# block 1

Block 1, placement view:
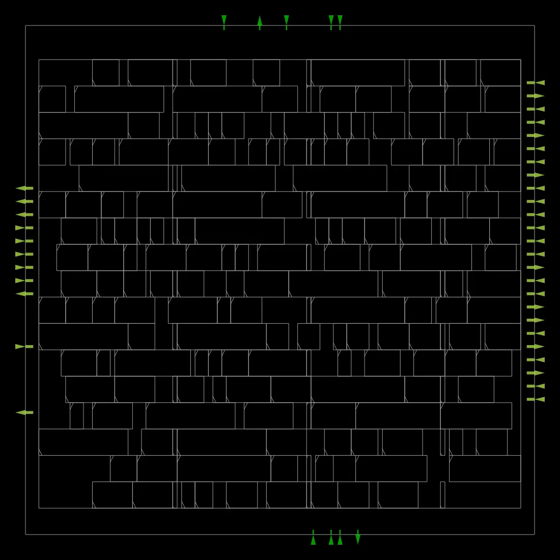
Block 1, where the registers sit:
Other sequential cells in the stronger grey, the rest of the logic in the fainter grey.
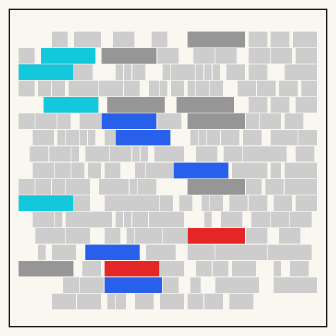
[src/rtl/fp_exec_ctrl.sv]
// FP execute sequencer: holds op/format for a fixed latency, then one RF write.
// Optional FP_EXEC_CTRL_EARLY_READY_EN lets a new op be accepted during WB.
module fp_exec_ctrl #(
    parameter int LAT_ADD  = 3,
    parameter int LAT_MUL  = 4,
    parameter int LAT_DIV  = 12,
    parameter int LAT_SQRT = 16,
    parameter int LAT_MISC = 1
) (
    input  logic       Clk,
    input  logic       in_Rst_n,
    input  logic       in_issue_valid,
    output logic       out_issue_ready,
    input  logic [3:0] in_issue_op,
    input  logic       in_issue_fmt,
    input  logic [4:0] in_issue_rd,
    input  logic       in_flush,
    input  logic       in_wb_stall,
    input  logic [4:0] in_chk_rs1,
    input  logic [4:0] in_chk_rs2,
    input  logic [4:0] in_chk_rd,
    output logic [3:0] out_FPU_Op,
    output logic       out_fmt,
    output logic       out_wr_en,
    output logic [4:0] out_wr_addr,
    output logic       out_busy,
    output logic       out_hazard,
    output logic       out_illegal
);

    localparam logic [1:0] S_IDLE = 2'd0;
    localparam logic [1:0] S_EXEC = 2'd1;
    localparam logic [1:0] S_WB   = 2'd2;

    logic [1:0] state;
    logic [4:0] cnt;
    logic [3:0] op_q;
    logic       fmt_q;
    logic [4:0] rd_q;
    logic       illegal_q;

    logic       wr_go;
    logic       accept;
    logic       legal;
    logic [4:0] lat_m1;

    assign wr_go = (state == S_WB) & ~in_wb_stall & ~in_flush;

`ifdef FP_EXEC_CTRL_EARLY_READY_EN
    assign out_issue_ready = (state == S_IDLE) | wr_go;
`else
    assign out_issue_ready = (state == S_IDLE);
`endif

    // A flush always wins over a same-cycle issue, even while idle.
    assign accept = in_issue_valid & out_issue_ready & ~in_flush;
    assign legal  = ~in_issue_op[3];

    always_comb begin
        lat_m1 = 5'(LAT_MISC - 1);
        case (in_issue_op)
            4'd0, 4'd1: lat_m1 = 5'(LAT_ADD - 1);
            4'd2:       lat_m1 = 5'(LAT_MUL - 1);
            4'd3:       lat_m1 = 5'(LAT_DIV - 1);
            4'd4:       lat_m1 = 5'(LAT_SQRT - 1);
            default:    lat_m1 = 5'(LAT_MISC - 1);
        endcase
    end

    always_ff @(posedge Clk or negedge in_Rst_n) begin
        if (!in_Rst_n) begin
            state     <= S_IDLE;
            cnt       <= 5'd0;
            op_q      <= 4'd0;
            fmt_q     <= 1'b0;
            rd_q      <= 5'd0;
            illegal_q <= 1'b0;
        end else begin
            illegal_q <= accept & ~legal;
            if (accept & legal) begin
                state <= S_EXEC;
                cnt   <= lat_m1;
                op_q  <= in_issue_op;
                fmt_q <= in_issue_fmt;
                rd_q  <= in_issue_rd;
            end else if (in_flush) begin
                state <= S_IDLE;
            end else begin
                case (state)
                    S_IDLE: state <= S_IDLE;
                    S_EXEC: begin
                        if (cnt == 5'd0) state <= S_WB;
                        else             cnt   <= cnt - 5'd1;
                    end
                    S_WB: begin
                        if (!in_wb_stall) state <= S_IDLE;
                    end
                    default: state <= S_IDLE;
                endcase
            end
        end
    end

    assign out_FPU_Op  = op_q;
    assign out_fmt     = fmt_q;
    assign out_wr_en   = wr_go;
    assign out_wr_addr = rd_q;
    assign out_busy    = (state != S_IDLE);
    assign out_illegal = illegal_q;
    assign out_hazard  = out_busy & ((in_chk_rs1 == rd_q) |
                                     (in_chk_rs2 == rd_q) |
                                     (in_chk_rd  == rd_q));

endmodule

[config.mk]
export PLATFORM = sky130hd
export DESIGN_NAME = fp_exec_ctrl
export DESIGN_NICKNAME = d
export VERILOG_FILES = /design/src/rtl/fp_exec_ctrl.sv
export SDC_FILE = /design/constraint.sdc
export NUM_CORES = 1
export LEC_CHECK = 0
export CAP_MARGIN = 0
export CORE_UTILIZATION = 41
export DETAILED_ROUTE_END_ITERATION = 16
export PLACE_DENSITY = 0.78
export SETUP_SLACK_MARGIN = 0.5
export SLEW_MARGIN = 0
export SYNTH_ARGS = -nofsm -noshare
export SYNTH_HDL_FRONTEND = slang
export SYNTH_SLANG_ARGS = --single-unit
export TNS_END_PERCENT = 20
[constraint.sdc]
create_clock -name Clk -period 2.05 [get_ports Clk]
set_clock_uncertainty 0.2 [all_clocks]
set_input_delay 0.41 -clock Clk [delete_from_list [all_inputs] [get_ports Clk]]
set_output_delay 0.41 -clock Clk [all_outputs]
set_load 0.05 [all_outputs]
==> results.yml <==
# physical design summary
global_route:
  grt_pass1_wl_mm: 4.40
  antenna_found_initial: 0
synthesis:
  aoi_share_pct: 11.0
  syn_inst: 114
  synthAdderAreaFrac_pct: 1.20
  yosysWarnings: 0
  ys_seq_share_pct: 43.1
  topCombFamilyByArea: "simple AND/OR/NAND/NOR gates"
  synthSimpleGateAreaFrac_pct: 27.8
final_layout:
  clkbuf_count: 4
  lay_top_cells: "clkdlybuf4s50_1 (19), nand2_1 (14), nand2_2 (12)"
  final_util_pct: 81.7
  fillers: 145
  logic_gates: 89
  nNonClkInverters: 6
  combGateArea_um2: 726
  signal_buffers: 57
place:
  dp_cells: 194
  place_ws_ns: -0.335
  dpl.hpwl_mm: 1.91
  placed_cell_area_mm2: 0.00163
status:
  violations: "setup timing"
  status: "finished with violations"
final_timing:
  slew_headroom_pct: 75.8
  fin_ws_ns: -0.258
  fmax_ghz: 0.433
  setup_violations: 1
  drv_slew: 0
power:
  seq_power_share_pct: 34.1
  internal_power_w: 0.000972
  finalPower_w: 0.00170
  leakage_nw: 0.850
route:
  vias: 1043
  drc_errors: 0
  wl_met3_um: 255
  drt_iter0_markers: 10
critical_path:
  start_kind: "register"
  r2r_end: "cnt[0]"
clocking:
  clockRootBuffer: "clkbuf_4"
job:
  drv_cap: 0
floorplan:
  fp.dieH_um: 52.5
worst_hold_path:
  min-delay-start: "in_flush"
Notes on 'placement view' of block 1 above:
Final Instance Count excl. Fillers: 202
row count: 17
n_taps: 28

Notes on 'where the registers sit' of block 1 above:
red -> state  # flops 2
cyan -> out_FPU_Op  # flops 4
blue -> cnt  # flops 5, where centre
not coloured = 7
Seq area share: 24.5%
total sequential power: 0.000579 W

==> cell usage after synthesis (2+ instances only) <==
cell type  instances  area (um^2)
nand2_1           26         97.6
dfrtp_1           18          450
xor2_1            11         96.3
nor2_1             9         33.8
inv_1              6         22.5
a21oi_1            4         20.0
xnor2_1            4         35.0
nor4_1             3         18.8
a211oi_1           2         15.0
a21o_1             2         15.0
nand2b_1           2         12.5
nand3_1            2         10.0
o21ai_0            2         10.0
==> logic make-up after synthesis <==
| group | after synthesis |
|---|---|
| buffers and inverters | 8 |
| and+or+nand+nor | 54 |
| DFF | 18 |
| adders and majority gates | 1 |
| muxes | 1 |
| AOI/OAI and AO/OA | 17 |
| xor gates and xnor gates | 15 |
==> repair_timing <==
action / in CTS / in global routing
gates resized: 56 / 15
endpoints found under the setup margin: 26 / 26
hold buffers: 0 / 0
pin swaps: 29 / 19
gates cloned: 1 / 1
buffers inserted: 1 / 1
==> worst max-delay path, stage by stage, from the launching register on <==
cell and delay [ns]:
dfrtp_2 0.48, xor2_1 0.16, nor4_1 0.30, a22oi_1 0.15, a21oi_4 0.16, buf_12 0.15

# block 2

[config.mk]
export PLATFORM = sky130hd
export DESIGN_NAME = seq_op_unit
export DESIGN_NICKNAME = d
export VERILOG_FILES = /design/src/rtl/seq_op_unit.sv
export SDC_FILE = /design/constraint.sdc
export NUM_CORES = 1
export LEC_CHECK = 0
export CAP_MARGIN = 40
export CORE_UTILIZATION = 50
export CTS_BUF_LIST = sky130_fd_sc_hd__clkbuf_8
export DETAILED_ROUTE_END_ITERATION = 16
export MAX_ROUTING_LAYER = met4
export PLACE_DENSITY = 0.66
export SLEW_MARGIN = 20
export SYNTH_ARGS = -nofsm -noshare
export SYNTH_HDL_FRONTEND = slang
export SYNTH_SLANG_ARGS = --single-unit
export TNS_END_PERCENT = 20
[constraint.sdc]
create_clock -name clk -period 6.3 [get_ports clk]
set_input_delay 0.945 -clock clk [delete_from_list [all_inputs] [get_ports clk]]
set_output_delay 0.945 -clock clk [all_outputs]
set_load 0.02 [all_outputs]
[src/rtl/seq_op_unit.sv]
// rtl/seq_op_unit.sv - handshaked ALU: single-cycle logic/arith ops, iterative MUL/DIV/REM
module seq_op_unit #(
  parameter int WIDTH = 16
) (
  input  logic             clk,
  input  logic             rst_n,
  input  logic             in_valid,
  output logic             in_ready,
  input  logic [3:0]       op,
  input  logic [WIDTH-1:0] a,
  input  logic [WIDTH-1:0] b,
  output logic             out_valid,
  input  logic             out_ready,
  output logic [WIDTH-1:0] result,
  output logic             flag
);

  localparam int CW = (WIDTH > 2) ? $clog2(WIDTH) : 1;

  localparam logic [1:0] S_IDLE = 2'd0;
  localparam logic [1:0] S_BUSY = 2'd1;
  localparam logic [1:0] S_DONE = 2'd2;

  localparam logic [3:0] OP_ADD = 4'd0;
  localparam logic [3:0] OP_SUB = 4'd1;
  localparam logic [3:0] OP_AND = 4'd2;
  localparam logic [3:0] OP_OR  = 4'd3;
  localparam logic [3:0] OP_XOR = 4'd4;
  localparam logic [3:0] OP_SLL = 4'd5;
  localparam logic [3:0] OP_SRL = 4'd6;
  localparam logic [3:0] OP_SRA = 4'd7;
  localparam logic [3:0] OP_GT  = 4'd8;
  localparam logic [3:0] OP_MUL = 4'd9;
  localparam logic [3:0] OP_DIV = 4'd10;
  localparam logic [3:0] OP_REM = 4'd11;

  logic [1:0]         state;
  logic [CW-1:0]      cnt;
  logic [3:0]         op_r;
  logic [WIDTH-1:0]   a_r;
  logic [WIDTH-1:0]   b_r;
  logic [WIDTH-1:0]   rem;
  logic [2*WIDTH-1:0] prod;

  logic [WIDTH:0]     sum;
  logic [WIDTH:0]     dif;
  logic               big_shift;
  logic               is_iter;
  logic [WIDTH-1:0]   sc_res;
  logic               sc_flag;

  assign in_ready  = (state == S_IDLE);
  assign out_valid = (state == S_DONE);

  assign sum       = {1'b0, a} + {1'b0, b};
  assign dif       = {1'b0, a} - {1'b0, b};
  assign big_shift = (b >= WIDTH'(WIDTH));
  assign is_iter   = (op == OP_MUL) || (((op == OP_DIV) || (op == OP_REM)) && (b != '0));

  always_comb begin
    sc_res  = '0;
    sc_flag = 1'b0;
    case (op)
      OP_ADD: begin sc_res = sum[WIDTH-1:0]; sc_flag = sum[WIDTH]; end
      OP_SUB: begin sc_res = dif[WIDTH-1:0]; sc_flag = dif[WIDTH]; end
      OP_AND: begin sc_res = a & b; sc_flag = ((a & b) == '0); end
      OP_OR:  begin sc_res = a | b; sc_flag = ((a | b) == '0); end
      OP_XOR: begin sc_res = a ^ b; sc_flag = ((a ^ b) == '0); end
      OP_SLL: sc_res = big_shift ? '0 : (a << b);
      OP_SRL: sc_res = big_shift ? '0 : (a >> b);
      OP_SRA: sc_res = big_shift ? {WIDTH{a[WIDTH-1]}} : WIDTH'($signed(a) >>> b);
      OP_GT:  sc_res = {{(WIDTH-1){1'b0}}, (a > b)};
      // Only the divide-by-zero cases of DIV/REM reach the single-cycle path.
      OP_DIV: begin sc_res = '1; sc_flag = 1'b1; end
      OP_REM: begin sc_res = a;  sc_flag = 1'b1; end
      default: begin sc_res = '0; sc_flag = 1'b1; end
    endcase
  end

  // MUL accumulates a_r << cnt; DIV shifts the dividend out of a_r as quotient bits shift in.
  logic [2*WIDTH-1:0] mul_next;
  logic [WIDTH:0]     rem_sh;
  logic               q_bit;
  logic [WIDTH-1:0]   rem_next;
  logic [WIDTH-1:0]   q_next;

  assign mul_next = prod + (b_r[cnt] ? ({{WIDTH{1'b0}}, a_r} << cnt) : '0);
  assign rem_sh   = {rem, a_r[WIDTH-1]};
  assign q_bit    = (rem_sh >= {1'b0, b_r});
  assign rem_next = q_bit ? WIDTH'(rem_sh - {1'b0, b_r}) : rem_sh[WIDTH-1:0];
  assign q_next   = {a_r[WIDTH-2:0], q_bit};

  always_ff @(posedge clk or negedge rst_n) begin
    if (!rst_n) begin
      state  <= S_IDLE;
      cnt    <= '0;
      op_r   <= '0;
      a_r    <= '0;
      b_r    <= '0;
      rem    <= '0;
      prod   <= '0;
      result <= '0;
      flag   <= 1'b0;
    end else begin
      case (state)
        S_IDLE: begin
          if (in_valid) begin
            if (is_iter) begin
              op_r  <= op;
              a_r   <= a;
              b_r   <= b;
              cnt   <= '0;
              rem   <= '0;
              prod  <= '0;
              state <= S_BUSY;
            end else begin
              result <= sc_res;
              flag   <= sc_flag;
              state  <= S_DONE;
            end
          end
        end
        S_BUSY: begin
          if (op_r == OP_MUL) begin
            prod <= mul_next;
          end else begin
            rem <= rem_next;
            a_r <= q_next;
          end
          cnt <= cnt + 1'b1;
          if (cnt == CW'(WIDTH - 1)) begin
            state <= S_DONE;
            if (op_r == OP_MUL) begin
              result <= mul_next[WIDTH-1:0];
              flag   <= (mul_next[2*WIDTH-1:WIDTH] != '0);
            end else begin
              result <= (op_r == OP_DIV) ? q_next : rem_next;
              flag   <= 1'b0;
            end
          end
        end
        S_DONE: begin
          if (out_ready) state <= S_IDLE;
        end
        default: state <= S_IDLE;
      endcase
    end
  end

endmodule

Block 2, M3 wires:
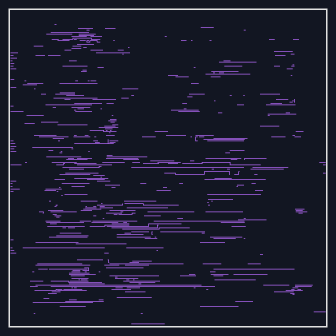
nets with wire on the layer = 277
wire length on this layer = 3,400 um
share of all routed wire = 6.9%
final WL: 49.2 mm
Global Route met3 Usage: 3.72%

Block 2, nets reached from selected ports:
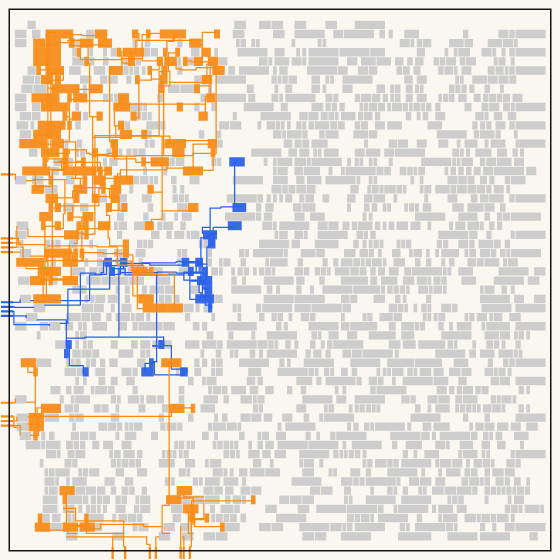
blue -> op  # bits 4, direction input, end cells 27, buffers 4, wire 547 um
orange -> b  # bits 16, direction input, end cells 173, buffers 20, wire 1,880 um
IO Count: 59
Buffers on Ports: 58

==> results.yml <==
# physical design summary
status:
  status: "finished clean"
power:
  irDropWorstVdd_uv: 349
  switching_share_pct: 53.5
  p_per_area_mw_per_mm2: 400
synthesis:
  edf_count: 0
  yosys_cells: 1690
  synth_cell_types: 79
  syn-num-nets: 1830
  yosysWarnings: 0
clocking:
  cts_sinks: 107
final_timing:
  rsz0062_at_grt: "no"
  fin_ws_ns: 0.841
final_layout:
  clockNetworkAreaShare_pct: 1.40
  lay_top_count: "nand2_1"
  drive_gt1_share_pct: 7.33
critical_path:
  timing.rr.start: "cnt[0]"
  path_class: "reg -> reg"
  cp_top_family: "simple AND/OR/NAND/NOR gates"
global_route:
  antenna_found_initial: 0
  grt_overflow_total: 0
Block 2, placement view:
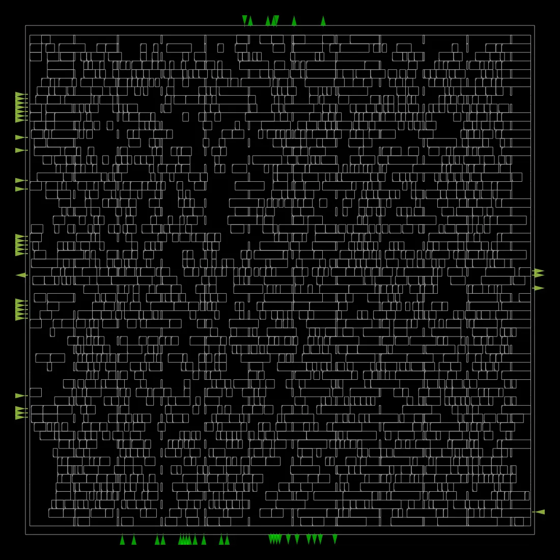
Seq area share: 19.5%
Fillers: 2,389
Final Instance Count excl. Fillers: 2,016
Placeable Area: 0.0245 mm^2

==> kinds of logic (layout without fill, tap and decap cells) <==
family	after synthesis	count (layout)	synth area share, %
AOI/OAI and AO/OA	578	578	29.5
xor gates and xnor gates	42	42	2.92
adders and majority gates	100	100	10.2
buffers and inverters	192	194	5.76
DFF	107	107	21.2
muxes	84	84	9.02
and+or+nand+nor	587	587	21.4
==> flip-flops by register name (all words and copies together) (netlist names) <==
| signal | flops |
|---|---|
| a_r | 16 |
| b_r | 16 |
| cnt | 4 |
| flag | 1 |
| op_r | 4 |
| prod | 32 |
| rem | 16 |
| result | 16 |
| state | 2 |
==> metal layers <==
layer  wire length [um]  track usage [%]  vias up
met5                  0                -        -
met4               3280             23.3        0
met3               3400             3.72      156
met2              22300             60.7      715
met1              20200             49.6     6433
li1                   -                -     6217
==> worst max path at each step <==
stage | cells after the start | end | start
6_report | 17 | flag | cnt[0]
5_1_grt | 17 | flag | cnt[0]
4_1_cts | 17 | flag | cnt[0]
3_5_place_dp | 17 | flag | cnt[0]
3_3_place_gp | 17 | flag | cnt[0]
2_1_floorplan | 20 | flag | cnt[0]

# block 3

Block 3, M3 wires:
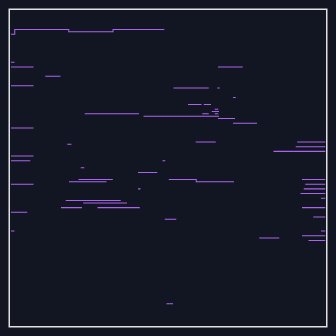
Block 3, wire density map:
The die is cut into 18 by 18 equal tiles; black is low, pale yellow is high, scaled to the fullest tile. Values are wire area over tile area, all layers added.
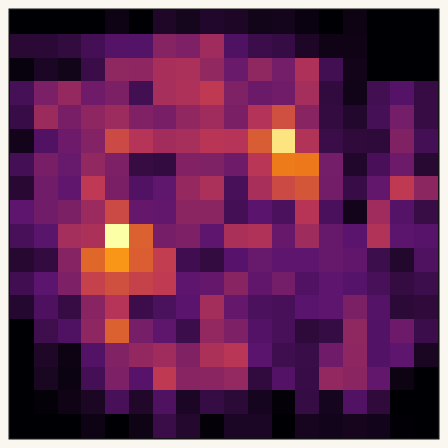
`config.mk`:
```
export PLATFORM = sky130hd
export DESIGN_NAME = quad_encoder_conditioner_flat
export DESIGN_NICKNAME = d
export VERILOG_FILES = /design/src/rtl/quad_encoder_conditioner_if.sv /design/src/rtl/quad_encoder_conditioner.sv /design/src/flat_wrapper.sv
export SDC_FILE = /design/constraint.sdc
export NUM_CORES = 1
export LEC_CHECK = 0
export CAP_MARGIN = 20
export CORE_UTILIZATION = 50
export DETAILED_ROUTE_END_ITERATION = 7
export HOLD_SLACK_MARGIN = 0.1
export PLACE_DENSITY = 0.72
export SLEW_MARGIN = 20
export SYNTH_ARGS = -nofsm -noshare
export SYNTH_HDL_FRONTEND = slang
export SYNTH_SLANG_ARGS = --single-unit
```
`constraint.sdc`:
```
create_clock -name clk -period 10.1 [get_ports clk]
set_clock_uncertainty 0.2 [all_clocks]
set_input_delay 2.525 -clock clk [delete_from_list [all_inputs] [get_ports clk]]
set_output_delay 2.525 -clock clk [all_outputs]
set_load 0.005 [all_outputs]
```
`src/rtl/quad_encoder_conditioner_if.sv`:
```
// Encoder conditioner bus: raw channels and error clear in, conditioned outputs back.
//   enc_a/enc_b : raw asynchronous quadrature channels
//   err_clr     : clears the sticky illegal-transition flag
//   a_filt/b_filt, pulse, step, dir, position, err : conditioned results
interface quad_encoder_conditioner_if #(
  parameter int unsigned POS_WIDTH = 32
);
  logic                 enc_a;
  logic                 enc_b;
  logic                 err_clr;
  logic                 a_filt;
  logic                 b_filt;
  logic                 pulse;
  logic                 step;
  logic                 dir;
  logic [POS_WIDTH-1:0] position;
  logic                 err;

  modport master (
    output enc_a, enc_b, err_clr,
    input  a_filt, b_filt, pulse, step, dir, position, err
  );

  modport slave (
    input  enc_a, enc_b, err_clr,
    output a_filt, b_filt, pulse, step, dir, position, err
  );
endinterface

```
`src/rtl/quad_encoder_conditioner.sv`:
```
// Quadrature encoder input stage: synchronises and deglitches A/B, decodes
// x4 position and direction, flags illegal transitions and emits a 1-cycle
// pulse per rising edge of filtered A for the RPM counter.
//   clk : system clock
//   rst : synchronous reset, active-high
//   bus : slave side of quad_encoder_conditioner_if (inputs enc_a, enc_b,
//         err_clr; outputs a_filt, b_filt, pulse, step, dir, position, err)
module quad_encoder_conditioner #(
  parameter int unsigned SYNC_STAGES   = 2,
  parameter int unsigned FILTER_CYCLES = 4,
  parameter int unsigned POS_WIDTH     = 32
) (
  input  logic                             clk,
  input  logic                             rst,
  quad_encoder_conditioner_if.slave        bus
);

  localparam int unsigned CNT_W    = 8;
  localparam int unsigned INIT_LEN = SYNC_STAGES + FILTER_CYCLES;
  localparam int unsigned INIT_W   = $clog2(INIT_LEN + 1);

  typedef enum logic {ST_INIT = 1'b0, ST_RUN = 1'b1} state_t;

  // Channel index 1 = A, 0 = B, so a pair reads as {A,B}.
  state_t                          state_q, state_d;
  logic [INIT_W-1:0]               init_cnt_q, init_cnt_d;
  logic [1:0][SYNC_STAGES-1:0]     sync_q, sync_d;
  logic [1:0][CNT_W-1:0]           cnt_q, cnt_d;
  logic [1:0]                      filt_q, filt_d;
  logic [1:0]                      prev_q, prev_d;
  logic                            pulse_q, pulse_d;
  logic                            step_q, step_d;
  logic                            dir_q, dir_d;
  logic                            err_q, err_d;
  logic [POS_WIDTH-1:0]            position_q, position_d;
  logic [1:0]                      raw, sync_last, diff;
  logic                            fwd;

  assign raw = {bus.enc_a, bus.enc_b};

  // INIT timer: lets the sync chains and filters settle before decoding.
  always_comb begin
    state_d    = state_q;
    init_cnt_d = init_cnt_q;
    if (state_q == ST_INIT) begin
      if (init_cnt_q == INIT_W'(INIT_LEN - 1)) begin
        state_d    = ST_RUN;
        init_cnt_d = '0;
      end else begin
        init_cnt_d = init_cnt_q + INIT_W'(1);
      end
    end
  end

  // Synchronisers and run-length deglitch filters.
  always_comb begin
    sync_d    = sync_q;
    cnt_d     = '0;
    filt_d    = filt_q;
    sync_last = '0;
    for (int i = 0; i < 2; i++) begin
      sync_d[i]    = {sync_q[i][SYNC_STAGES-2:0], raw[i]};
      sync_last[i] = sync_q[i][SYNC_STAGES-1];
      if (state_q == ST_INIT) begin
        filt_d[i] = sync_last[i];
      end else if (sync_last[i] != filt_q[i]) begin
        if (cnt_q[i] == CNT_W'(FILTER_CYCLES - 1)) begin
          filt_d[i] = sync_last[i];
        end else begin
          cnt_d[i] = cnt_q[i] + CNT_W'(1);
        end
      end
    end
  end

  // Quadrature decode; forward successor of {A,B} is {~B, A}.
  always_comb begin
    prev_d     = filt_q;
    pulse_d    = 1'b0;
    step_d     = 1'b0;
    dir_d      = dir_q;
    err_d      = err_q;
    position_d = position_q;
    diff       = filt_q ^ prev_q;
    fwd        = (filt_q == {~prev_q[0], prev_q[1]});
    if (state_q == ST_INIT) begin
      // Align prev with the filtered pair so RUN starts without a phantom step.
      prev_d = filt_d;
    end else begin
      pulse_d = ~prev_q[1] & filt_q[1];
      if (diff == 2'b11) begin
        err_d = 1'b1;
      end else begin
        if (bus.err_clr) begin
          err_d = 1'b0;
        end
        if (diff != 2'b00) begin
          step_d     = 1'b1;
          dir_d      = fwd;
          position_d = fwd ? position_q + POS_WIDTH'(1) : position_q - POS_WIDTH'(1);
        end
      end
    end
  end

  always_ff @(posedge clk) begin
    if (rst) begin
      state_q    <= ST_INIT;
      init_cnt_q <= '0;
      sync_q     <= '0;
      cnt_q      <= '0;
      filt_q     <= '0;
      prev_q     <= '0;
      pulse_q    <= 1'b0;
      step_q     <= 1'b0;
      dir_q      <= 1'b1;
      err_q      <= 1'b0;
      position_q <= '0;
    end else begin
      state_q    <= state_d;
      init_cnt_q <= init_cnt_d;
      sync_q     <= sync_d;
      cnt_q      <= cnt_d;
      filt_q     <= filt_d;
      prev_q     <= prev_d;
      pulse_q    <= pulse_d;
      step_q     <= step_d;
      dir_q      <= dir_d;
      err_q      <= err_d;
      position_q <= position_d;
    end
  end

  assign bus.a_filt   = filt_q[1];
  assign bus.b_filt   = filt_q[0];
  assign bus.pulse    = pulse_q;
  assign bus.step     = step_q;
  assign bus.dir      = dir_q;
  assign bus.err      = err_q;
  assign bus.position = position_q;

endmodule

```
`src/flat_wrapper.sv`:
```
// flat-port wrapper written by rule: the top's interface ports become plain ports
module quad_encoder_conditioner_flat 
#(
  parameter int unsigned SYNC_STAGES   = 2,
  parameter int unsigned FILTER_CYCLES = 4,
  parameter int unsigned POS_WIDTH     = 32
)
  (clk, rst, bus_enc_a, bus_enc_b, bus_err_clr, bus_a_filt, bus_b_filt, bus_pulse, bus_step, bus_dir, bus_position, bus_err);
  quad_encoder_conditioner_if #(.POS_WIDTH(POS_WIDTH)) bus_i ();
  input  logic clk;
  input  logic rst;
  input wire logic [$bits(bus_i.enc_a)-1:0] bus_enc_a;
  input wire logic [$bits(bus_i.enc_b)-1:0] bus_enc_b;
  input wire logic [$bits(bus_i.err_clr)-1:0] bus_err_clr;
  output wire logic [$bits(bus_i.a_filt)-1:0] bus_a_filt;
  output wire logic [$bits(bus_i.b_filt)-1:0] bus_b_filt;
  output wire logic [$bits(bus_i.pulse)-1:0] bus_pulse;
  output wire logic [$bits(bus_i.step)-1:0] bus_step;
  output wire logic [$bits(bus_i.dir)-1:0] bus_dir;
  output wire logic [$bits(bus_i.position)-1:0] bus_position;
  output wire logic [$bits(bus_i.err)-1:0] bus_err;
  assign bus_i.enc_a = bus_enc_a;
  assign bus_i.enc_b = bus_enc_b;
  assign bus_i.err_clr = bus_err_clr;
  assign bus_a_filt = bus_i.a_filt;
  assign bus_b_filt = bus_i.b_filt;
  assign bus_pulse = bus_i.pulse;
  assign bus_step = bus_i.step;
  assign bus_dir = bus_i.dir;
  assign bus_position = bus_i.position;
  assign bus_err = bus_i.err;
  quad_encoder_conditioner #(.SYNC_STAGES(SYNC_STAGES), .FILTER_CYCLES(FILTER_CYCLES), .POS_WIDTH(POS_WIDTH)) u_core (.clk(clk), .rst(rst), .bus(bus_i));
endmodule
```
==> results.yml <==
# physical design summary
status:
  status: "finished clean"
job:
  drv_cap: 0
critical_path:
  crit_cells: 1
  r2r_end: "u_core.bus.position[26]"
  crit_end: "bus_b_filt"
  cpMaxStageDelayCell: "clkdlybuf4s50_1"
  start_kind: "register"
synthesis:
  yosys.area.top_type: "dfxtp_1"
  flop_cell: "dfxtp_1"
  numSynthFlops: 64
  synthArstFlopShare_pct: 0
  syn_inst: 497
  post-synth-top-count-cell: "nand2_1"
  netlist_area_mm2: 0.00402
final_timing:
  drv_slew: 0
  fin_crit_sh_pct: 40.5
  rsz0062_at_grt: "no"
  slew_headroom_pct: 26.6
final_layout:
  final_util_pct: 60.7
  largest_reg_flops: 32
  drive_gt1_share_pct: 4.81
clocking:
  cts_repair_resize_count: 0
  clock_latency_ns: 0.34
  clkTransAtPathRegs_ns: 0.08
floorplan:
  io_pins: 43
  die_w_um: 91.7
worst_hold_path:
  whs_endpoint: "u_core.sync_last[0]"
  holdPathStages: 1
place:
  place_ws_ns: 5.94
  placed_cell_area_mm2: 0.00451
route:
  drc_errors: 0
  dr.pass1.iters: 4
Notes on 'M3 wires' of block 3 above:
wire length on this layer = 355 um
nets with wire on the layer = 40
share of all routed wire = 4.0%
longest straight run = 21.6 um
main direction = horizontal
final WL: 8.97 mm
Global Route met3 Usage: 5.22%
DR vias: 3,654

Notes on 'wire density map' of block 3 above:
emptiest ninth of the die = upper right
densest ninth of the die = middle left
fullest tile = 0.67
mean over tiles = 0.17
drt wl/cell: 14.0 um
GR Util All Layers: 21.9%

==> cell families (layout without fill, tap and decap cells) <==
family | Yosys count | in the layout | share of synthesized area [%]
AND/OR/NAND/NOR | 189 | 189 | 22.4
AND-OR/OR-AND | 138 | 138 | 22.4
flip-flops | 64 | 64 | 31.9
adder cells (fa/ha/maj) | 36 | 36 | 11.4
XOR/XNOR | 35 | 35 | 7.63
buffers and inverters | 29 | 72 | 2.77
multiplexers | 6 | 6 | 1.53
==> routing by layer <==
metal  global-route usage (%)  part of all wire, %  vias up
li1                         -                    -     1865
met1                     26.3                   47     1701
met2                     38.2                   48       71
met3                     5.22                  3.9       17
met4                     7.28                  1.5        0
met5                        0                    0        -
==> layout make-up <==
cell class	instances	area, um^2
timing repair buffer	44	430
sequential	64	1280
fill	693	3050
clock inverter	6	67.6
multi-input combinational	404	2630
tap	102	128
clock buffer	10	138
inverter	12	45.0
==> power breakdown <==
group          total [W]  switching, W  internal [W]  leakage [nW]
clock           0.000225      0.000104      0.000121        0.0989
combinational  0.0000697     0.0000411     0.0000286          1.34
sequential      0.000258    0.00000275      0.000255         0.517
total           0.000553      0.000148      0.000405          1.96

# block 4

Block 4, where the registers sit:
Other sequential cells in the stronger grey, the rest of the logic in the fainter grey.
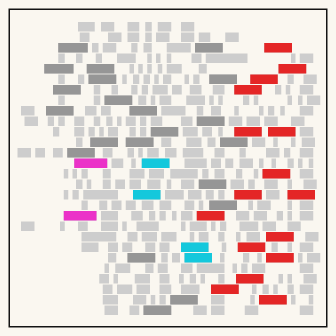
Block 4, M3 wires:
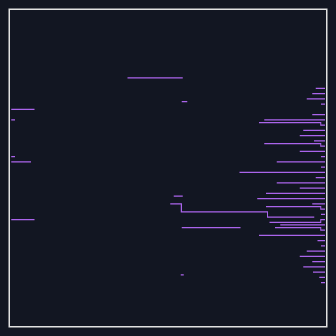
## src/rtl/coeff_bank_loader.sv

```systemverilog
// rtl/coeff_bank_loader.sv - FIR coefficient bank load sequencer for the three-axis signal path
// Optional stall timeout in LOAD: define LOADER_TIMEOUT_EN.
module coeff_bank_loader #(
    parameter logic [1:0] DEFAULT_BANK   = 2'd0,
    parameter int         TIMEOUT_CYCLES = 1024
) (
    input  logic        sys_clk,
    input  logic        reset,
    input  logic        cmd_valid,
    output logic        cmd_ready,
    input  logic [1:0]  cmd_axis,
    input  logic [1:0]  cmd_bank,
    input  logic        cmd_activate,
    input  logic        wr_valid,
    output logic        wr_ready,
    input  logic [15:0] wr_data,
    input  logic        path_available,
    output logic        update_en,
    output logic [1:0]  update_axis,
    output logic [1:0]  update_bank,
    output logic [3:0]  update_index,
    output logic [15:0] update_value,
    output logic [1:0]  x_bank,
    output logic [1:0]  y_bank,
    output logic [1:0]  z_bank,
    output logic        busy,
    output logic        done,
    output logic        error
);

    typedef enum logic [1:0] {
        S_IDLE,
        S_LOAD,
        S_SWAP,
        S_FINISH
    } state_t;

    state_t      r_state;
    state_t      w_next_state;

    logic [1:0]  r_axis;
    logic [1:0]  r_bank;
    logic        r_activate;
    logic [3:0]  r_index;

    logic        r_update_en;
    logic [1:0]  r_update_axis;
    logic [1:0]  r_update_bank;
    logic [3:0]  r_update_index;
    logic [15:0] r_update_value;

    logic [1:0]  r_x_bank;
    logic [1:0]  r_y_bank;
    logic [1:0]  r_z_bank;
    logic        r_error;

    logic        w_cmd_fire;
    logic        w_reject;
    logic        w_accept;
    logic        w_beat;
    logic        w_last_beat;
    logic        w_swap;
    logic        w_timeout;
    logic [1:0]  w_cur_bank;

    if (TIMEOUT_CYCLES < 1) begin : g_bad_timeout
        $error("TIMEOUT_CYCLES must be at least 1");
    end

    assign cmd_ready = (r_state == S_IDLE) && !reset;
    assign wr_ready  = (r_state == S_LOAD) && path_available;
    assign busy      = (r_state != S_IDLE);
    assign done      = (r_state == S_FINISH);
    assign error     = r_error;

    assign update_en    = r_update_en;
    assign update_axis  = r_update_axis;
    assign update_bank  = r_update_bank;
    assign update_index = r_update_index;
    assign update_value = r_update_value;

    assign x_bank = r_x_bank;
    assign y_bank = r_y_bank;
    assign z_bank = r_z_bank;

    always_comb begin
        w_cur_bank = 2'd0;
        case (cmd_axis)
            2'd1:    w_cur_bank = r_x_bank;
            2'd2:    w_cur_bank = r_y_bank;
            2'd3:    w_cur_bank = r_z_bank;
            default: w_cur_bank = 2'd0;
        endcase
    end

    // Re-loading the bank an axis is currently filtering with would corrupt a live pass.
    assign w_cmd_fire  = cmd_valid && cmd_ready;
    assign w_reject    = w_cmd_fire && ((cmd_axis == 2'd0) || (cmd_bank == w_cur_bank));
    assign w_accept    = w_cmd_fire && !w_reject;
    assign w_beat      = wr_valid && wr_ready;
    assign w_last_beat = w_beat && (r_index == 4'd15);
    assign w_swap      = (r_state == S_SWAP) && path_available;

`ifdef LOADER_TIMEOUT_EN
    localparam int TW = $clog2(TIMEOUT_CYCLES + 1);

    logic [TW-1:0] r_idle_cnt;

    always_ff @(posedge sys_clk) begin
        if (reset || (r_state != S_LOAD) || w_beat) begin
            r_idle_cnt <= '0;
        end else begin
            r_idle_cnt <= r_idle_cnt + 1'b1;
        end
    end

    assign w_timeout = (r_state == S_LOAD) && !w_beat &&
                       (r_idle_cnt == TW'(TIMEOUT_CYCLES - 1));
`else
    assign w_timeout = 1'b0;
`endif

    always_comb begin
        w_next_state = r_state;
        case (r_state)
            S_IDLE: begin
                if (w_accept) begin
                    w_next_state = S_LOAD;
                end
            end
            S_LOAD: begin
                if (w_last_beat) begin
                    w_next_state = r_activate ? S_SWAP : S_FINISH;
                end else if (w_timeout) begin
                    w_next_state = S_IDLE;
                end
            end
            S_SWAP: begin
                if (path_available) begin
                    w_next_state = S_FINISH;
                end
            end
            S_FINISH: begin
                w_next_state = S_IDLE;
            end
            default: begin
                w_next_state = S_IDLE;
            end
        endcase
    end

    always_ff @(posedge sys_clk) begin
        if (reset) begin
            r_state <= S_IDLE;
        end else begin
            r_state <= w_next_state;
        end
    end

    always_ff @(posedge sys_clk) begin
        if (reset) begin
            r_axis         <= 2'd0;
            r_bank         <= 2'd0;
            r_activate     <= 1'b0;
            r_index        <= 4'd0;
            r_update_en    <= 1'b0;
            r_update_axis  <= 2'd0;
            r_update_bank  <= 2'd0;
            r_update_index <= 4'd0;
            r_update_value <= 16'd0;
            r_x_bank       <= DEFAULT_BANK;
            r_y_bank       <= DEFAULT_BANK;
            r_z_bank       <= DEFAULT_BANK;
            r_error        <= 1'b0;
        end else begin
            r_update_en <= w_beat;
            r_error     <= w_reject || w_timeout;

            if (w_accept) begin
                r_axis     <= cmd_axis;
                r_bank     <= cmd_bank;
                r_activate <= cmd_activate;
                r_index    <= 4'd0;
            end

            if (w_beat) begin
                r_update_axis  <= r_axis;
                r_update_bank  <= r_bank;
                r_update_index <= r_index;
                r_update_value <= wr_data;
                r_index        <= r_index + 4'd1;
            end

            // Only the latched axis switches; the swap waits for an idle path.
            if (w_swap) begin
                case (r_axis)
                    2'd1:    r_x_bank <= r_bank;
                    2'd2:    r_y_bank <= r_bank;
                    2'd3:    r_z_bank <= r_bank;
                    default: r_x_bank <= r_x_bank;
                endcase
            end
        end
    end

endmodule

```

## config.mk

```make
export PLATFORM = sky130hd
export DESIGN_NAME = coeff_bank_loader
export DESIGN_NICKNAME = d
export VERILOG_FILES = /design/src/rtl/coeff_bank_loader.sv
export SDC_FILE = /design/constraint.sdc
export NUM_CORES = 1
export LEC_CHECK = 0
export ABC_AREA = 1
export CAP_MARGIN = 20
export CELL_PAD_IN_SITES_DETAIL_PLACEMENT = 1
export CELL_PAD_IN_SITES_GLOBAL_PLACEMENT = 1
export CORE_UTILIZATION = 29
export CTS_CLUSTER_DIAMETER = 120
export DETAILED_ROUTE_END_ITERATION = 12
export PLACE_DENSITY = 0.79
export SYNTH_ARGS = -nofsm -noshare
export SYNTH_HDL_FRONTEND = slang
export SYNTH_SLANG_ARGS = --single-unit
```

## constraint.sdc

```tcl
create_clock -name sys_clk -period 1.4 [get_ports sys_clk]
set_input_delay 0.14 -clock sys_clk [delete_from_list [all_inputs] [get_ports sys_clk]]
set_output_delay 0.14 -clock sys_clk [all_outputs]
set_load 0.005 [all_outputs]
```

==> results.yml <==
# physical design summary
synthesis:
  yosys_cells: 228
  yosys.area.top_type: "dfxtp_1"
  synth_top_area_share_pct: 46.5
  aoi_share_pct: 18.7
  synth-xor-area-share_pct: 0
  edf_count: 0
  mux_share_pct: 0
  synth.avg_cell_area_um2: 8.11
  topCombFamilyByArea: "simple AND/OR/NAND/NOR gates"
clocking:
  cts_max_level: 2
  cts_sinks: 43
  cts_buffer_depth: 2
  clockRootBuffer: "clkbuf_8"
route:
  ant_nets: 0
  wl_met3_um: 362
  avgViaCountPerCell: 4.77
  routedWlPerCell_um: 13.9
final_layout:
  fin_area_mm2: 0.00306
  layout.cells.non_filler: 400
  drive_gt1_share_pct: 29.8
  lay_top_count: "clkdlybuf4s50_1"
worst_hold_path:
  hp-class: "in -> reg"
final_timing:
  setup_violations: 31
  fin_ws_ns: -0.146
status:
  violations: "setup timing"
  status: "finished with violations"
floorplan:
  fp_util_pct: 30.7
  io_pins: 62
  core_area_mm2: 0.00603
power:
  irDropWorstVdd_uv: 586
  finalPower_w: 0.00374
critical_path:
  arrival_ns: 1.41
global_route:
  met2_usage_pct: 32.1
About 'where the registers sit' of block 4:
cyan -> r_index  # flops 4
magenta -> r_state  # flops 2
red -> update_value  # flops 16
Seq area share: 28.5%
Finished Core Util: 50.8%
total sequential power: 0.00140 W
register area: 871 um^2

About 'M3 wires' of block 4:
main direction = horizontal
longest straight run = 22.3 um
nets with wire on the layer = 43
share of all routed wire = 6.5%
final WL: 5.56 mm
Global Route met3 Usage: 4.44%
DR vias: 1,908

-- registers in the layout (all words and copies together), names as in the netlist --
register,flops
r_index,4
update_index,4
z_bank,2
r_activate,1
update_bank,2
x_bank,2
update_axis,2
update_value,16
update_en,1
error,1
y_bank,2
r_state,2
r_axis,2
r_bank,2
-- critical path, cell delays in order (launching register included) --
cell and delay, ns:
dfxtp_4 0.36, inv_4 0.05, ha_4 0.15, nand2_2 0.05
inv_2 0.04, buf_4 0.12, buf_6 0.10, buf_4 0.12
buf_6 0.10
-- worst paths after layout --
check / startpoint / endpoint / slack, ns / cells after the start
max: r_state[1] / wr_ready / -0.15 / 8
min: cmd_axis[0] / r_axis[0] / 0.34 / 2
max reg2reg: r_state[1] / r_state[0] / -0.11 / 12
min reg2reg: update_value[1] / update_value[1] / 0.46 / 2
-- area by class of cell --
cell class | instances | area (um^2)
Timing Repair Buffer | 98 | 933
Clock inverter | 3 | 43.8
Clock buffer | 5 | 68.8
Multi-Input combinational cell | 155 | 958
Sequential cell | 43 | 871
Fill cell | 722 | 2970
Inverter | 21 | 91.3
Tap cell | 75 | 93.8
-- power breakdown --
group	internal, W	switching, W
clock	0.000531	0.000453
sequential	0.00133	0.0000736
combinational	0.000727	0.000630

# block 5

Block 5, wire density map:
The die is cut into 29 by 29 equal tiles; black is low, pale yellow is high, scaled to the fullest tile. Values are wire area over tile area, all layers added.
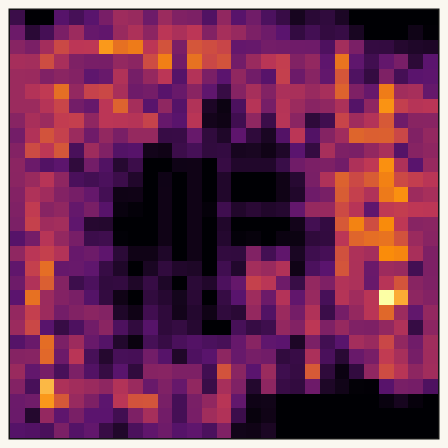
Block 5, nets reached from selected ports:
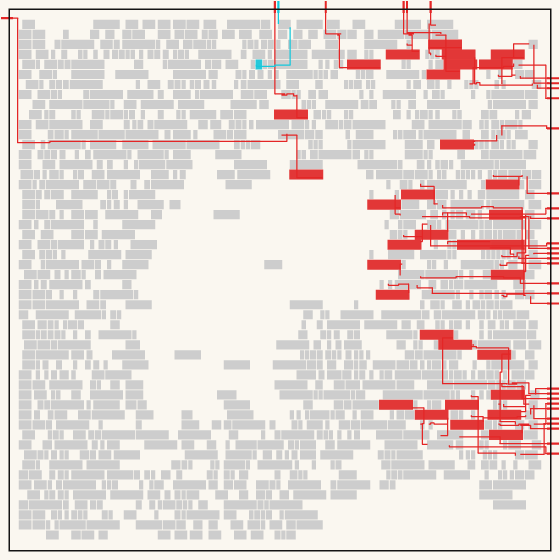
<file path="config.mk">
export PLATFORM = sky130hd
export DESIGN_NAME = xbus_arbiter_flat
export DESIGN_NICKNAME = d
export VERILOG_FILES = /design/src/rtl/xbus_arbiter_if.sv /design/src/rtl/xbus_arbiter.sv /design/src/flat_wrapper.sv
export SDC_FILE = /design/constraint.sdc
export NUM_CORES = 1
export LEC_CHECK = 0
export ABC_AREA = 1
export CAP_MARGIN = 30
export CORE_MARGIN = 2
export CORE_UTILIZATION = 35
export CTS_BUF_LIST = sky130_fd_sc_hd__clkbuf_4 sky130_fd_sc_hd__clkbuf_8
export DETAILED_ROUTE_END_ITERATION = 6
export HOLD_SLACK_MARGIN = 0.02
export PLACE_DENSITY = 0.76
export SYNTH_ARGS = -nofsm -noshare
export SYNTH_HDL_FRONTEND = slang
export SYNTH_SLANG_ARGS = --single-unit
</file>
<file path="constraint.sdc">
create_clock -name clk -period 1.59 [get_ports clk]
set_input_delay 0.318 -clock clk [delete_from_list [all_inputs] [get_ports clk]]
set_output_delay 0.318 -clock clk [all_outputs]
set_load 0.05 [all_outputs]
</file>
<file path="src/rtl/xbus_arbiter_if.sv">
// Bus bundle for the two-master xbus arbiter: both requester channels, the xbus
// slave channel, and grant/status. 'master' is the arbiter's view, 'slave' the environment's.
interface xbus_arbiter_if;
  logic        m0_req;
  logic [31:0] m0_addr;
  logic [31:0] m0_data;
  logic        m0_rnw;
  logic [3:0]  m0_be;
  logic        m0_ack;
  logic        m0_err;
  logic [31:0] m0_rdata;

  logic        m1_req;
  logic [31:0] m1_addr;
  logic [31:0] m1_data;
  logic        m1_rnw;
  logic [3:0]  m1_be;
  logic        m1_ack;
  logic        m1_err;
  logic [31:0] m1_rdata;

  logic        xbs_select;
  logic [31:0] xbs_addr;
  logic [31:0] xbs_data;
  logic        xbs_rnw;
  logic [3:0]  xbs_be;
  logic        sl_ack;
  logic [31:0] sl_data;

  logic [1:0]  gnt;
  logic        timeout_sticky;

  modport master (
    input  m0_req, m0_addr, m0_data, m0_rnw, m0_be,
    input  m1_req, m1_addr, m1_data, m1_rnw, m1_be,
    input  sl_ack, sl_data,
    output m0_ack, m0_err, m0_rdata,
    output m1_ack, m1_err, m1_rdata,
    output xbs_select, xbs_addr, xbs_data, xbs_rnw, xbs_be,
    output gnt, timeout_sticky
  );

  modport slave (
    output m0_req, m0_addr, m0_data, m0_rnw, m0_be,
    output m1_req, m1_addr, m1_data, m1_rnw, m1_be,
    output sl_ack, sl_data,
    input  m0_ack, m0_err, m0_rdata,
    input  m1_ack, m1_err, m1_rdata,
    input  xbs_select, xbs_addr, xbs_data, xbs_rnw, xbs_be,
    input  gnt, timeout_sticky
  );
endinterface

</file>
<file path="src/rtl/xbus_arbiter.sv">
// Two-master round-robin arbiter onto one xbus slave: single-cycle select,
// wait for the slave's ack, abort with an error after TIMEOUT silent cycles.
module xbus_arbiter #(
  parameter int unsigned TIMEOUT = 64
) (
  input  logic           clk,
  input  logic           rstn,
  xbus_arbiter_if.master bus
);

  localparam int unsigned CW = $clog2(TIMEOUT + 1);

  typedef enum logic [1:0] {
    IDLE,
    ISSUE,
    WAIT,
    DONE
  } state_t;

  state_t        state;
  logic          last;
  logic          owner;
  logic [CW-1:0] wait_cnt;
  logic [1:0]    ack_q;
  logic [1:0]    err_q;
  logic [31:0]   rdata_q [2];

  logic [1:0]    req;
  logic          win;

  // On a tie the master that was not served last wins.
  always_comb begin
    req = {bus.m1_req, bus.m0_req};
    win = 1'b0;
    if (req == 2'b11) win = ~last;
    else              win = req[1];
  end

  // NOTE: all state below updates with non-blocking assignments so every
  // register samples pre-edge values regardless of statement order.
  always_ff @(posedge clk or negedge rstn) begin
    if (!rstn) begin
      state              <= IDLE;
      last               <= 1'b1;
      owner              <= 1'b0;
      wait_cnt           <= '0;
      ack_q              <= '0;
      err_q              <= '0;
      // NOTE: the read-data "array" is only two registers and is a visible
      // output, so it is reset like any other flop (unlike a real RAM).
      rdata_q[0]         <= '0;
      rdata_q[1]         <= '0;
      bus.xbs_select     <= 1'b0;
      bus.xbs_addr       <= '0;
      bus.xbs_data       <= '0;
      bus.xbs_rnw        <= 1'b0;
      bus.xbs_be         <= '0;
      bus.gnt            <= '0;
      bus.timeout_sticky <= 1'b0;
    end else begin
      case (state)
        IDLE: begin
          if (|req) begin
            owner          <= win;
            bus.gnt        <= win ? 2'b10 : 2'b01;
            bus.xbs_addr   <= win ? bus.m1_addr : bus.m0_addr;
            bus.xbs_data   <= win ? bus.m1_data : bus.m0_data;
            bus.xbs_rnw    <= win ? bus.m1_rnw  : bus.m0_rnw;
            bus.xbs_be     <= win ? bus.m1_be   : bus.m0_be;
            bus.xbs_select <= 1'b1;
            state          <= ISSUE;
          end
        end

        ISSUE: begin
          bus.xbs_select <= 1'b0;
          wait_cnt       <= '0;
          state          <= WAIT;
        end

        WAIT: begin
          // An ack on the expiring edge still counts as a normal completion.
          if (bus.sl_ack) begin
            rdata_q[owner] <= bus.xbs_rnw ? bus.sl_data : 32'h0;
            ack_q[owner]   <= 1'b1;
            err_q[owner]   <= 1'b0;
            state          <= DONE;
          end else if (wait_cnt == CW'(TIMEOUT - 1)) begin
            wait_cnt           <= wait_cnt + CW'(1);
            rdata_q[owner]     <= 32'h0;
            ack_q[owner]       <= 1'b1;
            err_q[owner]       <= 1'b1;
            bus.timeout_sticky <= 1'b1;
            state              <= DONE;
          end else begin
            wait_cnt <= wait_cnt + CW'(1);
          end
        end

        DONE: begin
          ack_q   <= '0;
          err_q   <= '0;
          last    <= owner;
          bus.gnt <= '0;
          state   <= IDLE;
        end

        default: state <= IDLE;
      endcase
    end
  end

  assign bus.m0_ack   = ack_q[0];
  assign bus.m0_err   = err_q[0];
  assign bus.m0_rdata = rdata_q[0];
  assign bus.m1_ack   = ack_q[1];
  assign bus.m1_err   = err_q[1];
  assign bus.m1_rdata = rdata_q[1];

endmodule

</file>
<file path="src/flat_wrapper.sv">
// flat-port wrapper written by rule: the top's interface ports become plain ports
module xbus_arbiter_flat 
#(
  parameter int unsigned TIMEOUT = 64
)
  (clk, rstn, bus_m0_req, bus_m0_addr, bus_m0_data, bus_m0_rnw, bus_m0_be, bus_m1_req, bus_m1_addr, bus_m1_data, bus_m1_rnw, bus_m1_be, bus_sl_ack, bus_sl_data, bus_m0_ack, bus_m0_err, bus_m0_rdata, bus_m1_ack, bus_m1_err, bus_m1_rdata, bus_xbs_select, bus_xbs_addr, bus_xbs_data, bus_xbs_rnw, bus_xbs_be, bus_gnt, bus_timeout_sticky);
  xbus_arbiter_if bus_i ();
  input  logic clk;
  input  logic rstn;
  input wire logic [$bits(bus_i.m0_req)-1:0] bus_m0_req;
  input wire logic [$bits(bus_i.m0_addr)-1:0] bus_m0_addr;
  input wire logic [$bits(bus_i.m0_data)-1:0] bus_m0_data;
  input wire logic [$bits(bus_i.m0_rnw)-1:0] bus_m0_rnw;
  input wire logic [$bits(bus_i.m0_be)-1:0] bus_m0_be;
  input wire logic [$bits(bus_i.m1_req)-1:0] bus_m1_req;
  input wire logic [$bits(bus_i.m1_addr)-1:0] bus_m1_addr;
  input wire logic [$bits(bus_i.m1_data)-1:0] bus_m1_data;
  input wire logic [$bits(bus_i.m1_rnw)-1:0] bus_m1_rnw;
  input wire logic [$bits(bus_i.m1_be)-1:0] bus_m1_be;
  input wire logic [$bits(bus_i.sl_ack)-1:0] bus_sl_ack;
  input wire logic [$bits(bus_i.sl_data)-1:0] bus_sl_data;
  output wire logic [$bits(bus_i.m0_ack)-1:0] bus_m0_ack;
  output wire logic [$bits(bus_i.m0_err)-1:0] bus_m0_err;
  output wire logic [$bits(bus_i.m0_rdata)-1:0] bus_m0_rdata;
  output wire logic [$bits(bus_i.m1_ack)-1:0] bus_m1_ack;
  output wire logic [$bits(bus_i.m1_err)-1:0] bus_m1_err;
  output wire logic [$bits(bus_i.m1_rdata)-1:0] bus_m1_rdata;
  output wire logic [$bits(bus_i.xbs_select)-1:0] bus_xbs_select;
  output wire logic [$bits(bus_i.xbs_addr)-1:0] bus_xbs_addr;
  output wire logic [$bits(bus_i.xbs_data)-1:0] bus_xbs_data;
  output wire logic [$bits(bus_i.xbs_rnw)-1:0] bus_xbs_rnw;
  output wire logic [$bits(bus_i.xbs_be)-1:0] bus_xbs_be;
  output wire logic [$bits(bus_i.gnt)-1:0] bus_gnt;
  output wire logic [$bits(bus_i.timeout_sticky)-1:0] bus_timeout_sticky;
  assign bus_i.m0_req = bus_m0_req;
  assign bus_i.m0_addr = bus_m0_addr;
  assign bus_i.m0_data = bus_m0_data;
  assign bus_i.m0_rnw = bus_m0_rnw;
  assign bus_i.m0_be = bus_m0_be;
  assign bus_i.m1_req = bus_m1_req;
  assign bus_i.m1_addr = bus_m1_addr;
  assign bus_i.m1_data = bus_m1_data;
  assign bus_i.m1_rnw = bus_m1_rnw;
  assign bus_i.m1_be = bus_m1_be;
  assign bus_i.sl_ack = bus_sl_ack;
  assign bus_i.sl_data = bus_sl_data;
  assign bus_m0_ack = bus_i.m0_ack;
  assign bus_m0_err = bus_i.m0_err;
  assign bus_m0_rdata = bus_i.m0_rdata;
  assign bus_m1_ack = bus_i.m1_ack;
  assign bus_m1_err = bus_i.m1_err;
  assign bus_m1_rdata = bus_i.m1_rdata;
  assign bus_xbs_select = bus_i.xbs_select;
  assign bus_xbs_addr = bus_i.xbs_addr;
  assign bus_xbs_data = bus_i.xbs_data;
  assign bus_xbs_rnw = bus_i.xbs_rnw;
  assign bus_xbs_be = bus_i.xbs_be;
  assign bus_gnt = bus_i.gnt;
  assign bus_timeout_sticky = bus_i.timeout_sticky;
  xbus_arbiter #(.TIMEOUT(TIMEOUT)) u_core (.clk(clk), .rstn(rstn), .bus(bus_i));
endmodule
</file>
==> results.yml <==
# physical design summary
critical_path:
  crit_chain: "ha_2, nand2_2, nor2_4, nand2_4, nand2_8, nand3_4, clkbuf_16, nand2_1, nand2_1"
  critPathCaptureType: "register"
  slowest_delay_ns: 0.38
clocking:
  clockRootBuffer: "clkbuf_8"
  clkTransAtPathRegs_ns: 0.09
  cts_tree: "done"
global_route:
  antenna_found_initial: 0
  grt_busiest_layer: "met2"
  use_met1_pct: 27.2
  grt_pass1_wl_mm: 36.7
place:
  dpl.hpwl_mm: 17.1
  place_ws_ns: -0.230
route:
  ant_nets: 0
  m1WireLength_mm: 9.53
  drc_errors: 0
final_timing:
  whs_ns: 0.349
  drv_slew: 0
synthesis:
  yosysWarnings: 0
  syn-num-nets: 1062
  post-synth-top-count-cell: "nand2_1"
  yosys.stat.chipArea_mm2: 0.00713
  flop_cell: "dfrtp_1"
  topCombFamilyByArea: "simple AND/OR/NAND/NOR gates"
  synth.avg_cell_area_um2: 8.09
  yosys_cells: 881
  synth_top_area_share_pct: 53.0
floorplan:
  core_area_mm2: 0.0201
  rows: 52
  die_w_um: 147
  fp_util_pct: 35.5
final_layout:
  syn2layout_area_growth_pct: 65.9
  seq_area_mm2: 0.00380
  fin_area_mm2: 0.0118
  lay_top_cells: "nand2_1 (256), clkdlybuf4s50_1 (173), dfrtp_1 (151)"
status:
  status: "finished clean"
power:
  irDropWorstVdd_uv: 1010
About 'wire density map' of block 5:
mean over tiles = 0.18
emptiest ninth of the die = centre
nearly empty tiles = 11%
final WL: 24.0 mm
drt wl/cell: 16.1 um
DR vias: 7,368
GR Util All Layers: 21.4%

About 'nets reached from selected ports' of block 5:
cyan -> bus_m0_rnw  # bits 1, direction input, end cells 1, buffers 1, wire 23.6 um
red -> bus_m0_rdata  # bits 32, direction output, end cells 32, buffers 32, wire 1,140 um
IO Count: 316
Buffers on Ports: 315

[stage by stage]
stage / std cells / util [%] / total power (W)
6_report: 1493 / 58.8 / 0.0265
5_1_grt: 1493 / 58.8 / 0.0278
4_1_cts: 1484 / 58.0 / 0.0264
3_5_place_dp: 1451 / 55.7 / 0.0229
3_3_place_gp: 1451 / 55.7 / 0.0227
2_1_floorplan: 881 / - / 0.0158
[registers in the layout, summed over array words and instances, names as in the netlist, 2 cells and up]
register	cells
u_core.ack_q	2
u_core.bus.xbs_be	4
u_core.wait_cnt	7
u_core.bus.xbs_data	32
u_core.state	2
u_core.err_q	2
u_core.bus.xbs_addr	32
u_core.bus.m1_rdata	32
u_core.bus.m0_rdata	32
u_core.bus.gnt	2
[power breakdown]
| part | switching (W) | total, W | internal [W] |
|---|---|---|---|
| registers | 0.00138 | 0.00698 | 0.00560 |
| logic | 0.0101 | 0.0161 | 0.00600 |
| clock network | 0.00165 | 0.00345 | 0.00180 |
[layout make-up]
cell class	count	share of cell area, %
repair buffers	376	35.5
well taps	270	2.86
clock buffers	18	2.10
multi-input cells	646	25.1
flip-flops and latches	152	32.2
clock inverters	14	1.75
inverters	17	0.561

# block 6

Block 6, wire density map:
The die is cut into 34 by 34 equal tiles; black is low, pale yellow is high, scaled to the fullest tile. Values are wire area over tile area, all layers added.
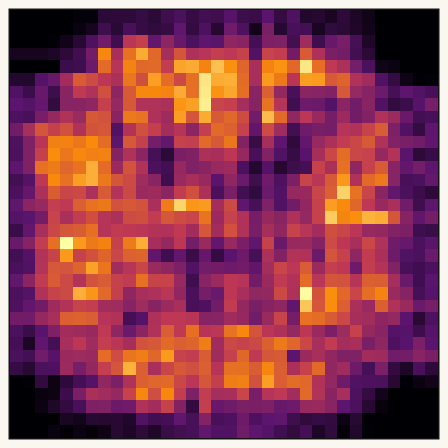
Block 6, M3 wires:
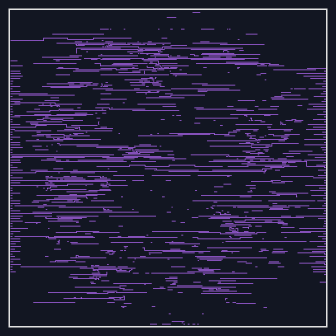
Block 6, where the registers sit:
Other sequential cells in the stronger grey, the rest of the logic in the fainter grey.
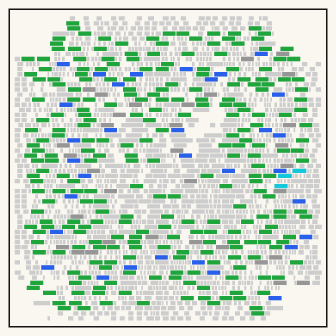
## config.mk

```make
export PLATFORM = sky130hd
export DESIGN_NAME = reg_bus_responder_flat
export DESIGN_NICKNAME = d
export VERILOG_FILES = /design/src/rtl/reg_bus_responder_pkg.sv /design/src/rtl/reg_bus_responder_if.sv /design/src/rtl/reg_bus_responder_event_counter_bank.sv /design/src/rtl/reg_bus_responder.sv /design/src/flat_wrapper.sv
export SDC_FILE = /design/constraint.sdc
export NUM_CORES = 1
export LEC_CHECK = 0
export ABC_AREA = 1
export CORE_MARGIN = 2
export CORE_UTILIZATION = 49
export DETAILED_ROUTE_END_ITERATION = 10
export PLACE_DENSITY = 0.81
export REMOVE_ABC_BUFFERS = 1
export SYNTH_ARGS = -nofsm -noshare
export SYNTH_HDL_FRONTEND = slang
export SYNTH_HIERARCHICAL = 1
export SYNTH_SLANG_ARGS = --single-unit
```

## constraint.sdc

```tcl
create_clock -name clk -period 1.8 [get_ports clk]
set_clock_uncertainty 0.2 [all_clocks]
set_input_delay 0.36 -clock clk [delete_from_list [all_inputs] [get_ports clk]]
set_output_delay 0.36 -clock clk [all_outputs]
set_load 0.01 [all_outputs]
```

## src/rtl/reg_bus_responder_pkg.sv

```systemverilog
// Shared register-bus data type and the responder address map (decoded on addr[7:0]).
package reg_bus_responder_pkg;
  typedef logic [31:0] reg_data_t;

  localparam logic [7:0] RESP_CFG_BASE   = 8'h00;
  localparam logic [7:0] RESP_CNT_CTRL   = 8'h40;
  localparam logic [7:0] RESP_CNT_SEL    = 8'h44;
  localparam logic [7:0] RESP_CNT_LSB    = 8'h48;
  localparam logic [7:0] RESP_CNT_MSB    = 8'h4C;
  localparam logic [7:0] RESP_SOFT_RESET = 8'h50;
  localparam logic [7:0] RESP_SCRATCH    = 8'h54;
  localparam logic [7:0] RESP_ID         = 8'h58;

  function automatic logic [7:0] cfg_addr(int i);
    return RESP_CFG_BASE + 8'(4 * i);
  endfunction
endpackage

```

## src/rtl/reg_bus_responder_if.sv

```systemverilog
// Tile register bus slice seen by one component: write strobe, read request, registered response.
interface reg_bus_responder_if;
  import reg_bus_responder_pkg::*;
  logic        wvalid;
  logic [15:0] waddr;
  logic [31:0] wdata;
  logic        arvalid;
  logic [15:0] araddr;
  logic        rvalid;
  reg_data_t   rdata;

  modport master (output wvalid, waddr, wdata, arvalid, araddr, input rvalid, rdata);
  modport slave  (input wvalid, waddr, wdata, arvalid, araddr, output rvalid, rdata);
endinterface

```

## src/rtl/reg_bus_responder_event_counter_bank.sv

```systemverilog
// Event counter bank: enable/clear control, 64-bit saturating counters, LSB read with MSB shadow.
module event_counter_bank
  import reg_bus_responder_pkg::*;
#(
  parameter int          N_CNT       = 4,
  parameter logic [63:0] CNT_RST_VAL = 64'd0
) (
  input  logic             clk,
  input  logic             rst,
  input  logic             wr,
  input  logic [7:0]       waddr,
  input  logic [3:0]       wdata,
  input  logic             rd,
  input  logic [7:0]       raddr,
  input  logic [N_CNT-1:0] evt_inc,
  output reg_data_t        rd_data
);
  logic                   en_q;
  logic [3:0]             sel_q;
  logic [31:0]            shadow_q;
  logic [N_CNT-1:0][63:0] cnt_q;
  logic [63:0]            sel_cnt;
  logic                   wr_ctrl, clr;

  assign wr_ctrl = wr && (waddr == RESP_CNT_CTRL);
  assign clr     = wr_ctrl && wdata[1];

  // Out-of-range selects read as zero rather than aliasing a real counter.
  always_comb begin
    sel_cnt = '0;
    for (int i = 0; i < N_CNT; i++)
      if (sel_q == 4'(i)) sel_cnt = cnt_q[i];
  end

  always_comb begin
    case (raddr)
      RESP_CNT_CTRL: rd_data = {31'd0, en_q};
      RESP_CNT_SEL:  rd_data = {28'd0, sel_q};
      RESP_CNT_LSB:  rd_data = sel_cnt[31:0];
      RESP_CNT_MSB:  rd_data = shadow_q;
      default:       rd_data = '0;
    endcase
  end

  always_ff @(posedge clk) begin
    if (rst) begin
      en_q     <= 1'b0;
      sel_q    <= '0;
      shadow_q <= '0;
      cnt_q    <= {N_CNT{CNT_RST_VAL}};
    end else begin
      if (wr_ctrl) en_q <= wdata[0];
      if (wr && (waddr == RESP_CNT_SEL)) sel_q <= wdata;
      if (rd && (raddr == RESP_CNT_LSB)) shadow_q <= sel_cnt[63:32];
      for (int i = 0; i < N_CNT; i++) begin
        if (clr) cnt_q[i] <= '0;
        else if (en_q && evt_inc[i] && !(&cnt_q[i])) cnt_q[i] <= cnt_q[i] + 64'd1;
      end
    end
  end
endmodule

```

## src/rtl/reg_bus_responder.sv

```systemverilog
// Component-side register bus endpoint: CFG/SCRATCH/ID registers, soft-reset pulser, optional
// event counters (enabled by REG_RESP_COUNTERS_EN). Reads answer one cycle after arvalid.
module reg_bus_responder
  import reg_bus_responder_pkg::*;
#(
  parameter int          COMP_ID     = 0,
  parameter int          N_CFG       = 8,
  parameter int          N_CNT       = 4,
  parameter int          SRST_CYCLES = 4,
  parameter logic [63:0] CNT_RST_VAL = 64'd0
) (
  input  logic                  clk,
  input  logic                  rst,
  reg_bus_responder_if.slave    reg_bus,
  output logic [N_CFG*32-1:0]   cfg_regs,
  output logic                  soft_rst,
  input  logic [N_CNT-1:0]      evt_inc
);
  localparam int SW = $clog2(SRST_CYCLES + 1);

  logic [N_CFG-1:0][31:0] cfg_q;
  reg_data_t              scratch_q, rd_val, cnt_rd;
  logic [SW-1:0]          srst_cnt;
  logic [7:0]             waddr, raddr;
  logic                   unused_hi;

  assign waddr     = reg_bus.waddr[7:0];
  assign raddr     = reg_bus.araddr[7:0];
  assign cfg_regs  = cfg_q;
  assign soft_rst  = (srst_cnt != '0);

`ifdef REG_RESP_COUNTERS_EN
  assign unused_hi = ^{reg_bus.waddr[15:8], reg_bus.araddr[15:8]};

  event_counter_bank #(.N_CNT(N_CNT), .CNT_RST_VAL(CNT_RST_VAL)) u_cnt (
    .clk     (clk),
    .rst     (rst),
    .wr      (reg_bus.wvalid),
    .waddr   (waddr),
    .wdata   (reg_bus.wdata[3:0]),
    .rd      (reg_bus.arvalid),
    .raddr   (raddr),
    .evt_inc (evt_inc),
    .rd_data (cnt_rd)
  );
`else
  localparam logic [63:0] unused_cnt_rst = CNT_RST_VAL;
  assign unused_hi = ^{reg_bus.waddr[15:8], reg_bus.araddr[15:8], evt_inc, unused_cnt_rst};
  assign cnt_rd    = '0;
`endif

  // Read mux sees only registered state, so a same-cycle write is not visible to the read.
  always_comb begin
    rd_val = '0;
    for (int i = 0; i < N_CFG; i++)
      if (raddr == cfg_addr(i)) rd_val = cfg_q[i];
    case (raddr)
      RESP_SCRATCH: rd_val = scratch_q;
      RESP_ID:      rd_val = reg_data_t'(COMP_ID);
      RESP_CNT_CTRL, RESP_CNT_SEL, RESP_CNT_LSB, RESP_CNT_MSB: rd_val = cnt_rd;
      default: ;
    endcase
  end

  always_ff @(posedge clk) begin
    if (rst) begin
      cfg_q          <= '0;
      scratch_q      <= '0;
      srst_cnt       <= '0;
      reg_bus.rvalid <= 1'b0;
      reg_bus.rdata  <= '0;
    end else begin
      reg_bus.rvalid <= reg_bus.arvalid;
      if (reg_bus.arvalid) reg_bus.rdata <= rd_val;
      if (reg_bus.wvalid) begin
        for (int i = 0; i < N_CFG; i++)
          if (waddr == cfg_addr(i)) cfg_q[i] <= reg_bus.wdata;
        if (waddr == RESP_SCRATCH) scratch_q <= reg_bus.wdata;
      end
      // A write while the pulse is active reloads and so extends it.
      if (reg_bus.wvalid && (waddr == RESP_SOFT_RESET)) srst_cnt <= SW'(SRST_CYCLES);
      else if (srst_cnt != '0)                          srst_cnt <= srst_cnt - SW'(1);
    end
  end
endmodule

```

## src/flat_wrapper.sv

```systemverilog
// flat-port wrapper written by rule: the top's interface ports become plain ports
module reg_bus_responder_flat import reg_bus_responder_pkg::*;
#(
  parameter int          COMP_ID     = 0,
  parameter int          N_CFG       = 8,
  parameter int          N_CNT       = 4,
  parameter int          SRST_CYCLES = 4,
  parameter logic [63:0] CNT_RST_VAL = 64'd0
)
  (clk, rst, cfg_regs, soft_rst, evt_inc, reg_bus_wvalid, reg_bus_waddr, reg_bus_wdata, reg_bus_arvalid, reg_bus_araddr, reg_bus_rvalid, reg_bus_rdata);
  reg_bus_responder_if reg_bus_i ();
  input  logic clk;
  input  logic rst;
  output logic [N_CFG*32-1:0] cfg_regs;
  output logic soft_rst;
  input  logic [N_CNT-1:0] evt_inc;
  input wire logic [$bits(reg_bus_i.wvalid)-1:0] reg_bus_wvalid;
  input wire logic [$bits(reg_bus_i.waddr)-1:0] reg_bus_waddr;
  input wire logic [$bits(reg_bus_i.wdata)-1:0] reg_bus_wdata;
  input wire logic [$bits(reg_bus_i.arvalid)-1:0] reg_bus_arvalid;
  input wire logic [$bits(reg_bus_i.araddr)-1:0] reg_bus_araddr;
  output wire logic [$bits(reg_bus_i.rvalid)-1:0] reg_bus_rvalid;
  output wire logic [$bits(reg_bus_i.rdata)-1:0] reg_bus_rdata;
  assign reg_bus_i.wvalid = reg_bus_wvalid;
  assign reg_bus_i.waddr = reg_bus_waddr;
  assign reg_bus_i.wdata = reg_bus_wdata;
  assign reg_bus_i.arvalid = reg_bus_arvalid;
  assign reg_bus_i.araddr = reg_bus_araddr;
  assign reg_bus_rvalid = reg_bus_i.rvalid;
  assign reg_bus_rdata = reg_bus_i.rdata;
  reg_bus_responder #(.COMP_ID(COMP_ID), .N_CFG(N_CFG), .N_CNT(N_CNT), .SRST_CYCLES(SRST_CYCLES), .CNT_RST_VAL(CNT_RST_VAL)) u_core (.clk(clk), .rst(rst), .reg_bus(reg_bus_i), .cfg_regs(cfg_regs), .soft_rst(soft_rst), .evt_inc(evt_inc));
endmodule
```

==> results.yml <==
# physical design summary
status:
  status: "finished with violations"
  violations: "setup timing"
route:
  dr.pass1.iters: 8
  avgViaCountPerCell: 6.14
  ant_nets: 0
synthesis:
  yosys.stat.chipArea_mm2: 0.0133
  synthArstFlopShare_pct: 0
  yosysWarnings: 6
  topCombFamilyByArea: "AND-OR/OR-AND gates"
  mux_share_pct: 0
  edf_count: 0
final_layout:
  n_antenna_cell: 1
  clkbuf_count: 52
  combGateArea_mm2: 0.00575
  signal_buffers: 485
  nNonClkInverters: 183
  largest_cell_class: "flip-flops and latches"
  syn2layout_area_growth_pct: 48.4
  fin_area_mm2: 0.0198
clocking:
  cts_tree: "done"
  clockRootBuffer: "clkbuf_16"
  cts_setup_buffers: 7
  hold_buffers: 0
final_timing:
  fin_ws_ns: -0.114
  period_needed_ns: 1.91
  rsz0062_at_grt: "yes"
  setup_violations: 1
critical_path:
  path_max_fanout: 2
  arrival_ns: 1.35
  timing.rr.start: "u_core/srst_cnt[1]"
  r2r_end: "u_core/srst_cnt[2]"
  crit_chain: "inv_2, ha_4, ha_4, inv_2, buf_6"
  slowest_delay_ns: 0.34
worst_hold_path:
  whs_endpoint: "u_core/reg_bus.rdata[10]"
  min-delay-start: "reg_bus_arvalid"
  holdPathStages: 3
power:
  power_frac_comb_pct: 7.7
  leakage_nw: 9.28
floorplan:
  rows: 60
  fp_util_pct: 49.6
  dieArea_mm2: 0.0286
place:
  port_buffers: 341
global_route:
  grt_pass1_wl_mm: 79.8
## Picture notes: 'wire density map' of block 6
mean over tiles = 0.36
tiles over half the peak = 31%
densest ninth of the die = middle left
nearly empty tiles = 7.2%
final WL: 57.4 mm
DR vias: 15,700
drt wl/cell: 22.4 um
GR Util All Layers: 35.6%

## Picture notes: 'M3 wires' of block 6
share of all routed wire = 13%
nets with wire on the layer = 475
longest straight run = 61.4 um
main direction = horizontal
Global Route met3 Usage: 6.99%

## Picture notes: 'where the registers sit' of block 6
blue -> u_core/reg_bus.rdata  # flops 32, where all over the die
green -> u_core/cfg_regs  # flops 256, where all over the die
cyan -> u_core/srst_cnt  # flops 3
not coloured = 33
register area: 0.00649 mm^2
Finished Core Util: 73.7%
Seq area share: 32.8%
total sequential power: 0.00731 W

## layer usage
layer / wire, um / share of wire (%) / track usage, %
met4: 3700 / 6.4 / 20.4
met2: 25700 / 45 / 57.2
met3: 7380 / 13 / 6.99
met5: 0 / 0 / 0
met1: 20700 / 36 / 45.0
## registers in the layout (all words and copies together) (netlist names)
name	count
u_core/cfg_regs	256
u_core/srst_cnt	3
u_core/reg_bus.rvalid	1
u_core/reg_bus.rdata	32
u_core/scratch_q	32
## worst reg2reg max path, stage by stage (launching register included)
cell and delay [ns]:
dfxtp_2 0.34, inv_2 0.05, ha_4 0.16, ha_4 0.16, buf_4 0.14, o21ai_0 0.18
a21oi_1 0.09
## worst max-delay path by stage
| stage | startpoint | to | cells after the start |
|---|---|---|---|
| after CTS | u_core/srst_cnt[0] | soft_rst | 5 |
| after global placement | reg_bus_araddr[0] | u_core/reg_bus.rdata[6] | 14 |
| after detailed placement | reg_bus_waddr[1] | u_core/cfg_regs[174] | 9 |
| after global routing | u_core/srst_cnt[0] | soft_rst | 5 |
| after floorplan | rst | u_core/cfg_regs[0] | 3 |
| final | u_core/srst_cnt[1] | soft_rst | 5 |

# block 7

Block 7, where the registers sit:
Other cells in grey.
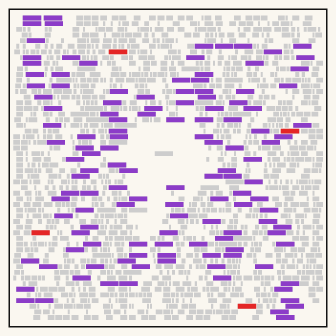
Block 7, placement view:
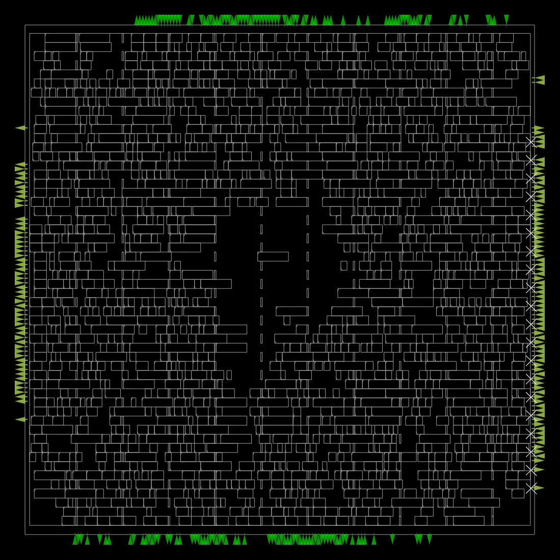
Block 7, nets reached from selected ports:
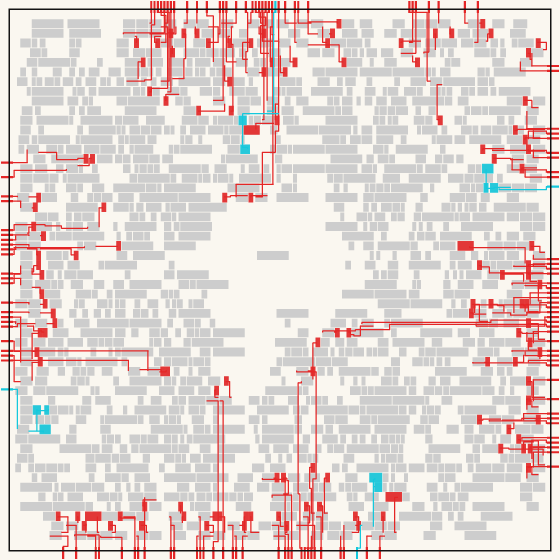
<file path="src/rtl/timer_pkg.sv">
// Shared definitions for the timer subsystem: mode encodings and default widths.
package timer_pkg;

  typedef enum logic {
    TIMER_MODE_ONESHOT  = 1'b0,
    TIMER_MODE_PERIODIC = 1'b1
  } timer_mode_e;

  localparam int unsigned TIMER_DEFAULT_N_CH    = 4;
  localparam int unsigned TIMER_DEFAULT_CNT_W   = 32;
  localparam int unsigned TIMER_DEFAULT_PRESC_W = 16;

endpackage

</file>
<file path="src/rtl/timer_channel.sv">
// Single up-counting timer channel: stop > trig > expiry > increment, registered expiry pulse.
module timer_channel
  import timer_pkg::*;
#(
  parameter int unsigned CNT_W = TIMER_DEFAULT_CNT_W
) (
  input  logic             clk,
  input  logic             rst_n,
  input  logic             trig,
  input  logic             stop,
  input  logic             tick,
  input  logic             mode,
  input  logic [CNT_W-1:0] cfg_max,
  output logic [CNT_W-1:0] cnt,
  output logic             busy,
  output logic             expire
);

  logic [CNT_W-1:0] cnt_d, cnt_q;
  logic             expire_d, expire_q;
  logic             running;
  logic             at_max;

  assign running = (cnt_q != '0);
  // Saturating compare keeps the counter from ever wrapping when cfg_max drops below it.
  assign at_max  = (cnt_q >= cfg_max);

  always_comb begin
    cnt_d    = cnt_q;
    expire_d = 1'b0;
    if (stop) begin
      cnt_d = '0;
    end else if (trig) begin
      cnt_d = CNT_W'(1);
    end else if (tick && running && at_max) begin
      expire_d = 1'b1;
      cnt_d    = (mode == TIMER_MODE_PERIODIC) ? CNT_W'(1) : '0;
    end else if (tick && running) begin
      cnt_d = cnt_q + CNT_W'(1);
    end
  end

  always_ff @(posedge clk or negedge rst_n) begin
    if (!rst_n) begin
      cnt_q    <= '0;
      expire_q <= 1'b0;
    end else begin
      cnt_q    <= cnt_d;
      expire_q <= expire_d;
    end
  end

  assign cnt    = cnt_q;
  assign busy   = running;
  assign expire = expire_q;

endmodule

</file>
<file path="src/rtl/timer_multi_ch.sv">
// Multi-channel timer top: shared tick source and per-channel bus slicing.
// Define TIMER_PRESCALE_EN to add the shared prescaler and the presc_div port.
module timer_multi_ch
  import timer_pkg::*;
#(
  parameter int unsigned N_CH    = TIMER_DEFAULT_N_CH,
  parameter int unsigned CNT_W   = TIMER_DEFAULT_CNT_W,
  parameter int unsigned PRESC_W = TIMER_DEFAULT_PRESC_W
) (
  input  logic                  clk,
  input  logic                  rst_n,
  input  logic [N_CH-1:0]       trig,
  input  logic [N_CH-1:0]       stop,
  input  logic [N_CH-1:0]       mode,
  input  logic [N_CH*CNT_W-1:0] cfg_max,
`ifdef TIMER_PRESCALE_EN
  input  logic [PRESC_W-1:0]    presc_div,
`endif
  output logic [N_CH*CNT_W-1:0] cnt,
  output logic [N_CH-1:0]       busy,
  output logic [N_CH-1:0]       expire
);

  logic tick;

`ifdef TIMER_PRESCALE_EN
  logic [PRESC_W-1:0] presc_d, presc_q;

  // Free-running; >= recovers cleanly if presc_div is lowered below the current count.
  always_comb begin
    presc_d = (presc_q >= presc_div) ? '0 : presc_q + PRESC_W'(1);
  end

  always_ff @(posedge clk or negedge rst_n) begin
    if (!rst_n) begin
      presc_q <= '0;
    end else begin
      presc_q <= presc_d;
    end
  end

  assign tick = (presc_q == presc_div);
`else
  logic [PRESC_W-1:0] presc_unused;
  assign presc_unused = '0;
  assign tick         = 1'b1;
`endif

  for (genvar i = 0; i < N_CH; i++) begin : g_ch
    timer_channel #(
      .CNT_W (CNT_W)
    ) u_channel (
      .clk     (clk),
      .rst_n   (rst_n),
      .trig    (trig[i]),
      .stop    (stop[i]),
      .tick    (tick),
      .mode    (mode[i]),
      .cfg_max (cfg_max[i*CNT_W +: CNT_W]),
      .cnt     (cnt[i*CNT_W +: CNT_W]),
      .busy    (busy[i]),
      .expire  (expire[i])
    );
  end

endmodule

</file>
<file path="config.mk">
export PLATFORM = sky130hd
export DESIGN_NAME = timer_multi_ch
export DESIGN_NICKNAME = d
export VERILOG_FILES = /design/src/rtl/timer_pkg.sv /design/src/rtl/timer_channel.sv /design/src/rtl/timer_multi_ch.sv
export SDC_FILE = /design/constraint.sdc
export NUM_CORES = 1
export LEC_CHECK = 0
export CAP_MARGIN = 25
export CORE_UTILIZATION = 45
export CTS_BUF_LIST = sky130_fd_sc_hd__clkbuf_8 sky130_fd_sc_hd__clkbuf_16
export CTS_CLUSTER_SIZE = 12
export DETAILED_ROUTE_END_ITERATION = 8
export MAX_ROUTING_LAYER = met4
export PLACE_DENSITY_LB_ADDON = 0.15
export SYNTH_ARGS = -nofsm -noshare
export SYNTH_HDL_FRONTEND = slang
export SYNTH_SLANG_ARGS = --single-unit
</file>
<file path="constraint.sdc">
create_clock -name clk -period 7.3 [get_ports clk]
set_input_delay 2.19 -clock clk [delete_from_list [all_inputs] [get_ports clk]]
set_output_delay 2.19 -clock clk [all_outputs]
set_load 0.03 [all_outputs]
</file>
==> results.yml <==
# physical design summary
critical_path:
  critPathCaptureType: "output pin"
  crit_required_ns: 5.11
  critPathLaunch: "g_ch[2].u_channel.cnt[0]"
  crit_end: "busy[2]"
clocking:
  cts_tree: "done"
  cts_setup_buffers: 0
  clock_latency_ns: 0.43
route:
  ant_nets: 0
  drc_errors: 40
  dr.pass1.iters: 7
synthesis:
  synthSimpleGateAreaFrac_pct: 25.9
  syn-num-nets: 1455
  synthAdderAreaFrac_pct: 16.8
  mux_share_pct: 0.197
  ys_seq_share_pct: 32.6
  synthArstFlopShare_pct: 100
  synth.avg_cell_area_um2: 8.61
  aoi_share_pct: 7.23
  numSynthFlops: 132
final_layout:
  nNonClkInverters: 147
  signal_buffers: 282
power:
  leakage_nw: 6.27
  internal_power_w: 0.00140
  finalPower_w: 0.00184
final_timing:
  finalClockSkew_ns: 0.0116
worst_hold_path:
  hp-class: "reg -> reg"
  whs_endpoint: "g_ch[3].u_channel.cnt[9]"
status:
  status: "finished with violations"
  violations: "DRC"
floorplan:
  dieArea_mm2: 0.0231
  die_w_um: 152
global_route:
  grt_pass1_vias: 9354
place:
  dp_cells: 1707
## Picture notes: 'where the registers sit' of block 7
red -> g_ch.u_channel.expire  # flops 4, where all over the die
purple -> g_ch.u_channel.cnt  # flops 128, where all over the die
register area: 0.00330 mm^2
total sequential power: 0.000744 W
Seq area share: 24.0%
Finished Core Util: 62.6%

## Picture notes: 'placement view' of block 7
row count: 54
Placeable Area: 0.0220 mm^2
n_taps: 280
Fillers: 1,935

## Picture notes: 'nets reached from selected ports' of block 7
red -> cfg_max  # bits 128, direction input, end cells 128, buffers 128, wire 2,520 um
cyan -> stop  # bits 4, direction input, end cells 10, buffers 4, wire 129 um
IO Count: 278
Buffers on Ports: 277

[power by group through the flow]
stage | Sequential [W] | Combinational (W) | Clock, W
after floorplan | 0.000761 | 0.0000972 | 0
after global placement | 0.000756 | 0.000225 | 0
after detailed placement | 0.000756 | 0.000228 | 0
after CTS | 0.000743 | 0.000230 | 0.000878
after global routing | 0.000744 | 0.000254 | 0.000912
final | 0.000744 | 0.000227 | 0.000865
[per-layer routing]
| layer | vias up | part of all wire [%] | track usage (%) |
|---|---|---|---|
| li1 | 4730 | - | - |
| met2 | 266 | 47 | 41.3 |
| met4 | 0 | 1.8 | 7.73 |
| met3 | 36 | 5.0 | 3.91 |
| met5 | - | 0 | - |
| met1 | 4473 | 46 | 32.9 |
[tightest hold or removal path, stage by stage (launching register included)]
cell and delay, ns:
dfrtp_1 0.43, xnor2_1 0.14, nor3_1 0.04
[through the flow]
stage	cell area, um^2	hold slack (ns)
floorplan	10100	0.723
global placement	13100	0.622
detailed placement	13100	0.614
CTS	13700	0.648
global route	13800	0.683
finish	13800	0.641
[sequential cells by signal (all words and copies together) (netlist names)]
register and flops:
g_ch.u_channel.cnt 128, g_ch.u_channel.expire 4

# block 8

## src/rtl/uart_pkg.sv

```systemverilog
// uart_pkg: shared definitions for the 16x-oversampling UART receiver and transmitter.
//   - rx_state_e : receiver state encoding (idle / start / data / stop)
//   - OsRate, vote indices : oversampling constants
//   - calc_div() : clocks per oversample tick, rounded, clamped to at least 1
//   - majority3() : 2-of-3 vote
package uart_pkg;

  localparam int unsigned OsRate   = 16;
  localparam logic [3:0]  VoteIdx0 = 4'd7;
  localparam logic [3:0]  VoteIdx1 = 4'd8;
  localparam logic [3:0]  VoteIdx2 = 4'd9;
  localparam logic [3:0]  LastIdx  = 4'd15;

  typedef enum logic [1:0] {
    StIdle,
    StStart,
    StData,
    StStop
  } rx_state_e;

  // round(clk_freq / (16 * baud)); a zero result would stall the tick, so clamp to 1.
  function automatic int unsigned calc_div(input int unsigned clk_freq,
                                           input int unsigned baud);
    int unsigned d;
    d = (clk_freq + 32'd8 * baud) / (OsRate * baud);
    return (d == 0) ? 32'd1 : d;
  endfunction

  function automatic logic majority3(input logic a, input logic b, input logic c);
    return (a & b) | (a & c) | (b & c);
  endfunction

endpackage

```

## src/rtl/uart_baud_tick.sv

```systemverilog
// uart_baud_tick: oversample tick generator.
//   clk   : system clock
//   rst_n : asynchronous active-low reset
//   clr   : synchronous clear; counter restarts at 0
//   tick  : high for one cycle when the counter wraps (every Div cycles)
module uart_baud_tick #(
  parameter int unsigned Div = 1
) (
  input  logic clk,
  input  logic rst_n,
  input  logic clr,
  output logic tick
);

  localparam int unsigned   CntW   = (Div > 1) ? $clog2(Div) : 1;
  localparam logic [CntW-1:0] CntMax = CntW'(Div - 1);

  logic [CntW-1:0] cnt_q, cnt_d;

  always_comb begin
    cnt_d = cnt_q + 1'b1;
    if (clr || (cnt_q == CntMax)) begin
      cnt_d = '0;
    end
  end

  always_ff @(posedge clk or negedge rst_n) begin
    if (!rst_n) begin
      cnt_q <= '0;
    end else begin
      cnt_q <= cnt_d;
    end
  end

  assign tick = (cnt_q == CntMax);

endmodule

```

## src/rtl/uart_rx_os16.sv

```systemverilog
// uart_rx_os16: 16x-oversampling 8N1 UART receiver with 2-of-3 majority vote per bit.
//   i_Clk   : system clock
//   i_Rst   : asynchronous active-low reset
//   i_Rx    : serial line, asynchronous, idle high
//   o_fDone : one-cycle strobe, valid byte on o_Data
//   o_Data  : last good byte, held until the next good frame
//   o_fErr  : one-cycle strobe, stop bit sampled low
module uart_rx_os16 #(
  parameter int unsigned CLK_FREQ = 50_000_000,
  parameter int unsigned BAUD     = 115200
) (
  input  logic       i_Clk,
  input  logic       i_Rst,
  input  logic       i_Rx,
  output logic       o_fDone,
  output logic [7:0] o_Data,
  output logic       o_fErr
);
  import uart_pkg::*;

  localparam int unsigned Div = calc_div(CLK_FREQ, BAUD);

  logic       rx_meta_q, rx_sync_q, rx_prev_q;
  rx_state_e  state_q, state_d;
  logic [3:0] samp_idx_q, samp_idx_d;
  logic [2:0] bit_idx_q, bit_idx_d;
  logic [2:0] vote_q, vote_d;  // samples taken at indices 7, 8, 9
  logic [7:0] shift_q, shift_d;
  logic [7:0] data_q, data_d;
  logic       done_q, done_d;
  logic       err_q, err_d;

  logic tick, tick_clr, fall, vote_bit, vote_stop;

  uart_baud_tick #(
    .Div(Div)
  ) u_baud_tick (
    .clk  (i_Clk),
    .rst_n(i_Rst),
    .clr  (tick_clr),
    .tick (tick)
  );

  assign fall      = rx_prev_q & ~rx_sync_q;
  assign vote_bit  = majority3(vote_q[0], vote_q[1], vote_q[2]);
  // Stop bit is decided on the index-9 tick itself, so the third sample is the live one.
  assign vote_stop = majority3(vote_q[0], vote_q[1], rx_sync_q);

  always_comb begin
    state_d    = state_q;
    samp_idx_d = samp_idx_q;
    bit_idx_d  = bit_idx_q;
    vote_d     = vote_q;
    shift_d    = shift_q;
    data_d     = data_q;
    done_d     = 1'b0;
    err_d      = 1'b0;
    tick_clr   = 1'b0;

    if ((state_q != StIdle) && tick) begin
      samp_idx_d = samp_idx_q + 4'd1;
      case (samp_idx_q)
        VoteIdx0: vote_d[0] = rx_sync_q;
        VoteIdx1: vote_d[1] = rx_sync_q;
        VoteIdx2: vote_d[2] = rx_sync_q;
        default:  ;
      endcase
    end

    unique case (state_q)
      StIdle: begin
        if (fall) begin
          state_d    = StStart;
          tick_clr   = 1'b1;
          samp_idx_d = '0;
        end
      end
      StStart: begin
        if (tick && (samp_idx_q == LastIdx)) begin
          if (!vote_bit) begin
            state_d   = StData;
            bit_idx_d = '0;
          end else begin
            state_d = StIdle;  // false start
          end
        end
      end
      StData: begin
        if (tick && (samp_idx_q == LastIdx)) begin
          shift_d   = {vote_bit, shift_q[7:1]};
          bit_idx_d = bit_idx_q + 3'd1;
          if (bit_idx_q == 3'd7) begin
            state_d = StStop;
          end
        end
      end
      StStop: begin
        // Leave at mid stop bit to give slack for back-to-back frames.
        if (tick && (samp_idx_q == VoteIdx2)) begin
          state_d = StIdle;
          if (vote_stop) begin
            data_d = shift_q;
            done_d = 1'b1;
          end else begin
            err_d = 1'b1;
          end
        end
      end
      default: state_d = StIdle;
    endcase
  end

  always_ff @(posedge i_Clk or negedge i_Rst) begin
    if (!i_Rst) begin
      rx_meta_q  <= 1'b1;
      rx_sync_q  <= 1'b1;
      rx_prev_q  <= 1'b1;
      state_q    <= StIdle;
      samp_idx_q <= '0;
      bit_idx_q  <= '0;
      vote_q     <= '0;
      shift_q    <= '0;
      data_q     <= '0;
      done_q     <= 1'b0;
      err_q      <= 1'b0;
    end else begin
      rx_meta_q  <= i_Rx;
      rx_sync_q  <= rx_meta_q;
      rx_prev_q  <= rx_sync_q;
      state_q    <= state_d;
      samp_idx_q <= samp_idx_d;
      bit_idx_q  <= bit_idx_d;
      vote_q     <= vote_d;
      shift_q    <= shift_d;
      data_q     <= data_d;
      done_q     <= done_d;
      err_q      <= err_d;
    end
  end

  assign o_fDone = done_q;
  assign o_fErr  = err_q;
  assign o_Data  = data_q;

endmodule

```

## config.mk

```make
export PLATFORM = sky130hd
export DESIGN_NAME = uart_rx_os16
export DESIGN_NICKNAME = d
export VERILOG_FILES = /design/src/rtl/uart_pkg.sv /design/src/rtl/uart_baud_tick.sv /design/src/rtl/uart_rx_os16.sv
export SDC_FILE = /design/constraint.sdc
export NUM_CORES = 1
export LEC_CHECK = 0
export ABC_AREA = 1
export CAP_MARGIN = 5
export CORE_MARGIN = 2
export CORE_UTILIZATION = 61
export CTS_BUF_LIST = sky130_fd_sc_hd__clkbuf_4 sky130_fd_sc_hd__clkbuf_8 sky130_fd_sc_hd__clkbuf_16
export DETAILED_ROUTE_END_ITERATION = 10
export PLACE_DENSITY_LB_ADDON = 0.12
export SYNTH_ARGS = -nofsm -noshare
export SYNTH_HDL_FRONTEND = slang
export SYNTH_SLANG_ARGS = --single-unit
export TNS_END_PERCENT = 1
```

## constraint.sdc

```tcl
create_clock -name i_Clk -period 2.4 [get_ports i_Clk]
set_input_delay 0.48 -clock i_Clk [delete_from_list [all_inputs] [get_ports i_Clk]]
set_output_delay 0.48 -clock i_Clk [all_outputs]
set_load 0.02 [all_outputs]
```

Block 8, wire density map:
The die is cut into 12 by 12 equal tiles; black is low, pale yellow is high, scaled to the fullest tile. Values are wire area over tile area, all layers added.
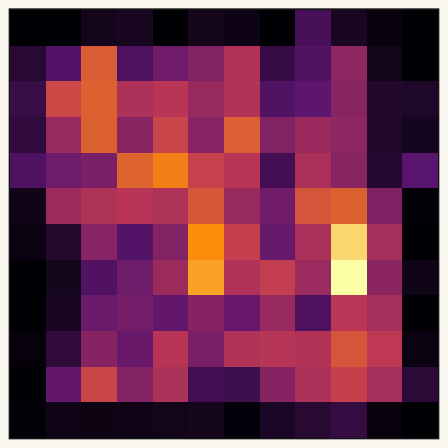
tiles over half the peak = 15%
fullest tile = 0.47
nearly empty tiles = 12%
drt wl/cell: 12.1 um
DR vias: 1,259
final WL: 2.97 mm

==> results.yml <==
# physical design summary
floorplan:
  dieArea_mm2: 0.00337
  rows: 19
  core_area_mm2: 0.00276
  io_pins: 13
  die_w_um: 58.1
  fp_util_pct: 64.7
  fp.dieH_um: 58.1
critical_path:
  arrival_ns: 1.35
  regToRegSetupSlack_ns: 0.83
  cp_top_family: "buffers and inverters"
  ff2ff_path_depth: 9
  path_class: "reg -> out"
  crit_required_ns: 1.92
  timing.rr.start: "u_baud_tick.cnt_q[0]"
  slowest_delay_ns: 0.61
  cpMaxStageDelayCell: "clkdlybuf4s50_1"
  critPathBufInv: 1
place:
  port_buffers: 12
  dpl.hpwl_mm: 2.18
synthesis:
  synth_top_area_share_pct: 49.1
  netlist_top_cells_area: "dfrtp_1 (49%), nand2_1 (11%), ha_1 (4.9%)"
  flop_cell: "dfrtp_1"
  edf_count: 0
  post-synth-top-count-cell: "nand2_1"
  ys_seq_share_pct: 53.5
global_route:
  grt_busiest_layer: "met2"
  grt_use_total_pct: 21.7
  grtUsageMet3_pct: 7.37
  use_met1_pct: 26.7
status:
  status: "finished clean"
final_timing:
  fin_ws_ns: 0.573
  rsz0062_at_grt: "no"
  period_needed_ns: 1.83
  fmax_ghz: 0.547
final_layout:
  syn2layout_area_growth_pct: 13.4
  lay_top_cells: "nand2_1 (54), dfrtp_1 (35), inv_1 (23)"
  fin_nets: 223
route:
  dr.pass1.iters: 4
clocking:
  clock_latency_ns: 0.35
  cts_repair_resize_count: 0
worst_hold_path:
  hp-class: "in -> async"
==> final cells by class <==
cell class | count | area [um^2]
clock buffer | 6 | 51.3
clock inverter | 2 | 60.1
fill | 194 | 736
inverter | 28 | 105
multi-input combinational | 128 | 697
sequential | 38 | 955
tap | 31 | 38.8
timing repair buffer | 12 | 115
==> sequential cells by signal, summed over array words and instances (netlist names), named ones only <==
signal / cells
state_q: 1
rx_meta_q: 1
samp_idx_q: 4
rx_prev_q: 1
o_Data: 8
shift_q: 8
o_fDone: 1
vote_q: 3
rx_sync_q: 1
o_fErr: 1
bit_idx_q: 3
u_baud_tick.cnt_q: 5
==> stage by stage <==
step	power, W	hold slack (ns)	instance area (um^2)
after floorplan	0.00108	0.184	1780
after CTS	0.00173	0.221	2020
final	0.00172	0.206	2020
after global placement	0.00114	0.351	1910
after global routing	0.00184	0.268	2020
after detailed placement	0.00117	0.354	1910
==> where the power goes <==
group	leakage [nW]	switching [W]	internal, W
Sequential	0.506	0.0000772	0.000719
Combinational	0.506	0.000219	0.000137
Clock	0.0585	0.000211	0.000353

# block 9

Block 9, M3 wires:
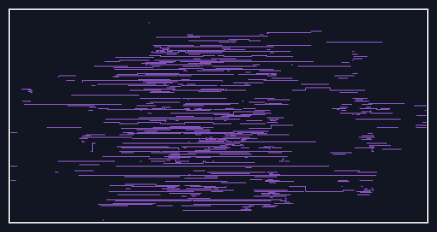
**src/rtl/piece_pkg.sv**
```systemverilog
// Shared types and constants for the next-piece queue.
// Pieces are 3-bit codes; 3'd7 marks an empty slot.
package piece_pkg;

  typedef logic [2:0] piece_t;

  localparam int     PIECE_BITS  = 3;
  localparam int     BAG_SIZE    = 7;
  localparam int     QUEUE_DEPTH = 14;
  localparam piece_t PIECE_NONE  = 3'd7;

  typedef enum logic [1:0] {
    IDLE,
    REQ,
    WAIT,
    LOAD
  } pq_state_t;

  function automatic logic [3:0] qidx(
    input logic [3:0] base,
    input logic [3:0] off
  );
    logic [4:0] s;
    s = {1'b0, base} + {1'b0, off};
    if (s >= 5'(QUEUE_DEPTH))
      s = s - 5'(QUEUE_DEPTH);
    return s[3:0];
  endfunction

endpackage

```
**src/rtl/piece_fifo.sv**
```systemverilog
// 14x3 circular piece buffer: 7-wide bag write, single pop,
// in-place head overwrite for hold swaps, and preview taps.
import piece_pkg::*;

module piece_fifo #(
  parameter int PREVIEW = 3
) (
  input  logic                    clk,
  input  logic                    reset,
  input  logic                    load,
  input  logic [20:0]             bag,
  input  logic                    pop,
  input  logic                    swap,
  input  logic [2:0]              swap_piece,
  output logic [2:0]              head,
  output logic                    valid,
  output logic [3:0]              count,
  output logic [3*PREVIEW-1:0]    preview
);

  piece_t     mem [QUEUE_DEPTH];
  logic [3:0] rd;
  logic [3:0] wr;

  always_ff @(posedge clk) begin
    if (!reset && load)
      for (int k = 0; k < BAG_SIZE; k++)
        mem[qidx(wr, 4'(k))] <= bag[PIECE_BITS*k +: PIECE_BITS];
    if (!reset && swap)
      mem[rd] <= swap_piece;
  end

  always_ff @(posedge clk) begin
    if (reset) begin
      rd    <= '0;
      wr    <= '0;
      count <= '0;
    end else begin
      if (load)
        wr <= qidx(wr, 4'(BAG_SIZE));
      if (pop)
        rd <= qidx(rd, 4'd1);
      count <= count
             + (load ? 4'(BAG_SIZE) : 4'd0)
             - (pop ? 4'd1 : 4'd0);
    end
  end

  assign valid = (count != 4'd0);
  assign head  = valid ? mem[rd] : PIECE_NONE;

  always_comb begin
    preview = '0;
    for (int j = 0; j < PREVIEW; j++)
      preview[PIECE_BITS*j +: PIECE_BITS] =
        (4'(j + 1) < count) ? mem[qidx(rd, 4'(j + 1))]
                            : PIECE_NONE;
  end

endmodule

```
**src/rtl/piece_queue.sv**
```systemverilog
// Next-piece queue: bag refill FSM, ready edge detect, hold slot.
// Hold slot is built only when PIECE_QUEUE_HOLD_EN is defined.
import piece_pkg::*;

module piece_queue #(
  parameter int PREVIEW = 3
) (
  input  logic                 clk,
  input  logic                 reset,
  input  logic [20:0]          bag,
  input  logic                 ready,
  output logic                 newbag,
  input  logic                 pop,
  input  logic                 hold,
  output logic [2:0]           piece,
  output logic                 piece_valid,
  output logic [3*PREVIEW-1:0] preview,
  output logic [2:0]           hold_piece,
  output logic                 hold_valid
);

  pq_state_t   state;
  logic        ready_q;
  logic [20:0] bag_q;
  logic [3:0]  count;
  logic        load;
  logic        do_pop;
  logic        fifo_pop;
  logic        swap;
  logic [2:0]  swap_piece;

  assign load   = (state == LOAD);
  assign do_pop = pop & piece_valid;

  always_ff @(posedge clk) begin
    if (reset) begin
      state   <= IDLE;
      newbag  <= 1'b0;
      ready_q <= 1'b0;
      bag_q   <= '0;
    end else begin
      ready_q <= ready;
      newbag  <= 1'b0;
      unique case (state)
        IDLE:
          if (count <= 4'(BAG_SIZE)) begin
            state  <= REQ;
            newbag <= 1'b1;
          end
        REQ:
          state <= WAIT;
        // a ready already high on entry is stale
        WAIT:
          if (ready & ~ready_q) begin
            state <= LOAD;
            bag_q <= bag;
          end
        LOAD:
          state <= IDLE;
        default:
          state <= IDLE;
      endcase
    end
  end

`ifdef PIECE_QUEUE_HOLD_EN
  logic   locked;
  logic   do_hold;
  piece_t hold_q;
  logic   hold_v;

  assign do_hold    = hold & ~pop & piece_valid & ~locked;
  assign fifo_pop   = do_pop | (do_hold & ~hold_v);
  assign swap       = do_hold & hold_v;
  assign swap_piece = hold_q;

  always_ff @(posedge clk) begin
    if (reset) begin
      hold_q <= PIECE_NONE;
      hold_v <= 1'b0;
      locked <= 1'b0;
    end else if (do_pop) begin
      locked <= 1'b0;
    end else if (do_hold) begin
      locked <= 1'b1;
      hold_q <= piece;
      hold_v <= 1'b1;
    end
  end

  assign hold_piece = hold_q;
  assign hold_valid = hold_v;
`else
  logic unused_hold;

  assign unused_hold = hold;
  assign fifo_pop    = do_pop;
  assign swap        = 1'b0;
  assign swap_piece  = PIECE_NONE;
  assign hold_piece  = PIECE_NONE;
  assign hold_valid  = 1'b0;
`endif

  piece_fifo #(
    .PREVIEW(PREVIEW)
  ) u_fifo (
    .clk       (clk),
    .reset     (reset),
    .load      (load),
    .bag       (bag_q),
    .pop       (fifo_pop),
    .swap      (swap),
    .swap_piece(swap_piece),
    .head      (piece),
    .valid     (piece_valid),
    .count     (count),
    .preview   (preview)
  );

endmodule

```
**config.mk**
```make
export PLATFORM = sky130hd
export DESIGN_NAME = piece_queue
export DESIGN_NICKNAME = d
export VERILOG_FILES = /design/src/rtl/piece_pkg.sv /design/src/rtl/piece_fifo.sv /design/src/rtl/piece_queue.sv
export SDC_FILE = /design/constraint.sdc
export NUM_CORES = 1
export LEC_CHECK = 0
export CAP_MARGIN = 20
export CORE_ASPECT_RATIO = 0.5
export CORE_MARGIN = 2
export CORE_UTILIZATION = 39
export CTS_CLUSTER_DIAMETER = 60
export DETAILED_ROUTE_END_ITERATION = 8
export GPL_TIMING_DRIVEN = 0
export PLACE_DENSITY_LB_ADDON = 0.3
export SLEW_MARGIN = 20
export SYNTH_ARGS = -nofsm -noshare
export SYNTH_HDL_FRONTEND = slang
export SYNTH_HIERARCHICAL = 1
export SYNTH_SLANG_ARGS = --single-unit
```
**constraint.sdc**
```tcl
create_clock -name clk -period 10.2 [get_ports clk]
set_input_delay 2.04 -clock clk [delete_from_list [all_inputs] [get_ports clk]]
set_output_delay 2.04 -clock clk [all_outputs]
set_load 0.02 [all_outputs]
```
==> results.yml <==
# physical design summary
final_layout:
  ff_count: 83
  drive_gt1_share_pct: 10.7
  fillers: 2680
  clkbuf_count: 10
  combAreaFraction_pct: 67.2
  n_antenna_cell: 0
  clockNetworkAreaShare_pct: 2.59
  logic_gates: 1110
  final_util_pct: 44.1
power:
  leakage_nw: 4.22
  p_clk_share_pct: 15.3
  internal_power_w: 0.00117
final_timing:
  hold_viol: 0
  fin_ws_ns: 2.97
  tightest_slew_ns: 1.10
  setup_tns_ns: 0
  setup_violations: 0
synthesis:
  numSynthFlops: 83
  aoi_share_pct: 28.6
  yosys.stat.chipArea_mm2: 0.0105
  ys_seq_share_pct: 19.9
critical_path:
  crit_end: "preview[6]"
  ff2ff_path_depth: 13
  critPathCaptureType: "output pin"
  start_kind: "register"
worst_hold_path:
  holdPathStages: 2
place:
  port_buffers: 37
status:
  status: "finished clean"
clocking:
  cts_max_level: 3
About 'M3 wires' of block 9:
wire length on this layer = 5,790 um
longest straight run = 168 um
Global Route met3 Usage: 9.32%
DR vias: 11,600
final WL: 47.1 mm

synthesized netlist by cell type, types with 7 or more instances:
cell	number	area share [%]
dfxtp_1	41	7.9
nand4_1	20	1.2
nor2_1	117	4.2
mux4_2	28	6.0
nor3_1	32	1.5
a31oi_1	24	1.4
o22ai_1	14	0.84
and3_1	17	1.0
ha_1	38	4.5
xnor2_1	11	0.92
o211ai_1	23	1.7
a21o_1	8	0.57
a211oi_1	20	1.4
a32oi_1	11	0.92
a21oi_1	79	3.8
nand2b_1	27	1.6
nor2b_1	22	1.3
nor3b_1	9	0.65
o21a_1	7	0.50
buf_2	20	0.96
o221ai_1	18	1.5
o21ai_1	20	0.96
nand2_1	131	4.7
a211o_1	10	0.84
buf_1	8	0.29
a22o_1	12	1.0
mux2i_1	51	4.9
a221oi_1	14	1.2
a221o_1	10	0.96
clkbuf_1	61	2.2
nand3_1	42	2.0
or2_2	12	0.72
a22oi_1	23	1.7
nor4_1	8	0.48
o31ai_1	8	0.57
o21ai_0	63	3.0
edfxtp_1	42	12
or3_1	9	0.54
and2_1	19	1.1
mux2_2	24	2.6
inv_1	37	1.3

# block 10

**config.mk**
```make
export PLATFORM = sky130hd
export DESIGN_NAME = regfile_wb_arbiter
export DESIGN_NICKNAME = d
export VERILOG_FILES = /design/src/rtl/gemips_pkg.sv /design/src/rtl/wb_slot.sv /design/src/rtl/regfile_wb_arbiter.sv
export SDC_FILE = /design/constraint.sdc
export NUM_CORES = 1
export LEC_CHECK = 0
export ABC_AREA = 1
export CAP_MARGIN = 20
export CELL_PAD_IN_SITES_DETAIL_PLACEMENT = 1
export CELL_PAD_IN_SITES_GLOBAL_PLACEMENT = 2
export CORE_AREA = 10 10 164 204
export CTS_BUF_LIST = sky130_fd_sc_hd__clkbuf_4 sky130_fd_sc_hd__clkbuf_8
export CTS_CLUSTER_DIAMETER = 100
export DETAILED_ROUTE_END_ITERATION = 8
export DIE_AREA = 0 0 174 214
export GPL_ROUTABILITY_DRIVEN = 0
export PLACE_DENSITY = 0.92
export REMOVE_ABC_BUFFERS = 1
export SYNTH_ARGS = -nofsm -noshare
export SYNTH_HDL_FRONTEND = slang
export SYNTH_SLANG_ARGS = --single-unit
```
**constraint.sdc**
```tcl
create_clock -name clk -period 2.65 [get_ports clk]
set_input_delay 0.6625 -clock clk [delete_from_list [all_inputs] [get_ports clk]]
set_output_delay 0.6625 -clock clk [all_outputs]
set_load 0.05 [all_outputs]
```
**src/rtl/gemips_pkg.sv**
```systemverilog
// Shared definitions for the register-file write-back path: requester IDs,
// register widths and the slot entry record.
package gemips_pkg;

  localparam int REG_AW = 5;
  localparam int REG_DW = 32;

  localparam logic [1:0] WB_REQ_PIPE = 2'd0;
  localparam logic [1:0] WB_REQ_MDU  = 2'd1;
  localparam logic [1:0] WB_REQ_LSU  = 2'd2;
  localparam logic [1:0] WB_REQ_NONE = 2'd3;

  localparam logic [REG_AW-1:0] REG_ZERO = 5'd0;

  typedef struct packed {
    logic              valid;
    logic [REG_AW-1:0] addr;
    logic [REG_DW-1:0] data;
  } wb_entry_t;

  // One-hot register bit for a live write; r0 never shows up as pending.
  function automatic logic [31:0] reg_onehot(input logic valid, input logic [REG_AW-1:0] addr);
    logic [31:0] mask;
    mask = '0;
    if (valid && addr != REG_ZERO) mask[addr] = 1'b1;
    return mask;
  endfunction

endpackage

```
**src/rtl/wb_slot.sv**
```systemverilog
// One-entry holding slot for a write-back producer. Writes to r0 are
// swallowed at acceptance so they never become valid.
//
// Handshake: a transfer happens at a posedge when in_valid & ready. ready is
// ~valid | grant, so a slot being drained this cycle can be refilled in the
// same edge and stream one write per cycle. The producer keeps in_addr and
// in_data stable while in_valid is high and ready is low.
module wb_slot
  import gemips_pkg::*;
(
  input  logic              clk,
  input  logic              rst,
  input  logic              in_valid,
  input  logic [REG_AW-1:0] in_addr,
  input  logic [REG_DW-1:0] in_data,
  input  logic              grant,
  output logic              ready,
  output wb_entry_t         entry
);

  logic take;

  assign ready = ~entry.valid | grant;
  assign take  = in_valid & ready;

  // Load on transfer (refill wins over drain), otherwise drop on grant.
  always_ff @(posedge clk or negedge rst) begin
    if (!rst) begin
      entry <= '0;
    end else if (take) begin
      entry.valid <= (in_addr != REG_ZERO);
      entry.addr  <= in_addr;
      entry.data  <= in_data;
    end else if (grant) begin
      entry.valid <= 1'b0;
    end
  end

endmodule

```
**src/rtl/regfile_wb_arbiter.sv**
```systemverilog
// Shares the register file's single write port between the pipeline
// (fixed priority), the mul/div unit and the load/refill path (round-robin
// between those two, with a starvation guard). The port is registered so it
// is stable across the register file's negedge write.
module regfile_wb_arbiter
  import gemips_pkg::*;
#(
  parameter int STARVE_LIMIT = 4  // legal 1..15
) (
  input  logic              clk,
  input  logic              rst,
  input  logic              req_valid_0,
  input  logic              req_valid_1,
  input  logic              req_valid_2,
  output logic              req_ready_0,
  output logic              req_ready_1,
  output logic              req_ready_2,
  input  logic [REG_AW-1:0] req_addr_0,
  input  logic [REG_AW-1:0] req_addr_1,
  input  logic [REG_AW-1:0] req_addr_2,
  input  logic [REG_DW-1:0] req_data_0,
  input  logic [REG_DW-1:0] req_data_1,
  input  logic [REG_DW-1:0] req_data_2,
  output logic              rf_we,
  output logic [REG_AW-1:0] rf_waddr,
  output logic [REG_DW-1:0] rf_wdata,
  output logic [1:0]        grant_id,
  output logic [31:0]       pending_mask
);

  localparam logic [3:0] LIMIT = 4'(STARVE_LIMIT);

  wb_entry_t  slot_0, slot_1, slot_2;
  wb_entry_t  win_entry;
  logic       grant_0, grant_1, grant_2;
  logic       starve_hit_1, starve_hit_2;
  logic [3:0] starve_cnt_1, starve_cnt_2;
  logic       rr_ptr;  // 0 = mul/div next, 1 = load/refill next
  logic [1:0] win_id;

  wb_slot u_slot_0 (
    .clk(clk), .rst(rst), .in_valid(req_valid_0), .in_addr(req_addr_0),
    .in_data(req_data_0), .grant(grant_0), .ready(req_ready_0), .entry(slot_0)
  );

  wb_slot u_slot_1 (
    .clk(clk), .rst(rst), .in_valid(req_valid_1), .in_addr(req_addr_1),
    .in_data(req_data_1), .grant(grant_1), .ready(req_ready_1), .entry(slot_1)
  );

  wb_slot u_slot_2 (
    .clk(clk), .rst(rst), .in_valid(req_valid_2), .in_addr(req_addr_2),
    .in_data(req_data_2), .grant(grant_2), .ready(req_ready_2), .entry(slot_2)
  );

  // Winner selection: starved secondary first, then pipeline, then round-robin.
  always_comb begin
    starve_hit_1 = slot_1.valid && (starve_cnt_1 >= LIMIT);
    starve_hit_2 = slot_2.valid && (starve_cnt_2 >= LIMIT);
    win_id       = WB_REQ_NONE;
    if (starve_hit_1 && starve_hit_2)    win_id = rr_ptr ? WB_REQ_LSU : WB_REQ_MDU;
    else if (starve_hit_1)               win_id = WB_REQ_MDU;
    else if (starve_hit_2)               win_id = WB_REQ_LSU;
    else if (slot_0.valid)               win_id = WB_REQ_PIPE;
    else if (slot_1.valid && slot_2.valid) win_id = rr_ptr ? WB_REQ_LSU : WB_REQ_MDU;
    else if (slot_1.valid)               win_id = WB_REQ_MDU;
    else if (slot_2.valid)               win_id = WB_REQ_LSU;
    grant_0 = (win_id == WB_REQ_PIPE);
    grant_1 = (win_id == WB_REQ_MDU);
    grant_2 = (win_id == WB_REQ_LSU);
  end

  // Route the winning slot's contents toward the output register.
  always_comb begin
    win_entry = '0;
    case (win_id)
      WB_REQ_PIPE: win_entry = slot_0;
      WB_REQ_MDU:  win_entry = slot_1;
      WB_REQ_LSU:  win_entry = slot_2;
      default:     win_entry = '0;
    endcase
  end

  // Starve counters and round-robin pointer for the two secondary slots.
  always_ff @(posedge clk or negedge rst) begin
    if (!rst) begin
      starve_cnt_1 <= '0;
      starve_cnt_2 <= '0;
      rr_ptr       <= 1'b0;
    end else begin
      if (!slot_1.valid || grant_1)  starve_cnt_1 <= '0;
      else if (starve_cnt_1 < LIMIT) starve_cnt_1 <= starve_cnt_1 + 4'd1;
      if (!slot_2.valid || grant_2)  starve_cnt_2 <= '0;
      else if (starve_cnt_2 < LIMIT) starve_cnt_2 <= starve_cnt_2 + 4'd1;
      if (grant_1)      rr_ptr <= 1'b1;
      else if (grant_2) rr_ptr <= 1'b0;
    end
  end

  // Registered write port; address/data hold while no write is issued.
  always_ff @(posedge clk or negedge rst) begin
    if (!rst) begin
      rf_we    <= 1'b0;
      rf_waddr <= '0;
      rf_wdata <= '0;
      grant_id <= WB_REQ_NONE;
    end else begin
      rf_we    <= win_entry.valid;
      grant_id <= win_id;
      if (win_entry.valid) begin
        rf_waddr <= win_entry.addr;
        rf_wdata <= win_entry.data;
      end
    end
  end

  // Registers with a write still buffered or on the port this cycle.
  always_comb begin
    pending_mask = reg_onehot(slot_0.valid, slot_0.addr)
                 | reg_onehot(slot_1.valid, slot_1.addr)
                 | reg_onehot(slot_2.valid, slot_2.addr)
                 | reg_onehot(rf_we, rf_waddr);
  end

endmodule

```
Block 10, wire density map:
The die is cut into 17 by 21 equal tiles; black is low, pale yellow is high, scaled to the fullest tile. Values are wire area over tile area, all layers added.
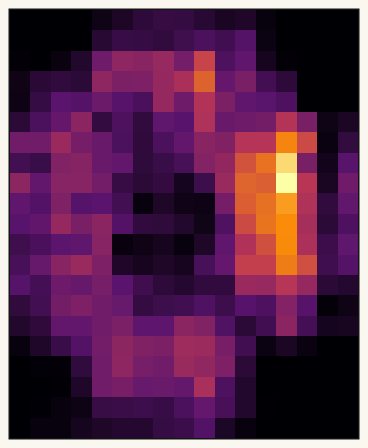
emptiest ninth of the die = lower right
fullest tile = 0.66
nearly empty tiles = 17%
mean over tiles = 0.14
DR vias: 8,611
GR Util All Layers: 17.3%
drt wl/cell: 18.4 um
final WL: 33.1 mm

==> results.yml <==
# physical design summary
final_layout:
  fin_area_mm2: 0.0126
  lay_top_count: "nand2_1"
  fin_nets: 1501
  combGateArea_mm2: 0.00395
power:
  power_frac_comb_pct: 65.8
  seq_power_share_pct: 23.9
  switching_share_pct: 50.5
floorplan:
  core_area_mm2: 0.0297
  dieArea_mm2: 0.0372
  fp.dieH_um: 214
synthesis:
  common_cells: "nand2_1 (338), inv_1 (171), dfrtp_1 (161)"
  yosys.area.top_type: "dfrtp_1"
  topCombFamilyByArea: "simple AND/OR/NAND/NOR gates"
  ys_seq_share_pct: 46.9
  flop_cell: "dfrtp_1"
  post-synth-top-count-cell: "nand2_1"
  yosys_cells: 1135
final_timing:
  setup_tns_ns: 0
  slew_headroom_pct: 59.6
  whs_ns: 0.147
  fmax_ghz: 0.378
worst_hold_path:
  hp-class: "in -> async"
route:
  m1WireLength_mm: 12.9
  avgViaCountPerCell: 4.79
  dr_wl_met2_mm: 17.3
critical_path:
  start_kind: "register"
  timing.rr.start: "starve_cnt_2[2]"
  crit_required_ns: 1.99
global_route:
  grt_max_degree: 57
  use_met1_pct: 18.4
  antenna_found_initial: 1
status:
  status: "finished clean"
place:
  placed_cell_area_mm2: 0.0114
clocking:
  cts_buffer_depth: 2
Block 10, M3 wires:
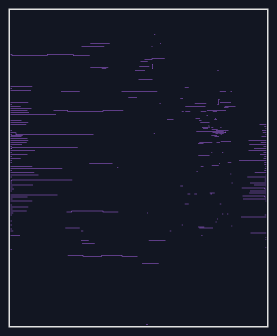
share of all routed wire = 4.3%
nets with wire on the layer = 155
Global Route met3 Usage: 3.84%

[kinds of logic after synthesis]
logic type | after synthesis
buffers and inverters | 226
and+or+nand+nor | 552
DFF | 163
adders and majority gates | 4
AOI/OAI and AO/OA | 184
muxes | 4
other | 1
xor gates and xnor gates | 1
[power groups by stage]
stage	combinational, W	clock (W)	sequential [W]
2_1_floorplan	0.00566	0	0.00530
3_3_place_gp	0.0110	0	0.00448
3_5_place_dp	0.0113	0	0.00454
4_1_cts	0.0118	0.00201	0.00449
5_1_grt	0.0136	0.00211	0.00466
6_report	0.0124	0.00195	0.00450
[worst max-delay path, cell delays in order (launching register included)]
cell and delay, ns:
dfrtp_1 0.43, inv_2 0.12, nand3_2 0.12, o21ai_2 0.14
inv_2 0.10, nand2_2 0.10, inv_1 0.07, nand2_1 0.06
nand4_1 0.16, buf_12 0.21
[layout make-up]
class                           count  area share [%]
Antenna cell                        1          0.0198
Sequential cell                   163            32.4
Multi-Input combinational cell    746            31.3
Clock inverter                     12            1.25
Tap cell                          401            3.97
Inverter                          172            5.25
Timing Repair Buffer              281            23.8
Clock buffer                       20            2.08

# block 11

File: src/rtl/usr_pkg.sv
// Shared definitions for the universal shift register.
// Holds the operation-mode encoding and the width helper for the shift counter.
package usr_pkg;

  typedef enum logic [2:0] {
    MODE_HOLD = 3'd0,
    MODE_LOAD = 3'd1,
    MODE_SHL  = 3'd2,
    MODE_SHR  = 3'd3,
    MODE_ROL  = 3'd4,
    MODE_ROR  = 3'd5,
    MODE_CLR  = 3'd6
  } usr_mode_e;

  // Bits needed to count from 0 up to and including width.
  function automatic int unsigned cnt_width(input int unsigned width);
    return $clog2(width + 1);
  endfunction

endpackage

File: src/rtl/usr_bit_cell.sv
// One-bit storage cell with a per-instance reset value and complementary outputs.
// Ports: clk, rst_n (async, active-low), rst_val_i (value taken in reset),
//        d_i (next value, sampled on rising clk), q_o / nq_o (stored bit and its complement).
module usr_bit_cell (
  input  logic clk,
  input  logic rst_n,
  input  logic rst_val_i,
  input  logic d_i,
  output logic q_o,
  output logic nq_o
);

  logic q_q;

  // Storage flop; the parent always supplies the next value, so no enable here.
  always_ff @(posedge clk or negedge rst_n) begin
    if (!rst_n) begin
      q_q <= rst_val_i;
    end else begin
      q_q <= d_i;
    end
  end

  assign q_o  = q_q;
  assign nq_o = ~q_q;

endmodule

File: src/rtl/univ_shift_reg.sv
// WIDTH-bit universal shift register: hold, load, shift, rotate and clear, with a
// saturating shift counter and a one-cycle done pulse when a full word has moved.
// Ports: clk, rst_n (async, active-low), en (0 = hold all state), mode (operation),
//        sin (serial in), d (parallel load data), q / nq (contents and complement),
//        sout (last bit shifted/rotated out), cnt (shifts since LOAD/CLR), done.
module univ_shift_reg
  import usr_pkg::*;
#(
  parameter int unsigned          WIDTH     = 8,
  parameter logic [WIDTH-1:0]     RESET_VAL = '0
) (
  input  logic                            clk,
  input  logic                            rst_n,
  input  logic                            en,
  input  logic [2:0]                      mode,
  input  logic                            sin,
  input  logic [WIDTH-1:0]                d,
  output logic [WIDTH-1:0]                q,
  output logic [WIDTH-1:0]                nq,
  output logic                            sout,
  output logic [cnt_width(WIDTH)-1:0]     cnt,
  output logic                            done
);

  localparam int unsigned CW = cnt_width(WIDTH);

  logic [WIDTH-1:0] q_q, q_d;
  logic             sout_q, sout_d;
  logic [CW-1:0]    cnt_q, cnt_d;
  logic             done_q, done_d;
  logic             shift;

  // Next-state selection for the word, serial out and counter.
  always_comb begin
    q_d    = q_q;
    sout_d = sout_q;
    cnt_d  = cnt_q;
    done_d = 1'b0;
    shift  = 1'b0;
    if (en) begin
      case (usr_mode_e'(mode))
        MODE_LOAD: begin
          q_d   = d;
          cnt_d = '0;
        end
        MODE_SHL: begin
          q_d    = {q_q[WIDTH-2:0], sin};
          sout_d = q_q[WIDTH-1];
          shift  = 1'b1;
        end
        MODE_SHR: begin
          q_d    = {sin, q_q[WIDTH-1:1]};
          sout_d = q_q[0];
          shift  = 1'b1;
        end
        MODE_ROL: begin
          q_d    = {q_q[WIDTH-2:0], q_q[WIDTH-1]};
          sout_d = q_q[WIDTH-1];
          shift  = 1'b1;
        end
        MODE_ROR: begin
          q_d    = {q_q[0], q_q[WIDTH-1:1]};
          sout_d = q_q[0];
          shift  = 1'b1;
        end
        MODE_CLR: begin
          q_d    = '0;
          sout_d = 1'b0;
          cnt_d  = '0;
        end
        default: begin
        end
      endcase
    end
    // Counter saturates at WIDTH; done only on the WIDTH-1 -> WIDTH transition.
    if (shift) begin
      if (cnt_q < CW'(WIDTH)) begin
        cnt_d = cnt_q + CW'(1);
      end
      done_d = (cnt_q == CW'(WIDTH - 1));
    end
  end

  // Word storage, one cell per bit.
  for (genvar i = 0; i < WIDTH; i++) begin : g_cell
    usr_bit_cell u_cell (
      .clk       (clk),
      .rst_n     (rst_n),
      .rst_val_i (RESET_VAL[i]),
      .d_i       (q_d[i]),
      .q_o       (q_q[i]),
      .nq_o      (nq[i])
    );
  end

  // Serial-out, counter and done registers.
  always_ff @(posedge clk or negedge rst_n) begin
    if (!rst_n) begin
      sout_q <= 1'b0;
      cnt_q  <= '0;
      done_q <= 1'b0;
    end else begin
      sout_q <= sout_d;
      cnt_q  <= cnt_d;
      done_q <= done_d;
    end
  end

  assign q    = q_q;
  assign sout = sout_q;
  assign cnt  = cnt_q;
  assign done = done_q;

endmodule

File: config.mk
export PLATFORM = sky130hd
export DESIGN_NAME = univ_shift_reg
export DESIGN_NICKNAME = d
export VERILOG_FILES = /design/src/rtl/usr_pkg.sv /design/src/rtl/usr_bit_cell.sv /design/src/rtl/univ_shift_reg.sv
export SDC_FILE = /design/constraint.sdc
export NUM_CORES = 1
export LEC_CHECK = 0
export CAP_MARGIN = 10
export CORE_ASPECT_RATIO = 0.8
export CORE_MARGIN = 8
export CORE_UTILIZATION = 45
export DETAILED_ROUTE_END_ITERATION = 16
export GPL_TIMING_DRIVEN = 0
export PLACE_DENSITY = 0.8
export SYNTH_ARGS = -nofsm -noshare
export SYNTH_HDL_FRONTEND = slang
export SYNTH_SLANG_ARGS = --single-unit
File: constraint.sdc
create_clock -name clk -period 3.2 [get_ports clk]
set_input_delay 0.32 -clock clk [delete_from_list [all_inputs] [get_ports clk]]
set_output_delay 0.32 -clock clk [all_outputs]
set_load 0.1 [all_outputs]
Block 11, M3 wires:
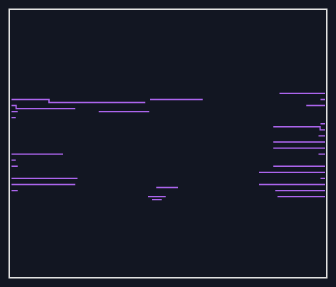
main direction = horizontal
wire length on this layer = 236 um
share of all routed wire = 9.2%
longest straight run = 21.4 um
nets with wire on the layer = 29
final WL: 2.56 mm
Global Route met3 Usage: 6.87%

Block 11, placement view:
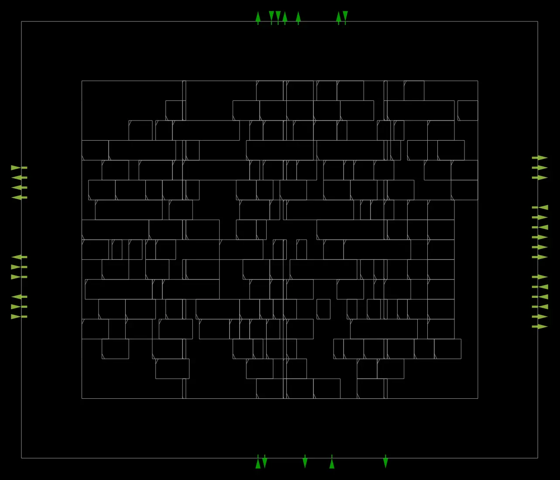
flip-flops: 14
Placeable Area: 0.00236 mm^2

==> results.yml <==
# physical design summary
status:
  status: "finished clean"
final_layout:
  syn2layout_area_growth_pct: 38.6
  drive_gt1_share_pct: 24.0
  seq_share_pct: 23.4
  logic_gates: 67
  lay_top_count: "clkdlybuf4s50_1"
synthesis:
  synthArstFlopShare_pct: 100
  yosys_cells: 115
  synth_top_area_share_pct: 32.4
  netlist_top_cells_area: "dfrtp_1 (32%), buf_4 (12%), mux2i_1 (5.6%)"
  synth.avg_cell_area_um2: 9.39
  yosys.stat.chipArea_mm2: 0.00108
  edf_count: 0
global_route:
  grt_use_total_pct: 12.5
  grt_pass1_vias: 1003
  antenna_found_initial: 0
  grt_max_degree: 15
critical_path:
  ff2ff_path_depth: 4
  path_class: "reg -> out"
  crit_end: "nq[7]"
  crit_cells: 3
  critPathCaptureType: "output pin"
  critPathBufInv: 3
  timing.rr.start: "cnt[3]"
  cp_top_family: "buffers and inverters"
  r2r_end: "cnt[2]"
  regToRegSetupSlack_ns: 2.06
route:
  top_layer_used: "met3"
  drc_errors: 0
final_timing:
  fin_crit_sh_pct: 73.8
  period_needed_ns: 2.36
  tightest_slew_ns: 0.984
clocking:
  clkTransAtPathRegs_ns: 0.08
  hold_buffers: 0
  cts_max_level: 1
  cts_sinks: 14
  cts_repair_resize_count: 0
  cts_buffer_depth: 2
  cts_inserted_buffers: 3
floorplan:
  die_w_um: 70.8
  nWellTaps: 27
  fp.dieH_um: 59.8
power:
  p_clk_share_pct: 7.8
Block 11, nets reached from selected ports:
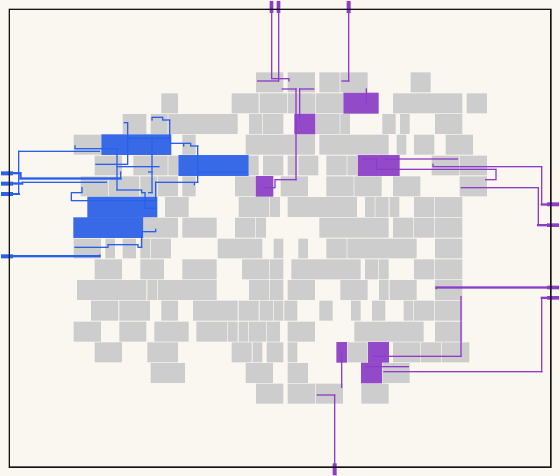
blue -> cnt  # bits 4, direction output, end cells 4, buffers 4, wire 162 um
purple -> d  # bits 8, direction input, end cells 8, buffers 8, wire 214 um
Buffers on Ports: 36
IO Count: 37

worst reg2reg max path, stage by stage, from the launching register on:
cell and delay (ns):
dfrtp_1 0.41, nor3b_2 0.31, nor2b_1 0.19, o21ai_1 0.07, o21ai_1 0.08
metal layers:
metal | up-vias | GRT usage, %
met4 | 0 | 0.590
met5 | - | 0
li1 | 458 | -
met1 | 450 | 13.7
met2 | 35 | 21.9
met3 | 0 | 6.87
worst min-delay path by stage:
stage	cells past startpoint	to	slack [ns]	startpoint
after floorplan	0	cnt[0]	0.02	rst_n
after global placement	1	sout	0.48	sout
after detailed placement	1	sout	0.48	sout
after CTS	1	g_cell[6].u_cell.q_o	0.45	rst_n
after global routing	1	g_cell[6].u_cell.q_o	0.49	rst_n
final	1	g_cell[6].u_cell.q_o	0.43	rst_n
cells by family after synthesis:
kind of cell | Yosys count
mux | 8
buf+inv | 34
flops | 14
compound gates | 30
xor+xnor | 1
simple gates | 25
fa+ha+maj | 3
through the flow:
step                setup WS [ns]  cells  hold slack, ns  util (%)
detailed placement          0.983    178           0.485      62.4
finish                      0.839    181           0.432      63.3
global placement             1.03    178           0.483      62.4
CTS                         0.828    181           0.451      63.3
floorplan                    1.56    115          0.0244         -
global route                0.785    181           0.486      63.3

# block 12

Block 12, nets reached from selected ports:
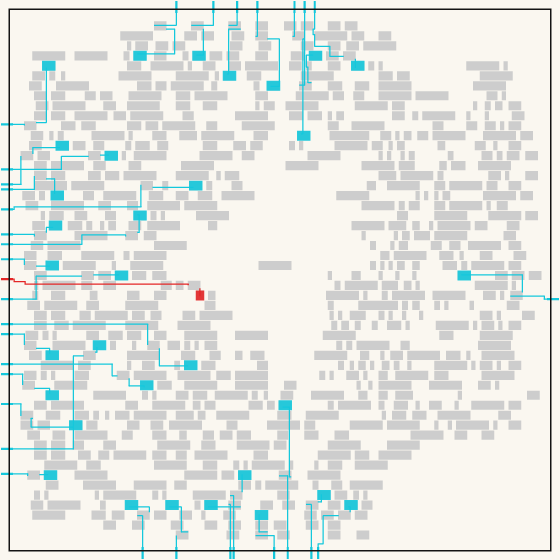
==> src/rtl/pool_max_sequencer_if.sv <==
`default_nettype none
// ---------------------------------------------------------------------------
// pool_max_sequencer_if : input stream, comparator and output stream bundle
// Rev 1.0
// ---------------------------------------------------------------------------
interface pool_max_sequencer_if #(
   parameter int DATA_WIDTH = 32,
   parameter int IDX_WIDTH  = 8
);
   logic                  in_valid;
   logic                  in_ready;
   logic [DATA_WIDTH-1:0] in_data;
   logic [DATA_WIDTH-1:0] cmp_a;
   logic [DATA_WIDTH-1:0] cmp_b;
   logic                  cmp_gt;
   logic [DATA_WIDTH-1:0] cmp_result;
   logic                  out_valid;
   logic                  out_ready;
   logic [DATA_WIDTH-1:0] out_data;
   logic [IDX_WIDTH-1:0]  out_idx;
   logic [15:0]           win_count;

   // master is the sequencer; slave is the surrounding buffers and comparator
   modport master (
      input  in_valid, in_data, cmp_gt, cmp_result, out_ready,
      output in_ready, cmp_a, cmp_b, out_valid, out_data, out_idx, win_count
   );
   modport slave (
      output in_valid, in_data, cmp_gt, cmp_result, out_ready,
      input  in_ready, cmp_a, cmp_b, out_valid, out_data, out_idx, win_count
   );
endinterface
`default_nettype wire

==> src/rtl/pool_max_sequencer.sv <==
`default_nettype none
// ---------------------------------------------------------------------------
// pool_max_sequencer : windowed max-pooling using an external float comparator
// Rev 1.0
// ---------------------------------------------------------------------------
module pool_max_sequencer #(
   parameter int DATA_WIDTH = 32,
   parameter int POOL_SIZE  = 4,
   parameter int IDX_WIDTH  = 8
) (
   input  wire logic             clk,
   input  wire logic             rst,
   pool_max_sequencer_if.master  bus
);
   localparam logic [IDX_WIDTH-1:0] C_POOL_CNT = IDX_WIDTH'(POOL_SIZE);

   typedef enum logic [1:0] {
      S_IDLE  = 2'd0,
      S_ACCUM = 2'd1,
      S_WAIT  = 2'd2,
      S_OUT   = 2'd3
   } state_t;

   state_t                state_q, state_d;
   logic [DATA_WIDTH-1:0] max_q, max_d;
   logic [IDX_WIDTH-1:0]  idx_q, idx_d;
   logic [IDX_WIDTH-1:0]  cnt_q, cnt_d;
   logic [IDX_WIDTH-1:0]  cur_idx_q, cur_idx_d;
   logic [DATA_WIDTH-1:0] cmp_a_q, cmp_a_d;
   logic [DATA_WIDTH-1:0] cmp_b_q, cmp_b_d;
   logic                  in_ready_q, in_ready_d;
   logic                  out_valid_q, out_valid_d;
   logic [15:0]           win_count_q, win_count_d;

   logic w_in_fire;
   logic w_out_fire;

   assign w_in_fire  = bus.in_valid & in_ready_q;
   assign w_out_fire = out_valid_q & bus.out_ready;

   always_comb begin
      state_d     = state_q;
      max_d       = max_q;
      idx_d       = idx_q;
      cnt_d       = cnt_q;
      cur_idx_d   = cur_idx_q;
      cmp_a_d     = cmp_a_q;
      cmp_b_d     = cmp_b_q;
      win_count_d = win_count_q;

      case (state_q)
         S_IDLE: begin
            if (w_in_fire) begin
               max_d   = bus.in_data;
               idx_d   = '0;
               cnt_d   = IDX_WIDTH'(1);
               state_d = (POOL_SIZE == 1) ? S_OUT : S_ACCUM;
            end
         end
         S_ACCUM: begin
            if (w_in_fire) begin
               cmp_a_d   = max_q;
               cmp_b_d   = bus.in_data;
               cur_idx_d = cnt_q;
               cnt_d     = cnt_q + 1'b1;
               state_d   = S_WAIT;
            end
         end
         S_WAIT: begin
            max_d = bus.cmp_result;
            // Equal operands keep the earlier index even if cmp_gt reports 0
            if (!bus.cmp_gt && (cmp_a_q != cmp_b_q)) begin
               idx_d = cur_idx_q;
            end
            state_d = (cnt_q == C_POOL_CNT) ? S_OUT : S_ACCUM;
         end
         S_OUT: begin
            if (w_out_fire) begin
               win_count_d = win_count_q + 16'd1;
               state_d     = S_IDLE;
            end
         end
         default: state_d = S_IDLE;
      endcase

      in_ready_d  = (state_d == S_IDLE) || (state_d == S_ACCUM);
      out_valid_d = (state_d == S_OUT);
   end

   always_ff @(posedge clk or posedge rst) begin
      if (rst) begin
         state_q     <= S_IDLE;
         max_q       <= '0;
         idx_q       <= '0;
         cnt_q       <= '0;
         cur_idx_q   <= '0;
         cmp_a_q     <= '0;
         cmp_b_q     <= '0;
         in_ready_q  <= 1'b0;
         out_valid_q <= 1'b0;
         win_count_q <= '0;
      end else begin
         state_q     <= state_d;
         max_q       <= max_d;
         idx_q       <= idx_d;
         cnt_q       <= cnt_d;
         cur_idx_q   <= cur_idx_d;
         cmp_a_q     <= cmp_a_d;
         cmp_b_q     <= cmp_b_d;
         in_ready_q  <= in_ready_d;
         out_valid_q <= out_valid_d;
         win_count_q <= win_count_d;
      end
   end

   assign bus.in_ready  = in_ready_q;
   assign bus.out_valid = out_valid_q;
   assign bus.out_data  = max_q;
   assign bus.out_idx   = idx_q;
   assign bus.cmp_a     = cmp_a_q;
   assign bus.cmp_b     = cmp_b_q;
   assign bus.win_count = win_count_q;
endmodule
`default_nettype wire
==> src/flat_wrapper.sv <==
// flat-port wrapper written by rule: the top's interface ports become plain ports
module pool_max_sequencer_flat 
#(
   parameter int DATA_WIDTH = 32,
   parameter int POOL_SIZE  = 4,
   parameter int IDX_WIDTH  = 8
)
  (clk, rst, bus_in_valid, bus_in_data, bus_cmp_gt, bus_cmp_result, bus_out_ready, bus_in_ready, bus_cmp_a, bus_cmp_b, bus_out_valid, bus_out_data, bus_out_idx, bus_win_count);
  pool_max_sequencer_if #(.DATA_WIDTH(DATA_WIDTH), .IDX_WIDTH(IDX_WIDTH)) bus_i ();
  input  wire logic clk;
  input  wire logic rst;
  input wire logic [$bits(bus_i.in_valid)-1:0] bus_in_valid;
  input wire logic [$bits(bus_i.in_data)-1:0] bus_in_data;
  input wire logic [$bits(bus_i.cmp_gt)-1:0] bus_cmp_gt;
  input wire logic [$bits(bus_i.cmp_result)-1:0] bus_cmp_result;
  input wire logic [$bits(bus_i.out_ready)-1:0] bus_out_ready;
  output wire logic [$bits(bus_i.in_ready)-1:0] bus_in_ready;
  output wire logic [$bits(bus_i.cmp_a)-1:0] bus_cmp_a;
  output wire logic [$bits(bus_i.cmp_b)-1:0] bus_cmp_b;
  output wire logic [$bits(bus_i.out_valid)-1:0] bus_out_valid;
  output wire logic [$bits(bus_i.out_data)-1:0] bus_out_data;
  output wire logic [$bits(bus_i.out_idx)-1:0] bus_out_idx;
  output wire logic [$bits(bus_i.win_count)-1:0] bus_win_count;
  assign bus_i.in_valid = bus_in_valid;
  assign bus_i.in_data = bus_in_data;
  assign bus_i.cmp_gt = bus_cmp_gt;
  assign bus_i.cmp_result = bus_cmp_result;
  assign bus_i.out_ready = bus_out_ready;
  assign bus_in_ready = bus_i.in_ready;
  assign bus_cmp_a = bus_i.cmp_a;
  assign bus_cmp_b = bus_i.cmp_b;
  assign bus_out_valid = bus_i.out_valid;
  assign bus_out_data = bus_i.out_data;
  assign bus_out_idx = bus_i.out_idx;
  assign bus_win_count = bus_i.win_count;
  pool_max_sequencer #(.DATA_WIDTH(DATA_WIDTH), .POOL_SIZE(POOL_SIZE), .IDX_WIDTH(IDX_WIDTH)) u_core (.clk(clk), .rst(rst), .bus(bus_i));
endmodule
==> config.mk <==
export PLATFORM = sky130hd
export DESIGN_NAME = pool_max_sequencer_flat
export DESIGN_NICKNAME = d
export VERILOG_FILES = /design/src/rtl/pool_max_sequencer_if.sv /design/src/rtl/pool_max_sequencer.sv /design/src/flat_wrapper.sv
export SDC_FILE = /design/constraint.sdc
export NUM_CORES = 1
export LEC_CHECK = 0
export ABC_CLOCK_PERIOD_IN_PS = 6650
export CAP_MARGIN = 20
export CELL_PAD_IN_SITES_DETAIL_PLACEMENT = 1
export CELL_PAD_IN_SITES_GLOBAL_PLACEMENT = 2
export CORE_MARGIN = 2
export CORE_UTILIZATION = 30
export CTS_CLUSTER_DIAMETER = 40
export DETAILED_ROUTE_END_ITERATION = 10
export PLACE_DENSITY = 0.79
export SLEW_MARGIN = 15
export SYNTH_ARGS = -nofsm -noshare
export SYNTH_HDL_FRONTEND = slang
export SYNTH_SLANG_ARGS = --single-unit
==> constraint.sdc <==
create_clock -name clk -period 6.65 [get_ports clk]
set_input_delay 1.33 -clock clk [delete_from_list [all_inputs] [get_ports clk]]
set_output_delay 1.33 -clock clk [all_outputs]
set_load 0.01 [all_outputs]
==> results.yml <==
# physical design summary
status:
  status: "finished clean"
final_timing:
  fin_crit_sh_pct: 48.0
  fmax_ghz: 0.313
  fin_ws_ns: 3.46
  tightest_slew_ns: 1.06
  setup_violations: 0
  rsz0062_at_grt: "no"
job:
  warnings: 27
final_layout:
  lay_top_count: "clkdlybuf4s50_1"
  fin_nets: 773
  lay_top_cells: "clkdlybuf4s50_1 (190), dfrtp_1 (140), mux2_2 (70)"
  drive_gt1_share_pct: 15.7
global_route:
  antenna_found_initial: 1
  grt_pass1_vias: 5044
  grt_pass1_wl_mm: 28.5
critical_path:
  crit_chain: "clkdlybuf4s50_1, nand2_1, nor2_1, nand2_4, mux2_2"
  critPathBufInv: 1
  ff2ff_path_depth: 5
synthesis:
  synth.avg_cell_area_um2: 12.1
  flop_cell: "dfrtp_1"
  netlist_top_cells_area: "dfrtp_1 (57%), mux2_2 (13%), mux2i_1 (6.7%)"
  syn-num-nets: 582
  ys_seq_share_pct: 57.0
  post-synth-top-count-cell: "dfrtp_1"
worst_hold_path:
  hp-class: "reg -> reg"
floorplan:
  nWellTaps: 270
power:
  leakage_nw: 3.85
route:
  dr_wl_met2_mm: 8.62
clocking:
  clkTransAtPathRegs_ns: 0.06
  cts_repair_resize_count: 0
place:
  dp_cells: 952
Notes on 'nets reached from selected ports' of block 12 above:
cyan -> bus_cmp_result  # bits 32, direction input, end cells 32, buffers 32, wire 802 um
red -> bus_cmp_gt  # bits 1, direction input, end cells 1, buffers 1, wire 51.6 um
IO Count: 191
Buffers on Ports: 190

metal layers:
metal	track usage, %	vias to the layer above
met4	5.19	0
met5	0	-
met3	7.86	18
met2	28.1	131
met1	19.6	2266
li1	-	2123
per-stage QoR:
| stage | cell area [um^2] | utilization [%] | hold slack [ns] |
|---|---|---|---|
| 2_1_floorplan | 6150 | - | 0.449 |
| 3_3_place_gp | 8340 | 41.3 | 0.457 |
| 3_5_place_dp | 8340 | 41.3 | 0.471 |
| 4_1_cts | 8920 | 44.2 | 0.482 |
| 5_1_grt | 8920 | 44.2 | 0.490 |
| 6_report | 8920 | 44.2 | 0.474 |
worst max-delay path by stage:
stage	cells after the start	start	slack (ns)	endpoint
after floorplan	1	rst	1.57	u_core.bus.cmp_a[0]
after global placement	5	bus_in_valid	3.13	u_core.bus.cmp_b[16]
after detailed placement	5	bus_in_valid	3.05	u_core.bus.cmp_a[6]
after CTS	5	bus_in_valid	3.48	u_core.bus.cmp_a[6]
after global routing	5	bus_in_valid	3.31	u_core.bus.cmp_a[30]
final	5	bus_in_valid	3.46	u_core.bus.cmp_a[4]
power by group:
part	switching (W)	internal, W
logic	0.000784	0.000973
registers	0.000329	0.00120
clock network	0.000345	0.000587

# block 13

Block 13, nets reached from selected ports:
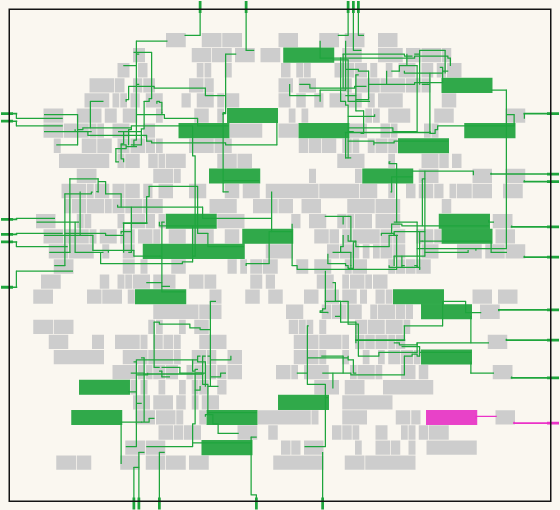
Block 13, placement view:
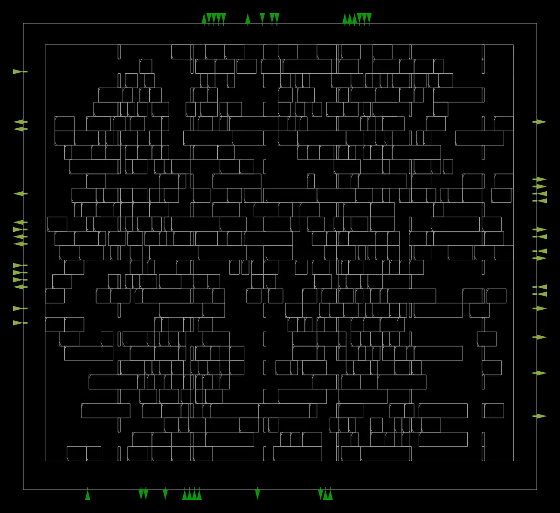
### src/rtl/counter_pkg.sv
// counter_pkg: shared BCD constants and defaults for the counter datapath
package counter_pkg;
  localparam int BCD_W = 4;
  localparam logic [BCD_W-1:0] BCD_MAX = 4'd9;
  localparam logic [BCD_W-1:0] BCD_ZERO = 4'd0;
  localparam int DEF_DIGITS = 6;
  localparam int DEF_GAP = 16;
  function automatic logic [BCD_W-1:0] bcd_clamp(input logic [BCD_W-1:0] d);
    return d > BCD_MAX ? BCD_MAX : d;
  endfunction
endpackage

### src/rtl/bcddigit.sv
// bcddigit: one BCD digit register with inc/dec chaining, clamped load and clear
//   clk, reset (async, active-low), clear, load, d (preset digit)
//   up (1 = increment), cin (count enable / carry-borrow in)
//   q (digit value), cout (carry or borrow to next digit)
module bcddigit
  import counter_pkg::*;
(
  input  logic             clk,
  input  logic             reset,
  input  logic             clear,
  input  logic             load,
  input  logic             up,
  input  logic             cin,
  input  logic [BCD_W-1:0] d,
  output logic [BCD_W-1:0] q,
  output logic             cout
);
  logic [BCD_W-1:0] q_nxt;
  always_comb
    q_nxt = clear ? BCD_ZERO :
            load  ? bcd_clamp(d) :
            !cin  ? q :
            up    ? (q == BCD_MAX ? BCD_ZERO : q + BCD_W'(1)) :
                    (q == BCD_ZERO ? BCD_MAX : q - BCD_W'(1));
  assign cout = cin & (up ? q == BCD_MAX : q == BCD_ZERO);
  always_ff @(posedge clk or negedge reset)
    if (!reset) q <= BCD_ZERO;
    else q <= q_nxt;
endmodule

### src/rtl/bcdcount.sv
// bcdcount: BCD up/down event counter with wrap carry and rate-limited refresh trigger
//   clk, reset (async, active-low)
//   step (rising edge counts), dir (1 = up), clear, load, load_val (BCD preset)
//   cnt_out (BCD count), trigger (refresh pulse), carry (wrap pulse)
module bcdcount
  import counter_pkg::*;
#(
  parameter int DIGITS = DEF_DIGITS,
  parameter int GAP = DEF_GAP
) (
  input  logic                  clk,
  input  logic                  reset,
  input  logic                  step,
  input  logic                  dir,
  input  logic                  clear,
  input  logic                  load,
  input  logic [BCD_W*DIGITS-1:0] load_val,
  output logic [BCD_W*DIGITS-1:0] cnt_out,
  output logic                  trigger,
  output logic                  carry
);
  localparam int GW = $clog2(GAP + 1);
  logic step_q, count, pending, serve;
  logic [GW-1:0] gap;
  logic [DIGITS:0] c;
  // clear and load win over a step edge; the discarded step is not deferred
  assign count = step & ~step_q & ~clear & ~load;
  assign serve = pending && gap == '0;
  assign c[0] = count;
  for (genvar i = 0; i < DIGITS; i++) begin : g_dig
    bcddigit u_dig (
      .clk  (clk),
      .reset(reset),
      .clear(clear),
      .load (load),
      .up   (dir),
      .cin  (c[i]),
      .d    (load_val[BCD_W*i +: BCD_W]),
      .q    (cnt_out[BCD_W*i +: BCD_W]),
      .cout (c[i+1])
    );
  end
  // a change landing on the serving edge stays pending so it gets its own refresh
  always_ff @(posedge clk or negedge reset)
    if (!reset) begin
      step_q  <= 1'b0;
      carry   <= 1'b0;
      trigger <= 1'b0;
      pending <= 1'b1;
      gap     <= '0;
    end else begin
      step_q  <= step;
      carry   <= c[DIGITS];
      trigger <= serve;
      pending <= clear | load | count | (pending & ~serve);
      gap     <= serve ? GW'(GAP) : gap == '0 ? gap : gap - GW'(1);
    end
endmodule
### config.mk
export PLATFORM = sky130hd
export DESIGN_NAME = bcdcount
export DESIGN_NICKNAME = d
export VERILOG_FILES = /design/src/rtl/counter_pkg.sv /design/src/rtl/bcddigit.sv /design/src/rtl/bcdcount.sv
export SDC_FILE = /design/constraint.sdc
export NUM_CORES = 1
export LEC_CHECK = 0
export CORE_ASPECT_RATIO = 0.9
export CORE_MARGIN = 4
export CORE_UTILIZATION = 40
export DETAILED_ROUTE_END_ITERATION = 7
export HOLD_SLACK_MARGIN = 0.03
export SLEW_MARGIN = 20
export SYNTH_ARGS = -nofsm -noshare
export SYNTH_HDL_FRONTEND = slang
export SYNTH_SLANG_ARGS = --single-unit
### constraint.sdc
create_clock -name clk -period 2.8 [get_ports clk]
set_input_delay 0.56 -clock clk [delete_from_list [all_inputs] [get_ports clk]]
set_output_delay 0.56 -clock clk [all_outputs]
set_load 0.02 [all_outputs]
==> results.yml <==
# physical design summary
status:
  status: "finished clean"
floorplan:
  core_area_mm2: 0.00700
critical_path:
  critPathLaunch: "dir"
  cp_top_family: "AND-OR/OR-AND gates"
  cpMaxStageDelayCell: "clkdlybuf4s50_1"
global_route:
  grt_pass1_wl_mm: 13.3
route:
  m1WireLength_mm: 3.96
  dr_wl_met2_mm: 3.39
power:
  p_per_area_mw_per_mm2: 393
final_layout:
  logic_gates: 273
place:
  place.gp.congestion: 0.838
synthesis:
  syn_inst: 352
  edf_count: 0
final_timing:
  fin_ws_ns: 0.244
job:
  drv_cap: 0
## Picture notes: 'nets reached from selected ports' of block 13
magenta -> trigger  # bits 1, direction output, end cells 1, buffers 1, wire 10.4 um
green -> cnt_out  # bits 24, direction output, end cells 24, buffers 26, wire 1,730 um
IO Count: 56
Buffers on Ports: 55

## Picture notes: 'placement view' of block 13
Finished Core Util: 53.0%
Seq area share: 22.3%
row count: 29

==> logic make-up (layout without fill, tap and decap cells) <==
group,after synthesis,in the layout
XOR/XNOR,5,5
adder cells (fa/ha/maj),23,23
flip-flops,33,33
AND-OR/OR-AND,107,107
multiplexers,9,9
buffers and inverters,46,111
AND/OR/NAND/NOR,129,129
==> worst max-delay path by stage <==
| stage | depth (start not counted) | slack [ns] | endpoint |
|---|---|---|---|
| after floorplan | 7 | 0.53 | g_dig[4].u_dig.q[3] |
| after global placement | 7 | 0.06 | g_dig[3].u_dig.q[1] |
| after detailed placement | 7 | -0.006 | g_dig[3].u_dig.q[1] |
| after CTS | 7 | 0.27 | g_dig[3].u_dig.q[1] |
| after global routing | 7 | 0.16 | g_dig[3].u_dig.q[1] |
| final | 7 | 0.24 | g_dig[3].u_dig.q[1] |
==> where the power goes <==
part / total (W) / internal [W] / leakage (nW) / switching, W
logic: 0.000510 / 0.000246 / 1.15 / 0.000264
registers: 0.000570 / 0.000506 / 0.431 / 0.0000635
clock network: 0.000379 / 0.000201 / 0.0455 / 0.000178

# block 14

**src/rtl/ws2812b_rx_decoder.sv**
```systemverilog
// ws2812b_rx_decoder
//
// Receive-side decoder for a single-wire WS2812B data stream. Each high
// pulse is measured in clock cycles and classified as a 0 or 1 bit. Bits are
// assembled MSB-first into 24-bit GRB words, presented on a valid/ready
// output. A low gap of T_RESET cycles after at least one completed word is
// reported as a frame latch, together with the number of words in that frame.
//
// Ports:
//   clk            clock
//   rst_n          synchronous, active-low reset
//   din_i          asynchronous serial input (2-flop synchronized internally)
//   rx_ready_i     consumer accepts rx_data_o this cycle
//   clear_flags_i  clears rx_overrun_o and rx_error_o (a same-cycle set wins)
//   rx_data_o      last completed word, first received bit at [23]
//   rx_valid_o     rx_data_o holds an unconsumed word
//   rx_latch_o     one-cycle pulse at the end of a reset gap closing a frame
//   led_count_o    completed words in the last latched frame (saturating)
//   rx_overrun_o   sticky: a completed word was dropped
//   rx_error_o     sticky: timing violation or partial word
module ws2812b_rx_decoder #(
  parameter int T_THRESH   = 38,
  parameter int T_MIN_HIGH = 8,
  parameter int T_MAX_HIGH = 96,
  parameter int T_RESET    = 3200,
  parameter int CNT_W      = 12
) (
  input  logic        clk,
  input  logic        rst_n,
  input  logic        din_i,
  input  logic        rx_ready_i,
  input  logic        clear_flags_i,
  output logic [23:0] rx_data_o,
  output logic        rx_valid_o,
  output logic        rx_latch_o,
  output logic [7:0]  led_count_o,
  output logic        rx_overrun_o,
  output logic        rx_error_o
);

  // Line-decoder states.
  localparam logic [1:0] ST_SYNC = 2'd0;  // waiting for a full reset gap
  localparam logic [1:0] ST_IDLE = 2'd1;  // aligned, waiting for a bit
  localparam logic [1:0] ST_HIGH = 2'd2;  // measuring a high pulse
  localparam logic [1:0] ST_LOW  = 2'd3;  // measuring the low part of a bit

  localparam logic [CNT_W-1:0] THRESH_C = CNT_W'(T_THRESH);
  localparam logic [CNT_W-1:0] MIN_C    = CNT_W'(T_MIN_HIGH);
  localparam logic [CNT_W-1:0] MAX_C    = CNT_W'(T_MAX_HIGH);
  localparam logic [CNT_W-1:0] RESET_C  = CNT_W'(T_RESET);
  localparam logic [CNT_W-1:0] ONE_C    = CNT_W'(1);

  localparam logic [4:0] LAST_BIT = 5'd23;

  // Saturating 8-bit increment for the per-frame word counter.
  function automatic logic [7:0] sat_inc8(input logic [7:0] v);
    return (v == 8'hFF) ? v : v + 8'd1;
  endfunction

  // Bit classification from a measured high width.
  function automatic logic classify(input logic [CNT_W-1:0] width);
    return (width >= THRESH_C);
  endfunction

  // Sticky flag update: a set in the same cycle overrides a clear.
  function automatic logic sticky(input logic cur, input logic set, input logic clr);
    logic nxt;
    nxt = cur;
    if (clr) nxt = 1'b0;
    if (set) nxt = 1'b1;
    return nxt;
  endfunction

  // ---------------------------------------------------------------------
  // Input synchronizer and edge detection
  // ---------------------------------------------------------------------
  logic s1_q, s2_q, s2d_q;
  logic rise, fall;

  assign rise = s2_q & ~s2d_q;
  assign fall = ~s2_q & s2d_q;

  // ---------------------------------------------------------------------
  // Pulse measurement and bit assembly
  // ---------------------------------------------------------------------
  logic [1:0]       state_q, state_d;
  logic [CNT_W-1:0] cnt_q, cnt_d;
  logic [CNT_W-1:0] cnt_inc;
  logic [4:0]       bits_q, bits_d;
  logic [22:0]      shift_q, shift_d;

  logic             word_done;   // 24th bit decoded this cycle
  logic [23:0]      new_word;    // the completed word
  logic             err_set;     // timing violation or partial word
  logic             gap_end;     // reset gap completed in LOW

  assign cnt_inc = cnt_q + ONE_C;

  always_comb begin
    state_d   = state_q;
    cnt_d     = cnt_q;
    bits_d    = bits_q;
    shift_d   = shift_q;
    word_done = 1'b0;
    new_word  = '0;
    err_set   = 1'b0;
    gap_end   = 1'b0;

    case (state_q)
      ST_SYNC: begin
        if (s2_q) begin
          cnt_d = '0;
        end else if (cnt_inc == RESET_C) begin
          state_d = ST_IDLE;
          cnt_d   = '0;
        end else begin
          cnt_d = cnt_inc;
        end
      end

      ST_IDLE: begin
        if (rise) begin
          state_d = ST_HIGH;
          cnt_d   = ONE_C;
        end
      end

      ST_HIGH: begin
        if (fall) begin
          if (cnt_q < MIN_C) begin
            err_set = 1'b1;
            bits_d  = '0;
            state_d = ST_SYNC;
            cnt_d   = '0;
          end else begin
            // The final bit completes the word straight from the shifter, so
            // the word is available in the same cycle the bit is decoded.
            if (bits_q == LAST_BIT) begin
              word_done = 1'b1;
              new_word  = {shift_q, classify(cnt_q)};
              bits_d    = '0;
            end else begin
              shift_d = {shift_q[21:0], classify(cnt_q)};
              bits_d  = bits_q + 5'd1;
            end
            state_d = ST_LOW;
            cnt_d   = ONE_C;
          end
        end else if (cnt_inc == MAX_C) begin
          err_set = 1'b1;
          bits_d  = '0;
          state_d = ST_SYNC;
          cnt_d   = '0;
        end else begin
          cnt_d = cnt_inc;
        end
      end

      ST_LOW: begin
        if (rise) begin
          state_d = ST_HIGH;
          cnt_d   = ONE_C;
        end else if (cnt_inc == RESET_C) begin
          state_d = ST_IDLE;
          cnt_d   = '0;
          gap_end = 1'b1;
          // Stale shifter contents need no clearing: a new word always
          // shifts 23 fresh bits through before it is used.
          if (bits_q != 5'd0) begin
            err_set = 1'b1;
            bits_d  = '0;
          end
        end else begin
          cnt_d = cnt_inc;
        end
      end

      default: begin
        state_d = ST_SYNC;
        cnt_d   = '0;
        bits_d  = '0;
      end
    endcase
  end

  // ---------------------------------------------------------------------
  // Output handshake, frame accounting and flags
  // ---------------------------------------------------------------------
  logic [23:0] data_q, data_d;
  logic        valid_q, valid_d;
  logic        latch_q, latch_d;
  logic [7:0]  frame_q, frame_d;
  logic [7:0]  led_q, led_d;
  logic        ovr_q, ovr_d;
  logic        err_q, err_d;
  logic        ovr_set;

  always_comb begin
    data_d  = data_q;
    valid_d = valid_q;
    ovr_set = 1'b0;
    frame_d = frame_q;
    led_d   = led_q;
    latch_d = 1'b0;

    if (word_done) begin
      frame_d = sat_inc8(frame_q);
      // A consumer taking the old word this cycle frees the slot.
      if (!valid_q || rx_ready_i) begin
        data_d  = new_word;
        valid_d = 1'b1;
      end else begin
        ovr_set = 1'b1;
      end
    end else if (valid_q && rx_ready_i) begin
      valid_d = 1'b0;
    end

    if (gap_end && (frame_q != 8'd0)) begin
      latch_d = 1'b1;
      led_d   = frame_q;
      frame_d = 8'd0;
    end

    ovr_d = sticky(ovr_q, ovr_set, clear_flags_i);
    err_d = sticky(err_q, err_set, clear_flags_i);
  end

  always_ff @(posedge clk) begin
    if (!rst_n) begin
      s1_q    <= 1'b0;
      s2_q    <= 1'b0;
      s2d_q   <= 1'b0;
      state_q <= ST_SYNC;
      cnt_q   <= '0;
      bits_q  <= '0;
      shift_q <= '0;
      data_q  <= '0;
      valid_q <= 1'b0;
      latch_q <= 1'b0;
      frame_q <= 8'd0;
      led_q   <= 8'd0;
      ovr_q   <= 1'b0;
      err_q   <= 1'b0;
    end else begin
      s1_q    <= din_i;
      s2_q    <= s1_q;
      s2d_q   <= s2_q;
      state_q <= state_d;
      cnt_q   <= cnt_d;
      bits_q  <= bits_d;
      shift_q <= shift_d;
      data_q  <= data_d;
      valid_q <= valid_d;
      latch_q <= latch_d;
      frame_q <= frame_d;
      led_q   <= led_d;
      ovr_q   <= ovr_d;
      err_q   <= err_d;
    end
  end

  assign rx_data_o    = data_q;
  assign rx_valid_o   = valid_q;
  assign rx_latch_o   = latch_q;
  assign led_count_o  = led_q;
  assign rx_overrun_o = ovr_q;
  assign rx_error_o   = err_q;

endmodule

```
**config.mk**
```make
export PLATFORM = sky130hd
export DESIGN_NAME = ws2812b_rx_decoder
export DESIGN_NICKNAME = d
export VERILOG_FILES = /design/src/rtl/ws2812b_rx_decoder.sv
export SDC_FILE = /design/constraint.sdc
export NUM_CORES = 1
export LEC_CHECK = 0
export CELL_PAD_IN_SITES_DETAIL_PLACEMENT = 0
export CELL_PAD_IN_SITES_GLOBAL_PLACEMENT = 1
export CORE_MARGIN = 4
export CORE_UTILIZATION = 40
export CTS_BUF_LIST = sky130_fd_sc_hd__clkbuf_4 sky130_fd_sc_hd__clkbuf_8
export CTS_CLUSTER_DIAMETER = 50
export DETAILED_ROUTE_END_ITERATION = 8
export PLACE_DENSITY_LB_ADDON = 0.1
export SYNTH_ARGS = -nofsm -noshare
export SYNTH_HDL_FRONTEND = slang
export SYNTH_SLANG_ARGS = --single-unit
```
**constraint.sdc**
```tcl
create_clock -name clk -period 2.7 [get_ports clk]
set_input_delay 0.81 -clock clk [delete_from_list [all_inputs] [get_ports clk]]
set_output_delay 0.81 -clock clk [all_outputs]
set_load 0.02 [all_outputs]
```
Block 14, nets reached from selected ports:
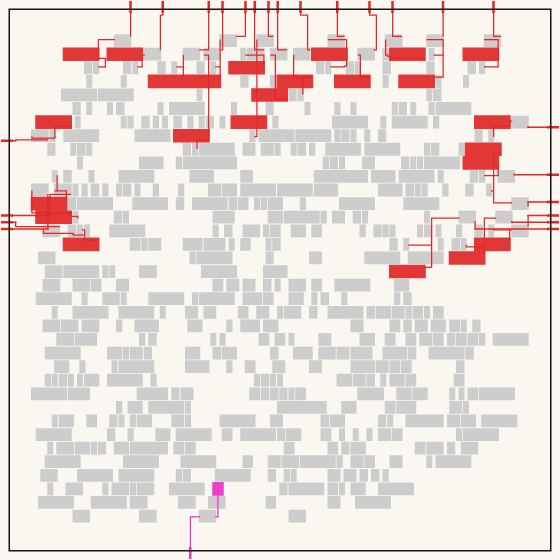
red -> rx_data_o  # bits 24, direction output, end cells 24, buffers 24, wire 469 um
magenta -> din_i  # bits 1, direction input, end cells 1, buffers 1, wire 14.0 um
Buffers on Ports: 40
IO Count: 41

Block 14, wire density map:
The die is cut into 22 by 22 equal tiles; black is low, pale yellow is high, scaled to the fullest tile. Values are wire area over tile area, all layers added.
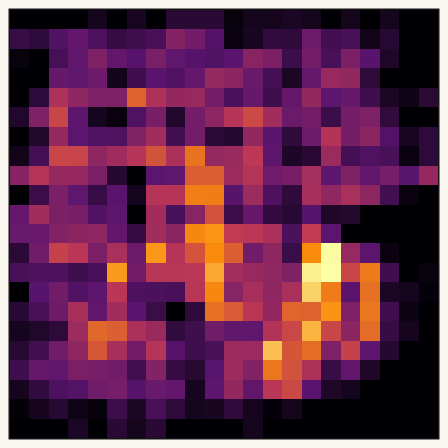
densest ninth of the die = centre
tiles over half the peak = 11%
fullest tile = 0.46
emptiest ninth of the die = upper right
mean over tiles = 0.12
nearly empty tiles = 17%
GR Util All Layers: 16.4%
drt wl/cell: 13.6 um

==> results.yml <==
# physical design summary
worst_hold_path:
  whs_endpoint: "s2_q"
final_layout:
  syn2layout_area_growth_pct: 18.9
  drive_gt1_share_pct: 9.62
synthesis:
  synthSimpleGateAreaFrac_pct: 25.4
  ys_seq_share_pct: 44.4
critical_path:
  timing.rr.start: "cnt_q[5]"
  crit_cells: 7
  cpMaxStageDelayCell: "dfxtp_1"
status:
  status: "finished clean"
job:
  warnings: 28
clocking:
  cts_tree: "done"
  cts_inserted_buffers: 9
  cts_max_level: 3
  cts_buffer_depth: 2
final_timing:
  setup_tns_ns: 0
  setup_violations: 0
  tightest_slew_ns: 0.491
power:
  p_per_area_mw_per_mm2: 524
route:
  dr.pass1.iters: 4
Block 14, M3 wires:
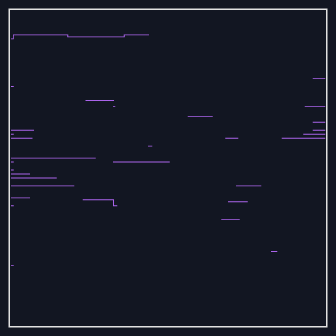
share of all routed wire = 2.9%
longest straight run = 28.8 um
main direction = horizontal
wire length on this layer = 265 um
final WL: 9.04 mm
Global Route met3 Usage: 4.90%
DR vias: 3,454

power groups by stage:
stage | Combinational [W] | Clock, W | Sequential, W
2_1_floorplan | 0.0000774 | 0 | 0.00136
3_3_place_gp | 0.0000982 | 0 | 0.00137
3_5_place_dp | 0.0000988 | 0 | 0.00137
4_1_cts | 0.0000990 | 0.00108 | 0.00134
5_1_grt | 0.000112 | 0.00115 | 0.00134
6_report | 0.0000986 | 0.00106 | 0.00134
layer usage:
layer / vias to the layer above / global-route usage, %
li1: 1774 / -
met1: 1636 / 22.8
met2: 38 / 25.3
met3: 6 / 4.90
met4: 0 / 3.52
met5: - / 0
final cells by class:
| type | count | area [um^2] | share of cell area [%] |
|---|---|---|---|
| Timing Repair Buffer | 59 | 543 | 11.4 |
| Multi-Input combinational cell | 356 | 2010 | 42.1 |
| Inverter | 10 | 37.5 | 0.787 |
| Sequential cell | 89 | 1780 | 37.4 |
| Clock inverter | 5 | 86.3 | 1.81 |
| Tap cell | 133 | 166 | 3.49 |
| Clock buffer | 11 | 145 | 3.04 |

# block 15

===== src/rtl/button_event_arbiter_pkg.sv =====
// Shared constants for the button event arbiter: debounce default and counter width.
package button_event_arbiter_pkg;

   localparam int unsigned DebCyclesDefault = 500;
   localparam int unsigned BtnCntW          = 32;

endpackage


===== src/rtl/button_event_arbiter_debounce_cell.sv =====
// Single-button debouncer: accepts a new level after a run of identical mismatching
// samples, and flags the first cycle of a debounced high level.
module button_event_arbiter_debounce_cell
   import button_event_arbiter_pkg::*;
#(
   parameter int unsigned DEB_CYCLES = DebCyclesDefault
) (
   input  logic clk_i,
   input  logic rst_i,
   input  logic btn_i,
   output logic level_o,
   output logic rise_o
);

   logic [BtnCntW-1:0] cnt_q, cnt_d;
   logic               level_q, level_d;
   logic               level_prev_q;

   always_comb begin
      cnt_d   = '0;
      level_d = level_q;
      // Any sample that matches the current level (a bounce) restarts the count.
      if (btn_i != level_q) begin
         if (cnt_q == BtnCntW'(DEB_CYCLES)) begin
            level_d = btn_i;
         end else begin
            cnt_d = cnt_q + BtnCntW'(1);
         end
      end
   end

   always_ff @(posedge clk_i) begin
      if (rst_i) begin
         cnt_q        <= '0;
         level_q      <= 1'b0;
         level_prev_q <= 1'b0;
      end else begin
         cnt_q        <= cnt_d;
         level_q      <= level_d;
         level_prev_q <= level_q;
      end
   end

   assign level_o = level_q;
   assign rise_o  = level_q & ~level_prev_q;

endmodule


===== src/rtl/button_event_arbiter.sv =====
// Debounced buttons -> press events -> round-robin into a show-ahead event FIFO.
// Optional auto-repeat while held is enabled by defining BTN_REPEAT_EN.
module button_event_arbiter
   import button_event_arbiter_pkg::*;
#(
   parameter  int unsigned N_BTN      = 5,
   parameter  int unsigned DEB_CYCLES = DebCyclesDefault,
   parameter  int unsigned QDEPTH     = 4,
   parameter  int unsigned REP_DELAY  = 50000000,
   parameter  int unsigned REP_PERIOD = 10000000,
   localparam int unsigned IDW        = $clog2(N_BTN)
) (
   input  logic             clk_i,
   input  logic             rst_i,
   input  logic [N_BTN-1:0] btn_i,
   output logic [N_BTN-1:0] level_o,
   output logic             ev_valid_o,
   output logic [IDW-1:0]   ev_id_o,
   output logic             ev_rep_o,
   input  logic             ev_ready_i,
   output logic             ev_ovf_o,
   input  logic             ovf_clr_i
);

   localparam int unsigned PtrW = $clog2(QDEPTH);

   typedef struct packed {
      logic           rep;
      logic [IDW-1:0] id;
   } ev_entry_t;

   logic [N_BTN-1:0] rise;
   logic [N_BTN-1:0] rep_tick;

   for (genvar i = 0; i < N_BTN; i++) begin : g_cell
      button_event_arbiter_debounce_cell #(
         .DEB_CYCLES(DEB_CYCLES)
      ) u_cell (
         .clk_i  (clk_i),
         .rst_i  (rst_i),
         .btn_i  (btn_i[i]),
         .level_o(level_o[i]),
         .rise_o (rise[i])
      );
   end

`ifdef BTN_REPEAT_EN
   logic [BtnCntW-1:0] rep_cnt_q [N_BTN];
   logic [BtnCntW-1:0] rep_cnt_d [N_BTN];
   logic [BtnCntW-1:0] rep_tgt_q [N_BTN];
   logic [BtnCntW-1:0] rep_tgt_d [N_BTN];

   // Hold counter is 0 in the first high cycle; the target steps by REP_PERIOD per tick.
   always_comb begin
      rep_tick = '0;
      for (int unsigned i = 0; i < N_BTN; i++) begin
         rep_cnt_d[i] = '0;
         rep_tgt_d[i] = BtnCntW'(REP_DELAY);
         if (level_o[i]) begin
            rep_cnt_d[i] = rep_cnt_q[i] + BtnCntW'(1);
            rep_tgt_d[i] = rep_tgt_q[i];
            if (rep_cnt_q[i] == rep_tgt_q[i]) begin
               rep_tick[i]  = 1'b1;
               rep_tgt_d[i] = rep_tgt_q[i] + BtnCntW'(REP_PERIOD);
            end
         end
      end
   end

   always_ff @(posedge clk_i) begin
      for (int unsigned i = 0; i < N_BTN; i++) begin
         if (rst_i) begin
            rep_cnt_q[i] <= '0;
            rep_tgt_q[i] <= BtnCntW'(REP_DELAY);
         end else begin
            rep_cnt_q[i] <= rep_cnt_d[i];
            rep_tgt_q[i] <= rep_tgt_d[i];
         end
      end
   end
`else
   logic unused_rep_cfg;
   assign unused_rep_cfg = ^{REP_DELAY, REP_PERIOD};
   assign rep_tick       = '0;
`endif

   logic [N_BTN-1:0] pend_q, pend_d;
   logic [N_BTN-1:0] pend_rep_q, pend_rep_d;
   logic [IDW-1:0]   rr_q, rr_d;
   logic             ovf_q, ovf_d;

   ev_entry_t        mem_q [QDEPTH];
   logic [PtrW-1:0]  wr_ptr_q, rd_ptr_q;
   logic [PtrW:0]    count_q, count_d;
   ev_entry_t        head;

   logic             push, pop, can_accept;
   logic [N_BTN-1:0] grant;
   logic             grant_any;
   logic [IDW-1:0]   grant_idx;
   logic [IDW:0]     pick;

   assign ev_valid_o = (count_q != '0);
   assign pop        = ev_valid_o & ev_ready_i;
   assign can_accept = (count_q != (PtrW+1)'(QDEPTH)) | pop;

   // Search starts just after the last grant and wraps.
   always_comb begin
      grant     = '0;
      grant_any = 1'b0;
      grant_idx = '0;
      pick      = '0;
      for (int unsigned k = 1; k <= N_BTN; k++) begin
         pick = {1'b0, rr_q} + (IDW+1)'(k);
         if (pick >= (IDW+1)'(N_BTN)) begin
            pick = pick - (IDW+1)'(N_BTN);
         end
         if (can_accept && !grant_any && pend_q[pick[IDW-1:0]]) begin
            grant_any = 1'b1;
            grant_idx = pick[IDW-1:0];
         end
      end
      if (grant_any) begin
         grant[grant_idx] = 1'b1;
      end
   end

   assign push = grant_any;
   assign rr_d = grant_any ? grant_idx : rr_q;

   always_comb begin
      pend_d     = pend_q & ~grant;
      pend_rep_d = pend_rep_q;
      ovf_d      = ovf_q & ~ovf_clr_i;
      for (int unsigned i = 0; i < N_BTN; i++) begin
         if (rise[i]) begin
            // A press whose predecessor is still waiting and not leaving now is lost.
            if (pend_q[i] && !grant[i]) begin
               ovf_d = 1'b1;
            end else begin
               pend_d[i]     = 1'b1;
               pend_rep_d[i] = 1'b0;
            end
         end else if (rep_tick[i] && (!pend_q[i] || grant[i])) begin
            pend_d[i]     = 1'b1;
            pend_rep_d[i] = 1'b1;
         end
      end
   end

   always_comb begin
      count_d = count_q;
      unique case ({push, pop})
         2'b10:   count_d = count_q + (PtrW+1)'(1);
         2'b01:   count_d = count_q - (PtrW+1)'(1);
         default: count_d = count_q;
      endcase
   end

   always_ff @(posedge clk_i) begin
      if (rst_i) begin
         pend_q     <= '0;
         pend_rep_q <= '0;
         rr_q       <= IDW'(N_BTN - 1);
         ovf_q      <= 1'b0;
         wr_ptr_q   <= '0;
         rd_ptr_q   <= '0;
         count_q    <= '0;
      end else begin
         pend_q     <= pend_d;
         pend_rep_q <= pend_rep_d;
         rr_q       <= rr_d;
         ovf_q      <= ovf_d;
         count_q    <= count_d;
         if (push) wr_ptr_q <= wr_ptr_q + PtrW'(1);
         if (pop)  rd_ptr_q <= rd_ptr_q + PtrW'(1);
      end
   end

   always_ff @(posedge clk_i) begin
      if (push) begin
         mem_q[wr_ptr_q] <= '{rep: pend_rep_q[grant_idx], id: grant_idx};
      end
   end

   assign head     = mem_q[rd_ptr_q];
   assign ev_id_o  = ev_valid_o ? head.id : '0;
   assign ev_rep_o = ev_valid_o & head.rep;
   assign ev_ovf_o = ovf_q;

endmodule

===== config.mk =====
export PLATFORM = sky130hd
export DESIGN_NAME = button_event_arbiter
export DESIGN_NICKNAME = d
export VERILOG_FILES = /design/src/rtl/button_event_arbiter_pkg.sv /design/src/rtl/button_event_arbiter_debounce_cell.sv /design/src/rtl/button_event_arbiter.sv
export SDC_FILE = /design/constraint.sdc
export NUM_CORES = 1
export LEC_CHECK = 0
export ABC_AREA = 1
export CAP_MARGIN = 20
export CORE_MARGIN = 2
export CORE_UTILIZATION = 45
export DETAILED_ROUTE_END_ITERATION = 10
export MAX_ROUTING_LAYER = met4
export PLACE_DENSITY_LB_ADDON = 0.3
export SLEW_MARGIN = 30
export SYNTH_ARGS = -nofsm -noshare
export SYNTH_HDL_FRONTEND = slang
export SYNTH_SLANG_ARGS = --single-unit

===== constraint.sdc =====
create_clock -name clk_i -period 4.3 [get_ports clk_i]
set_input_delay 0.86 -clock clk_i [delete_from_list [all_inputs] [get_ports clk_i]]
set_output_delay 0.86 -clock clk_i [all_outputs]
set_load 0.005 [all_outputs]

Block 15, nets reached from selected ports:
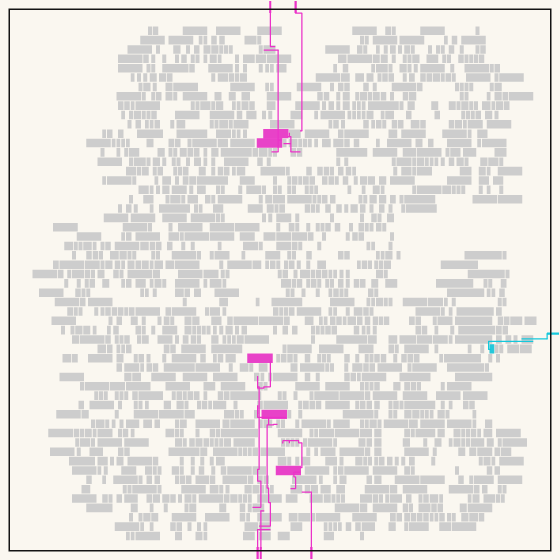
cyan -> ev_ready_i  # bits 1, direction input, end cells 1, buffers 1, wire 25.2 um
magenta -> level_o  # bits 5, direction output, end cells 5, buffers 5, wire 266 um
Buffers on Ports: 18
IO Count: 20

==> results.yml <==
# physical design summary
status:
  status: "finished clean"
worst_hold_path:
  min-delay-start: "g_cell[1].u_cell.cnt_q[0]"
synthesis:
  edf_count: 12
  synth.avg_cell_area_um2: 7.26
  synthArstFlopShare_pct: 0
  netlist_top_cells_area: "dfxtp_1 (36%), inv_1 (8.2%), nand2_1 (8.0%)"
  aoi_share_pct: 10.5
  topCombFamilyByArea: "simple AND/OR/NAND/NOR gates"
  synth_top_area_share_pct: 35.7
  netlist_area_mm2: 0.0105
  numSynthFlops: 200
place:
  dp_cells: 1767
  place.gp.congestion: 0.889
power:
  switching_share_pct: 37.3
  leakage_nw: 4.30
  p_per_area_mw_per_mm2: 482
floorplan:
  fp_util_pct: 46.2
  die_w_um: 157
final_timing:
  slew_headroom_pct: 58.1
  rsz0062_at_grt: "no"
  tightest_slew_ns: 0.623
  finalClockSkew_ns: 0.0138
  drv_slew: 0
  hold_viol: 0
  fmax_ghz: 0.273
critical_path:
  ff2ff_path_depth: 19
  regToRegSetupSlack_ns: 0.64
  critPathLaunch: "rr_q[1]"
  critPathCaptureType: "register"
global_route:
  grt_use_total_pct: 18.0
  grt_overflow_total: 0
  grtUsageMet3_pct: 2.78
  antenna_found_initial: 0
final_layout:
  syn2layout_area_growth_pct: 10.3
  drive_gt1_share_pct: 9.43
  fin_nets: 1509
clocking:
  cts_tree: "done"
  cts_setup_buffers: 0
  clkTransAtPathRegs_ns: 0.07
  cts_repair_resize_count: 0
route:
  avgViaCountPerCell: 4.96
  ant_nets: 0
  drt_iter0_markers: 495
Block 15, placement view:
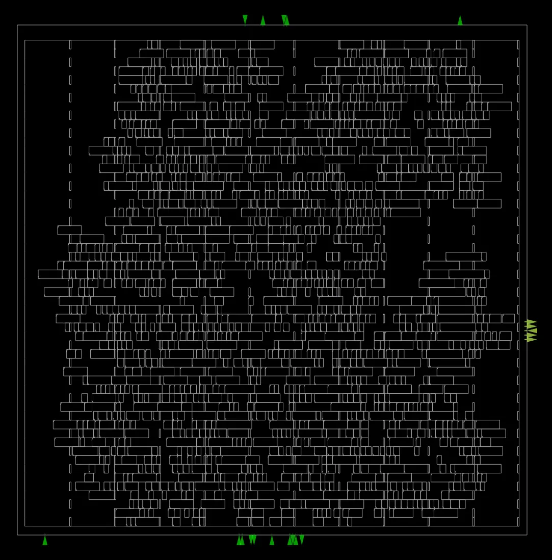
Seq area share: 35.5%
Placeable Area: 0.0228 mm^2
row count: 55
flip-flops: 200

-- metrics by stage --
step                      total power, W  setup slack, ns
after global placement           0.00411            0.735
after global routing             0.00603            0.142
after CTS                        0.00566            0.678
final                            0.00561            0.636
after detailed placement         0.00410            0.678
after floorplan                  0.00358            0.856
-- routing by layer --
metal	vias to the layer above	part of all wire [%]
met1	3979	50
met3	27	2.6
met2	109	46
met4	0	1.7
met5	-	0
li1	4810	-
-- critical path, cell delays in order (launching register included) --
cell and delay, ns:
dfxtp_1 0.49, inv_1 0.20, ha_1 0.22, ha_1 0.33, o21ai_0 0.13, nand2_1 0.15, nand2_1 0.08, o21ai_0 0.19
nand2_1 0.12, nand3_1 0.07, nand3_1 0.16, nand4_1 0.18, nor2_1 0.16, ha_1 0.16, inv_1 0.06, fa_1 0.37
a21oi_1 0.14, o21ai_0 0.11, o21ai_0 0.15, a21oi_1 0.05
-- final cells by class --
cell class / count / area, um^2
Clock buffer: 20 / 457
Sequential cell: 200 / 4120
Inverter: 240 / 902
Multi-Input combinational cell: 988 / 5390
Timing Repair Buffer: 26 / 240
Tap cell: 313 / 392
Clock inverter: 11 / 114
Fill cell: 2167 / 11200

# block 16

Block 16, wire density map:
The die is cut into 40 by 40 equal tiles; black is low, pale yellow is high, scaled to the fullest tile. Values are wire area over tile area, all layers added.
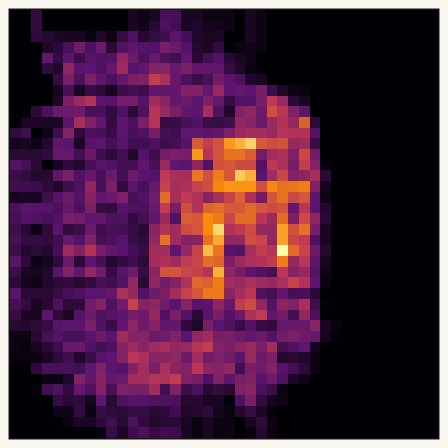
Block 16, placement view:
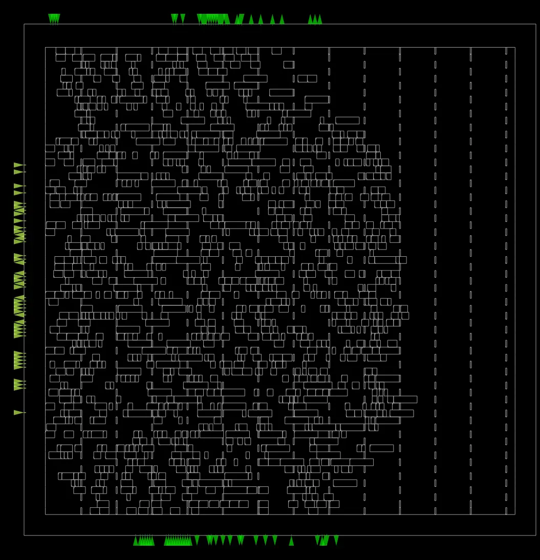
Block 16, M3 wires:
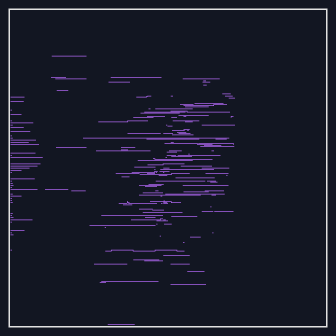
$ cat config.mk
export PLATFORM = sky130hd
export DESIGN_NAME = logicop_exec_flat
export DESIGN_NICKNAME = d
export VERILOG_FILES = /design/src/rtl/logicop_exec_if.sv /design/src/rtl/logicop_exec.sv /design/src/flat_wrapper.sv
export SDC_FILE = /design/constraint.sdc
export NUM_CORES = 1
export LEC_CHECK = 0
export CORE_MARGIN = 8
export CORE_UTILIZATION = 24
export DETAILED_ROUTE_END_ITERATION = 7
export GPL_ROUTABILITY_DRIVEN = 0
export PLACE_DENSITY_LB_ADDON = 0.15
export SYNTH_ARGS = -nofsm -noshare
export SYNTH_HDL_FRONTEND = slang
export SYNTH_SLANG_ARGS = --single-unit
$ cat constraint.sdc
create_clock -name i_clk -period 3.9 [get_ports i_clk]
set_input_delay 0.585 -clock i_clk [delete_from_list [all_inputs] [get_ports i_clk]]
set_output_delay 0.585 -clock i_clk [all_outputs]
set_load 0.05 [all_outputs]
$ cat src/rtl/logicop_exec_if.sv
// logicop_exec_if: operation type and valid/ready bus for the logic/shift execute unit
package logicop_pkg;
   typedef enum logic [2:0] {LOP_NOP, LOP_AND, LOP_ORR, LOP_XOR, LOP_SLL, LOP_SRL, LOP_SRA} rv32_logicop;
endpackage

interface logicop_exec_if;
   import logicop_pkg::*;
   logic        i_valid;
   logic        o_ready;
   rv32_logicop i_logicop;
   logic [31:0] i_op_a;
   logic [31:0] i_op_b;
   logic        o_valid;
   logic        i_ready;
   logic [31:0] o_result;
   logic        o_busy;
   modport master(output i_valid, i_logicop, i_op_a, i_op_b, i_ready, input o_ready, o_valid, o_result, o_busy);
   modport slave(input i_valid, i_logicop, i_op_a, i_op_b, i_ready, output o_ready, o_valid, o_result, o_busy);
endinterface

$ cat src/rtl/logicop_exec.sv
// logicop_exec: bitwise ops in one cycle, shifts iterated SHIFT_STEP bits per cycle
module logicop_exec
   import logicop_pkg::*;
#(
   parameter int SHIFT_STEP = 4
) (
   input logic            i_clk,
   input logic            i_rst_n,
   input logic            i_flush,
   logicop_exec_if.slave  bus
);
   if (!(SHIFT_STEP inside {1, 2, 4, 8, 16, 32})) begin : g_bad_step
      $error("SHIFT_STEP must be a power of 2 in 1..32");
   end
   localparam logic [5:0] STEP = 6'(SHIFT_STEP);
   typedef enum logic [1:0] {IDLE, SHIFT, DONE} state_t;
   state_t      state;
   rv32_logicop op;
   logic [31:0] acc;
   logic [5:0]  rem;
   logic [5:0]  step;
   logic [31:0] shifted;
   logic [31:0] quick;
   logic        is_shift;
   logic        accept;
   assign bus.o_ready = !i_flush && (state == IDLE || (state == DONE && bus.i_ready));
   assign bus.o_valid = state == DONE;
   assign bus.o_busy  = state == SHIFT;
   assign accept      = bus.i_valid && bus.o_ready;
   assign is_shift    = bus.i_logicop inside {LOP_SLL, LOP_SRL, LOP_SRA};
   // one partial shift per cycle, and the single-cycle result of a newly accepted op
   always_comb begin
      step    = rem < STEP ? rem : STEP;
      shifted = op == LOP_SLL ? acc << step :
                op == LOP_SRA ? 32'($signed(acc) >>> step) : acc >> step;
      quick   = bus.i_logicop == LOP_AND ? bus.i_op_a & bus.i_op_b :
                bus.i_logicop == LOP_ORR ? bus.i_op_a | bus.i_op_b :
                bus.i_logicop == LOP_XOR ? bus.i_op_a ^ bus.i_op_b :
                is_shift ? bus.i_op_a : 32'h0;
   end
   // state machine; o_result is only loaded on entry to DONE
   always_ff @(posedge i_clk or negedge i_rst_n) begin
      if (!i_rst_n) begin
         state        <= IDLE;
         op           <= LOP_NOP;
         acc          <= '0;
         rem          <= '0;
         bus.o_result <= '0;
      end else if (i_flush) begin
         state <= IDLE;
      end else if (accept) begin
         op  <= bus.i_logicop;
         acc <= bus.i_op_a;
         rem <= {1'b0, bus.i_op_b[4:0]};
         if (is_shift && bus.i_op_b[4:0] != 5'd0) begin
            state <= SHIFT;
         end else begin
            state        <= DONE;
            bus.o_result <= quick;
         end
      end else if (state == SHIFT) begin
         acc <= shifted;
         rem <= rem - step;
         if (rem == step) begin
            state        <= DONE;
            bus.o_result <= shifted;
         end
      end else if (state == DONE && bus.i_ready) begin
         state <= IDLE;
      end
   end
endmodule

$ cat src/flat_wrapper.sv
// flat-port wrapper written by rule: the top's interface ports become plain ports
module logicop_exec_flat import logicop_pkg::*;
#(
   parameter int SHIFT_STEP = 4
)
  (i_clk, i_rst_n, i_flush, bus_i_valid, bus_i_logicop, bus_i_op_a, bus_i_op_b, bus_i_ready, bus_o_ready, bus_o_valid, bus_o_result, bus_o_busy);
  logicop_exec_if bus_i ();
  input logic i_clk;
  input logic i_rst_n;
  input logic i_flush;
  input wire logic [$bits(bus_i.i_valid)-1:0] bus_i_valid;
  input wire logic [$bits(bus_i.i_logicop)-1:0] bus_i_logicop;
  input wire logic [$bits(bus_i.i_op_a)-1:0] bus_i_op_a;
  input wire logic [$bits(bus_i.i_op_b)-1:0] bus_i_op_b;
  input wire logic [$bits(bus_i.i_ready)-1:0] bus_i_ready;
  output wire logic [$bits(bus_i.o_ready)-1:0] bus_o_ready;
  output wire logic [$bits(bus_i.o_valid)-1:0] bus_o_valid;
  output wire logic [$bits(bus_i.o_result)-1:0] bus_o_result;
  output wire logic [$bits(bus_i.o_busy)-1:0] bus_o_busy;
  assign bus_i.i_valid = bus_i_valid;
  assign bus_i.i_logicop = bus_i_logicop;
  assign bus_i.i_op_a = bus_i_op_a;
  assign bus_i.i_op_b = bus_i_op_b;
  assign bus_i.i_ready = bus_i_ready;
  assign bus_o_ready = bus_i.o_ready;
  assign bus_o_valid = bus_i.o_valid;
  assign bus_o_result = bus_i.o_result;
  assign bus_o_busy = bus_i.o_busy;
  logicop_exec #(.SHIFT_STEP(SHIFT_STEP)) u_core (.i_clk(i_clk), .i_rst_n(i_rst_n), .i_flush(i_flush), .bus(bus_i));
endmodule
==> results.yml <==
# physical design summary
clocking:
  cts_repair_resize_count: 0
status:
  status: "finished clean"
global_route:
  grt_overflow_total: 0
  antenna_found_initial: 0
  grt_max_degree: 76
final_timing:
  slew_headroom_pct: 28.5
  fin_ws_ns: 0.718
synthesis:
  yosys.stat.chipArea_mm2: 0.00808
  topCombFamilyByArea: "AND-OR/OR-AND gates"
  netlist_area_mm2: 0.00808
  yosys_cells: 1133
power:
  power_frac_comb_pct: 63.4
  powerClk_w: 0.000898
  seq_power_share_pct: 24.7
route:
  dr.pass1.iters: 5
final_layout:
  fillers: 3708
critical_path:
  regToRegSetupSlack_ns: 0.72
## Picture notes: 'wire density map' of block 16
densest ninth of the die = centre
fullest tile = 0.78
nearly empty tiles = 36%
emptiest ninth of the die = upper right
mean over tiles = 0.14
final WL: 35.3 mm
GR Util All Layers: 17.6%
drt wl/cell: 21.8 um
DR vias: 8,777

## Picture notes: 'placement view' of block 16
n_taps: 448
Placeable Area: 0.0334 mm^2
Final Instance Count excl. Fillers: 1,620
Finished Core Util: 29.6%

## Picture notes: 'M3 wires' of block 16
longest straight run = 92.0 um
nets with wire on the layer = 134
wire length on this layer = 2,180 um
main direction = horizontal
Global Route met3 Usage: 1.84%

## metal layers
metal | GRT usage, % | part of all wire (%) | wire (um) | up-vias
met5 | 0 | 0 | 0 | -
met4 | 4.06 | 1.5 | 539 | 0
met3 | 1.84 | 6.2 | 2180 | 39
met2 | 27.3 | 45 | 15800 | 327
met1 | 25.8 | 48 | 16800 | 4253
li1 | - | - | - | 4158
## cell families after synthesis
| family | count (synthesis) |
|---|---|
| compound gates | 452 |
| simple gates | 305 |
| buf+inv | 195 |
| flops | 75 |
| fa+ha+maj | 65 |
| mux | 40 |
| other cells | 1 |
## sequential cells by signal, summed over array words and instances, names as in the netlist
register	count
u_core.acc	32
u_core.bus.o_result	32
u_core.op	3
u_core.rem	6
u_core.state	2
## metrics by stage
stage	utilization [%]	std cells
floorplan	-	1133
global placement	28.6	1604
detailed placement	28.6	1604
CTS	29.6	1620
global route	29.6	1620
finish	29.6	1620
## layout make-up
type	count	area, um^2	share of cell area (%)
multi-input cells	863	5480	55.6
flip-flops and latches	75	1880	19.0
repair buffers	144	1350	13.7
well taps	448	561	5.69
inverters	74	278	2.82
clock buffers	12	267	2.70
clock inverters	4	47.5	0.482

# block 17

**config.mk**
```make
export PLATFORM = sky130hd
export DESIGN_NAME = weight_glb_reader_flat
export DESIGN_NICKNAME = d
export VERILOG_FILES = /design/src/rtl/weight_glb_reader_pkg.sv /design/src/rtl/weight_glb_reader_if.sv /design/src/rtl/weight_glb_reader_channel.sv /design/src/rtl/weight_glb_reader.sv /design/src/flat_wrapper.sv
export SDC_FILE = /design/constraint.sdc
export NUM_CORES = 1
export LEC_CHECK = 0
export CORE_UTILIZATION = 35
export DETAILED_ROUTE_END_ITERATION = 6
export SYNTH_ARGS = -nofsm -noshare
export SYNTH_HDL_FRONTEND = slang
export SYNTH_SLANG_ARGS = --single-unit
```
**constraint.sdc**
```tcl
create_clock -name clk -period 2.4 [get_ports clk]
set_input_delay 0.24 -clock clk [delete_from_list [all_inputs] [get_ports clk]]
set_output_delay 0.24 -clock clk [all_outputs]
set_load 0.03 [all_outputs]
```
**src/rtl/weight_glb_reader_pkg.sv**
```systemverilog
// Shared types and sizes for the GLB weight-bank reader.
package weight_glb_pkg;

  // Word widths shared with the weight router / PE side.
  localparam int unsigned WADDR_W   = 8;
  localparam int unsigned WDATA_W   = 13;
  // Output buffer entries per channel; hides the 1-cycle SRAM latency.
  localparam int unsigned BUF_DEPTH = 2;

  typedef enum logic [1:0] {
    ST_IDLE   = 2'd0,
    ST_STREAM = 2'd1,
    ST_DONE   = 2'd2
  } glb_state_e;

endpackage

```
**src/rtl/weight_glb_reader_if.sv**
```systemverilog
// Valid/ready streams from the GLB reader to the weight router GLB-side input.
interface weight_glb_reader_if;
  import weight_glb_pkg::*;

  logic               out_address_valid;
  logic               out_address_ready;
  logic [WADDR_W-1:0] out_address;
  logic               out_data_valid;
  logic               out_data_ready;
  logic [WDATA_W-1:0] out_data;

  modport master (
    output out_address_valid, out_address, out_data_valid, out_data,
    input  out_address_ready, out_data_ready
  );

  modport slave (
    input  out_address_valid, out_address, out_data_valid, out_data,
    output out_address_ready, out_data_ready
  );

endinterface

```
**src/rtl/weight_glb_reader_channel.sv**
```systemverilog
// One SRAM-to-stream channel: issues reads ahead into a 2-entry buffer so a
// 1-cycle-latency SRAM can sustain one word per cycle under backpressure.
module glb_stream_channel
  import weight_glb_pkg::*;
#(
  parameter int unsigned IDX_W  = 7,
  parameter int unsigned WORD_W = 8
) (
  input  logic              clk,
  input  logic              reset,
  input  logic              active,
  input  logic              clear,
  input  logic [IDX_W-1:0]  base,
  input  logic [IDX_W:0]    len,
  output logic              rd_en_c,
  output logic [IDX_W-1:0]  rd_idx_c,
  input  logic [WORD_W-1:0] rd_data,
  output logic              out_valid,
  input  logic              out_ready,
  output logic [WORD_W-1:0] out_word,
  output logic              complete_c
);

  localparam int unsigned CNT_W = IDX_W + 1;

  logic [CNT_W-1:0]  issued_q;
  logic [CNT_W-1:0]  delivered_q;
  logic [CNT_W-1:0]  delivered_n;
  logic              inflight_q;
  logic              complete_q;
  logic [1:0]        count_q;
  logic [1:0]        count_n;
  logic [WORD_W-1:0] tail_q;
  logic              pop_c;
  logic [2:0]        occ_c;

  // Issue decision, next occupancy and completion look-ahead.
  always_comb begin
    pop_c       = out_valid & out_ready;
    occ_c       = 3'(count_q) + 3'(inflight_q) - 3'(pop_c);
    rd_en_c     = active & (issued_q < len) & (occ_c < 3'(BUF_DEPTH));
    rd_idx_c    = base + issued_q[IDX_W-1:0];
    delivered_n = delivered_q + CNT_W'(pop_c);
    count_n     = count_q + 2'(inflight_q) - 2'(pop_c);
    complete_c  = complete_q | (delivered_n == len);
  end

  // Counters, in-flight tracking and the head/tail shift buffer.
  always_ff @(posedge clk) begin
    if (reset) begin
      issued_q    <= '0;
      delivered_q <= '0;
      complete_q  <= 1'b0;
      inflight_q  <= 1'b0;
      count_q     <= 2'd0;
      out_valid   <= 1'b0;
      out_word    <= '0;
      tail_q      <= '0;
    end else begin
      if (clear) begin
        issued_q    <= '0;
        delivered_q <= '0;
        complete_q  <= 1'b0;
      end else begin
        if (rd_en_c) issued_q <= issued_q + CNT_W'(1);
        delivered_q <= delivered_n;
        if (active && (delivered_n == len)) complete_q <= 1'b1;
      end
      inflight_q <= rd_en_c;
      count_q    <= count_n;
      out_valid  <= (count_n != 2'd0);
      case (count_q)
        2'd0: begin
          if (inflight_q) out_word <= rd_data;
        end
        2'd1: begin
          if (inflight_q && pop_c) out_word <= rd_data;
          else if (inflight_q)     tail_q   <= rd_data;
        end
        default: begin
          if (pop_c) out_word <= tail_q;
        end
      endcase
    end
  end

endmodule

```
**src/rtl/weight_glb_reader.sv**
```systemverilog
// Streams one compressed weight block (CSC address + data vectors) from the
// GLB weight bank to the weight router, then pulses done.
module weight_glb_reader
  import weight_glb_pkg::*;
#(
  parameter int unsigned ADDR_AW = 7,
  parameter int unsigned DATA_AW = 9
) (
  input  logic               clk,
  input  logic               reset,
  input  logic               start,
  input  logic [ADDR_AW-1:0] addr_base,
  input  logic [ADDR_AW:0]   addr_len,
  input  logic [DATA_AW-1:0] data_base,
  input  logic [DATA_AW:0]   data_len,
  output logic               busy,
  output logic               done,
  output logic               asram_rd_en,
  output logic [ADDR_AW-1:0] asram_rd_idx,
  input  logic [WADDR_W-1:0] asram_rd_data,
  output logic               dsram_rd_en,
  output logic [DATA_AW-1:0] dsram_rd_idx,
  input  logic [WDATA_W-1:0] dsram_rd_data,
  weight_glb_reader_if.master out_if
);

  glb_state_e         state_q;
  glb_state_e         state_n;
  logic               accept_c;
  logic               active_c;
  logic               addr_complete_c;
  logic               data_complete_c;
  logic [ADDR_AW-1:0] addr_base_q;
  logic [ADDR_AW:0]   addr_len_q;
  logic [DATA_AW-1:0] data_base_q;
  logic [DATA_AW:0]   data_len_q;

  // Next-state logic: accept in IDLE, finish when both channels delivered.
  always_comb begin
    state_n  = state_q;
    accept_c = 1'b0;
    active_c = (state_q == ST_STREAM);
    case (state_q)
      ST_IDLE: begin
        if (start) begin
          state_n  = ST_STREAM;
          accept_c = 1'b1;
        end
      end
      ST_STREAM: begin
        if (addr_complete_c && data_complete_c) state_n = ST_DONE;
      end
      ST_DONE:  state_n = ST_IDLE;
      default:  state_n = ST_IDLE;
    endcase
  end

  // State register with registered busy/done decodes.
  always_ff @(posedge clk) begin
    if (reset) begin
      state_q <= ST_IDLE;
      busy    <= 1'b0;
      done    <= 1'b0;
    end else begin
      state_q <= state_n;
      busy    <= (state_n != ST_IDLE);
      done    <= (state_n == ST_DONE);
    end
  end

  // Transfer parameters are captured once, on accept.
  always_ff @(posedge clk) begin
    if (reset) begin
      addr_base_q <= '0;
      addr_len_q  <= '0;
      data_base_q <= '0;
      data_len_q  <= '0;
    end else if (accept_c) begin
      addr_base_q <= addr_base;
      addr_len_q  <= addr_len;
      data_base_q <= data_base;
      data_len_q  <= data_len;
    end
  end

  glb_stream_channel #(.IDX_W(ADDR_AW), .WORD_W(WADDR_W)) u_addr_chan (
    .clk        (clk),
    .reset      (reset),
    .active     (active_c),
    .clear      (accept_c),
    .base       (addr_base_q),
    .len        (addr_len_q),
    .rd_en_c    (asram_rd_en),
    .rd_idx_c   (asram_rd_idx),
    .rd_data    (asram_rd_data),
    .out_valid  (out_if.out_address_valid),
    .out_ready  (out_if.out_address_ready),
    .out_word   (out_if.out_address),
    .complete_c (addr_complete_c)
  );

  glb_stream_channel #(.IDX_W(DATA_AW), .WORD_W(WDATA_W)) u_data_chan (
    .clk        (clk),
    .reset      (reset),
    .active     (active_c),
    .clear      (accept_c),
    .base       (data_base_q),
    .len        (data_len_q),
    .rd_en_c    (dsram_rd_en),
    .rd_idx_c   (dsram_rd_idx),
    .rd_data    (dsram_rd_data),
    .out_valid  (out_if.out_data_valid),
    .out_ready  (out_if.out_data_ready),
    .out_word   (out_if.out_data),
    .complete_c (data_complete_c)
  );

endmodule

```
**src/flat_wrapper.sv**
```systemverilog
// flat-port wrapper written by rule: the top's interface ports become plain ports
module weight_glb_reader_flat import weight_glb_pkg::*;
#(
  parameter int unsigned ADDR_AW = 7,
  parameter int unsigned DATA_AW = 9
)
  (clk, reset, start, addr_base, addr_len, data_base, data_len, busy, done, asram_rd_en, asram_rd_idx, asram_rd_data, dsram_rd_en, dsram_rd_idx, dsram_rd_data, out_if_out_address_valid, out_if_out_address, out_if_out_data_valid, out_if_out_data, out_if_out_address_ready, out_if_out_data_ready);
  weight_glb_reader_if out_if_i ();
  input  logic clk;
  input  logic reset;
  input  logic start;
  input  logic [ADDR_AW-1:0] addr_base;
  input  logic [ADDR_AW:0] addr_len;
  input  logic [DATA_AW-1:0] data_base;
  input  logic [DATA_AW:0] data_len;
  output logic busy;
  output logic done;
  output logic asram_rd_en;
  output logic [ADDR_AW-1:0] asram_rd_idx;
  input  logic [WADDR_W-1:0] asram_rd_data;
  output logic dsram_rd_en;
  output logic [DATA_AW-1:0] dsram_rd_idx;
  input  logic [WDATA_W-1:0] dsram_rd_data;
  output wire logic [$bits(out_if_i.out_address_valid)-1:0] out_if_out_address_valid;
  output wire logic [$bits(out_if_i.out_address)-1:0] out_if_out_address;
  output wire logic [$bits(out_if_i.out_data_valid)-1:0] out_if_out_data_valid;
  output wire logic [$bits(out_if_i.out_data)-1:0] out_if_out_data;
  input wire logic [$bits(out_if_i.out_address_ready)-1:0] out_if_out_address_ready;
  input wire logic [$bits(out_if_i.out_data_ready)-1:0] out_if_out_data_ready;
  assign out_if_out_address_valid = out_if_i.out_address_valid;
  assign out_if_out_address = out_if_i.out_address;
  assign out_if_out_data_valid = out_if_i.out_data_valid;
  assign out_if_out_data = out_if_i.out_data;
  assign out_if_i.out_address_ready = out_if_out_address_ready;
  assign out_if_i.out_data_ready = out_if_out_data_ready;
  weight_glb_reader #(.ADDR_AW(ADDR_AW), .DATA_AW(DATA_AW)) u_core (.clk(clk), .reset(reset), .start(start), .addr_base(addr_base), .addr_len(addr_len), .data_base(data_base), .data_len(data_len), .busy(busy), .done(done), .asram_rd_en(asram_rd_en), .asram_rd_idx(asram_rd_idx), .asram_rd_data(asram_rd_data), .dsram_rd_en(dsram_rd_en), .dsram_rd_idx(dsram_rd_idx), .dsram_rd_data(dsram_rd_data), .out_if(out_if_i));
endmodule
```
Block 17, M3 wires:
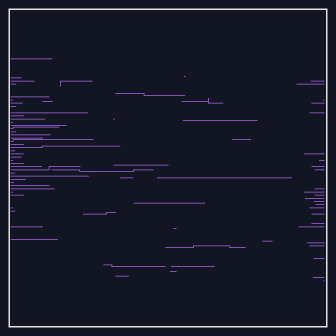
wire length on this layer = 968 um
main direction = horizontal
longest straight run = 57.5 um
nets with wire on the layer = 73
final WL: 15.7 mm
Global Route met3 Usage: 6.29%
DR vias: 5,403

Block 17, placement view:
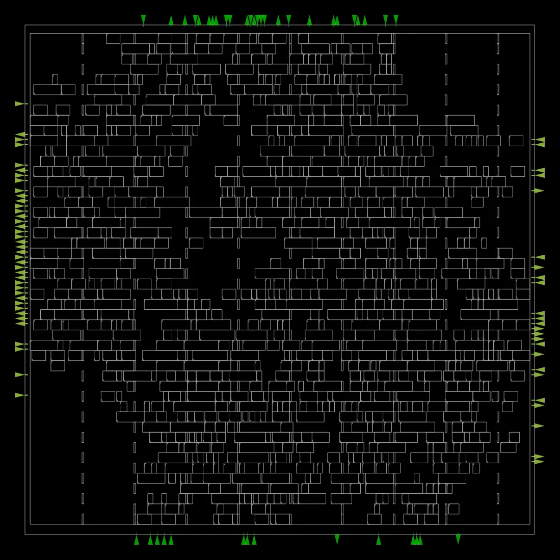
flip-flops: 126
row count: 48
Finished Core Util: 52.1%

Block 17, wire density map:
The die is cut into 27 by 27 equal tiles; black is low, pale yellow is high, scaled to the fullest tile. Values are wire area over tile area, all layers added.
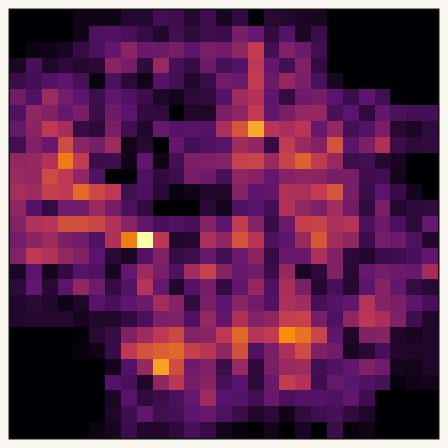
nearly empty tiles = 16%
mean over tiles = 0.14
emptiest ninth of the die = lower left
drt wl/cell: 14.1 um
GR Util All Layers: 18.0%

==> results.yml <==
# physical design summary
clocking:
  clockRootBuffer: "clkbuf_16"
  cts_inserted_buffers: 17
global_route:
  grt_overflow_total: 0
  grt_pass1_wl_mm: 25.8
final_timing:
  fin_ws_ns: -0.491
  setup_violations: 22
  drv_slew: 0
  hold_viol: 0
  slew_headroom_pct: 64.5
route:
  avgViaCountPerCell: 4.85
place:
  port_buffers: 102
  place_ws_ns: -0.682
final_layout:
  drive_gt1_share_pct: 23.0
power:
  powerClk_w: 0.00271
  leakage_nw: 3.58
synthesis:
  yosys.stat.chipArea_mm2: 0.00624
critical_path:
  arrival_ns: 2.65
status:
  violations: "setup timing"
  status: "finished with violations"
floorplan:
  dieArea_mm2: 0.0184
  core_area_mm2: 0.0174
## Yosys cell counts (all sizes together) (4+ instances only)
master	count
dfxtp	126
nand2	90
nor2	77
a21oi	64
mux2i	44
ha	41
inv	41
xnor2	36
a211oi	23
clkbuf	23
o21ai	18
a21o	11
nand3	11
xor2	11
and2	9
and3	8
or3	7
buf	6
nor3	5
fa	4
nand2b	4
nand4b	4
o21bai	4
or4	4
## layout make-up
type | instances | area (um^2) | area share [%]
Clock buffer | 21 | 460 | 5.09
Clock inverter | 11 | 163 | 1.80
Inverter | 42 | 175 | 1.94
Multi-Input combinational cell | 511 | 3810 | 42.1
Sequential cell | 126 | 2540 | 28.1
Tap cell | 225 | 282 | 3.11
Timing Repair Buffer | 179 | 1620 | 17.9
## per-stage QoR
step	power (W)	TNS, ns
5_1_grt	0.00787	-7.36
6_report	0.00748	-4.62
3_3_place_gp	0.00458	-11.26
2_1_floorplan	0.00381	-1.03
4_1_cts	0.00747	-4.48
3_5_place_dp	0.00459	-12.51
## layer usage
layer	track usage [%]	vias up	share of wire (%)
li1	-	2770	-
met1	23.9	2519	48
met2	27.7	98	45
met3	6.29	14	6.2
met4	4.81	2	0.86
met5	0	-	0.083

# block 18

Block 18, where the registers sit:
Other sequential cells in the stronger grey, the rest of the logic in the fainter grey.
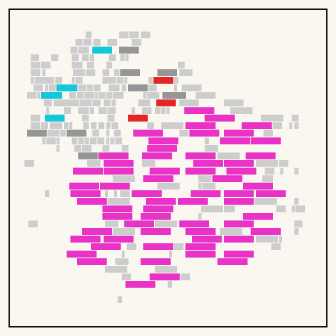
Block 18, nets reached from selected ports:
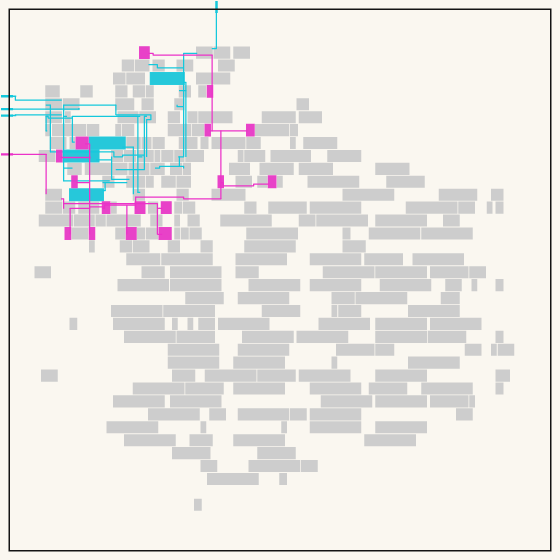
<file path="src/rtl/queue.sv">
`default_nettype none
// ============================================================================
// Module   : queue
// Brief    : Synchronous FIFO with first-word fall-through output, occupancy
//            count, full/empty status and sticky overflow/underflow flags.
//            Port shape matches the LIFO stack so the two are interchangeable.
// Revision : 1.0 - initial release
// ============================================================================
module queue #(
   parameter int   length     = 8,
   parameter int   data_width = 8,
   localparam int  cnt_width  = $clog2(length + 1)
) (
   input  logic                  clk,
   input  logic                  rst,
   input  logic                  push,
   input  logic                  pop,
   input  logic [data_width-1:0] data_IN,
   output logic [data_width-1:0] data_OUT,
   output logic                  full,
   output logic                  empty,
   output logic [cnt_width-1:0]  count,
   output logic                  overflow,
   output logic                  underflow
);

   // Pointers only need to address 0..length-1; length >= 2 keeps this >= 1.
   localparam int c_PTR_WIDTH = $clog2(length);

   logic [data_width-1:0]  r_mem [length];
   logic [c_PTR_WIDTH-1:0] r_head;
   logic [c_PTR_WIDTH-1:0] r_tail;
   logic [cnt_width-1:0]   r_count;
   logic                   r_overflow;
   logic                   r_underflow;

   logic w_full;
   logic w_empty;
   logic w_do_pop;
   logic w_do_push;

   // Pointer increment that wraps at length-1, so non-power-of-two depths work.
   function automatic logic [c_PTR_WIDTH-1:0] f_next_ptr(input logic [c_PTR_WIDTH-1:0] ptr);
      logic [c_PTR_WIDTH-1:0] nxt;
      if (ptr == c_PTR_WIDTH'(length - 1)) begin
         nxt = '0;
      end else begin
         nxt = ptr + 1'b1;
      end
      return nxt;
   endfunction

   // Status and effective operations; a push into a full queue is allowed
   // only when a pop frees the head slot in the same cycle.
   always_comb begin
      w_full    = (r_count == cnt_width'(length));
      w_empty   = (r_count == '0);
      w_do_pop  = pop & ~w_empty;
      w_do_push = push & (~w_full | w_do_pop);
   end

   // Storage write at the tail; contents are deliberately not cleared by reset,
   // but a push coinciding with reset is never committed.
   always_ff @(posedge clk) begin
      if (!rst && w_do_push) begin
         r_mem[r_tail] <= data_IN;
      end
   end

   // Head/tail pointers advance on their effective operation.
   always_ff @(posedge clk) begin
      if (rst) begin
         r_head <= '0;
         r_tail <= '0;
      end else begin
         if (w_do_pop) begin
            r_head <= f_next_ptr(r_head);
         end
         if (w_do_push) begin
            r_tail <= f_next_ptr(r_tail);
         end
      end
   end

   // Occupancy counter: simultaneous push and pop cancel out.
   always_ff @(posedge clk) begin
      if (rst) begin
         r_count <= '0;
      end else begin
         case ({w_do_push, w_do_pop})
            2'b10:   r_count <= r_count + 1'b1;
            2'b01:   r_count <= r_count - 1'b1;
            default: r_count <= r_count;
         endcase
      end
   end

   // Sticky error flags, cleared only by reset.
   always_ff @(posedge clk) begin
      if (rst) begin
         r_overflow  <= 1'b0;
         r_underflow <= 1'b0;
      end else begin
         if (push && !w_do_push) begin
            r_overflow <= 1'b1;
         end
         if (pop && w_empty) begin
            r_underflow <= 1'b1;
         end
      end
   end

   // Outputs derive from registered state only; empty forces zero so the
   // head never exposes stale storage.
   always_comb begin
      data_OUT  = w_empty ? '0 : r_mem[r_head];
      full      = w_full;
      empty     = w_empty;
      count     = r_count;
      overflow  = r_overflow;
      underflow = r_underflow;
   end

endmodule
`default_nettype wire

</file>
<file path="config.mk">
export PLATFORM = sky130hd
export DESIGN_NAME = queue
export DESIGN_NICKNAME = d
export VERILOG_FILES = /design/src/rtl/queue.sv
export SDC_FILE = /design/constraint.sdc
export NUM_CORES = 1
export LEC_CHECK = 0
export CORE_MARGIN = 5
export CORE_UTILIZATION = 30
export CTS_BUF_LIST = sky130_fd_sc_hd__clkbuf_8 sky130_fd_sc_hd__clkbuf_16
export DETAILED_ROUTE_END_ITERATION = 7
export SYNTH_ARGS = -nofsm -noshare
export SYNTH_HDL_FRONTEND = slang
export SYNTH_SLANG_ARGS = --single-unit
</file>
<file path="constraint.sdc">
create_clock -name clk -period 2.3 [get_ports clk]
set_input_delay 0.46 -clock clk [delete_from_list [all_inputs] [get_ports clk]]
set_output_delay 0.46 -clock clk [all_outputs]
set_load 0.01 [all_outputs]
</file>
==> results.yml <==
# physical design summary
power:
  irDropWorstVdd_uv: 491
  finalPower_w: 0.00417
route:
  dr.pass1.iters: 4
  vias: 1798
  m1WireLength_mm: 2.91
  wl_met3_um: 247
clocking:
  cts_tree: "done"
floorplan:
  fp.dieH_um: 114
synthesis:
  netlist_area_mm2: 0.00323
  common_cells: "edfxtp_1 (64), nor2_1 (20), mux4_2 (16)"
  topCombFamilyByArea: "multiplexers"
  synth.avg_cell_area_um2: 16.9
  aoi_share_pct: 3.69
  edf_count: 64
  synthAdderAreaFrac_pct: 2.95
job:
  warnings: 27
status:
  violations: "setup timing"
  status: "finished with violations"
worst_hold_path:
  whs_endpoint: "overflow"
  hp-class: "reg -> reg"
global_route:
  grt_overflow_total: 0
  met2_usage_pct: 16.8
  use_met1_pct: 13.7
critical_path:
  crit_cells: 9
  critPathBufInv: 2
  arrival_ns: 2.58
  cp_top_family: "simple AND/OR/NAND/NOR gates"
final_layout:
  n_antenna_cell: 0
  lay_top_count: "edfxtp_1"
final_timing:
  slew_headroom_pct: 45.5
  fmax_ghz: 0.433
  setup_violations: 1
  fin_ws_ns: -0.0106
  hold_viol: 0
## Picture notes: 'where the registers sit' of block 18
magenta -> r_mem  # flops 64
red -> r_head  # flops 3
cyan -> count  # flops 4, where upper left
not coloured = 8
total sequential power: 0.00169 W
Seq area share: 54.3%

## Picture notes: 'nets reached from selected ports' of block 18
cyan -> count  # bits 4, direction output, end cells 4, buffers 8, wire 292 um
magenta -> rst  # bits 1, direction input, end cells 16, buffers 2, wire 185 um
IO Count: 28
Buffers on Ports: 27

## stage by stage
step                cell area (um^2)  util [%]  setup TNS [ns]  hold WS (ns)  std cells
global placement                3880      37.2           -2.82         0.452        373
floorplan                       3250         -               0         0.450        191
finish                          4100      39.4         -0.0106         0.483        395
detailed placement              3880      37.2           -2.78         0.468        373
CTS                             4100      39.4               0         0.490        395
global route                    4100      39.4         -0.0724         0.527        395
## power by group
group / internal (W) / switching, W
Combinational: 0.000881 / 0.000721
Clock: 0.000380 / 0.000495
Sequential: 0.00164 / 0.0000557
## registers in the layout, indices dropped and copies added, names as in the netlist, named ones only
name       flops
underflow      1
r_head         3
count          4
overflow       1
r_mem         64
r_tail         3
## final cells by class
cell class | count | area [um^2] | area share [%]
multi-input cells | 101 | 988 | 24.1
clock buffers | 9 | 124 | 3.02
inverters | 3 | 11.3 | 0.275
flip-flops and latches | 79 | 2230 | 54.3
clock inverters | 7 | 40.0 | 0.977
well taps | 136 | 170 | 4.15
repair buffers | 60 | 538 | 13.1
## what timing repair did
item	CTS	global route
gates resized	30	10
pin swaps	4	2
buffers inserted	6	0
setup endpoints to repair	10	9

# block 19

Block 19, where the registers sit:
Other sequential cells in the stronger grey, the rest of the logic in the fainter grey.
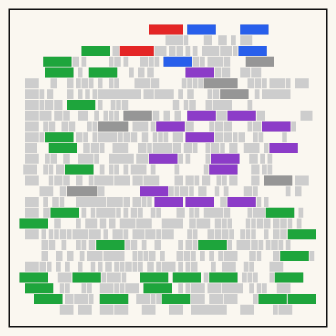
Block 19, nets reached from selected ports:
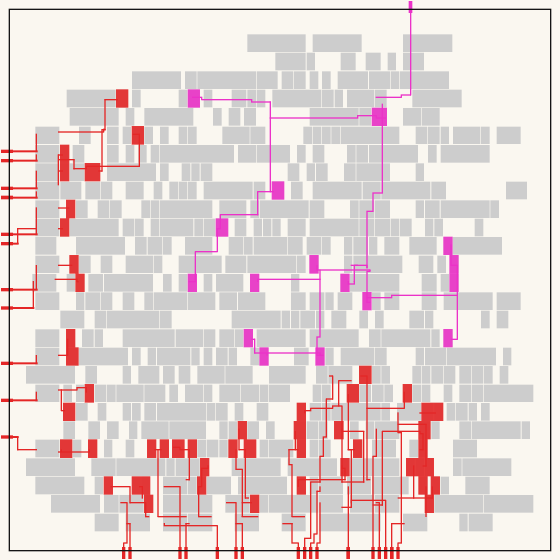
Block 19, wire density map:
The die is cut into 16 by 16 equal tiles; black is low, pale yellow is high, scaled to the fullest tile. Values are wire area over tile area, all layers added.
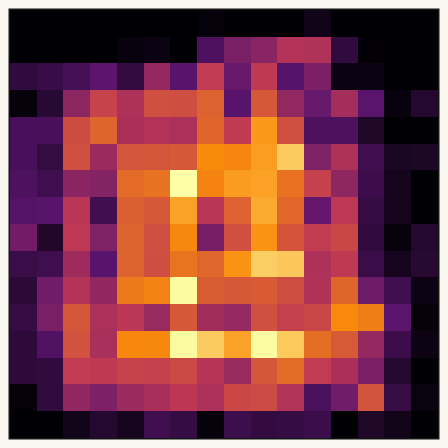
### src/rtl/spi_dac_pkg.sv
// Shared state encoding and counter width helpers for the SPI DAC sequencer.
// SPI_DAC_LDAC_EN adds the LDAC state.
package spi_dac_pkg;

    typedef enum logic [1:0] {
        S_IDLE,
        S_SHIFT,
        S_GAP
`ifdef SPI_DAC_LDAC_EN
        ,
        S_LDAC
`endif
    } state_t;

    function automatic int cnt_w(input int n);
        return (n > 1) ? $clog2(n) : 1;
    endfunction

endpackage

### src/rtl/spi_dac_shifter.sv
// One chip-select frame: FRAME_W bits MSB-first, SCLK low then high for
// CLK_DIV cycles each, data only moving while SCLK is low.
module spi_dac_shifter
    import spi_dac_pkg::*;
#(
    parameter int DATA_W  = 14,
    parameter int FRAME_W = 16,
    parameter int CLK_DIV = 1
) (
    input  logic              clk,
    input  logic              rst,
    input  logic              start,
    input  logic [DATA_W-1:0] data,
    output logic              sclk,
    output logic              sdata,
    output logic              active,
    output logic              last
);

    localparam int BW = cnt_w(FRAME_W);
    localparam int VW = cnt_w(CLK_DIV);
    localparam logic [BW-1:0] BIT_LAST = BW'(FRAME_W - 1);
    localparam logic [VW-1:0] DIV_LAST = VW'(CLK_DIV - 1);

    logic [FRAME_W-1:0] shreg;
    logic [BW-1:0]      bit_cnt;
    logic [VW-1:0]      div_cnt;
    logic               phase;
    logic               half_end;

    assign half_end = active && (div_cnt == DIV_LAST);
    assign last     = half_end && phase && (bit_cnt == BIT_LAST);
    assign sclk     = active && phase;
    assign sdata    = active && shreg[FRAME_W-1];

    always_ff @(posedge clk) begin
        if (rst) begin
            active  <= 1'b0;
            shreg   <= '0;
            bit_cnt <= '0;
            div_cnt <= '0;
            phase   <= 1'b0;
        end else if (start) begin
            active  <= 1'b1;
            shreg   <= FRAME_W'(data) << (FRAME_W - DATA_W);
            bit_cnt <= '0;
            div_cnt <= '0;
            phase   <= 1'b0;
        end else if (active) begin
            if (half_end) begin
                div_cnt <= '0;
                phase   <= ~phase;
                // End of the high half: advance to the next bit.
                if (phase) begin
                    shreg   <= shreg << 1;
                    bit_cnt <= bit_cnt + 1'b1;
                    if (last)
                        active <= 1'b0;
                end
            end else begin
                div_cnt <= div_cnt + 1'b1;
            end
        end
    end

endmodule

### src/rtl/spi_dac_sequencer.sv
// Multi-channel serial DAC writer: handshake, channel walk, chip selects.
// Optional SPI_DAC_LDAC_EN adds an ldac_n pulse before done.
module spi_dac_sequencer
    import spi_dac_pkg::*;
#(
    parameter int DATA_W   = 14,
    parameter int FRAME_W  = 16,
    parameter int CHANNELS = 2,
    parameter int CLK_DIV  = 1
) (
    input  logic                       clk,
    input  logic                       rst,
    input  logic                       in_valid,
    output logic                       in_ready,
    input  logic [CHANNELS*DATA_W-1:0] in_data,
    input  logic [CHANNELS-1:0]        in_mask,
    output logic                       sclk,
    output logic                       sdata,
    output logic [CHANNELS-1:0]        cs_n,
    output logic                       done
`ifdef SPI_DAC_LDAC_EN
    ,
    output logic                       ldac_n
`endif
);

    if (FRAME_W < DATA_W) begin : g_bad_frame
        $error("FRAME_W must be at least DATA_W");
    end

    localparam int CW = cnt_w(CHANNELS);
    localparam int WW = cnt_w(2 * CLK_DIV);
    localparam logic [WW-1:0] GAP_LAST = WW'(CLK_DIV - 1);
`ifdef SPI_DAC_LDAC_EN
    localparam logic [WW-1:0] LDAC_LAST = WW'(2 * CLK_DIV - 1);
`endif

    state_t                      state, state_n;
    logic [CW-1:0]               ch, ch_n, first, nxt;
    logic                        has_nxt;
    logic [WW-1:0]               wait_cnt;
    logic [CHANNELS*DATA_W-1:0]  data_q;
    logic [CHANNELS-1:0]         mask_q;
    logic                        done_q, done_n;
    logic                        latch, start, accept;
    logic [DATA_W-1:0]           start_word;
    logic                        frame_active, frame_last;

    assign in_ready = (state == S_IDLE) && !rst;
    assign accept   = in_valid && in_ready;
    assign done     = done_q;
`ifdef SPI_DAC_LDAC_EN
    assign ldac_n   = (state != S_LDAC);
`endif

    always_comb begin
        cs_n = '1;
        if (frame_active)
            cs_n[ch] = 1'b0;
    end

    // Lowest enabled channel of the offer, and next enabled one above ch.
    always_comb begin
        first   = '0;
        nxt     = '0;
        has_nxt = 1'b0;
        for (int i = CHANNELS - 1; i >= 0; i--) begin
            if (in_mask[i])
                first = CW'(i);
            if (mask_q[i] && (i > int'(ch))) begin
                nxt     = CW'(i);
                has_nxt = 1'b1;
            end
        end
    end

    always_comb begin
        state_n    = state;
        ch_n       = ch;
        start      = 1'b0;
        latch      = 1'b0;
        done_n     = 1'b0;
        start_word = data_q[int'(nxt)*DATA_W +: DATA_W];
        unique case (state)
            S_IDLE: begin
                if (accept) begin
                    latch = 1'b1;
                    if (|in_mask) begin
                        state_n    = S_SHIFT;
                        ch_n       = first;
                        start      = 1'b1;
                        start_word = in_data[int'(first)*DATA_W +: DATA_W];
                    end else begin
                        done_n = 1'b1;
                    end
                end
            end
            S_SHIFT: begin
                if (frame_last)
                    state_n = S_GAP;
            end
            S_GAP: begin
                if (wait_cnt == GAP_LAST) begin
                    if (has_nxt) begin
                        state_n = S_SHIFT;
                        ch_n    = nxt;
                        start   = 1'b1;
                    end else begin
`ifdef SPI_DAC_LDAC_EN
                        state_n = S_LDAC;
`else
                        state_n = S_IDLE;
                        done_n  = 1'b1;
`endif
                    end
                end
            end
`ifdef SPI_DAC_LDAC_EN
            S_LDAC: begin
                if (wait_cnt == LDAC_LAST) begin
                    state_n = S_IDLE;
                    done_n  = 1'b1;
                end
            end
`endif
            default: state_n = S_IDLE;
        endcase
    end

    always_ff @(posedge clk) begin
        if (rst) begin
            state    <= S_IDLE;
            ch       <= '0;
            wait_cnt <= '0;
            done_q   <= 1'b0;
            data_q   <= '0;
            mask_q   <= '0;
        end else begin
            state    <= state_n;
            ch       <= ch_n;
            done_q   <= done_n;
            wait_cnt <= (state_n != state) ? '0 : wait_cnt + 1'b1;
            if (latch) begin
                data_q <= in_data;
                mask_q <= in_mask;
            end
        end
    end

    spi_dac_shifter #(
        .DATA_W  (DATA_W),
        .FRAME_W (FRAME_W),
        .CLK_DIV (CLK_DIV)
    ) u_shifter (
        .clk    (clk),
        .rst    (rst),
        .start  (start),
        .data   (start_word),
        .sclk   (sclk),
        .sdata  (sdata),
        .active (frame_active),
        .last   (frame_last)
    );

endmodule

### config.mk
export PLATFORM = sky130hd
export DESIGN_NAME = spi_dac_sequencer
export DESIGN_NICKNAME = d
export VERILOG_FILES = /design/src/rtl/spi_dac_pkg.sv /design/src/rtl/spi_dac_shifter.sv /design/src/rtl/spi_dac_sequencer.sv
export SDC_FILE = /design/constraint.sdc
export NUM_CORES = 1
export LEC_CHECK = 0
export ABC_AREA = 1
export CAP_MARGIN = 30
export CORE_MARGIN = 2
export CORE_UTILIZATION = 49
export DETAILED_ROUTE_END_ITERATION = 7
export GPL_TIMING_DRIVEN = 0
export PLACE_DENSITY = 0.76
export SLEW_MARGIN = 10
export SYNTH_ARGS = -nofsm -noshare
export SYNTH_HDL_FRONTEND = slang
export SYNTH_SLANG_ARGS = --single-unit
export TNS_END_PERCENT = 5
### constraint.sdc
create_clock -name clk -period 1.4 [get_ports clk]
set_input_delay 0.14 -clock clk [delete_from_list [all_inputs] [get_ports clk]]
set_output_delay 0.14 -clock clk [all_outputs]
set_load 0.01 [all_outputs]
==> results.yml <==
# physical design summary
final_timing:
  fin_ws_ns: -0.125
  rsz0062_at_grt: "yes"
  setup_violations: 17
status:
  status: "finished with violations"
  violations: "setup timing"
final_layout:
  nNonClkInverters: 38
  combAreaFraction_pct: 41.0
  final_util_pct: 65.9
  logic_gates: 293
  clockNetworkAreaShare_pct: 3.24
  lay_top_cells: "nand2_1 (125), dfxtp_1 (50), o21ai_0 (34)"
  largest-register: "data_q"
  drive_gt1_share_pct: 17.4
power:
  switching_share_pct: 26.9
  leakage_nw: 1.59
  irDropWorstVdd_uv: 518
  finalPower_w: 0.00344
  internal_power_w: 0.00252
synthesis:
  numSynthFlops: 55
  synth.avg_cell_area_um2: 6.83
  flop_cell: "dfxtp_1"
  ys_seq_share_pct: 39.2
  yosys_cells: 411
  synthArstFlopShare_pct: 0
  yosysWarnings: 0
global_route:
  grt_use_total_pct: 24.2
  grtUsageMet3_pct: 3.51
  use_met1_pct: 33.0
  grt_pass1_wl_mm: 12.1
  grt_pass1_vias: 2664
critical_path:
  slowest_delay_ns: 0.37
  critPathBufInv: 1
  crit_chain: "nor2_4, buf_6, nand4_4, nand2_1, nand3_1, and3_1"
place:
  place.gp.congestion: 0.943
clocking:
  clockRootBuffer: "clkbuf_8"
  cts_tree: "done"
route:
  m1WireLength_mm: 3.47
## Picture notes: 'where the registers sit' of block 19
blue -> u_shifter.bit_cnt  # flops 4
purple -> u_shifter.shreg  # flops 14
red -> state  # flops 2
green -> data_q  # flops 28, where all over the die
not coloured = 7
total sequential power: 0.00170 W
Seq area share: 30.7%
register area: 0.00111 mm^2

## Picture notes: 'nets reached from selected ports' of block 19
red -> in_data  # bits 28, direction input, end cells 49, buffers 28, wire 541 um
magenta -> rst  # bits 1, direction input, end cells 16, buffers 2, wire 200 um
Buffers on Ports: 38
IO Count: 39

## Picture notes: 'wire density map' of block 19
mean over tiles = 0.19
emptiest ninth of the die = upper right
densest ninth of the die = centre
final WL: 7.47 mm
DR vias: 2,867

cells by family after synthesis:
group           after synthesis  share of synthesized area, %
compound gates               70                          13.4
flops                        55                          39.2
fa+ha+maj                     1                         0.446
simple gates                220                          35.8
xor+xnor                      2                         0.624
buf+inv                      63                          10.5
Yosys cell counts (4+ instances only):
| master | instances | area (um^2) |
|---|---|---|
| a21oi_1 | 21 | 105 |
| buf_6 | 4 | 45.0 |
| inv_1 | 34 | 128 |
| nand4_1 | 22 | 138 |
| o22ai_1 | 4 | 25.0 |
| nand2_1 | 128 | 480 |
| dfxtp_1 | 55 | 1100 |
| o21ai_1 | 5 | 25.0 |
| buf_2 | 8 | 40.0 |
| clkbuf_1 | 8 | 30.0 |
| inv_2 | 4 | 15.0 |
| buf_4 | 5 | 37.5 |
| a21oi_2 | 4 | 35.0 |
| o21ai_0 | 34 | 170 |
| nor2_1 | 29 | 109 |
| nand3_1 | 23 | 115 |
path summary, 6_finish.rpt:
kind         cells past startpoint                 end  slack [ns]        from
min                              2  u_shifter.shreg[2]        0.11         rst
min reg2reg                      2          data_q[22]        0.46  data_q[22]
max                              6  u_shifter.shreg[9]       -0.12    state[1]
max reg2reg                      6  u_shifter.shreg[9]       -0.12    state[1]

# block 20

`config.mk`:
```
export PLATFORM = sky130hd
export DESIGN_NAME = a429_wb_arbiter_flat
export DESIGN_NICKNAME = d
export VERILOG_FILES = /design/src/rtl/a429_wb_arbiter_if.sv /design/src/rtl/a429_wb_arbiter.sv /design/src/flat_wrapper.sv
export SDC_FILE = /design/constraint.sdc
export NUM_CORES = 1
export LEC_CHECK = 0
export CAP_MARGIN = 30
export CORE_AREA = 2 2 82 84
export CTS_CLUSTER_SIZE = 12
export DETAILED_ROUTE_END_ITERATION = 16
export DIE_AREA = 0 0 84 86
export PLACE_DENSITY = 0.77
export SYNTH_ARGS = -nofsm -noshare
export SYNTH_HDL_FRONTEND = slang
export SYNTH_SLANG_ARGS = --single-unit
```
`constraint.sdc`:
```
create_clock -name clk_i -period 2.69 [get_ports clk_i]
set_input_delay 0.807 -clock clk_i [delete_from_list [all_inputs] [get_ports clk_i]]
set_output_delay 0.807 -clock clk_i [all_outputs]
set_load 0.005 [all_outputs]
```
`src/rtl/a429_wb_arbiter_if.sv`:
```
// Bus bundle between two Wishbone requesters, the arbiter and the a429 core slave port.
// Err signals exist only when A429_WB_ARB_TIMEOUT_EN is defined.
interface a429_wb_arbiter_if #(
    parameter int AW = 2,
    parameter int DW = 32
);
    logic          m0_cyc_i;
    logic          m0_stb_i;
    logic          m0_wnr_i;
    logic [AW-1:0] m0_adr_i;
    logic [DW-1:0] m0_dat_i;
    logic [DW-1:0] m0_dat_o;
    logic          m0_ack_o;
    logic          m1_cyc_i;
    logic          m1_stb_i;
    logic          m1_wnr_i;
    logic [AW-1:0] m1_adr_i;
    logic [DW-1:0] m1_dat_i;
    logic [DW-1:0] m1_dat_o;
    logic          m1_ack_o;
    logic          s_cyc_o;
    logic          s_stb_o;
    logic          s_wnr_o;
    logic [AW-1:0] s_adr_o;
    logic [DW-1:0] s_dat_o;
    logic [DW-1:0] s_dat_i;
    logic          s_ack_i;
`ifdef A429_WB_ARB_TIMEOUT_EN
    logic          m0_err_o;
    logic          m1_err_o;

    modport slave (
        input  m0_cyc_i, m0_stb_i, m0_wnr_i, m0_adr_i, m0_dat_i,
        input  m1_cyc_i, m1_stb_i, m1_wnr_i, m1_adr_i, m1_dat_i,
        input  s_dat_i, s_ack_i,
        output m0_dat_o, m0_ack_o, m1_dat_o, m1_ack_o, m0_err_o, m1_err_o,
        output s_cyc_o, s_stb_o, s_wnr_o, s_adr_o, s_dat_o
    );

    modport master (
        output m0_cyc_i, m0_stb_i, m0_wnr_i, m0_adr_i, m0_dat_i,
        output m1_cyc_i, m1_stb_i, m1_wnr_i, m1_adr_i, m1_dat_i,
        output s_dat_i, s_ack_i,
        input  m0_dat_o, m0_ack_o, m1_dat_o, m1_ack_o, m0_err_o, m1_err_o,
        input  s_cyc_o, s_stb_o, s_wnr_o, s_adr_o, s_dat_o
    );
`else
    modport slave (
        input  m0_cyc_i, m0_stb_i, m0_wnr_i, m0_adr_i, m0_dat_i,
        input  m1_cyc_i, m1_stb_i, m1_wnr_i, m1_adr_i, m1_dat_i,
        input  s_dat_i, s_ack_i,
        output m0_dat_o, m0_ack_o, m1_dat_o, m1_ack_o,
        output s_cyc_o, s_stb_o, s_wnr_o, s_adr_o, s_dat_o
    );

    modport master (
        output m0_cyc_i, m0_stb_i, m0_wnr_i, m0_adr_i, m0_dat_i,
        output m1_cyc_i, m1_stb_i, m1_wnr_i, m1_adr_i, m1_dat_i,
        output s_dat_i, s_ack_i,
        input  m0_dat_o, m0_ack_o, m1_dat_o, m1_ack_o,
        input  s_cyc_o, s_stb_o, s_wnr_o, s_adr_o, s_dat_o
    );
`endif
endinterface

```
`src/rtl/a429_wb_arbiter.sv`:
```
// Two-master round-robin Wishbone arbiter with cycle lock in front of the a429 core slave port.
// Optional ack timeout (err pulse + forced release) when A429_WB_ARB_TIMEOUT_EN is defined.
module a429_wb_arbiter #(
    parameter int AW      = 2,
    parameter int DW      = 32,
    parameter int TIMEOUT = 15
) (
    input  logic                      clk_i,
    input  logic                      rst_i,
    a429_wb_arbiter_if.slave          bus
);

    typedef enum logic [1:0] {
        ST_IDLE = 2'd0,
        ST_GNT0 = 2'd1,
        ST_GNT1 = 2'd2
    } state_t;

    state_t        r_state;
    state_t        w_state_nxt;
    logic          r_last;
    logic          w_req0;
    logic          w_req1;
    logic          w_own_cyc;
    logic          w_own_stb;
    logic          w_own_wnr;
    logic [AW-1:0] w_own_adr;
    logic [DW-1:0] w_own_dat;
    logic          w_to_hit;

    assign w_req0 = bus.m0_cyc_i & bus.m0_stb_i;
    assign w_req1 = bus.m1_cyc_i & bus.m1_stb_i;

    // Read data is broadcast; each master qualifies it with its own ack.
    assign bus.m0_dat_o = bus.s_dat_i;
    assign bus.m1_dat_o = bus.s_dat_i;

    // Select the granted master's bus signals; all zero while idle.
    always_comb begin
        w_own_cyc = 1'b0;
        w_own_stb = 1'b0;
        w_own_wnr = 1'b0;
        w_own_adr = {AW{1'b0}};
        w_own_dat = {DW{1'b0}};
        case (r_state)
            ST_GNT0: begin
                w_own_cyc = bus.m0_cyc_i;
                w_own_stb = bus.m0_stb_i;
                w_own_wnr = bus.m0_wnr_i;
                w_own_adr = bus.m0_adr_i;
                w_own_dat = bus.m0_dat_i;
            end
            ST_GNT1: begin
                w_own_cyc = bus.m1_cyc_i;
                w_own_stb = bus.m1_stb_i;
                w_own_wnr = bus.m1_wnr_i;
                w_own_adr = bus.m1_adr_i;
                w_own_dat = bus.m1_dat_i;
            end
            default: begin
                w_own_cyc = 1'b0;
            end
        endcase
    end

`ifdef A429_WB_ARB_TIMEOUT_EN
    localparam int CW = $clog2(TIMEOUT + 1);
    logic [CW-1:0] r_cnt;
    logic          w_stall;

    assign w_stall  = w_own_cyc & w_own_stb & ~bus.s_ack_i;
    assign w_to_hit = w_stall & (r_cnt == CW'(TIMEOUT - 1));

    // Stalled-strobe counter, cleared while idle (grant entry) and on every ack.
    always_ff @(posedge clk_i or posedge rst_i) begin
        if (rst_i) begin
            r_cnt <= {CW{1'b0}};
        end else if ((r_state == ST_IDLE) || bus.s_ack_i) begin
            r_cnt <= {CW{1'b0}};
        end else if (w_stall) begin
            r_cnt <= r_cnt + CW'(1);
        end else begin
            r_cnt <= r_cnt;
        end
    end

    assign bus.m0_err_o = (r_state == ST_GNT0) & w_to_hit;
    assign bus.m1_err_o = (r_state == ST_GNT1) & w_to_hit;
`else
    assign w_to_hit = 1'b0;
`endif

    // Next-state and bus outputs; a late ack after the owner drops cyc is swallowed.
    always_comb begin
        w_state_nxt  = r_state;
        bus.s_cyc_o  = w_own_cyc;
        bus.s_stb_o  = w_own_stb;
        bus.s_wnr_o  = w_own_wnr;
        bus.s_adr_o  = w_own_adr;
        bus.s_dat_o  = w_own_dat;
        bus.m0_ack_o = 1'b0;
        bus.m1_ack_o = 1'b0;
        case (r_state)
            ST_IDLE: begin
                if (w_req0 && (!w_req1 || r_last)) begin
                    w_state_nxt = ST_GNT0;
                end else if (w_req1) begin
                    w_state_nxt = ST_GNT1;
                end else begin
                    w_state_nxt = ST_IDLE;
                end
            end
            ST_GNT0: begin
                bus.m0_ack_o = bus.s_ack_i & bus.m0_cyc_i;
                if (!bus.m0_cyc_i || w_to_hit) begin
                    w_state_nxt = ST_IDLE;
                end else begin
                    w_state_nxt = ST_GNT0;
                end
            end
            ST_GNT1: begin
                bus.m1_ack_o = bus.s_ack_i & bus.m1_cyc_i;
                if (!bus.m1_cyc_i || w_to_hit) begin
                    w_state_nxt = ST_IDLE;
                end else begin
                    w_state_nxt = ST_GNT1;
                end
            end
            default: begin
                w_state_nxt = ST_IDLE;
            end
        endcase
    end

    // State register; the round-robin pointer records who released the bus last.
    always_ff @(posedge clk_i or posedge rst_i) begin
        if (rst_i) begin
            r_state <= ST_IDLE;
            r_last  <= 1'b1;
        end else begin
            r_state <= w_state_nxt;
            if ((r_state == ST_GNT0) && (w_state_nxt == ST_IDLE)) begin
                r_last <= 1'b0;
            end else if ((r_state == ST_GNT1) && (w_state_nxt == ST_IDLE)) begin
                r_last <= 1'b1;
            end else begin
                r_last <= r_last;
            end
        end
    end

endmodule
```
`src/flat_wrapper.sv`:
```
// flat-port wrapper written by rule: the top's interface ports become plain ports
module a429_wb_arbiter_flat 
#(
    parameter int AW      = 2,
    parameter int DW      = 32,
    parameter int TIMEOUT = 15
)
  (clk_i, rst_i, bus_m0_cyc_i, bus_m0_stb_i, bus_m0_wnr_i, bus_m0_adr_i, bus_m0_dat_i, bus_m1_cyc_i, bus_m1_stb_i, bus_m1_wnr_i, bus_m1_adr_i, bus_m1_dat_i, bus_s_dat_i, bus_s_ack_i, bus_m0_dat_o, bus_m0_ack_o, bus_m1_dat_o, bus_m1_ack_o, bus_s_cyc_o, bus_s_stb_o, bus_s_wnr_o, bus_s_adr_o, bus_s_dat_o);
  a429_wb_arbiter_if #(.AW(AW), .DW(DW)) bus_i ();
  input  logic clk_i;
  input  logic rst_i;
  input wire logic [$bits(bus_i.m0_cyc_i)-1:0] bus_m0_cyc_i;
  input wire logic [$bits(bus_i.m0_stb_i)-1:0] bus_m0_stb_i;
  input wire logic [$bits(bus_i.m0_wnr_i)-1:0] bus_m0_wnr_i;
  input wire logic [$bits(bus_i.m0_adr_i)-1:0] bus_m0_adr_i;
  input wire logic [$bits(bus_i.m0_dat_i)-1:0] bus_m0_dat_i;
  input wire logic [$bits(bus_i.m1_cyc_i)-1:0] bus_m1_cyc_i;
  input wire logic [$bits(bus_i.m1_stb_i)-1:0] bus_m1_stb_i;
  input wire logic [$bits(bus_i.m1_wnr_i)-1:0] bus_m1_wnr_i;
  input wire logic [$bits(bus_i.m1_adr_i)-1:0] bus_m1_adr_i;
  input wire logic [$bits(bus_i.m1_dat_i)-1:0] bus_m1_dat_i;
  input wire logic [$bits(bus_i.s_dat_i)-1:0] bus_s_dat_i;
  input wire logic [$bits(bus_i.s_ack_i)-1:0] bus_s_ack_i;
  output wire logic [$bits(bus_i.m0_dat_o)-1:0] bus_m0_dat_o;
  output wire logic [$bits(bus_i.m0_ack_o)-1:0] bus_m0_ack_o;
  output wire logic [$bits(bus_i.m1_dat_o)-1:0] bus_m1_dat_o;
  output wire logic [$bits(bus_i.m1_ack_o)-1:0] bus_m1_ack_o;
  output wire logic [$bits(bus_i.s_cyc_o)-1:0] bus_s_cyc_o;
  output wire logic [$bits(bus_i.s_stb_o)-1:0] bus_s_stb_o;
  output wire logic [$bits(bus_i.s_wnr_o)-1:0] bus_s_wnr_o;
  output wire logic [$bits(bus_i.s_adr_o)-1:0] bus_s_adr_o;
  output wire logic [$bits(bus_i.s_dat_o)-1:0] bus_s_dat_o;
  assign bus_i.m0_cyc_i = bus_m0_cyc_i;
  assign bus_i.m0_stb_i = bus_m0_stb_i;
  assign bus_i.m0_wnr_i = bus_m0_wnr_i;
  assign bus_i.m0_adr_i = bus_m0_adr_i;
  assign bus_i.m0_dat_i = bus_m0_dat_i;
  assign bus_i.m1_cyc_i = bus_m1_cyc_i;
  assign bus_i.m1_stb_i = bus_m1_stb_i;
  assign bus_i.m1_wnr_i = bus_m1_wnr_i;
  assign bus_i.m1_adr_i = bus_m1_adr_i;
  assign bus_i.m1_dat_i = bus_m1_dat_i;
  assign bus_i.s_dat_i = bus_s_dat_i;
  assign bus_i.s_ack_i = bus_s_ack_i;
  assign bus_m0_dat_o = bus_i.m0_dat_o;
  assign bus_m0_ack_o = bus_i.m0_ack_o;
  assign bus_m1_dat_o = bus_i.m1_dat_o;
  assign bus_m1_ack_o = bus_i.m1_ack_o;
  assign bus_s_cyc_o = bus_i.s_cyc_o;
  assign bus_s_stb_o = bus_i.s_stb_o;
  assign bus_s_wnr_o = bus_i.s_wnr_o;
  assign bus_s_adr_o = bus_i.s_adr_o;
  assign bus_s_dat_o = bus_i.s_dat_o;
  a429_wb_arbiter #(.AW(AW), .DW(DW), .TIMEOUT(TIMEOUT)) u_core (.clk_i(clk_i), .rst_i(rst_i), .bus(bus_i));
endmodule
```
Block 20, cell area per tile:
The die is cut into 8 by 9 equal tiles; black is low, pale yellow is high, 0 to 100% covered.
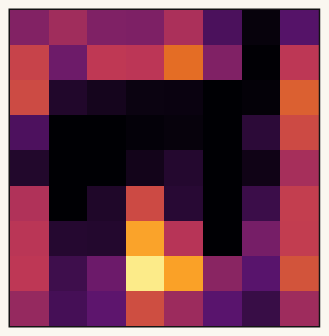
nearly empty tiles = 19%
mean over tiles = 28%
fullest tile = 96%
tiles over 75% full = 4.2%
densest ninth of the die = bottom centre
FP Util: 20.8%
Finished Core Util: 33.6%
Placeable Area: 0.00628 mm^2

-- area by class of cell --
type	instances	area, um^2	area share (%)
multi-input cells	93	667	31.6
clock buffers	4	45.0	2.14
inverters	3	11.3	0.534
flip-flops and latches	3	76.3	3.62
well taps	77	96.3	4.57
repair buffers	125	1210	57.5
-- registers in the layout, summed over array words and instances, names as in the netlist --
register        cells
u_core.r_last       1
u_core.r_state      2
-- report_power, final --
part / total [W] / internal, W / switching [W]
combinational: 0.000515 / 0.000310 / 0.000205
clock: 0.000133 / 0.000101 / 0.0000317
sequential: 0.0000666 / 0.0000581 / 0.00000850
total: 0.000714 / 0.000469 / 0.000245
-- metrics by stage --
| step | worst slack [ns] | std cells | setup TNS, ns | hold slack [ns] | cell area [um^2] |
|---|---|---|---|---|---|
| final | 0.118 | 305 | 0 | 0.617 | 2110 |
| after global routing | 0.0341 | 305 | 0 | 0.647 | 2110 |
| after CTS | 0.0639 | 305 | 0 | 0.615 | 2110 |
| after detailed placement | -0.225 | 301 | -4.02 | 0.610 | 2110 |
| after global placement | -0.231 | 301 | -3.65 | 0.605 | 2110 |
| after floorplan | 0.703 | 175 | 0 | 0.560 | 1310 |
==> results.yml <==
# physical design summary
status:
  status: "finished clean"
critical_path:
  arrival_ns: 1.76
  ff2ff_path_depth: 6
  critPathCaptureType: "output pin"
  cp_top_family: "buffers and inverters"
  path_max_fanout: 1
  path_class: "in -> out"
  crit_cells: 4
clocking:
  cts_max_level: 1
  clkTransAtPathRegs_ns: 0.03
  clockRootBuffer: "clkbuf_8"
final_timing:
  tightest_slew_ns: 0.237
  fin_crit_sh_pct: 95.6
  period_needed_ns: 2.57
synthesis:
  mux_share_pct: 0
  yosys_cells: 175
  netlist_area_mm2: 0.00131
  ys_seq_share_pct: 5.85
  yosys.area.top_type: "buf_4"
  synthArstFlopShare_pct: 100
  topCombFamilyByArea: "buffers and inverters"
route:
  dr.pass1.iters: 4
  drc_errors: 0
global_route:
  grt_overflow_total: 0
  grt_busiest_layer: "met2"
floorplan:
  rows: 29
final_layout:
  drive_gt1_share_pct: 7.02
  n_antenna_cell: 0
  lay_top_cells: "clkdlybuf4s50_1 (74), dlygate4sd2_1 (41), a22oi_1 (37), nor2b_1 (37), buf_4 (7)"
place:
  port_buffers: 115
power:
  irDropWorstVdd_uv: 128
job:
  drv_cap: 0
  warnings: 29

# block 21

**config.mk**
```make
export PLATFORM = sky130hd
export DESIGN_NAME = csr_bank
export DESIGN_NICKNAME = d
export VERILOG_FILES = /design/src/rtl/csr_bank.sv
export SDC_FILE = /design/constraint.sdc
export NUM_CORES = 1
export LEC_CHECK = 0
export CAP_MARGIN = 10
export CORE_MARGIN = 8
export CORE_UTILIZATION = 52
export DETAILED_ROUTE_END_ITERATION = 8
export PLACE_DENSITY = 0.86
export REMOVE_ABC_BUFFERS = 1
export SYNTH_ARGS = -nofsm -noshare
export SYNTH_HDL_FRONTEND = slang
export SYNTH_SLANG_ARGS = --single-unit
```
**constraint.sdc**
```tcl
create_clock -name i_clk -period 11.09 [get_ports i_clk]
set_input_delay 1.109 -clock i_clk [delete_from_list [all_inputs] [get_ports i_clk]]
set_output_delay 1.109 -clock i_clk [all_outputs]
set_load 0.02 [all_outputs]
```
**src/rtl/csr_bank.sv**
```systemverilog
// Parametrised control/status register bank: masked CTRL registers, W1C STATUS with
// hardware set, IRQ enable and level interrupt. Optional CTRL lock via CSR_BANK_LOCK_EN.
module csr_bank #(
    parameter int                       NUM_RW      = 4,
    parameter int                       DATA_W      = 32,
    parameter int                       ADDR_W      = 32,
    parameter logic [ADDR_W-1:0]        BASE_ADDR   = '0,
    parameter logic [NUM_RW*DATA_W-1:0] RW_MASK     = {NUM_RW{32'hFFFF_FFFF}},
    parameter logic [NUM_RW*DATA_W-1:0] RW_RESET    = '0,
    parameter logic [DATA_W-1:0]        STATUS_MASK = 32'hFFFF_FFFF
) (
    input  logic                       i_clk,
    input  logic                       i_rst,
    input  logic                       i_write,
    input  logic                       i_read,
    input  logic [ADDR_W-1:0]          i_addr,
    input  logic [DATA_W-1:0]          i_wdata,
    output logic [DATA_W-1:0]          o_rdata,
    output logic                       o_rvalid,
    output logic                       o_err,
    output logic [NUM_RW*DATA_W-1:0]   o_ctrl,
    input  logic [DATA_W-1:0]          i_hw_set,
    output logic [DATA_W-1:0]          o_status,
    output logic                       o_irq
);

    localparam int IDX_W = ADDR_W - 2;
`ifdef CSR_BANK_LOCK_EN
    localparam int NUM_REGS = NUM_RW + 3;
    localparam logic [IDX_W-1:0] LOCK_IDX = IDX_W'(NUM_RW + 2);
`else
    localparam int NUM_REGS = NUM_RW + 2;
`endif
    localparam logic [IDX_W-1:0] STATUS_IDX = IDX_W'(NUM_RW);
    localparam logic [IDX_W-1:0] IRQ_EN_IDX = IDX_W'(NUM_RW + 1);
    localparam logic [IDX_W-1:0] END_IDX    = IDX_W'(NUM_REGS);

    logic [NUM_RW*DATA_W-1:0] ctrl_q;
    logic [DATA_W-1:0]        status_q;
    logic [DATA_W-1:0]        irq_en_q;
    logic [DATA_W-1:0]        status_next;
    logic [DATA_W-1:0]        irq_en_next;
    logic [DATA_W-1:0]        w1c;
    logic [DATA_W-1:0]        rd_mux;
    logic [NUM_RW-1:0]        ctrl_we;
    logic [IDX_W-1:0]         word_idx;
    logic                     mapped;
    logic                     is_ctrl;
    logic                     is_status;
    logic                     is_irq_en;
    logic                     ctrl_blocked;
    logic                     wr_ok;
    logic                     wr_hit;

    // Word index relative to the base; addresses below the base wrap high and fall outside the map.
    assign word_idx  = i_addr[ADDR_W-1:2] - BASE_ADDR[ADDR_W-1:2];
    assign mapped    = (i_addr[1:0] == 2'b00) && (word_idx < END_IDX);
    assign is_ctrl   = word_idx < IDX_W'(NUM_RW);
    assign is_status = word_idx == STATUS_IDX;
    assign is_irq_en = word_idx == IRQ_EN_IDX;

`ifdef CSR_BANK_LOCK_EN
    logic lock_q;
    logic is_lock;

    assign is_lock      = word_idx == LOCK_IDX;
    assign ctrl_blocked = lock_q;

    always_ff @(posedge i_clk or posedge i_rst) begin
        if (i_rst) begin
            lock_q <= 1'b0;
        end else if (wr_hit && is_lock && i_wdata[0]) begin
            lock_q <= 1'b1;
        end
    end
`else
    assign ctrl_blocked = 1'b0;
`endif

    assign wr_ok  = mapped && !(is_ctrl && ctrl_blocked);
    assign wr_hit = i_write && wr_ok;

    always_comb begin
        ctrl_we = '0;
        for (int k = 0; k < NUM_RW; k++) begin
            ctrl_we[k] = wr_hit && is_ctrl && (word_idx == IDX_W'(k));
        end
    end

    always_comb begin
        rd_mux = '0;
        if (is_ctrl) begin
            for (int k = 0; k < NUM_RW; k++) begin
                if (word_idx == IDX_W'(k)) begin
                    rd_mux = ctrl_q[k*DATA_W +: DATA_W];
                end
            end
        end else if (is_status) begin
            rd_mux = status_q;
        end else if (is_irq_en) begin
            rd_mux = irq_en_q;
        end
`ifdef CSR_BANK_LOCK_EN
        else if (is_lock) begin
            rd_mux = {{(DATA_W-1){1'b0}}, lock_q};
        end
`endif
    end

    // Set is OR-ed in after the clear so a concurrent hardware event is never lost.
    assign w1c         = (wr_hit && is_status) ? i_wdata : '0;
    assign status_next = (status_q & ~w1c) | (i_hw_set & STATUS_MASK);
    assign irq_en_next = (wr_hit && is_irq_en) ? (i_wdata & STATUS_MASK) : irq_en_q;

    always_ff @(posedge i_clk or posedge i_rst) begin
        if (i_rst) begin
            ctrl_q <= RW_RESET;
        end else begin
            for (int k = 0; k < NUM_RW; k++) begin
                if (ctrl_we[k]) begin
                    ctrl_q[k*DATA_W +: DATA_W] <= i_wdata & RW_MASK[k*DATA_W +: DATA_W];
                end
            end
        end
    end

    always_ff @(posedge i_clk or posedge i_rst) begin
        if (i_rst) begin
            status_q <= '0;
            irq_en_q <= '0;
            o_irq    <= 1'b0;
        end else begin
            status_q <= status_next;
            irq_en_q <= irq_en_next;
            o_irq    <= |(status_next & irq_en_next);
        end
    end

    always_ff @(posedge i_clk or posedge i_rst) begin
        if (i_rst) begin
            o_rdata  <= '0;
            o_rvalid <= 1'b0;
            o_err    <= 1'b0;
        end else begin
            o_rvalid <= i_read;
            o_err    <= (i_read && !mapped) || (i_write && !wr_ok);
            if (i_read) begin
                o_rdata <= mapped ? rd_mux : '0;
            end
        end
    end

    assign o_ctrl   = ctrl_q;
    assign o_status = status_q;

endmodule
```
Block 21, M3 wires:
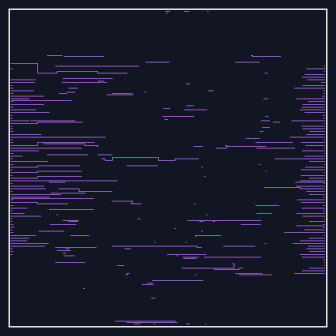
nets with wire on the layer = 200
longest straight run = 53.1 um
DR vias: 8,061
final WL: 33.3 mm

Block 21, where the registers sit:
Other sequential cells in the stronger grey, the rest of the logic in the fainter grey.
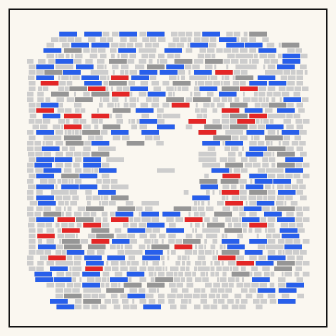
blue -> o_ctrl  # flops 128, where all over the die
red -> o_status  # flops 32
register area: 0.00568 mm^2
total sequential power: 0.000829 W
Finished Core Util: 73.5%

Block 21, nets reached from selected ports:
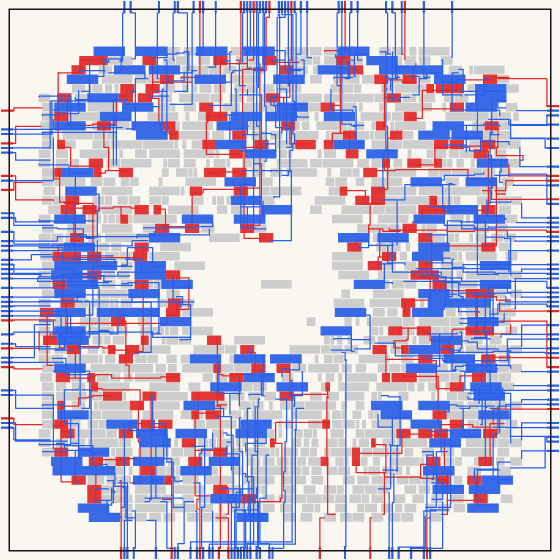
blue -> o_ctrl  # bits 128, direction output, end cells 128, buffers 128, wire 6,260 um
red -> i_wdata  # bits 32, direction input, end cells 186, buffers 32, wire 2,570 um
Buffers on Ports: 294
IO Count: 295

==> results.yml <==
# physical design summary
status:
  status: "finished clean"
floorplan:
  dieArea_mm2: 0.0248
final_layout:
  clockNetworkAreaShare_pct: 5.37
  fin_nets: 1206
  syn2layout_area_growth_pct: 38.2
  seq_share_pct: 39.4
  bufAreaShareNonClock_pct: 21.1
  ff_count: 227
  signal_buffers: 307
global_route:
  grt_pass1_vias: 8906
  met2_usage_pct: 46.0
  antenna_found_initial: 1
synthesis:
  synth-xor-area-share_pct: 0
  topCombFamilyByArea: "multiplexers"
  aoi_share_pct: 8.64
  flop_cell: "dfrtp_1"
critical_path:
  cpMaxStageDelayCell: "nand3b_1"
  crit_chain: "clkdlybuf4s50_1, nor4_1, and4_1, nand4_1, nor3_2, buf_4, nand3b_1, buf_4, mux2_2"
  cp_common_cell: "buf_4"
final_timing:
  drv_slew: 0
  setup_violations: 0
  fin_ws_ns: 6.54
  whs_ns: 0.505
  setup_tns_ns: 0
power:
  power.group.top: "sequential cells"
  internal_power_w: 0.00134
place:
  dp_cells: 1345
job:
  drv_cap: 0
clocking:
  cts_repair_resize_count: 0
  cts_sinks: 227
route:
  drt_iter0_markers: 580
-- Yosys cell counts (4+ instances only) --
| library cell | number |
|---|---|
| a22o_1 | 4 |
| o21ai_0 | 6 |
| nor4_1 | 4 |
| mux2i_1 | 42 |
| buf_2 | 10 |
| a22oi_1 | 7 |
| nor3b_1 | 5 |
| inv_1 | 51 |
| nand2b_1 | 24 |
| nand4_1 | 11 |
| o32a_1 | 4 |
| buf_1 | 4 |
| a221oi_1 | 30 |
| dfrtp_1 | 227 |
| nor2_1 | 46 |
| nor3_1 | 4 |
| mux2_2 | 200 |
| o22ai_1 | 36 |
| nand2_1 | 17 |
| o22a_1 | 19 |
| clkbuf_1 | 29 |
-- metal layers --
metal | share of wire, % | wire [um] | vias to the layer above
li1 | - | - | 3585
met1 | 40 | 13200 | 4089
met2 | 50 | 16600 | 326
met3 | 7.7 | 2550 | 61
met4 | 2.8 | 929 | 0
met5 | 0 | 0 | -
-- stage by stage --
stage / utilization (%) / power (W)
global route: 73.5 / 0.00177
global placement: 69.5 / 0.000938
detailed placement: 69.5 / 0.000939
finish: 73.5 / 0.00171
floorplan: - / 0.000873
CTS: 73.5 / 0.00172

# block 22

Block 22, placement view:
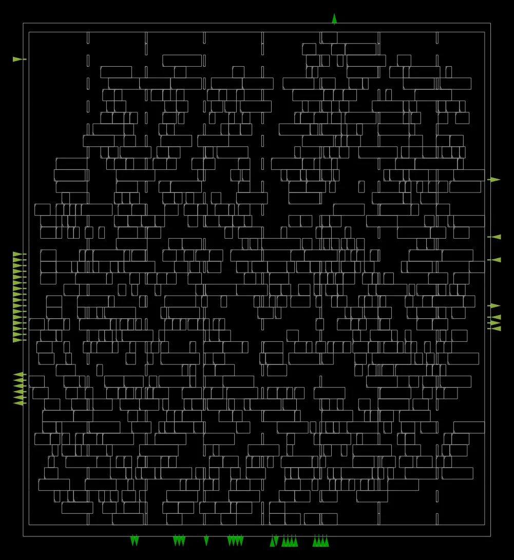
Block 22, M3 wires:
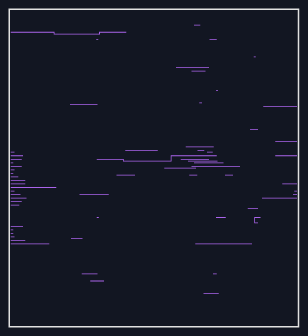
`src/rtl/tape_pkg.sv`:
```
// Shared definitions for the tape-input player.
//   state_t     : sequencing states of tape_player
//   SYNC_BYTE   : byte sent between leader and data
//   LEADER_BYTE : byte repeated during the leader
package tape_pkg;

    typedef enum logic [1:0] {
        IDLE,
        LEAD,
        SYNC,
        DATA
    } state_t;

    localparam logic [7:0] SYNC_BYTE   = 8'hE6;
    localparam logic [7:0] LEADER_BYTE = 8'h00;

endpackage

```
`src/rtl/tape_serializer.sv`:
```
// Biphase serializer: shifts one byte out MSB first, each bit as two
// half-periods (~bit, then bit), each lasting HALF_PERIOD ce ticks.
// Ports:
//   clk_i, rst_i    : clock, synchronous active-high reset
//   clear_i         : synchronous abort, same effect as reset
//   ce_i            : timing tick
//   load_valid_i    : load_byte_i is offered
//   load_byte_i     : byte to send
//   load_ready_o    : a byte is accepted this cycle if offered
//   tapein_o        : biphase output (holds its level while starved)
//   byte_done_o     : strobe in the cycle the last half-bit ends
module tape_serializer #(
    parameter int unsigned HALF_PERIOD = 741
) (
    input  logic       clk_i,
    input  logic       rst_i,
    input  logic       clear_i,
    input  logic       ce_i,
    input  logic       load_valid_i,
    input  logic [7:0] load_byte_i,
    output logic       load_ready_o,
    output logic       tapein_o,
    output logic       byte_done_o
);

    localparam int unsigned TW = $clog2(HALF_PERIOD + 1);
    localparam logic [TW-1:0] TICK_LAST = TW'(HALF_PERIOD - 1);

    logic          active_q, active_d;
    logic [TW-1:0] tick_q, tick_d;
    logic [2:0]    bit_q, bit_d;
    logic          half_q, half_d;
    logic [7:0]    sh_q, sh_d;
    logic          tapein_q, tapein_d;

    logic half_end;
    logic byte_end;
    logic load;

    assign half_end     = active_q && ce_i && (tick_q == TICK_LAST);
    assign byte_end     = half_end && half_q && (bit_q == 3'd0);
    // Ready at the closing tick too, so back-to-back bytes carry no gap.
    assign load_ready_o = !active_q || byte_end;
    assign load         = load_ready_o && load_valid_i;
    assign byte_done_o  = byte_end;
    assign tapein_o     = tapein_q;

    always_comb begin
        active_d = active_q;
        tick_d   = tick_q;
        bit_d    = bit_q;
        half_d   = half_q;
        sh_d     = sh_q;
        tapein_d = tapein_q;
        if (load) begin
            active_d = 1'b1;
            sh_d     = load_byte_i;
            bit_d    = 3'd7;
            half_d   = 1'b0;
            tick_d   = '0;
            tapein_d = ~load_byte_i[7];
        end else if (byte_end) begin
            // Starved: tick count stops and the line keeps its last level.
            active_d = 1'b0;
            tick_d   = '0;
        end else if (half_end) begin
            tick_d = '0;
            if (!half_q) begin
                half_d   = 1'b1;
                tapein_d = sh_q[7];
            end else begin
                half_d   = 1'b0;
                bit_d    = bit_q - 1'b1;
                sh_d     = {sh_q[6:0], 1'b0};
                tapein_d = ~sh_q[6];
            end
        end else if (active_q && ce_i) begin
            tick_d = tick_q + 1'b1;
        end
    end

    always_ff @(posedge clk_i) begin
        if (rst_i || clear_i) begin
            active_q <= 1'b0;
            tick_q   <= '0;
            bit_q    <= '0;
            half_q   <= 1'b0;
            sh_q     <= '0;
            tapein_q <= 1'b0;
        end else begin
            active_q <= active_d;
            tick_q   <= tick_d;
            bit_q    <= bit_d;
            half_q   <= half_d;
            sh_q     <= sh_d;
            tapein_q <= tapein_d;
        end
    end

endmodule

```
`src/rtl/tape_player.sv`:
```
// Tape-in source: plays a leader of LEADER_BYTE, SYNC_BYTE, then `length`
// bytes fetched from memory, as a biphase signal for the monitor loader.
// Ports:
//   clk_sys, reset       : clock, synchronous active-high reset
//   ce                   : timing tick
//   start / stop         : one-cycle pulses; stop has priority
//   length               : data byte count, sampled on start
//   rd_req/rd_addr       : byte fetch request, held until rd_ack
//   rd_data/rd_ack       : fetched byte, valid in the one-cycle ack
//   tapein               : biphase output, 0 when idle
//   busy / done          : playback active / normal completion strobe
//   underrun             : sticky, set when a data byte was not ready
module tape_player
    import tape_pkg::*;
#(
    parameter int unsigned HALF_PERIOD  = 741,
    parameter int unsigned LEADER_BYTES = 256,
    parameter int unsigned ADDR_W       = 16
) (
    input  logic              clk_sys,
    input  logic              reset,
    input  logic              ce,
    input  logic              start,
    input  logic              stop,
    input  logic [ADDR_W-1:0] length,
    output logic              rd_req,
    output logic [ADDR_W-1:0] rd_addr,
    input  logic [7:0]        rd_data,
    input  logic              rd_ack,
    output logic              tapein,
    output logic              busy,
    output logic              done,
    output logic              underrun
);

    localparam int unsigned LW = $clog2(LEADER_BYTES + 1);
    localparam logic [LW-1:0] LEAD_LAST = LW'(LEADER_BYTES);

    state_t            state_q, state_d;
    logic [ADDR_W-1:0] length_q, length_d;
    logic [ADDR_W-1:0] sent_q, sent_d;
    logic [LW-1:0]     lead_q, lead_d;
    logic              rd_req_q, rd_req_d;
    logic [ADDR_W-1:0] rd_addr_q, rd_addr_d;
    logic [7:0]        buf_q, buf_d;
    logic              buf_valid_q, buf_valid_d;
    logic              underrun_q, underrun_d;
    logic              done_q, done_d;

    logic       ser_valid;
    logic [7:0] ser_byte;
    logic       ser_ready;
    logic       ser_done;
    logic       ser_tapein;
    logic       take_buf;
    logic       finish;

    tape_serializer #(
        .HALF_PERIOD(HALF_PERIOD)
    ) u_ser (
        .clk_i       (clk_sys),
        .rst_i       (reset),
        .clear_i     (stop),
        .ce_i        (ce),
        .load_valid_i(ser_valid),
        .load_byte_i (ser_byte),
        .load_ready_o(ser_ready),
        .tapein_o    (ser_tapein),
        .byte_done_o (ser_done)
    );

    // lead_q counts leader bytes already handed to the serializer, so the
    // byte offered at each boundary is chosen from the current count.
    always_comb begin
        state_d     = state_q;
        length_d    = length_q;
        sent_d      = sent_q;
        lead_d      = lead_q;
        rd_req_d    = rd_req_q;
        rd_addr_d   = rd_addr_q;
        buf_d       = buf_q;
        buf_valid_d = buf_valid_q;
        underrun_d  = underrun_q;
        done_d      = 1'b0;
        ser_valid   = 1'b0;
        ser_byte    = LEADER_BYTE;
        take_buf    = 1'b0;
        finish      = 1'b0;

        if (stop) begin
            state_d     = IDLE;
            rd_req_d    = 1'b0;
            buf_valid_d = 1'b0;
        end else begin
            if (rd_req_q && rd_ack) begin
                rd_req_d    = 1'b0;
                rd_addr_d   = rd_addr_q + 1'b1;
                buf_d       = rd_data;
                buf_valid_d = 1'b1;
            end

            case (state_q)
                IDLE: begin
                    if (start) begin
                        ser_valid   = 1'b1;
                        length_d    = length;
                        rd_addr_d   = '0;
                        underrun_d  = 1'b0;
                        lead_d      = LW'(1);
                        sent_d      = '0;
                        rd_req_d    = 1'b1;
                        buf_valid_d = 1'b0;
                        state_d     = LEAD;
                    end
                end
                LEAD: begin
                    ser_valid = 1'b1;
                    if (lead_q == LEAD_LAST) ser_byte = SYNC_BYTE;
                    if (ser_done) begin
                        if (lead_q == LEAD_LAST) state_d = SYNC;
                        else                     lead_d  = lead_q + 1'b1;
                    end
                end
                SYNC: begin
                    if (ser_done) begin
                        if (length_q == '0) begin
                            finish = 1'b1;
                        end else begin
                            state_d  = DATA;
                            take_buf = buf_valid_q;
                        end
                    end
                end
                DATA: begin
                    if (ser_done && (sent_q == length_q)) begin
                        finish = 1'b1;
                    end else if (ser_ready) begin
                        if (buf_valid_q) take_buf   = 1'b1;
                        else             underrun_d = 1'b1;
                    end
                end
                default: state_d = IDLE;
            endcase

            if (take_buf) begin
                ser_valid   = 1'b1;
                ser_byte    = buf_q;
                buf_valid_d = 1'b0;
                sent_d      = sent_q + 1'b1;
                if (rd_addr_q < length_q) rd_req_d = 1'b1;
            end

            if (finish) begin
                state_d     = IDLE;
                done_d      = 1'b1;
                rd_req_d    = 1'b0;
                buf_valid_d = 1'b0;
            end
        end
    end

    always_ff @(posedge clk_sys) begin
        if (reset) begin
            state_q     <= IDLE;
            length_q    <= '0;
            sent_q      <= '0;
            lead_q      <= '0;
            rd_req_q    <= 1'b0;
            rd_addr_q   <= '0;
            buf_q       <= '0;
            buf_valid_q <= 1'b0;
            underrun_q  <= 1'b0;
            done_q      <= 1'b0;
        end else begin
            state_q     <= state_d;
            length_q    <= length_d;
            sent_q      <= sent_d;
            lead_q      <= lead_d;
            rd_req_q    <= rd_req_d;
            rd_addr_q   <= rd_addr_d;
            buf_q       <= buf_d;
            buf_valid_q <= buf_valid_d;
            underrun_q  <= underrun_d;
            done_q      <= done_d;
        end
    end

    assign busy     = (state_q != IDLE);
    assign tapein   = ser_tapein && busy;
    assign rd_req   = rd_req_q;
    assign rd_addr  = rd_addr_q;
    assign done     = done_q;
    assign underrun = underrun_q;

endmodule

```
`config.mk`:
```
export PLATFORM = sky130hd
export DESIGN_NAME = tape_player
export DESIGN_NICKNAME = d
export VERILOG_FILES = /design/src/rtl/tape_pkg.sv /design/src/rtl/tape_serializer.sv /design/src/rtl/tape_player.sv
export SDC_FILE = /design/constraint.sdc
export NUM_CORES = 1
export LEC_CHECK = 0
export CAP_MARGIN = 20
export CORE_ASPECT_RATIO = 1.1
export CORE_MARGIN = 1
export CORE_UTILIZATION = 40
export CTS_CLUSTER_DIAMETER = 50
export DETAILED_ROUTE_END_ITERATION = 10
export PLACE_DENSITY = 0.56
export SYNTH_ARGS = -nofsm -noshare
export SYNTH_HDL_FRONTEND = slang
export SYNTH_SLANG_ARGS = --single-unit
```
`constraint.sdc`:
```
create_clock -name clk_sys -period 4.2 [get_ports clk_sys]
set_input_delay 0.42 -clock clk_sys [delete_from_list [all_inputs] [get_ports clk_sys]]
set_output_delay 0.42 -clock clk_sys [all_outputs]
set_load 0.005 [all_outputs]
```
==> results.yml <==
# physical design summary
place:
  port_buffers: 50
  placed_cell_area_mm2: 0.00583
  place_ws_ns: 1.10
clocking:
  cts_inserted_buffers: 9
  clkTransAtPathRegs_ns: 0.07
  clockRootBuffer: "clkbuf_16"
  cts_setup_buffers: 0
final_layout:
  lay_top_count: "dfxtp_1"
  clockNetworkAreaShare_pct: 4.63
status:
  status: "finished clean"
global_route:
  grt_pass1_wl_mm: 21.8
power:
  irDropWorstVdd_uv: 198
final_timing:
  whs_ns: 0.458
  slew_headroom_pct: 39.8
synthesis:
  yosys_cells: 634
floorplan:
  rows: 43
critical_path:
  crit_required_ns: 4.48
Notes on 'placement view' of block 22 above:
Final Instance Count excl. Fillers: 835
Placeable Area: 0.0126 mm^2
n_taps: 157
Finished Core Util: 48.5%
Fillers: 1,253

Notes on 'M3 wires' of block 22 above:
share of all routed wire = 3.4%
main direction = horizontal
longest straight run = 21.6 um
Global Route met3 Usage: 3.03%
DR vias: 4,582
final WL: 12.9 mm

[final timing paths]
| check | startpoint | to | slack, ns | cells past startpoint |
|---|---|---|---|---|
| min reg2reg | buf_q[5] | buf_q[5] | 0.46 | 2 |
| min | buf_q[5] | buf_q[5] | 0.46 | 2 |
| max | length_q[13] | u_ser.tick_q[1] | 1.41 | 7 |
| max reg2reg | length_q[13] | u_ser.tick_q[1] | 1.41 | 7 |
[metal layers]
metal  vias up  track usage [%]  wire length (um)
li1       2327                -                 -
met5         -                0                 0
met1      2152             24.5              5910
met2        87             34.4              6240
met3        16             3.03               439
met4         0             9.83               284
[cell families after synthesis]
kind of cell | after synthesis | share of synthesized area [%]
AND-OR/OR-AND | 131 | 15.5
XOR/XNOR | 47 | 7.89
adder cells (fa/ha/maj) | 28 | 6.71
flip-flops | 95 | 36.4
multiplexers | 10 | 2.01
buffers and inverters | 56 | 4.27
AND/OR/NAND/NOR | 267 | 27.2
[power breakdown]
group          switching (W)  internal, W  leakage, nW  total [W]
clock network       0.000350     0.000448        0.142   0.000798
logic               0.000114    0.0000818         1.22   0.000196
registers          0.0000205     0.000917        0.768   0.000938
total               0.000485      0.00145         2.13    0.00193


==> notes/layouts.md <==
Pictures saved along the way, in no particular order.

Nets reached from selected ports.
Plate I
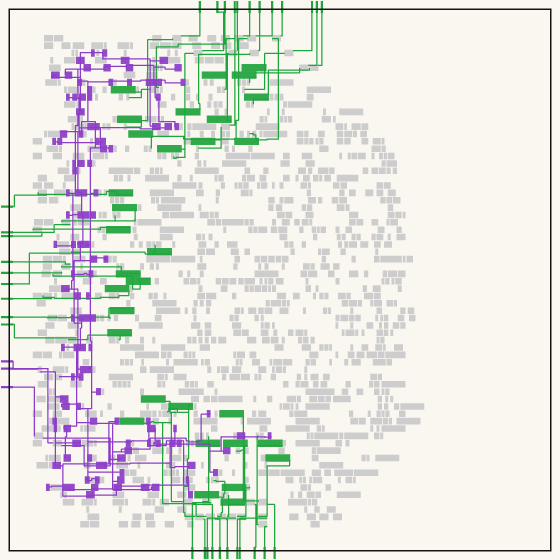
Plate II
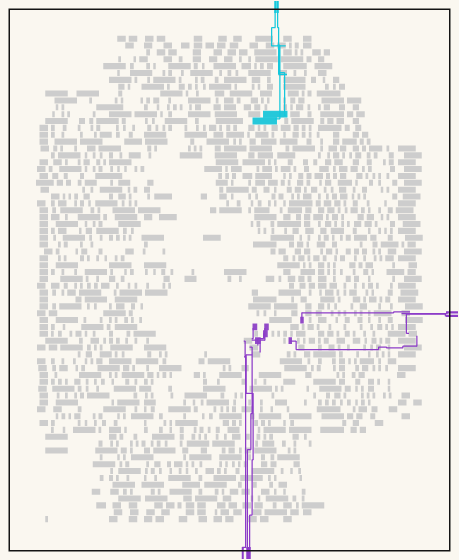
Plate III
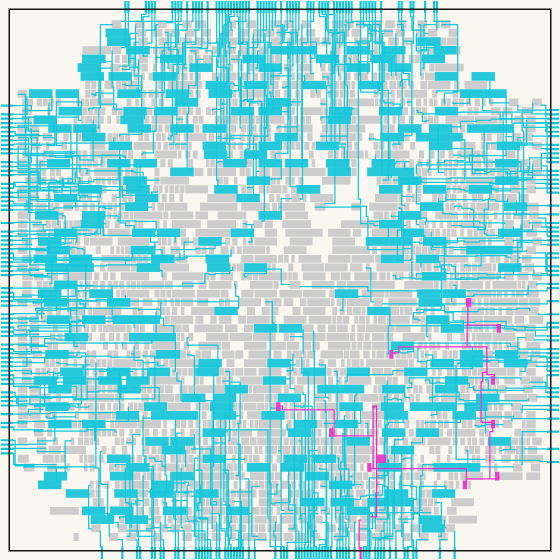
Plate IV
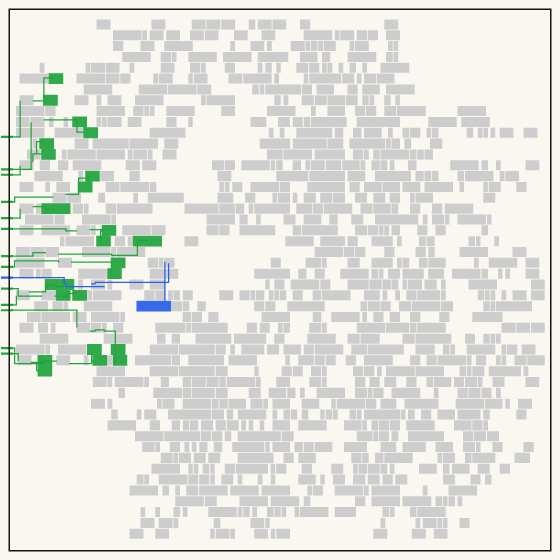
Plate V
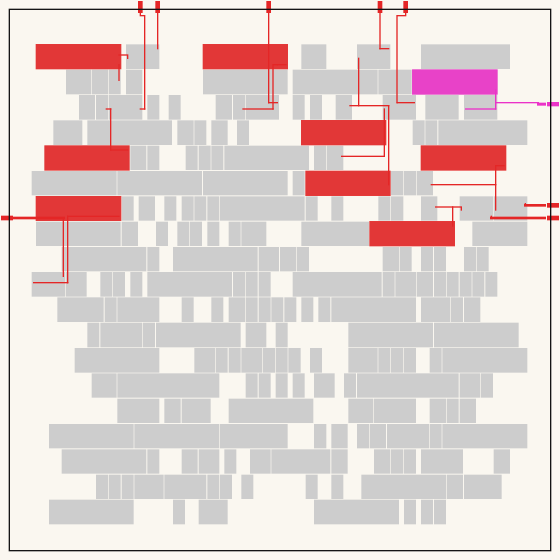
Plate VI
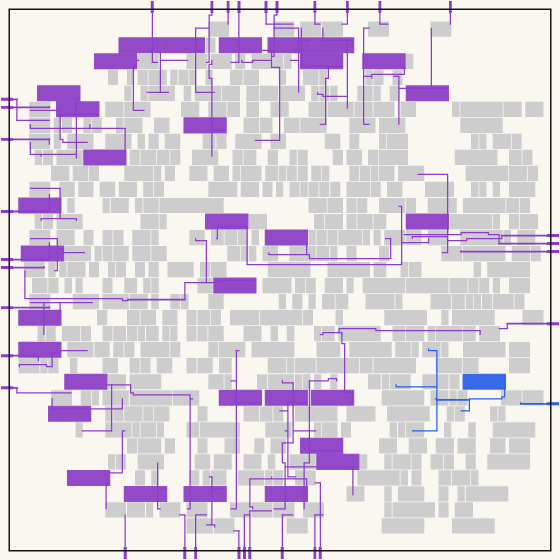
Of these, fewest cells: Plate V
block 10 -> Plate II
block 6 -> Plate III
block 17 -> Plate IV
block 8 -> Plate V
block 16 -> Plate I
block 3 -> Plate VI


==> gallery <==
Where the registers sit.
Other sequential cells in the stronger grey, the rest of the logic in the fainter grey.
panel A
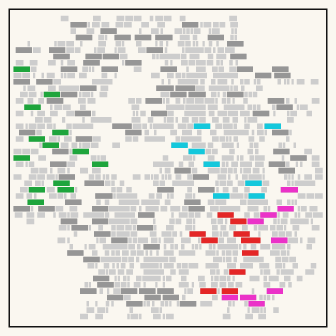
panel B
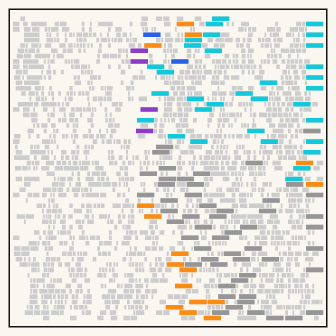
panel C
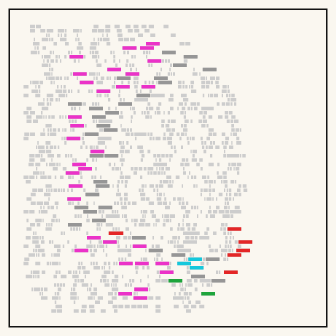
panel D
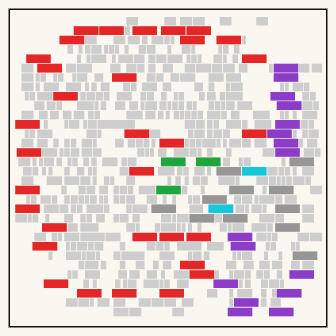
panel E
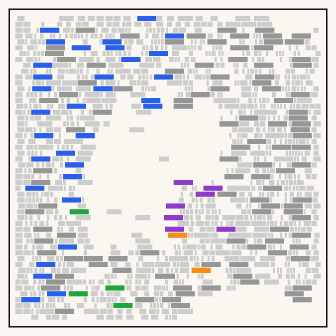
panel F
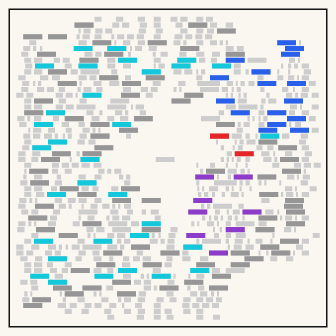
- fewest cells: panel D
- most cells: panel B
| from | picture |
|---|---|
| block 12 | panel F |
| block 16 | panel C |
| block 2 | panel B |
| block 3 | panel D |
| block 5 | panel E |
| block 17 | panel A |

Key to panel C:
cyan -> u_core.op  # flops 3
magenta -> u_core.bus.o_result  # flops 32
red -> u_core.rem  # flops 6
green -> u_core.state  # flops 2
not coloured = 32

Power figures rest on the tool's default switching activity, not on a simulated workload.
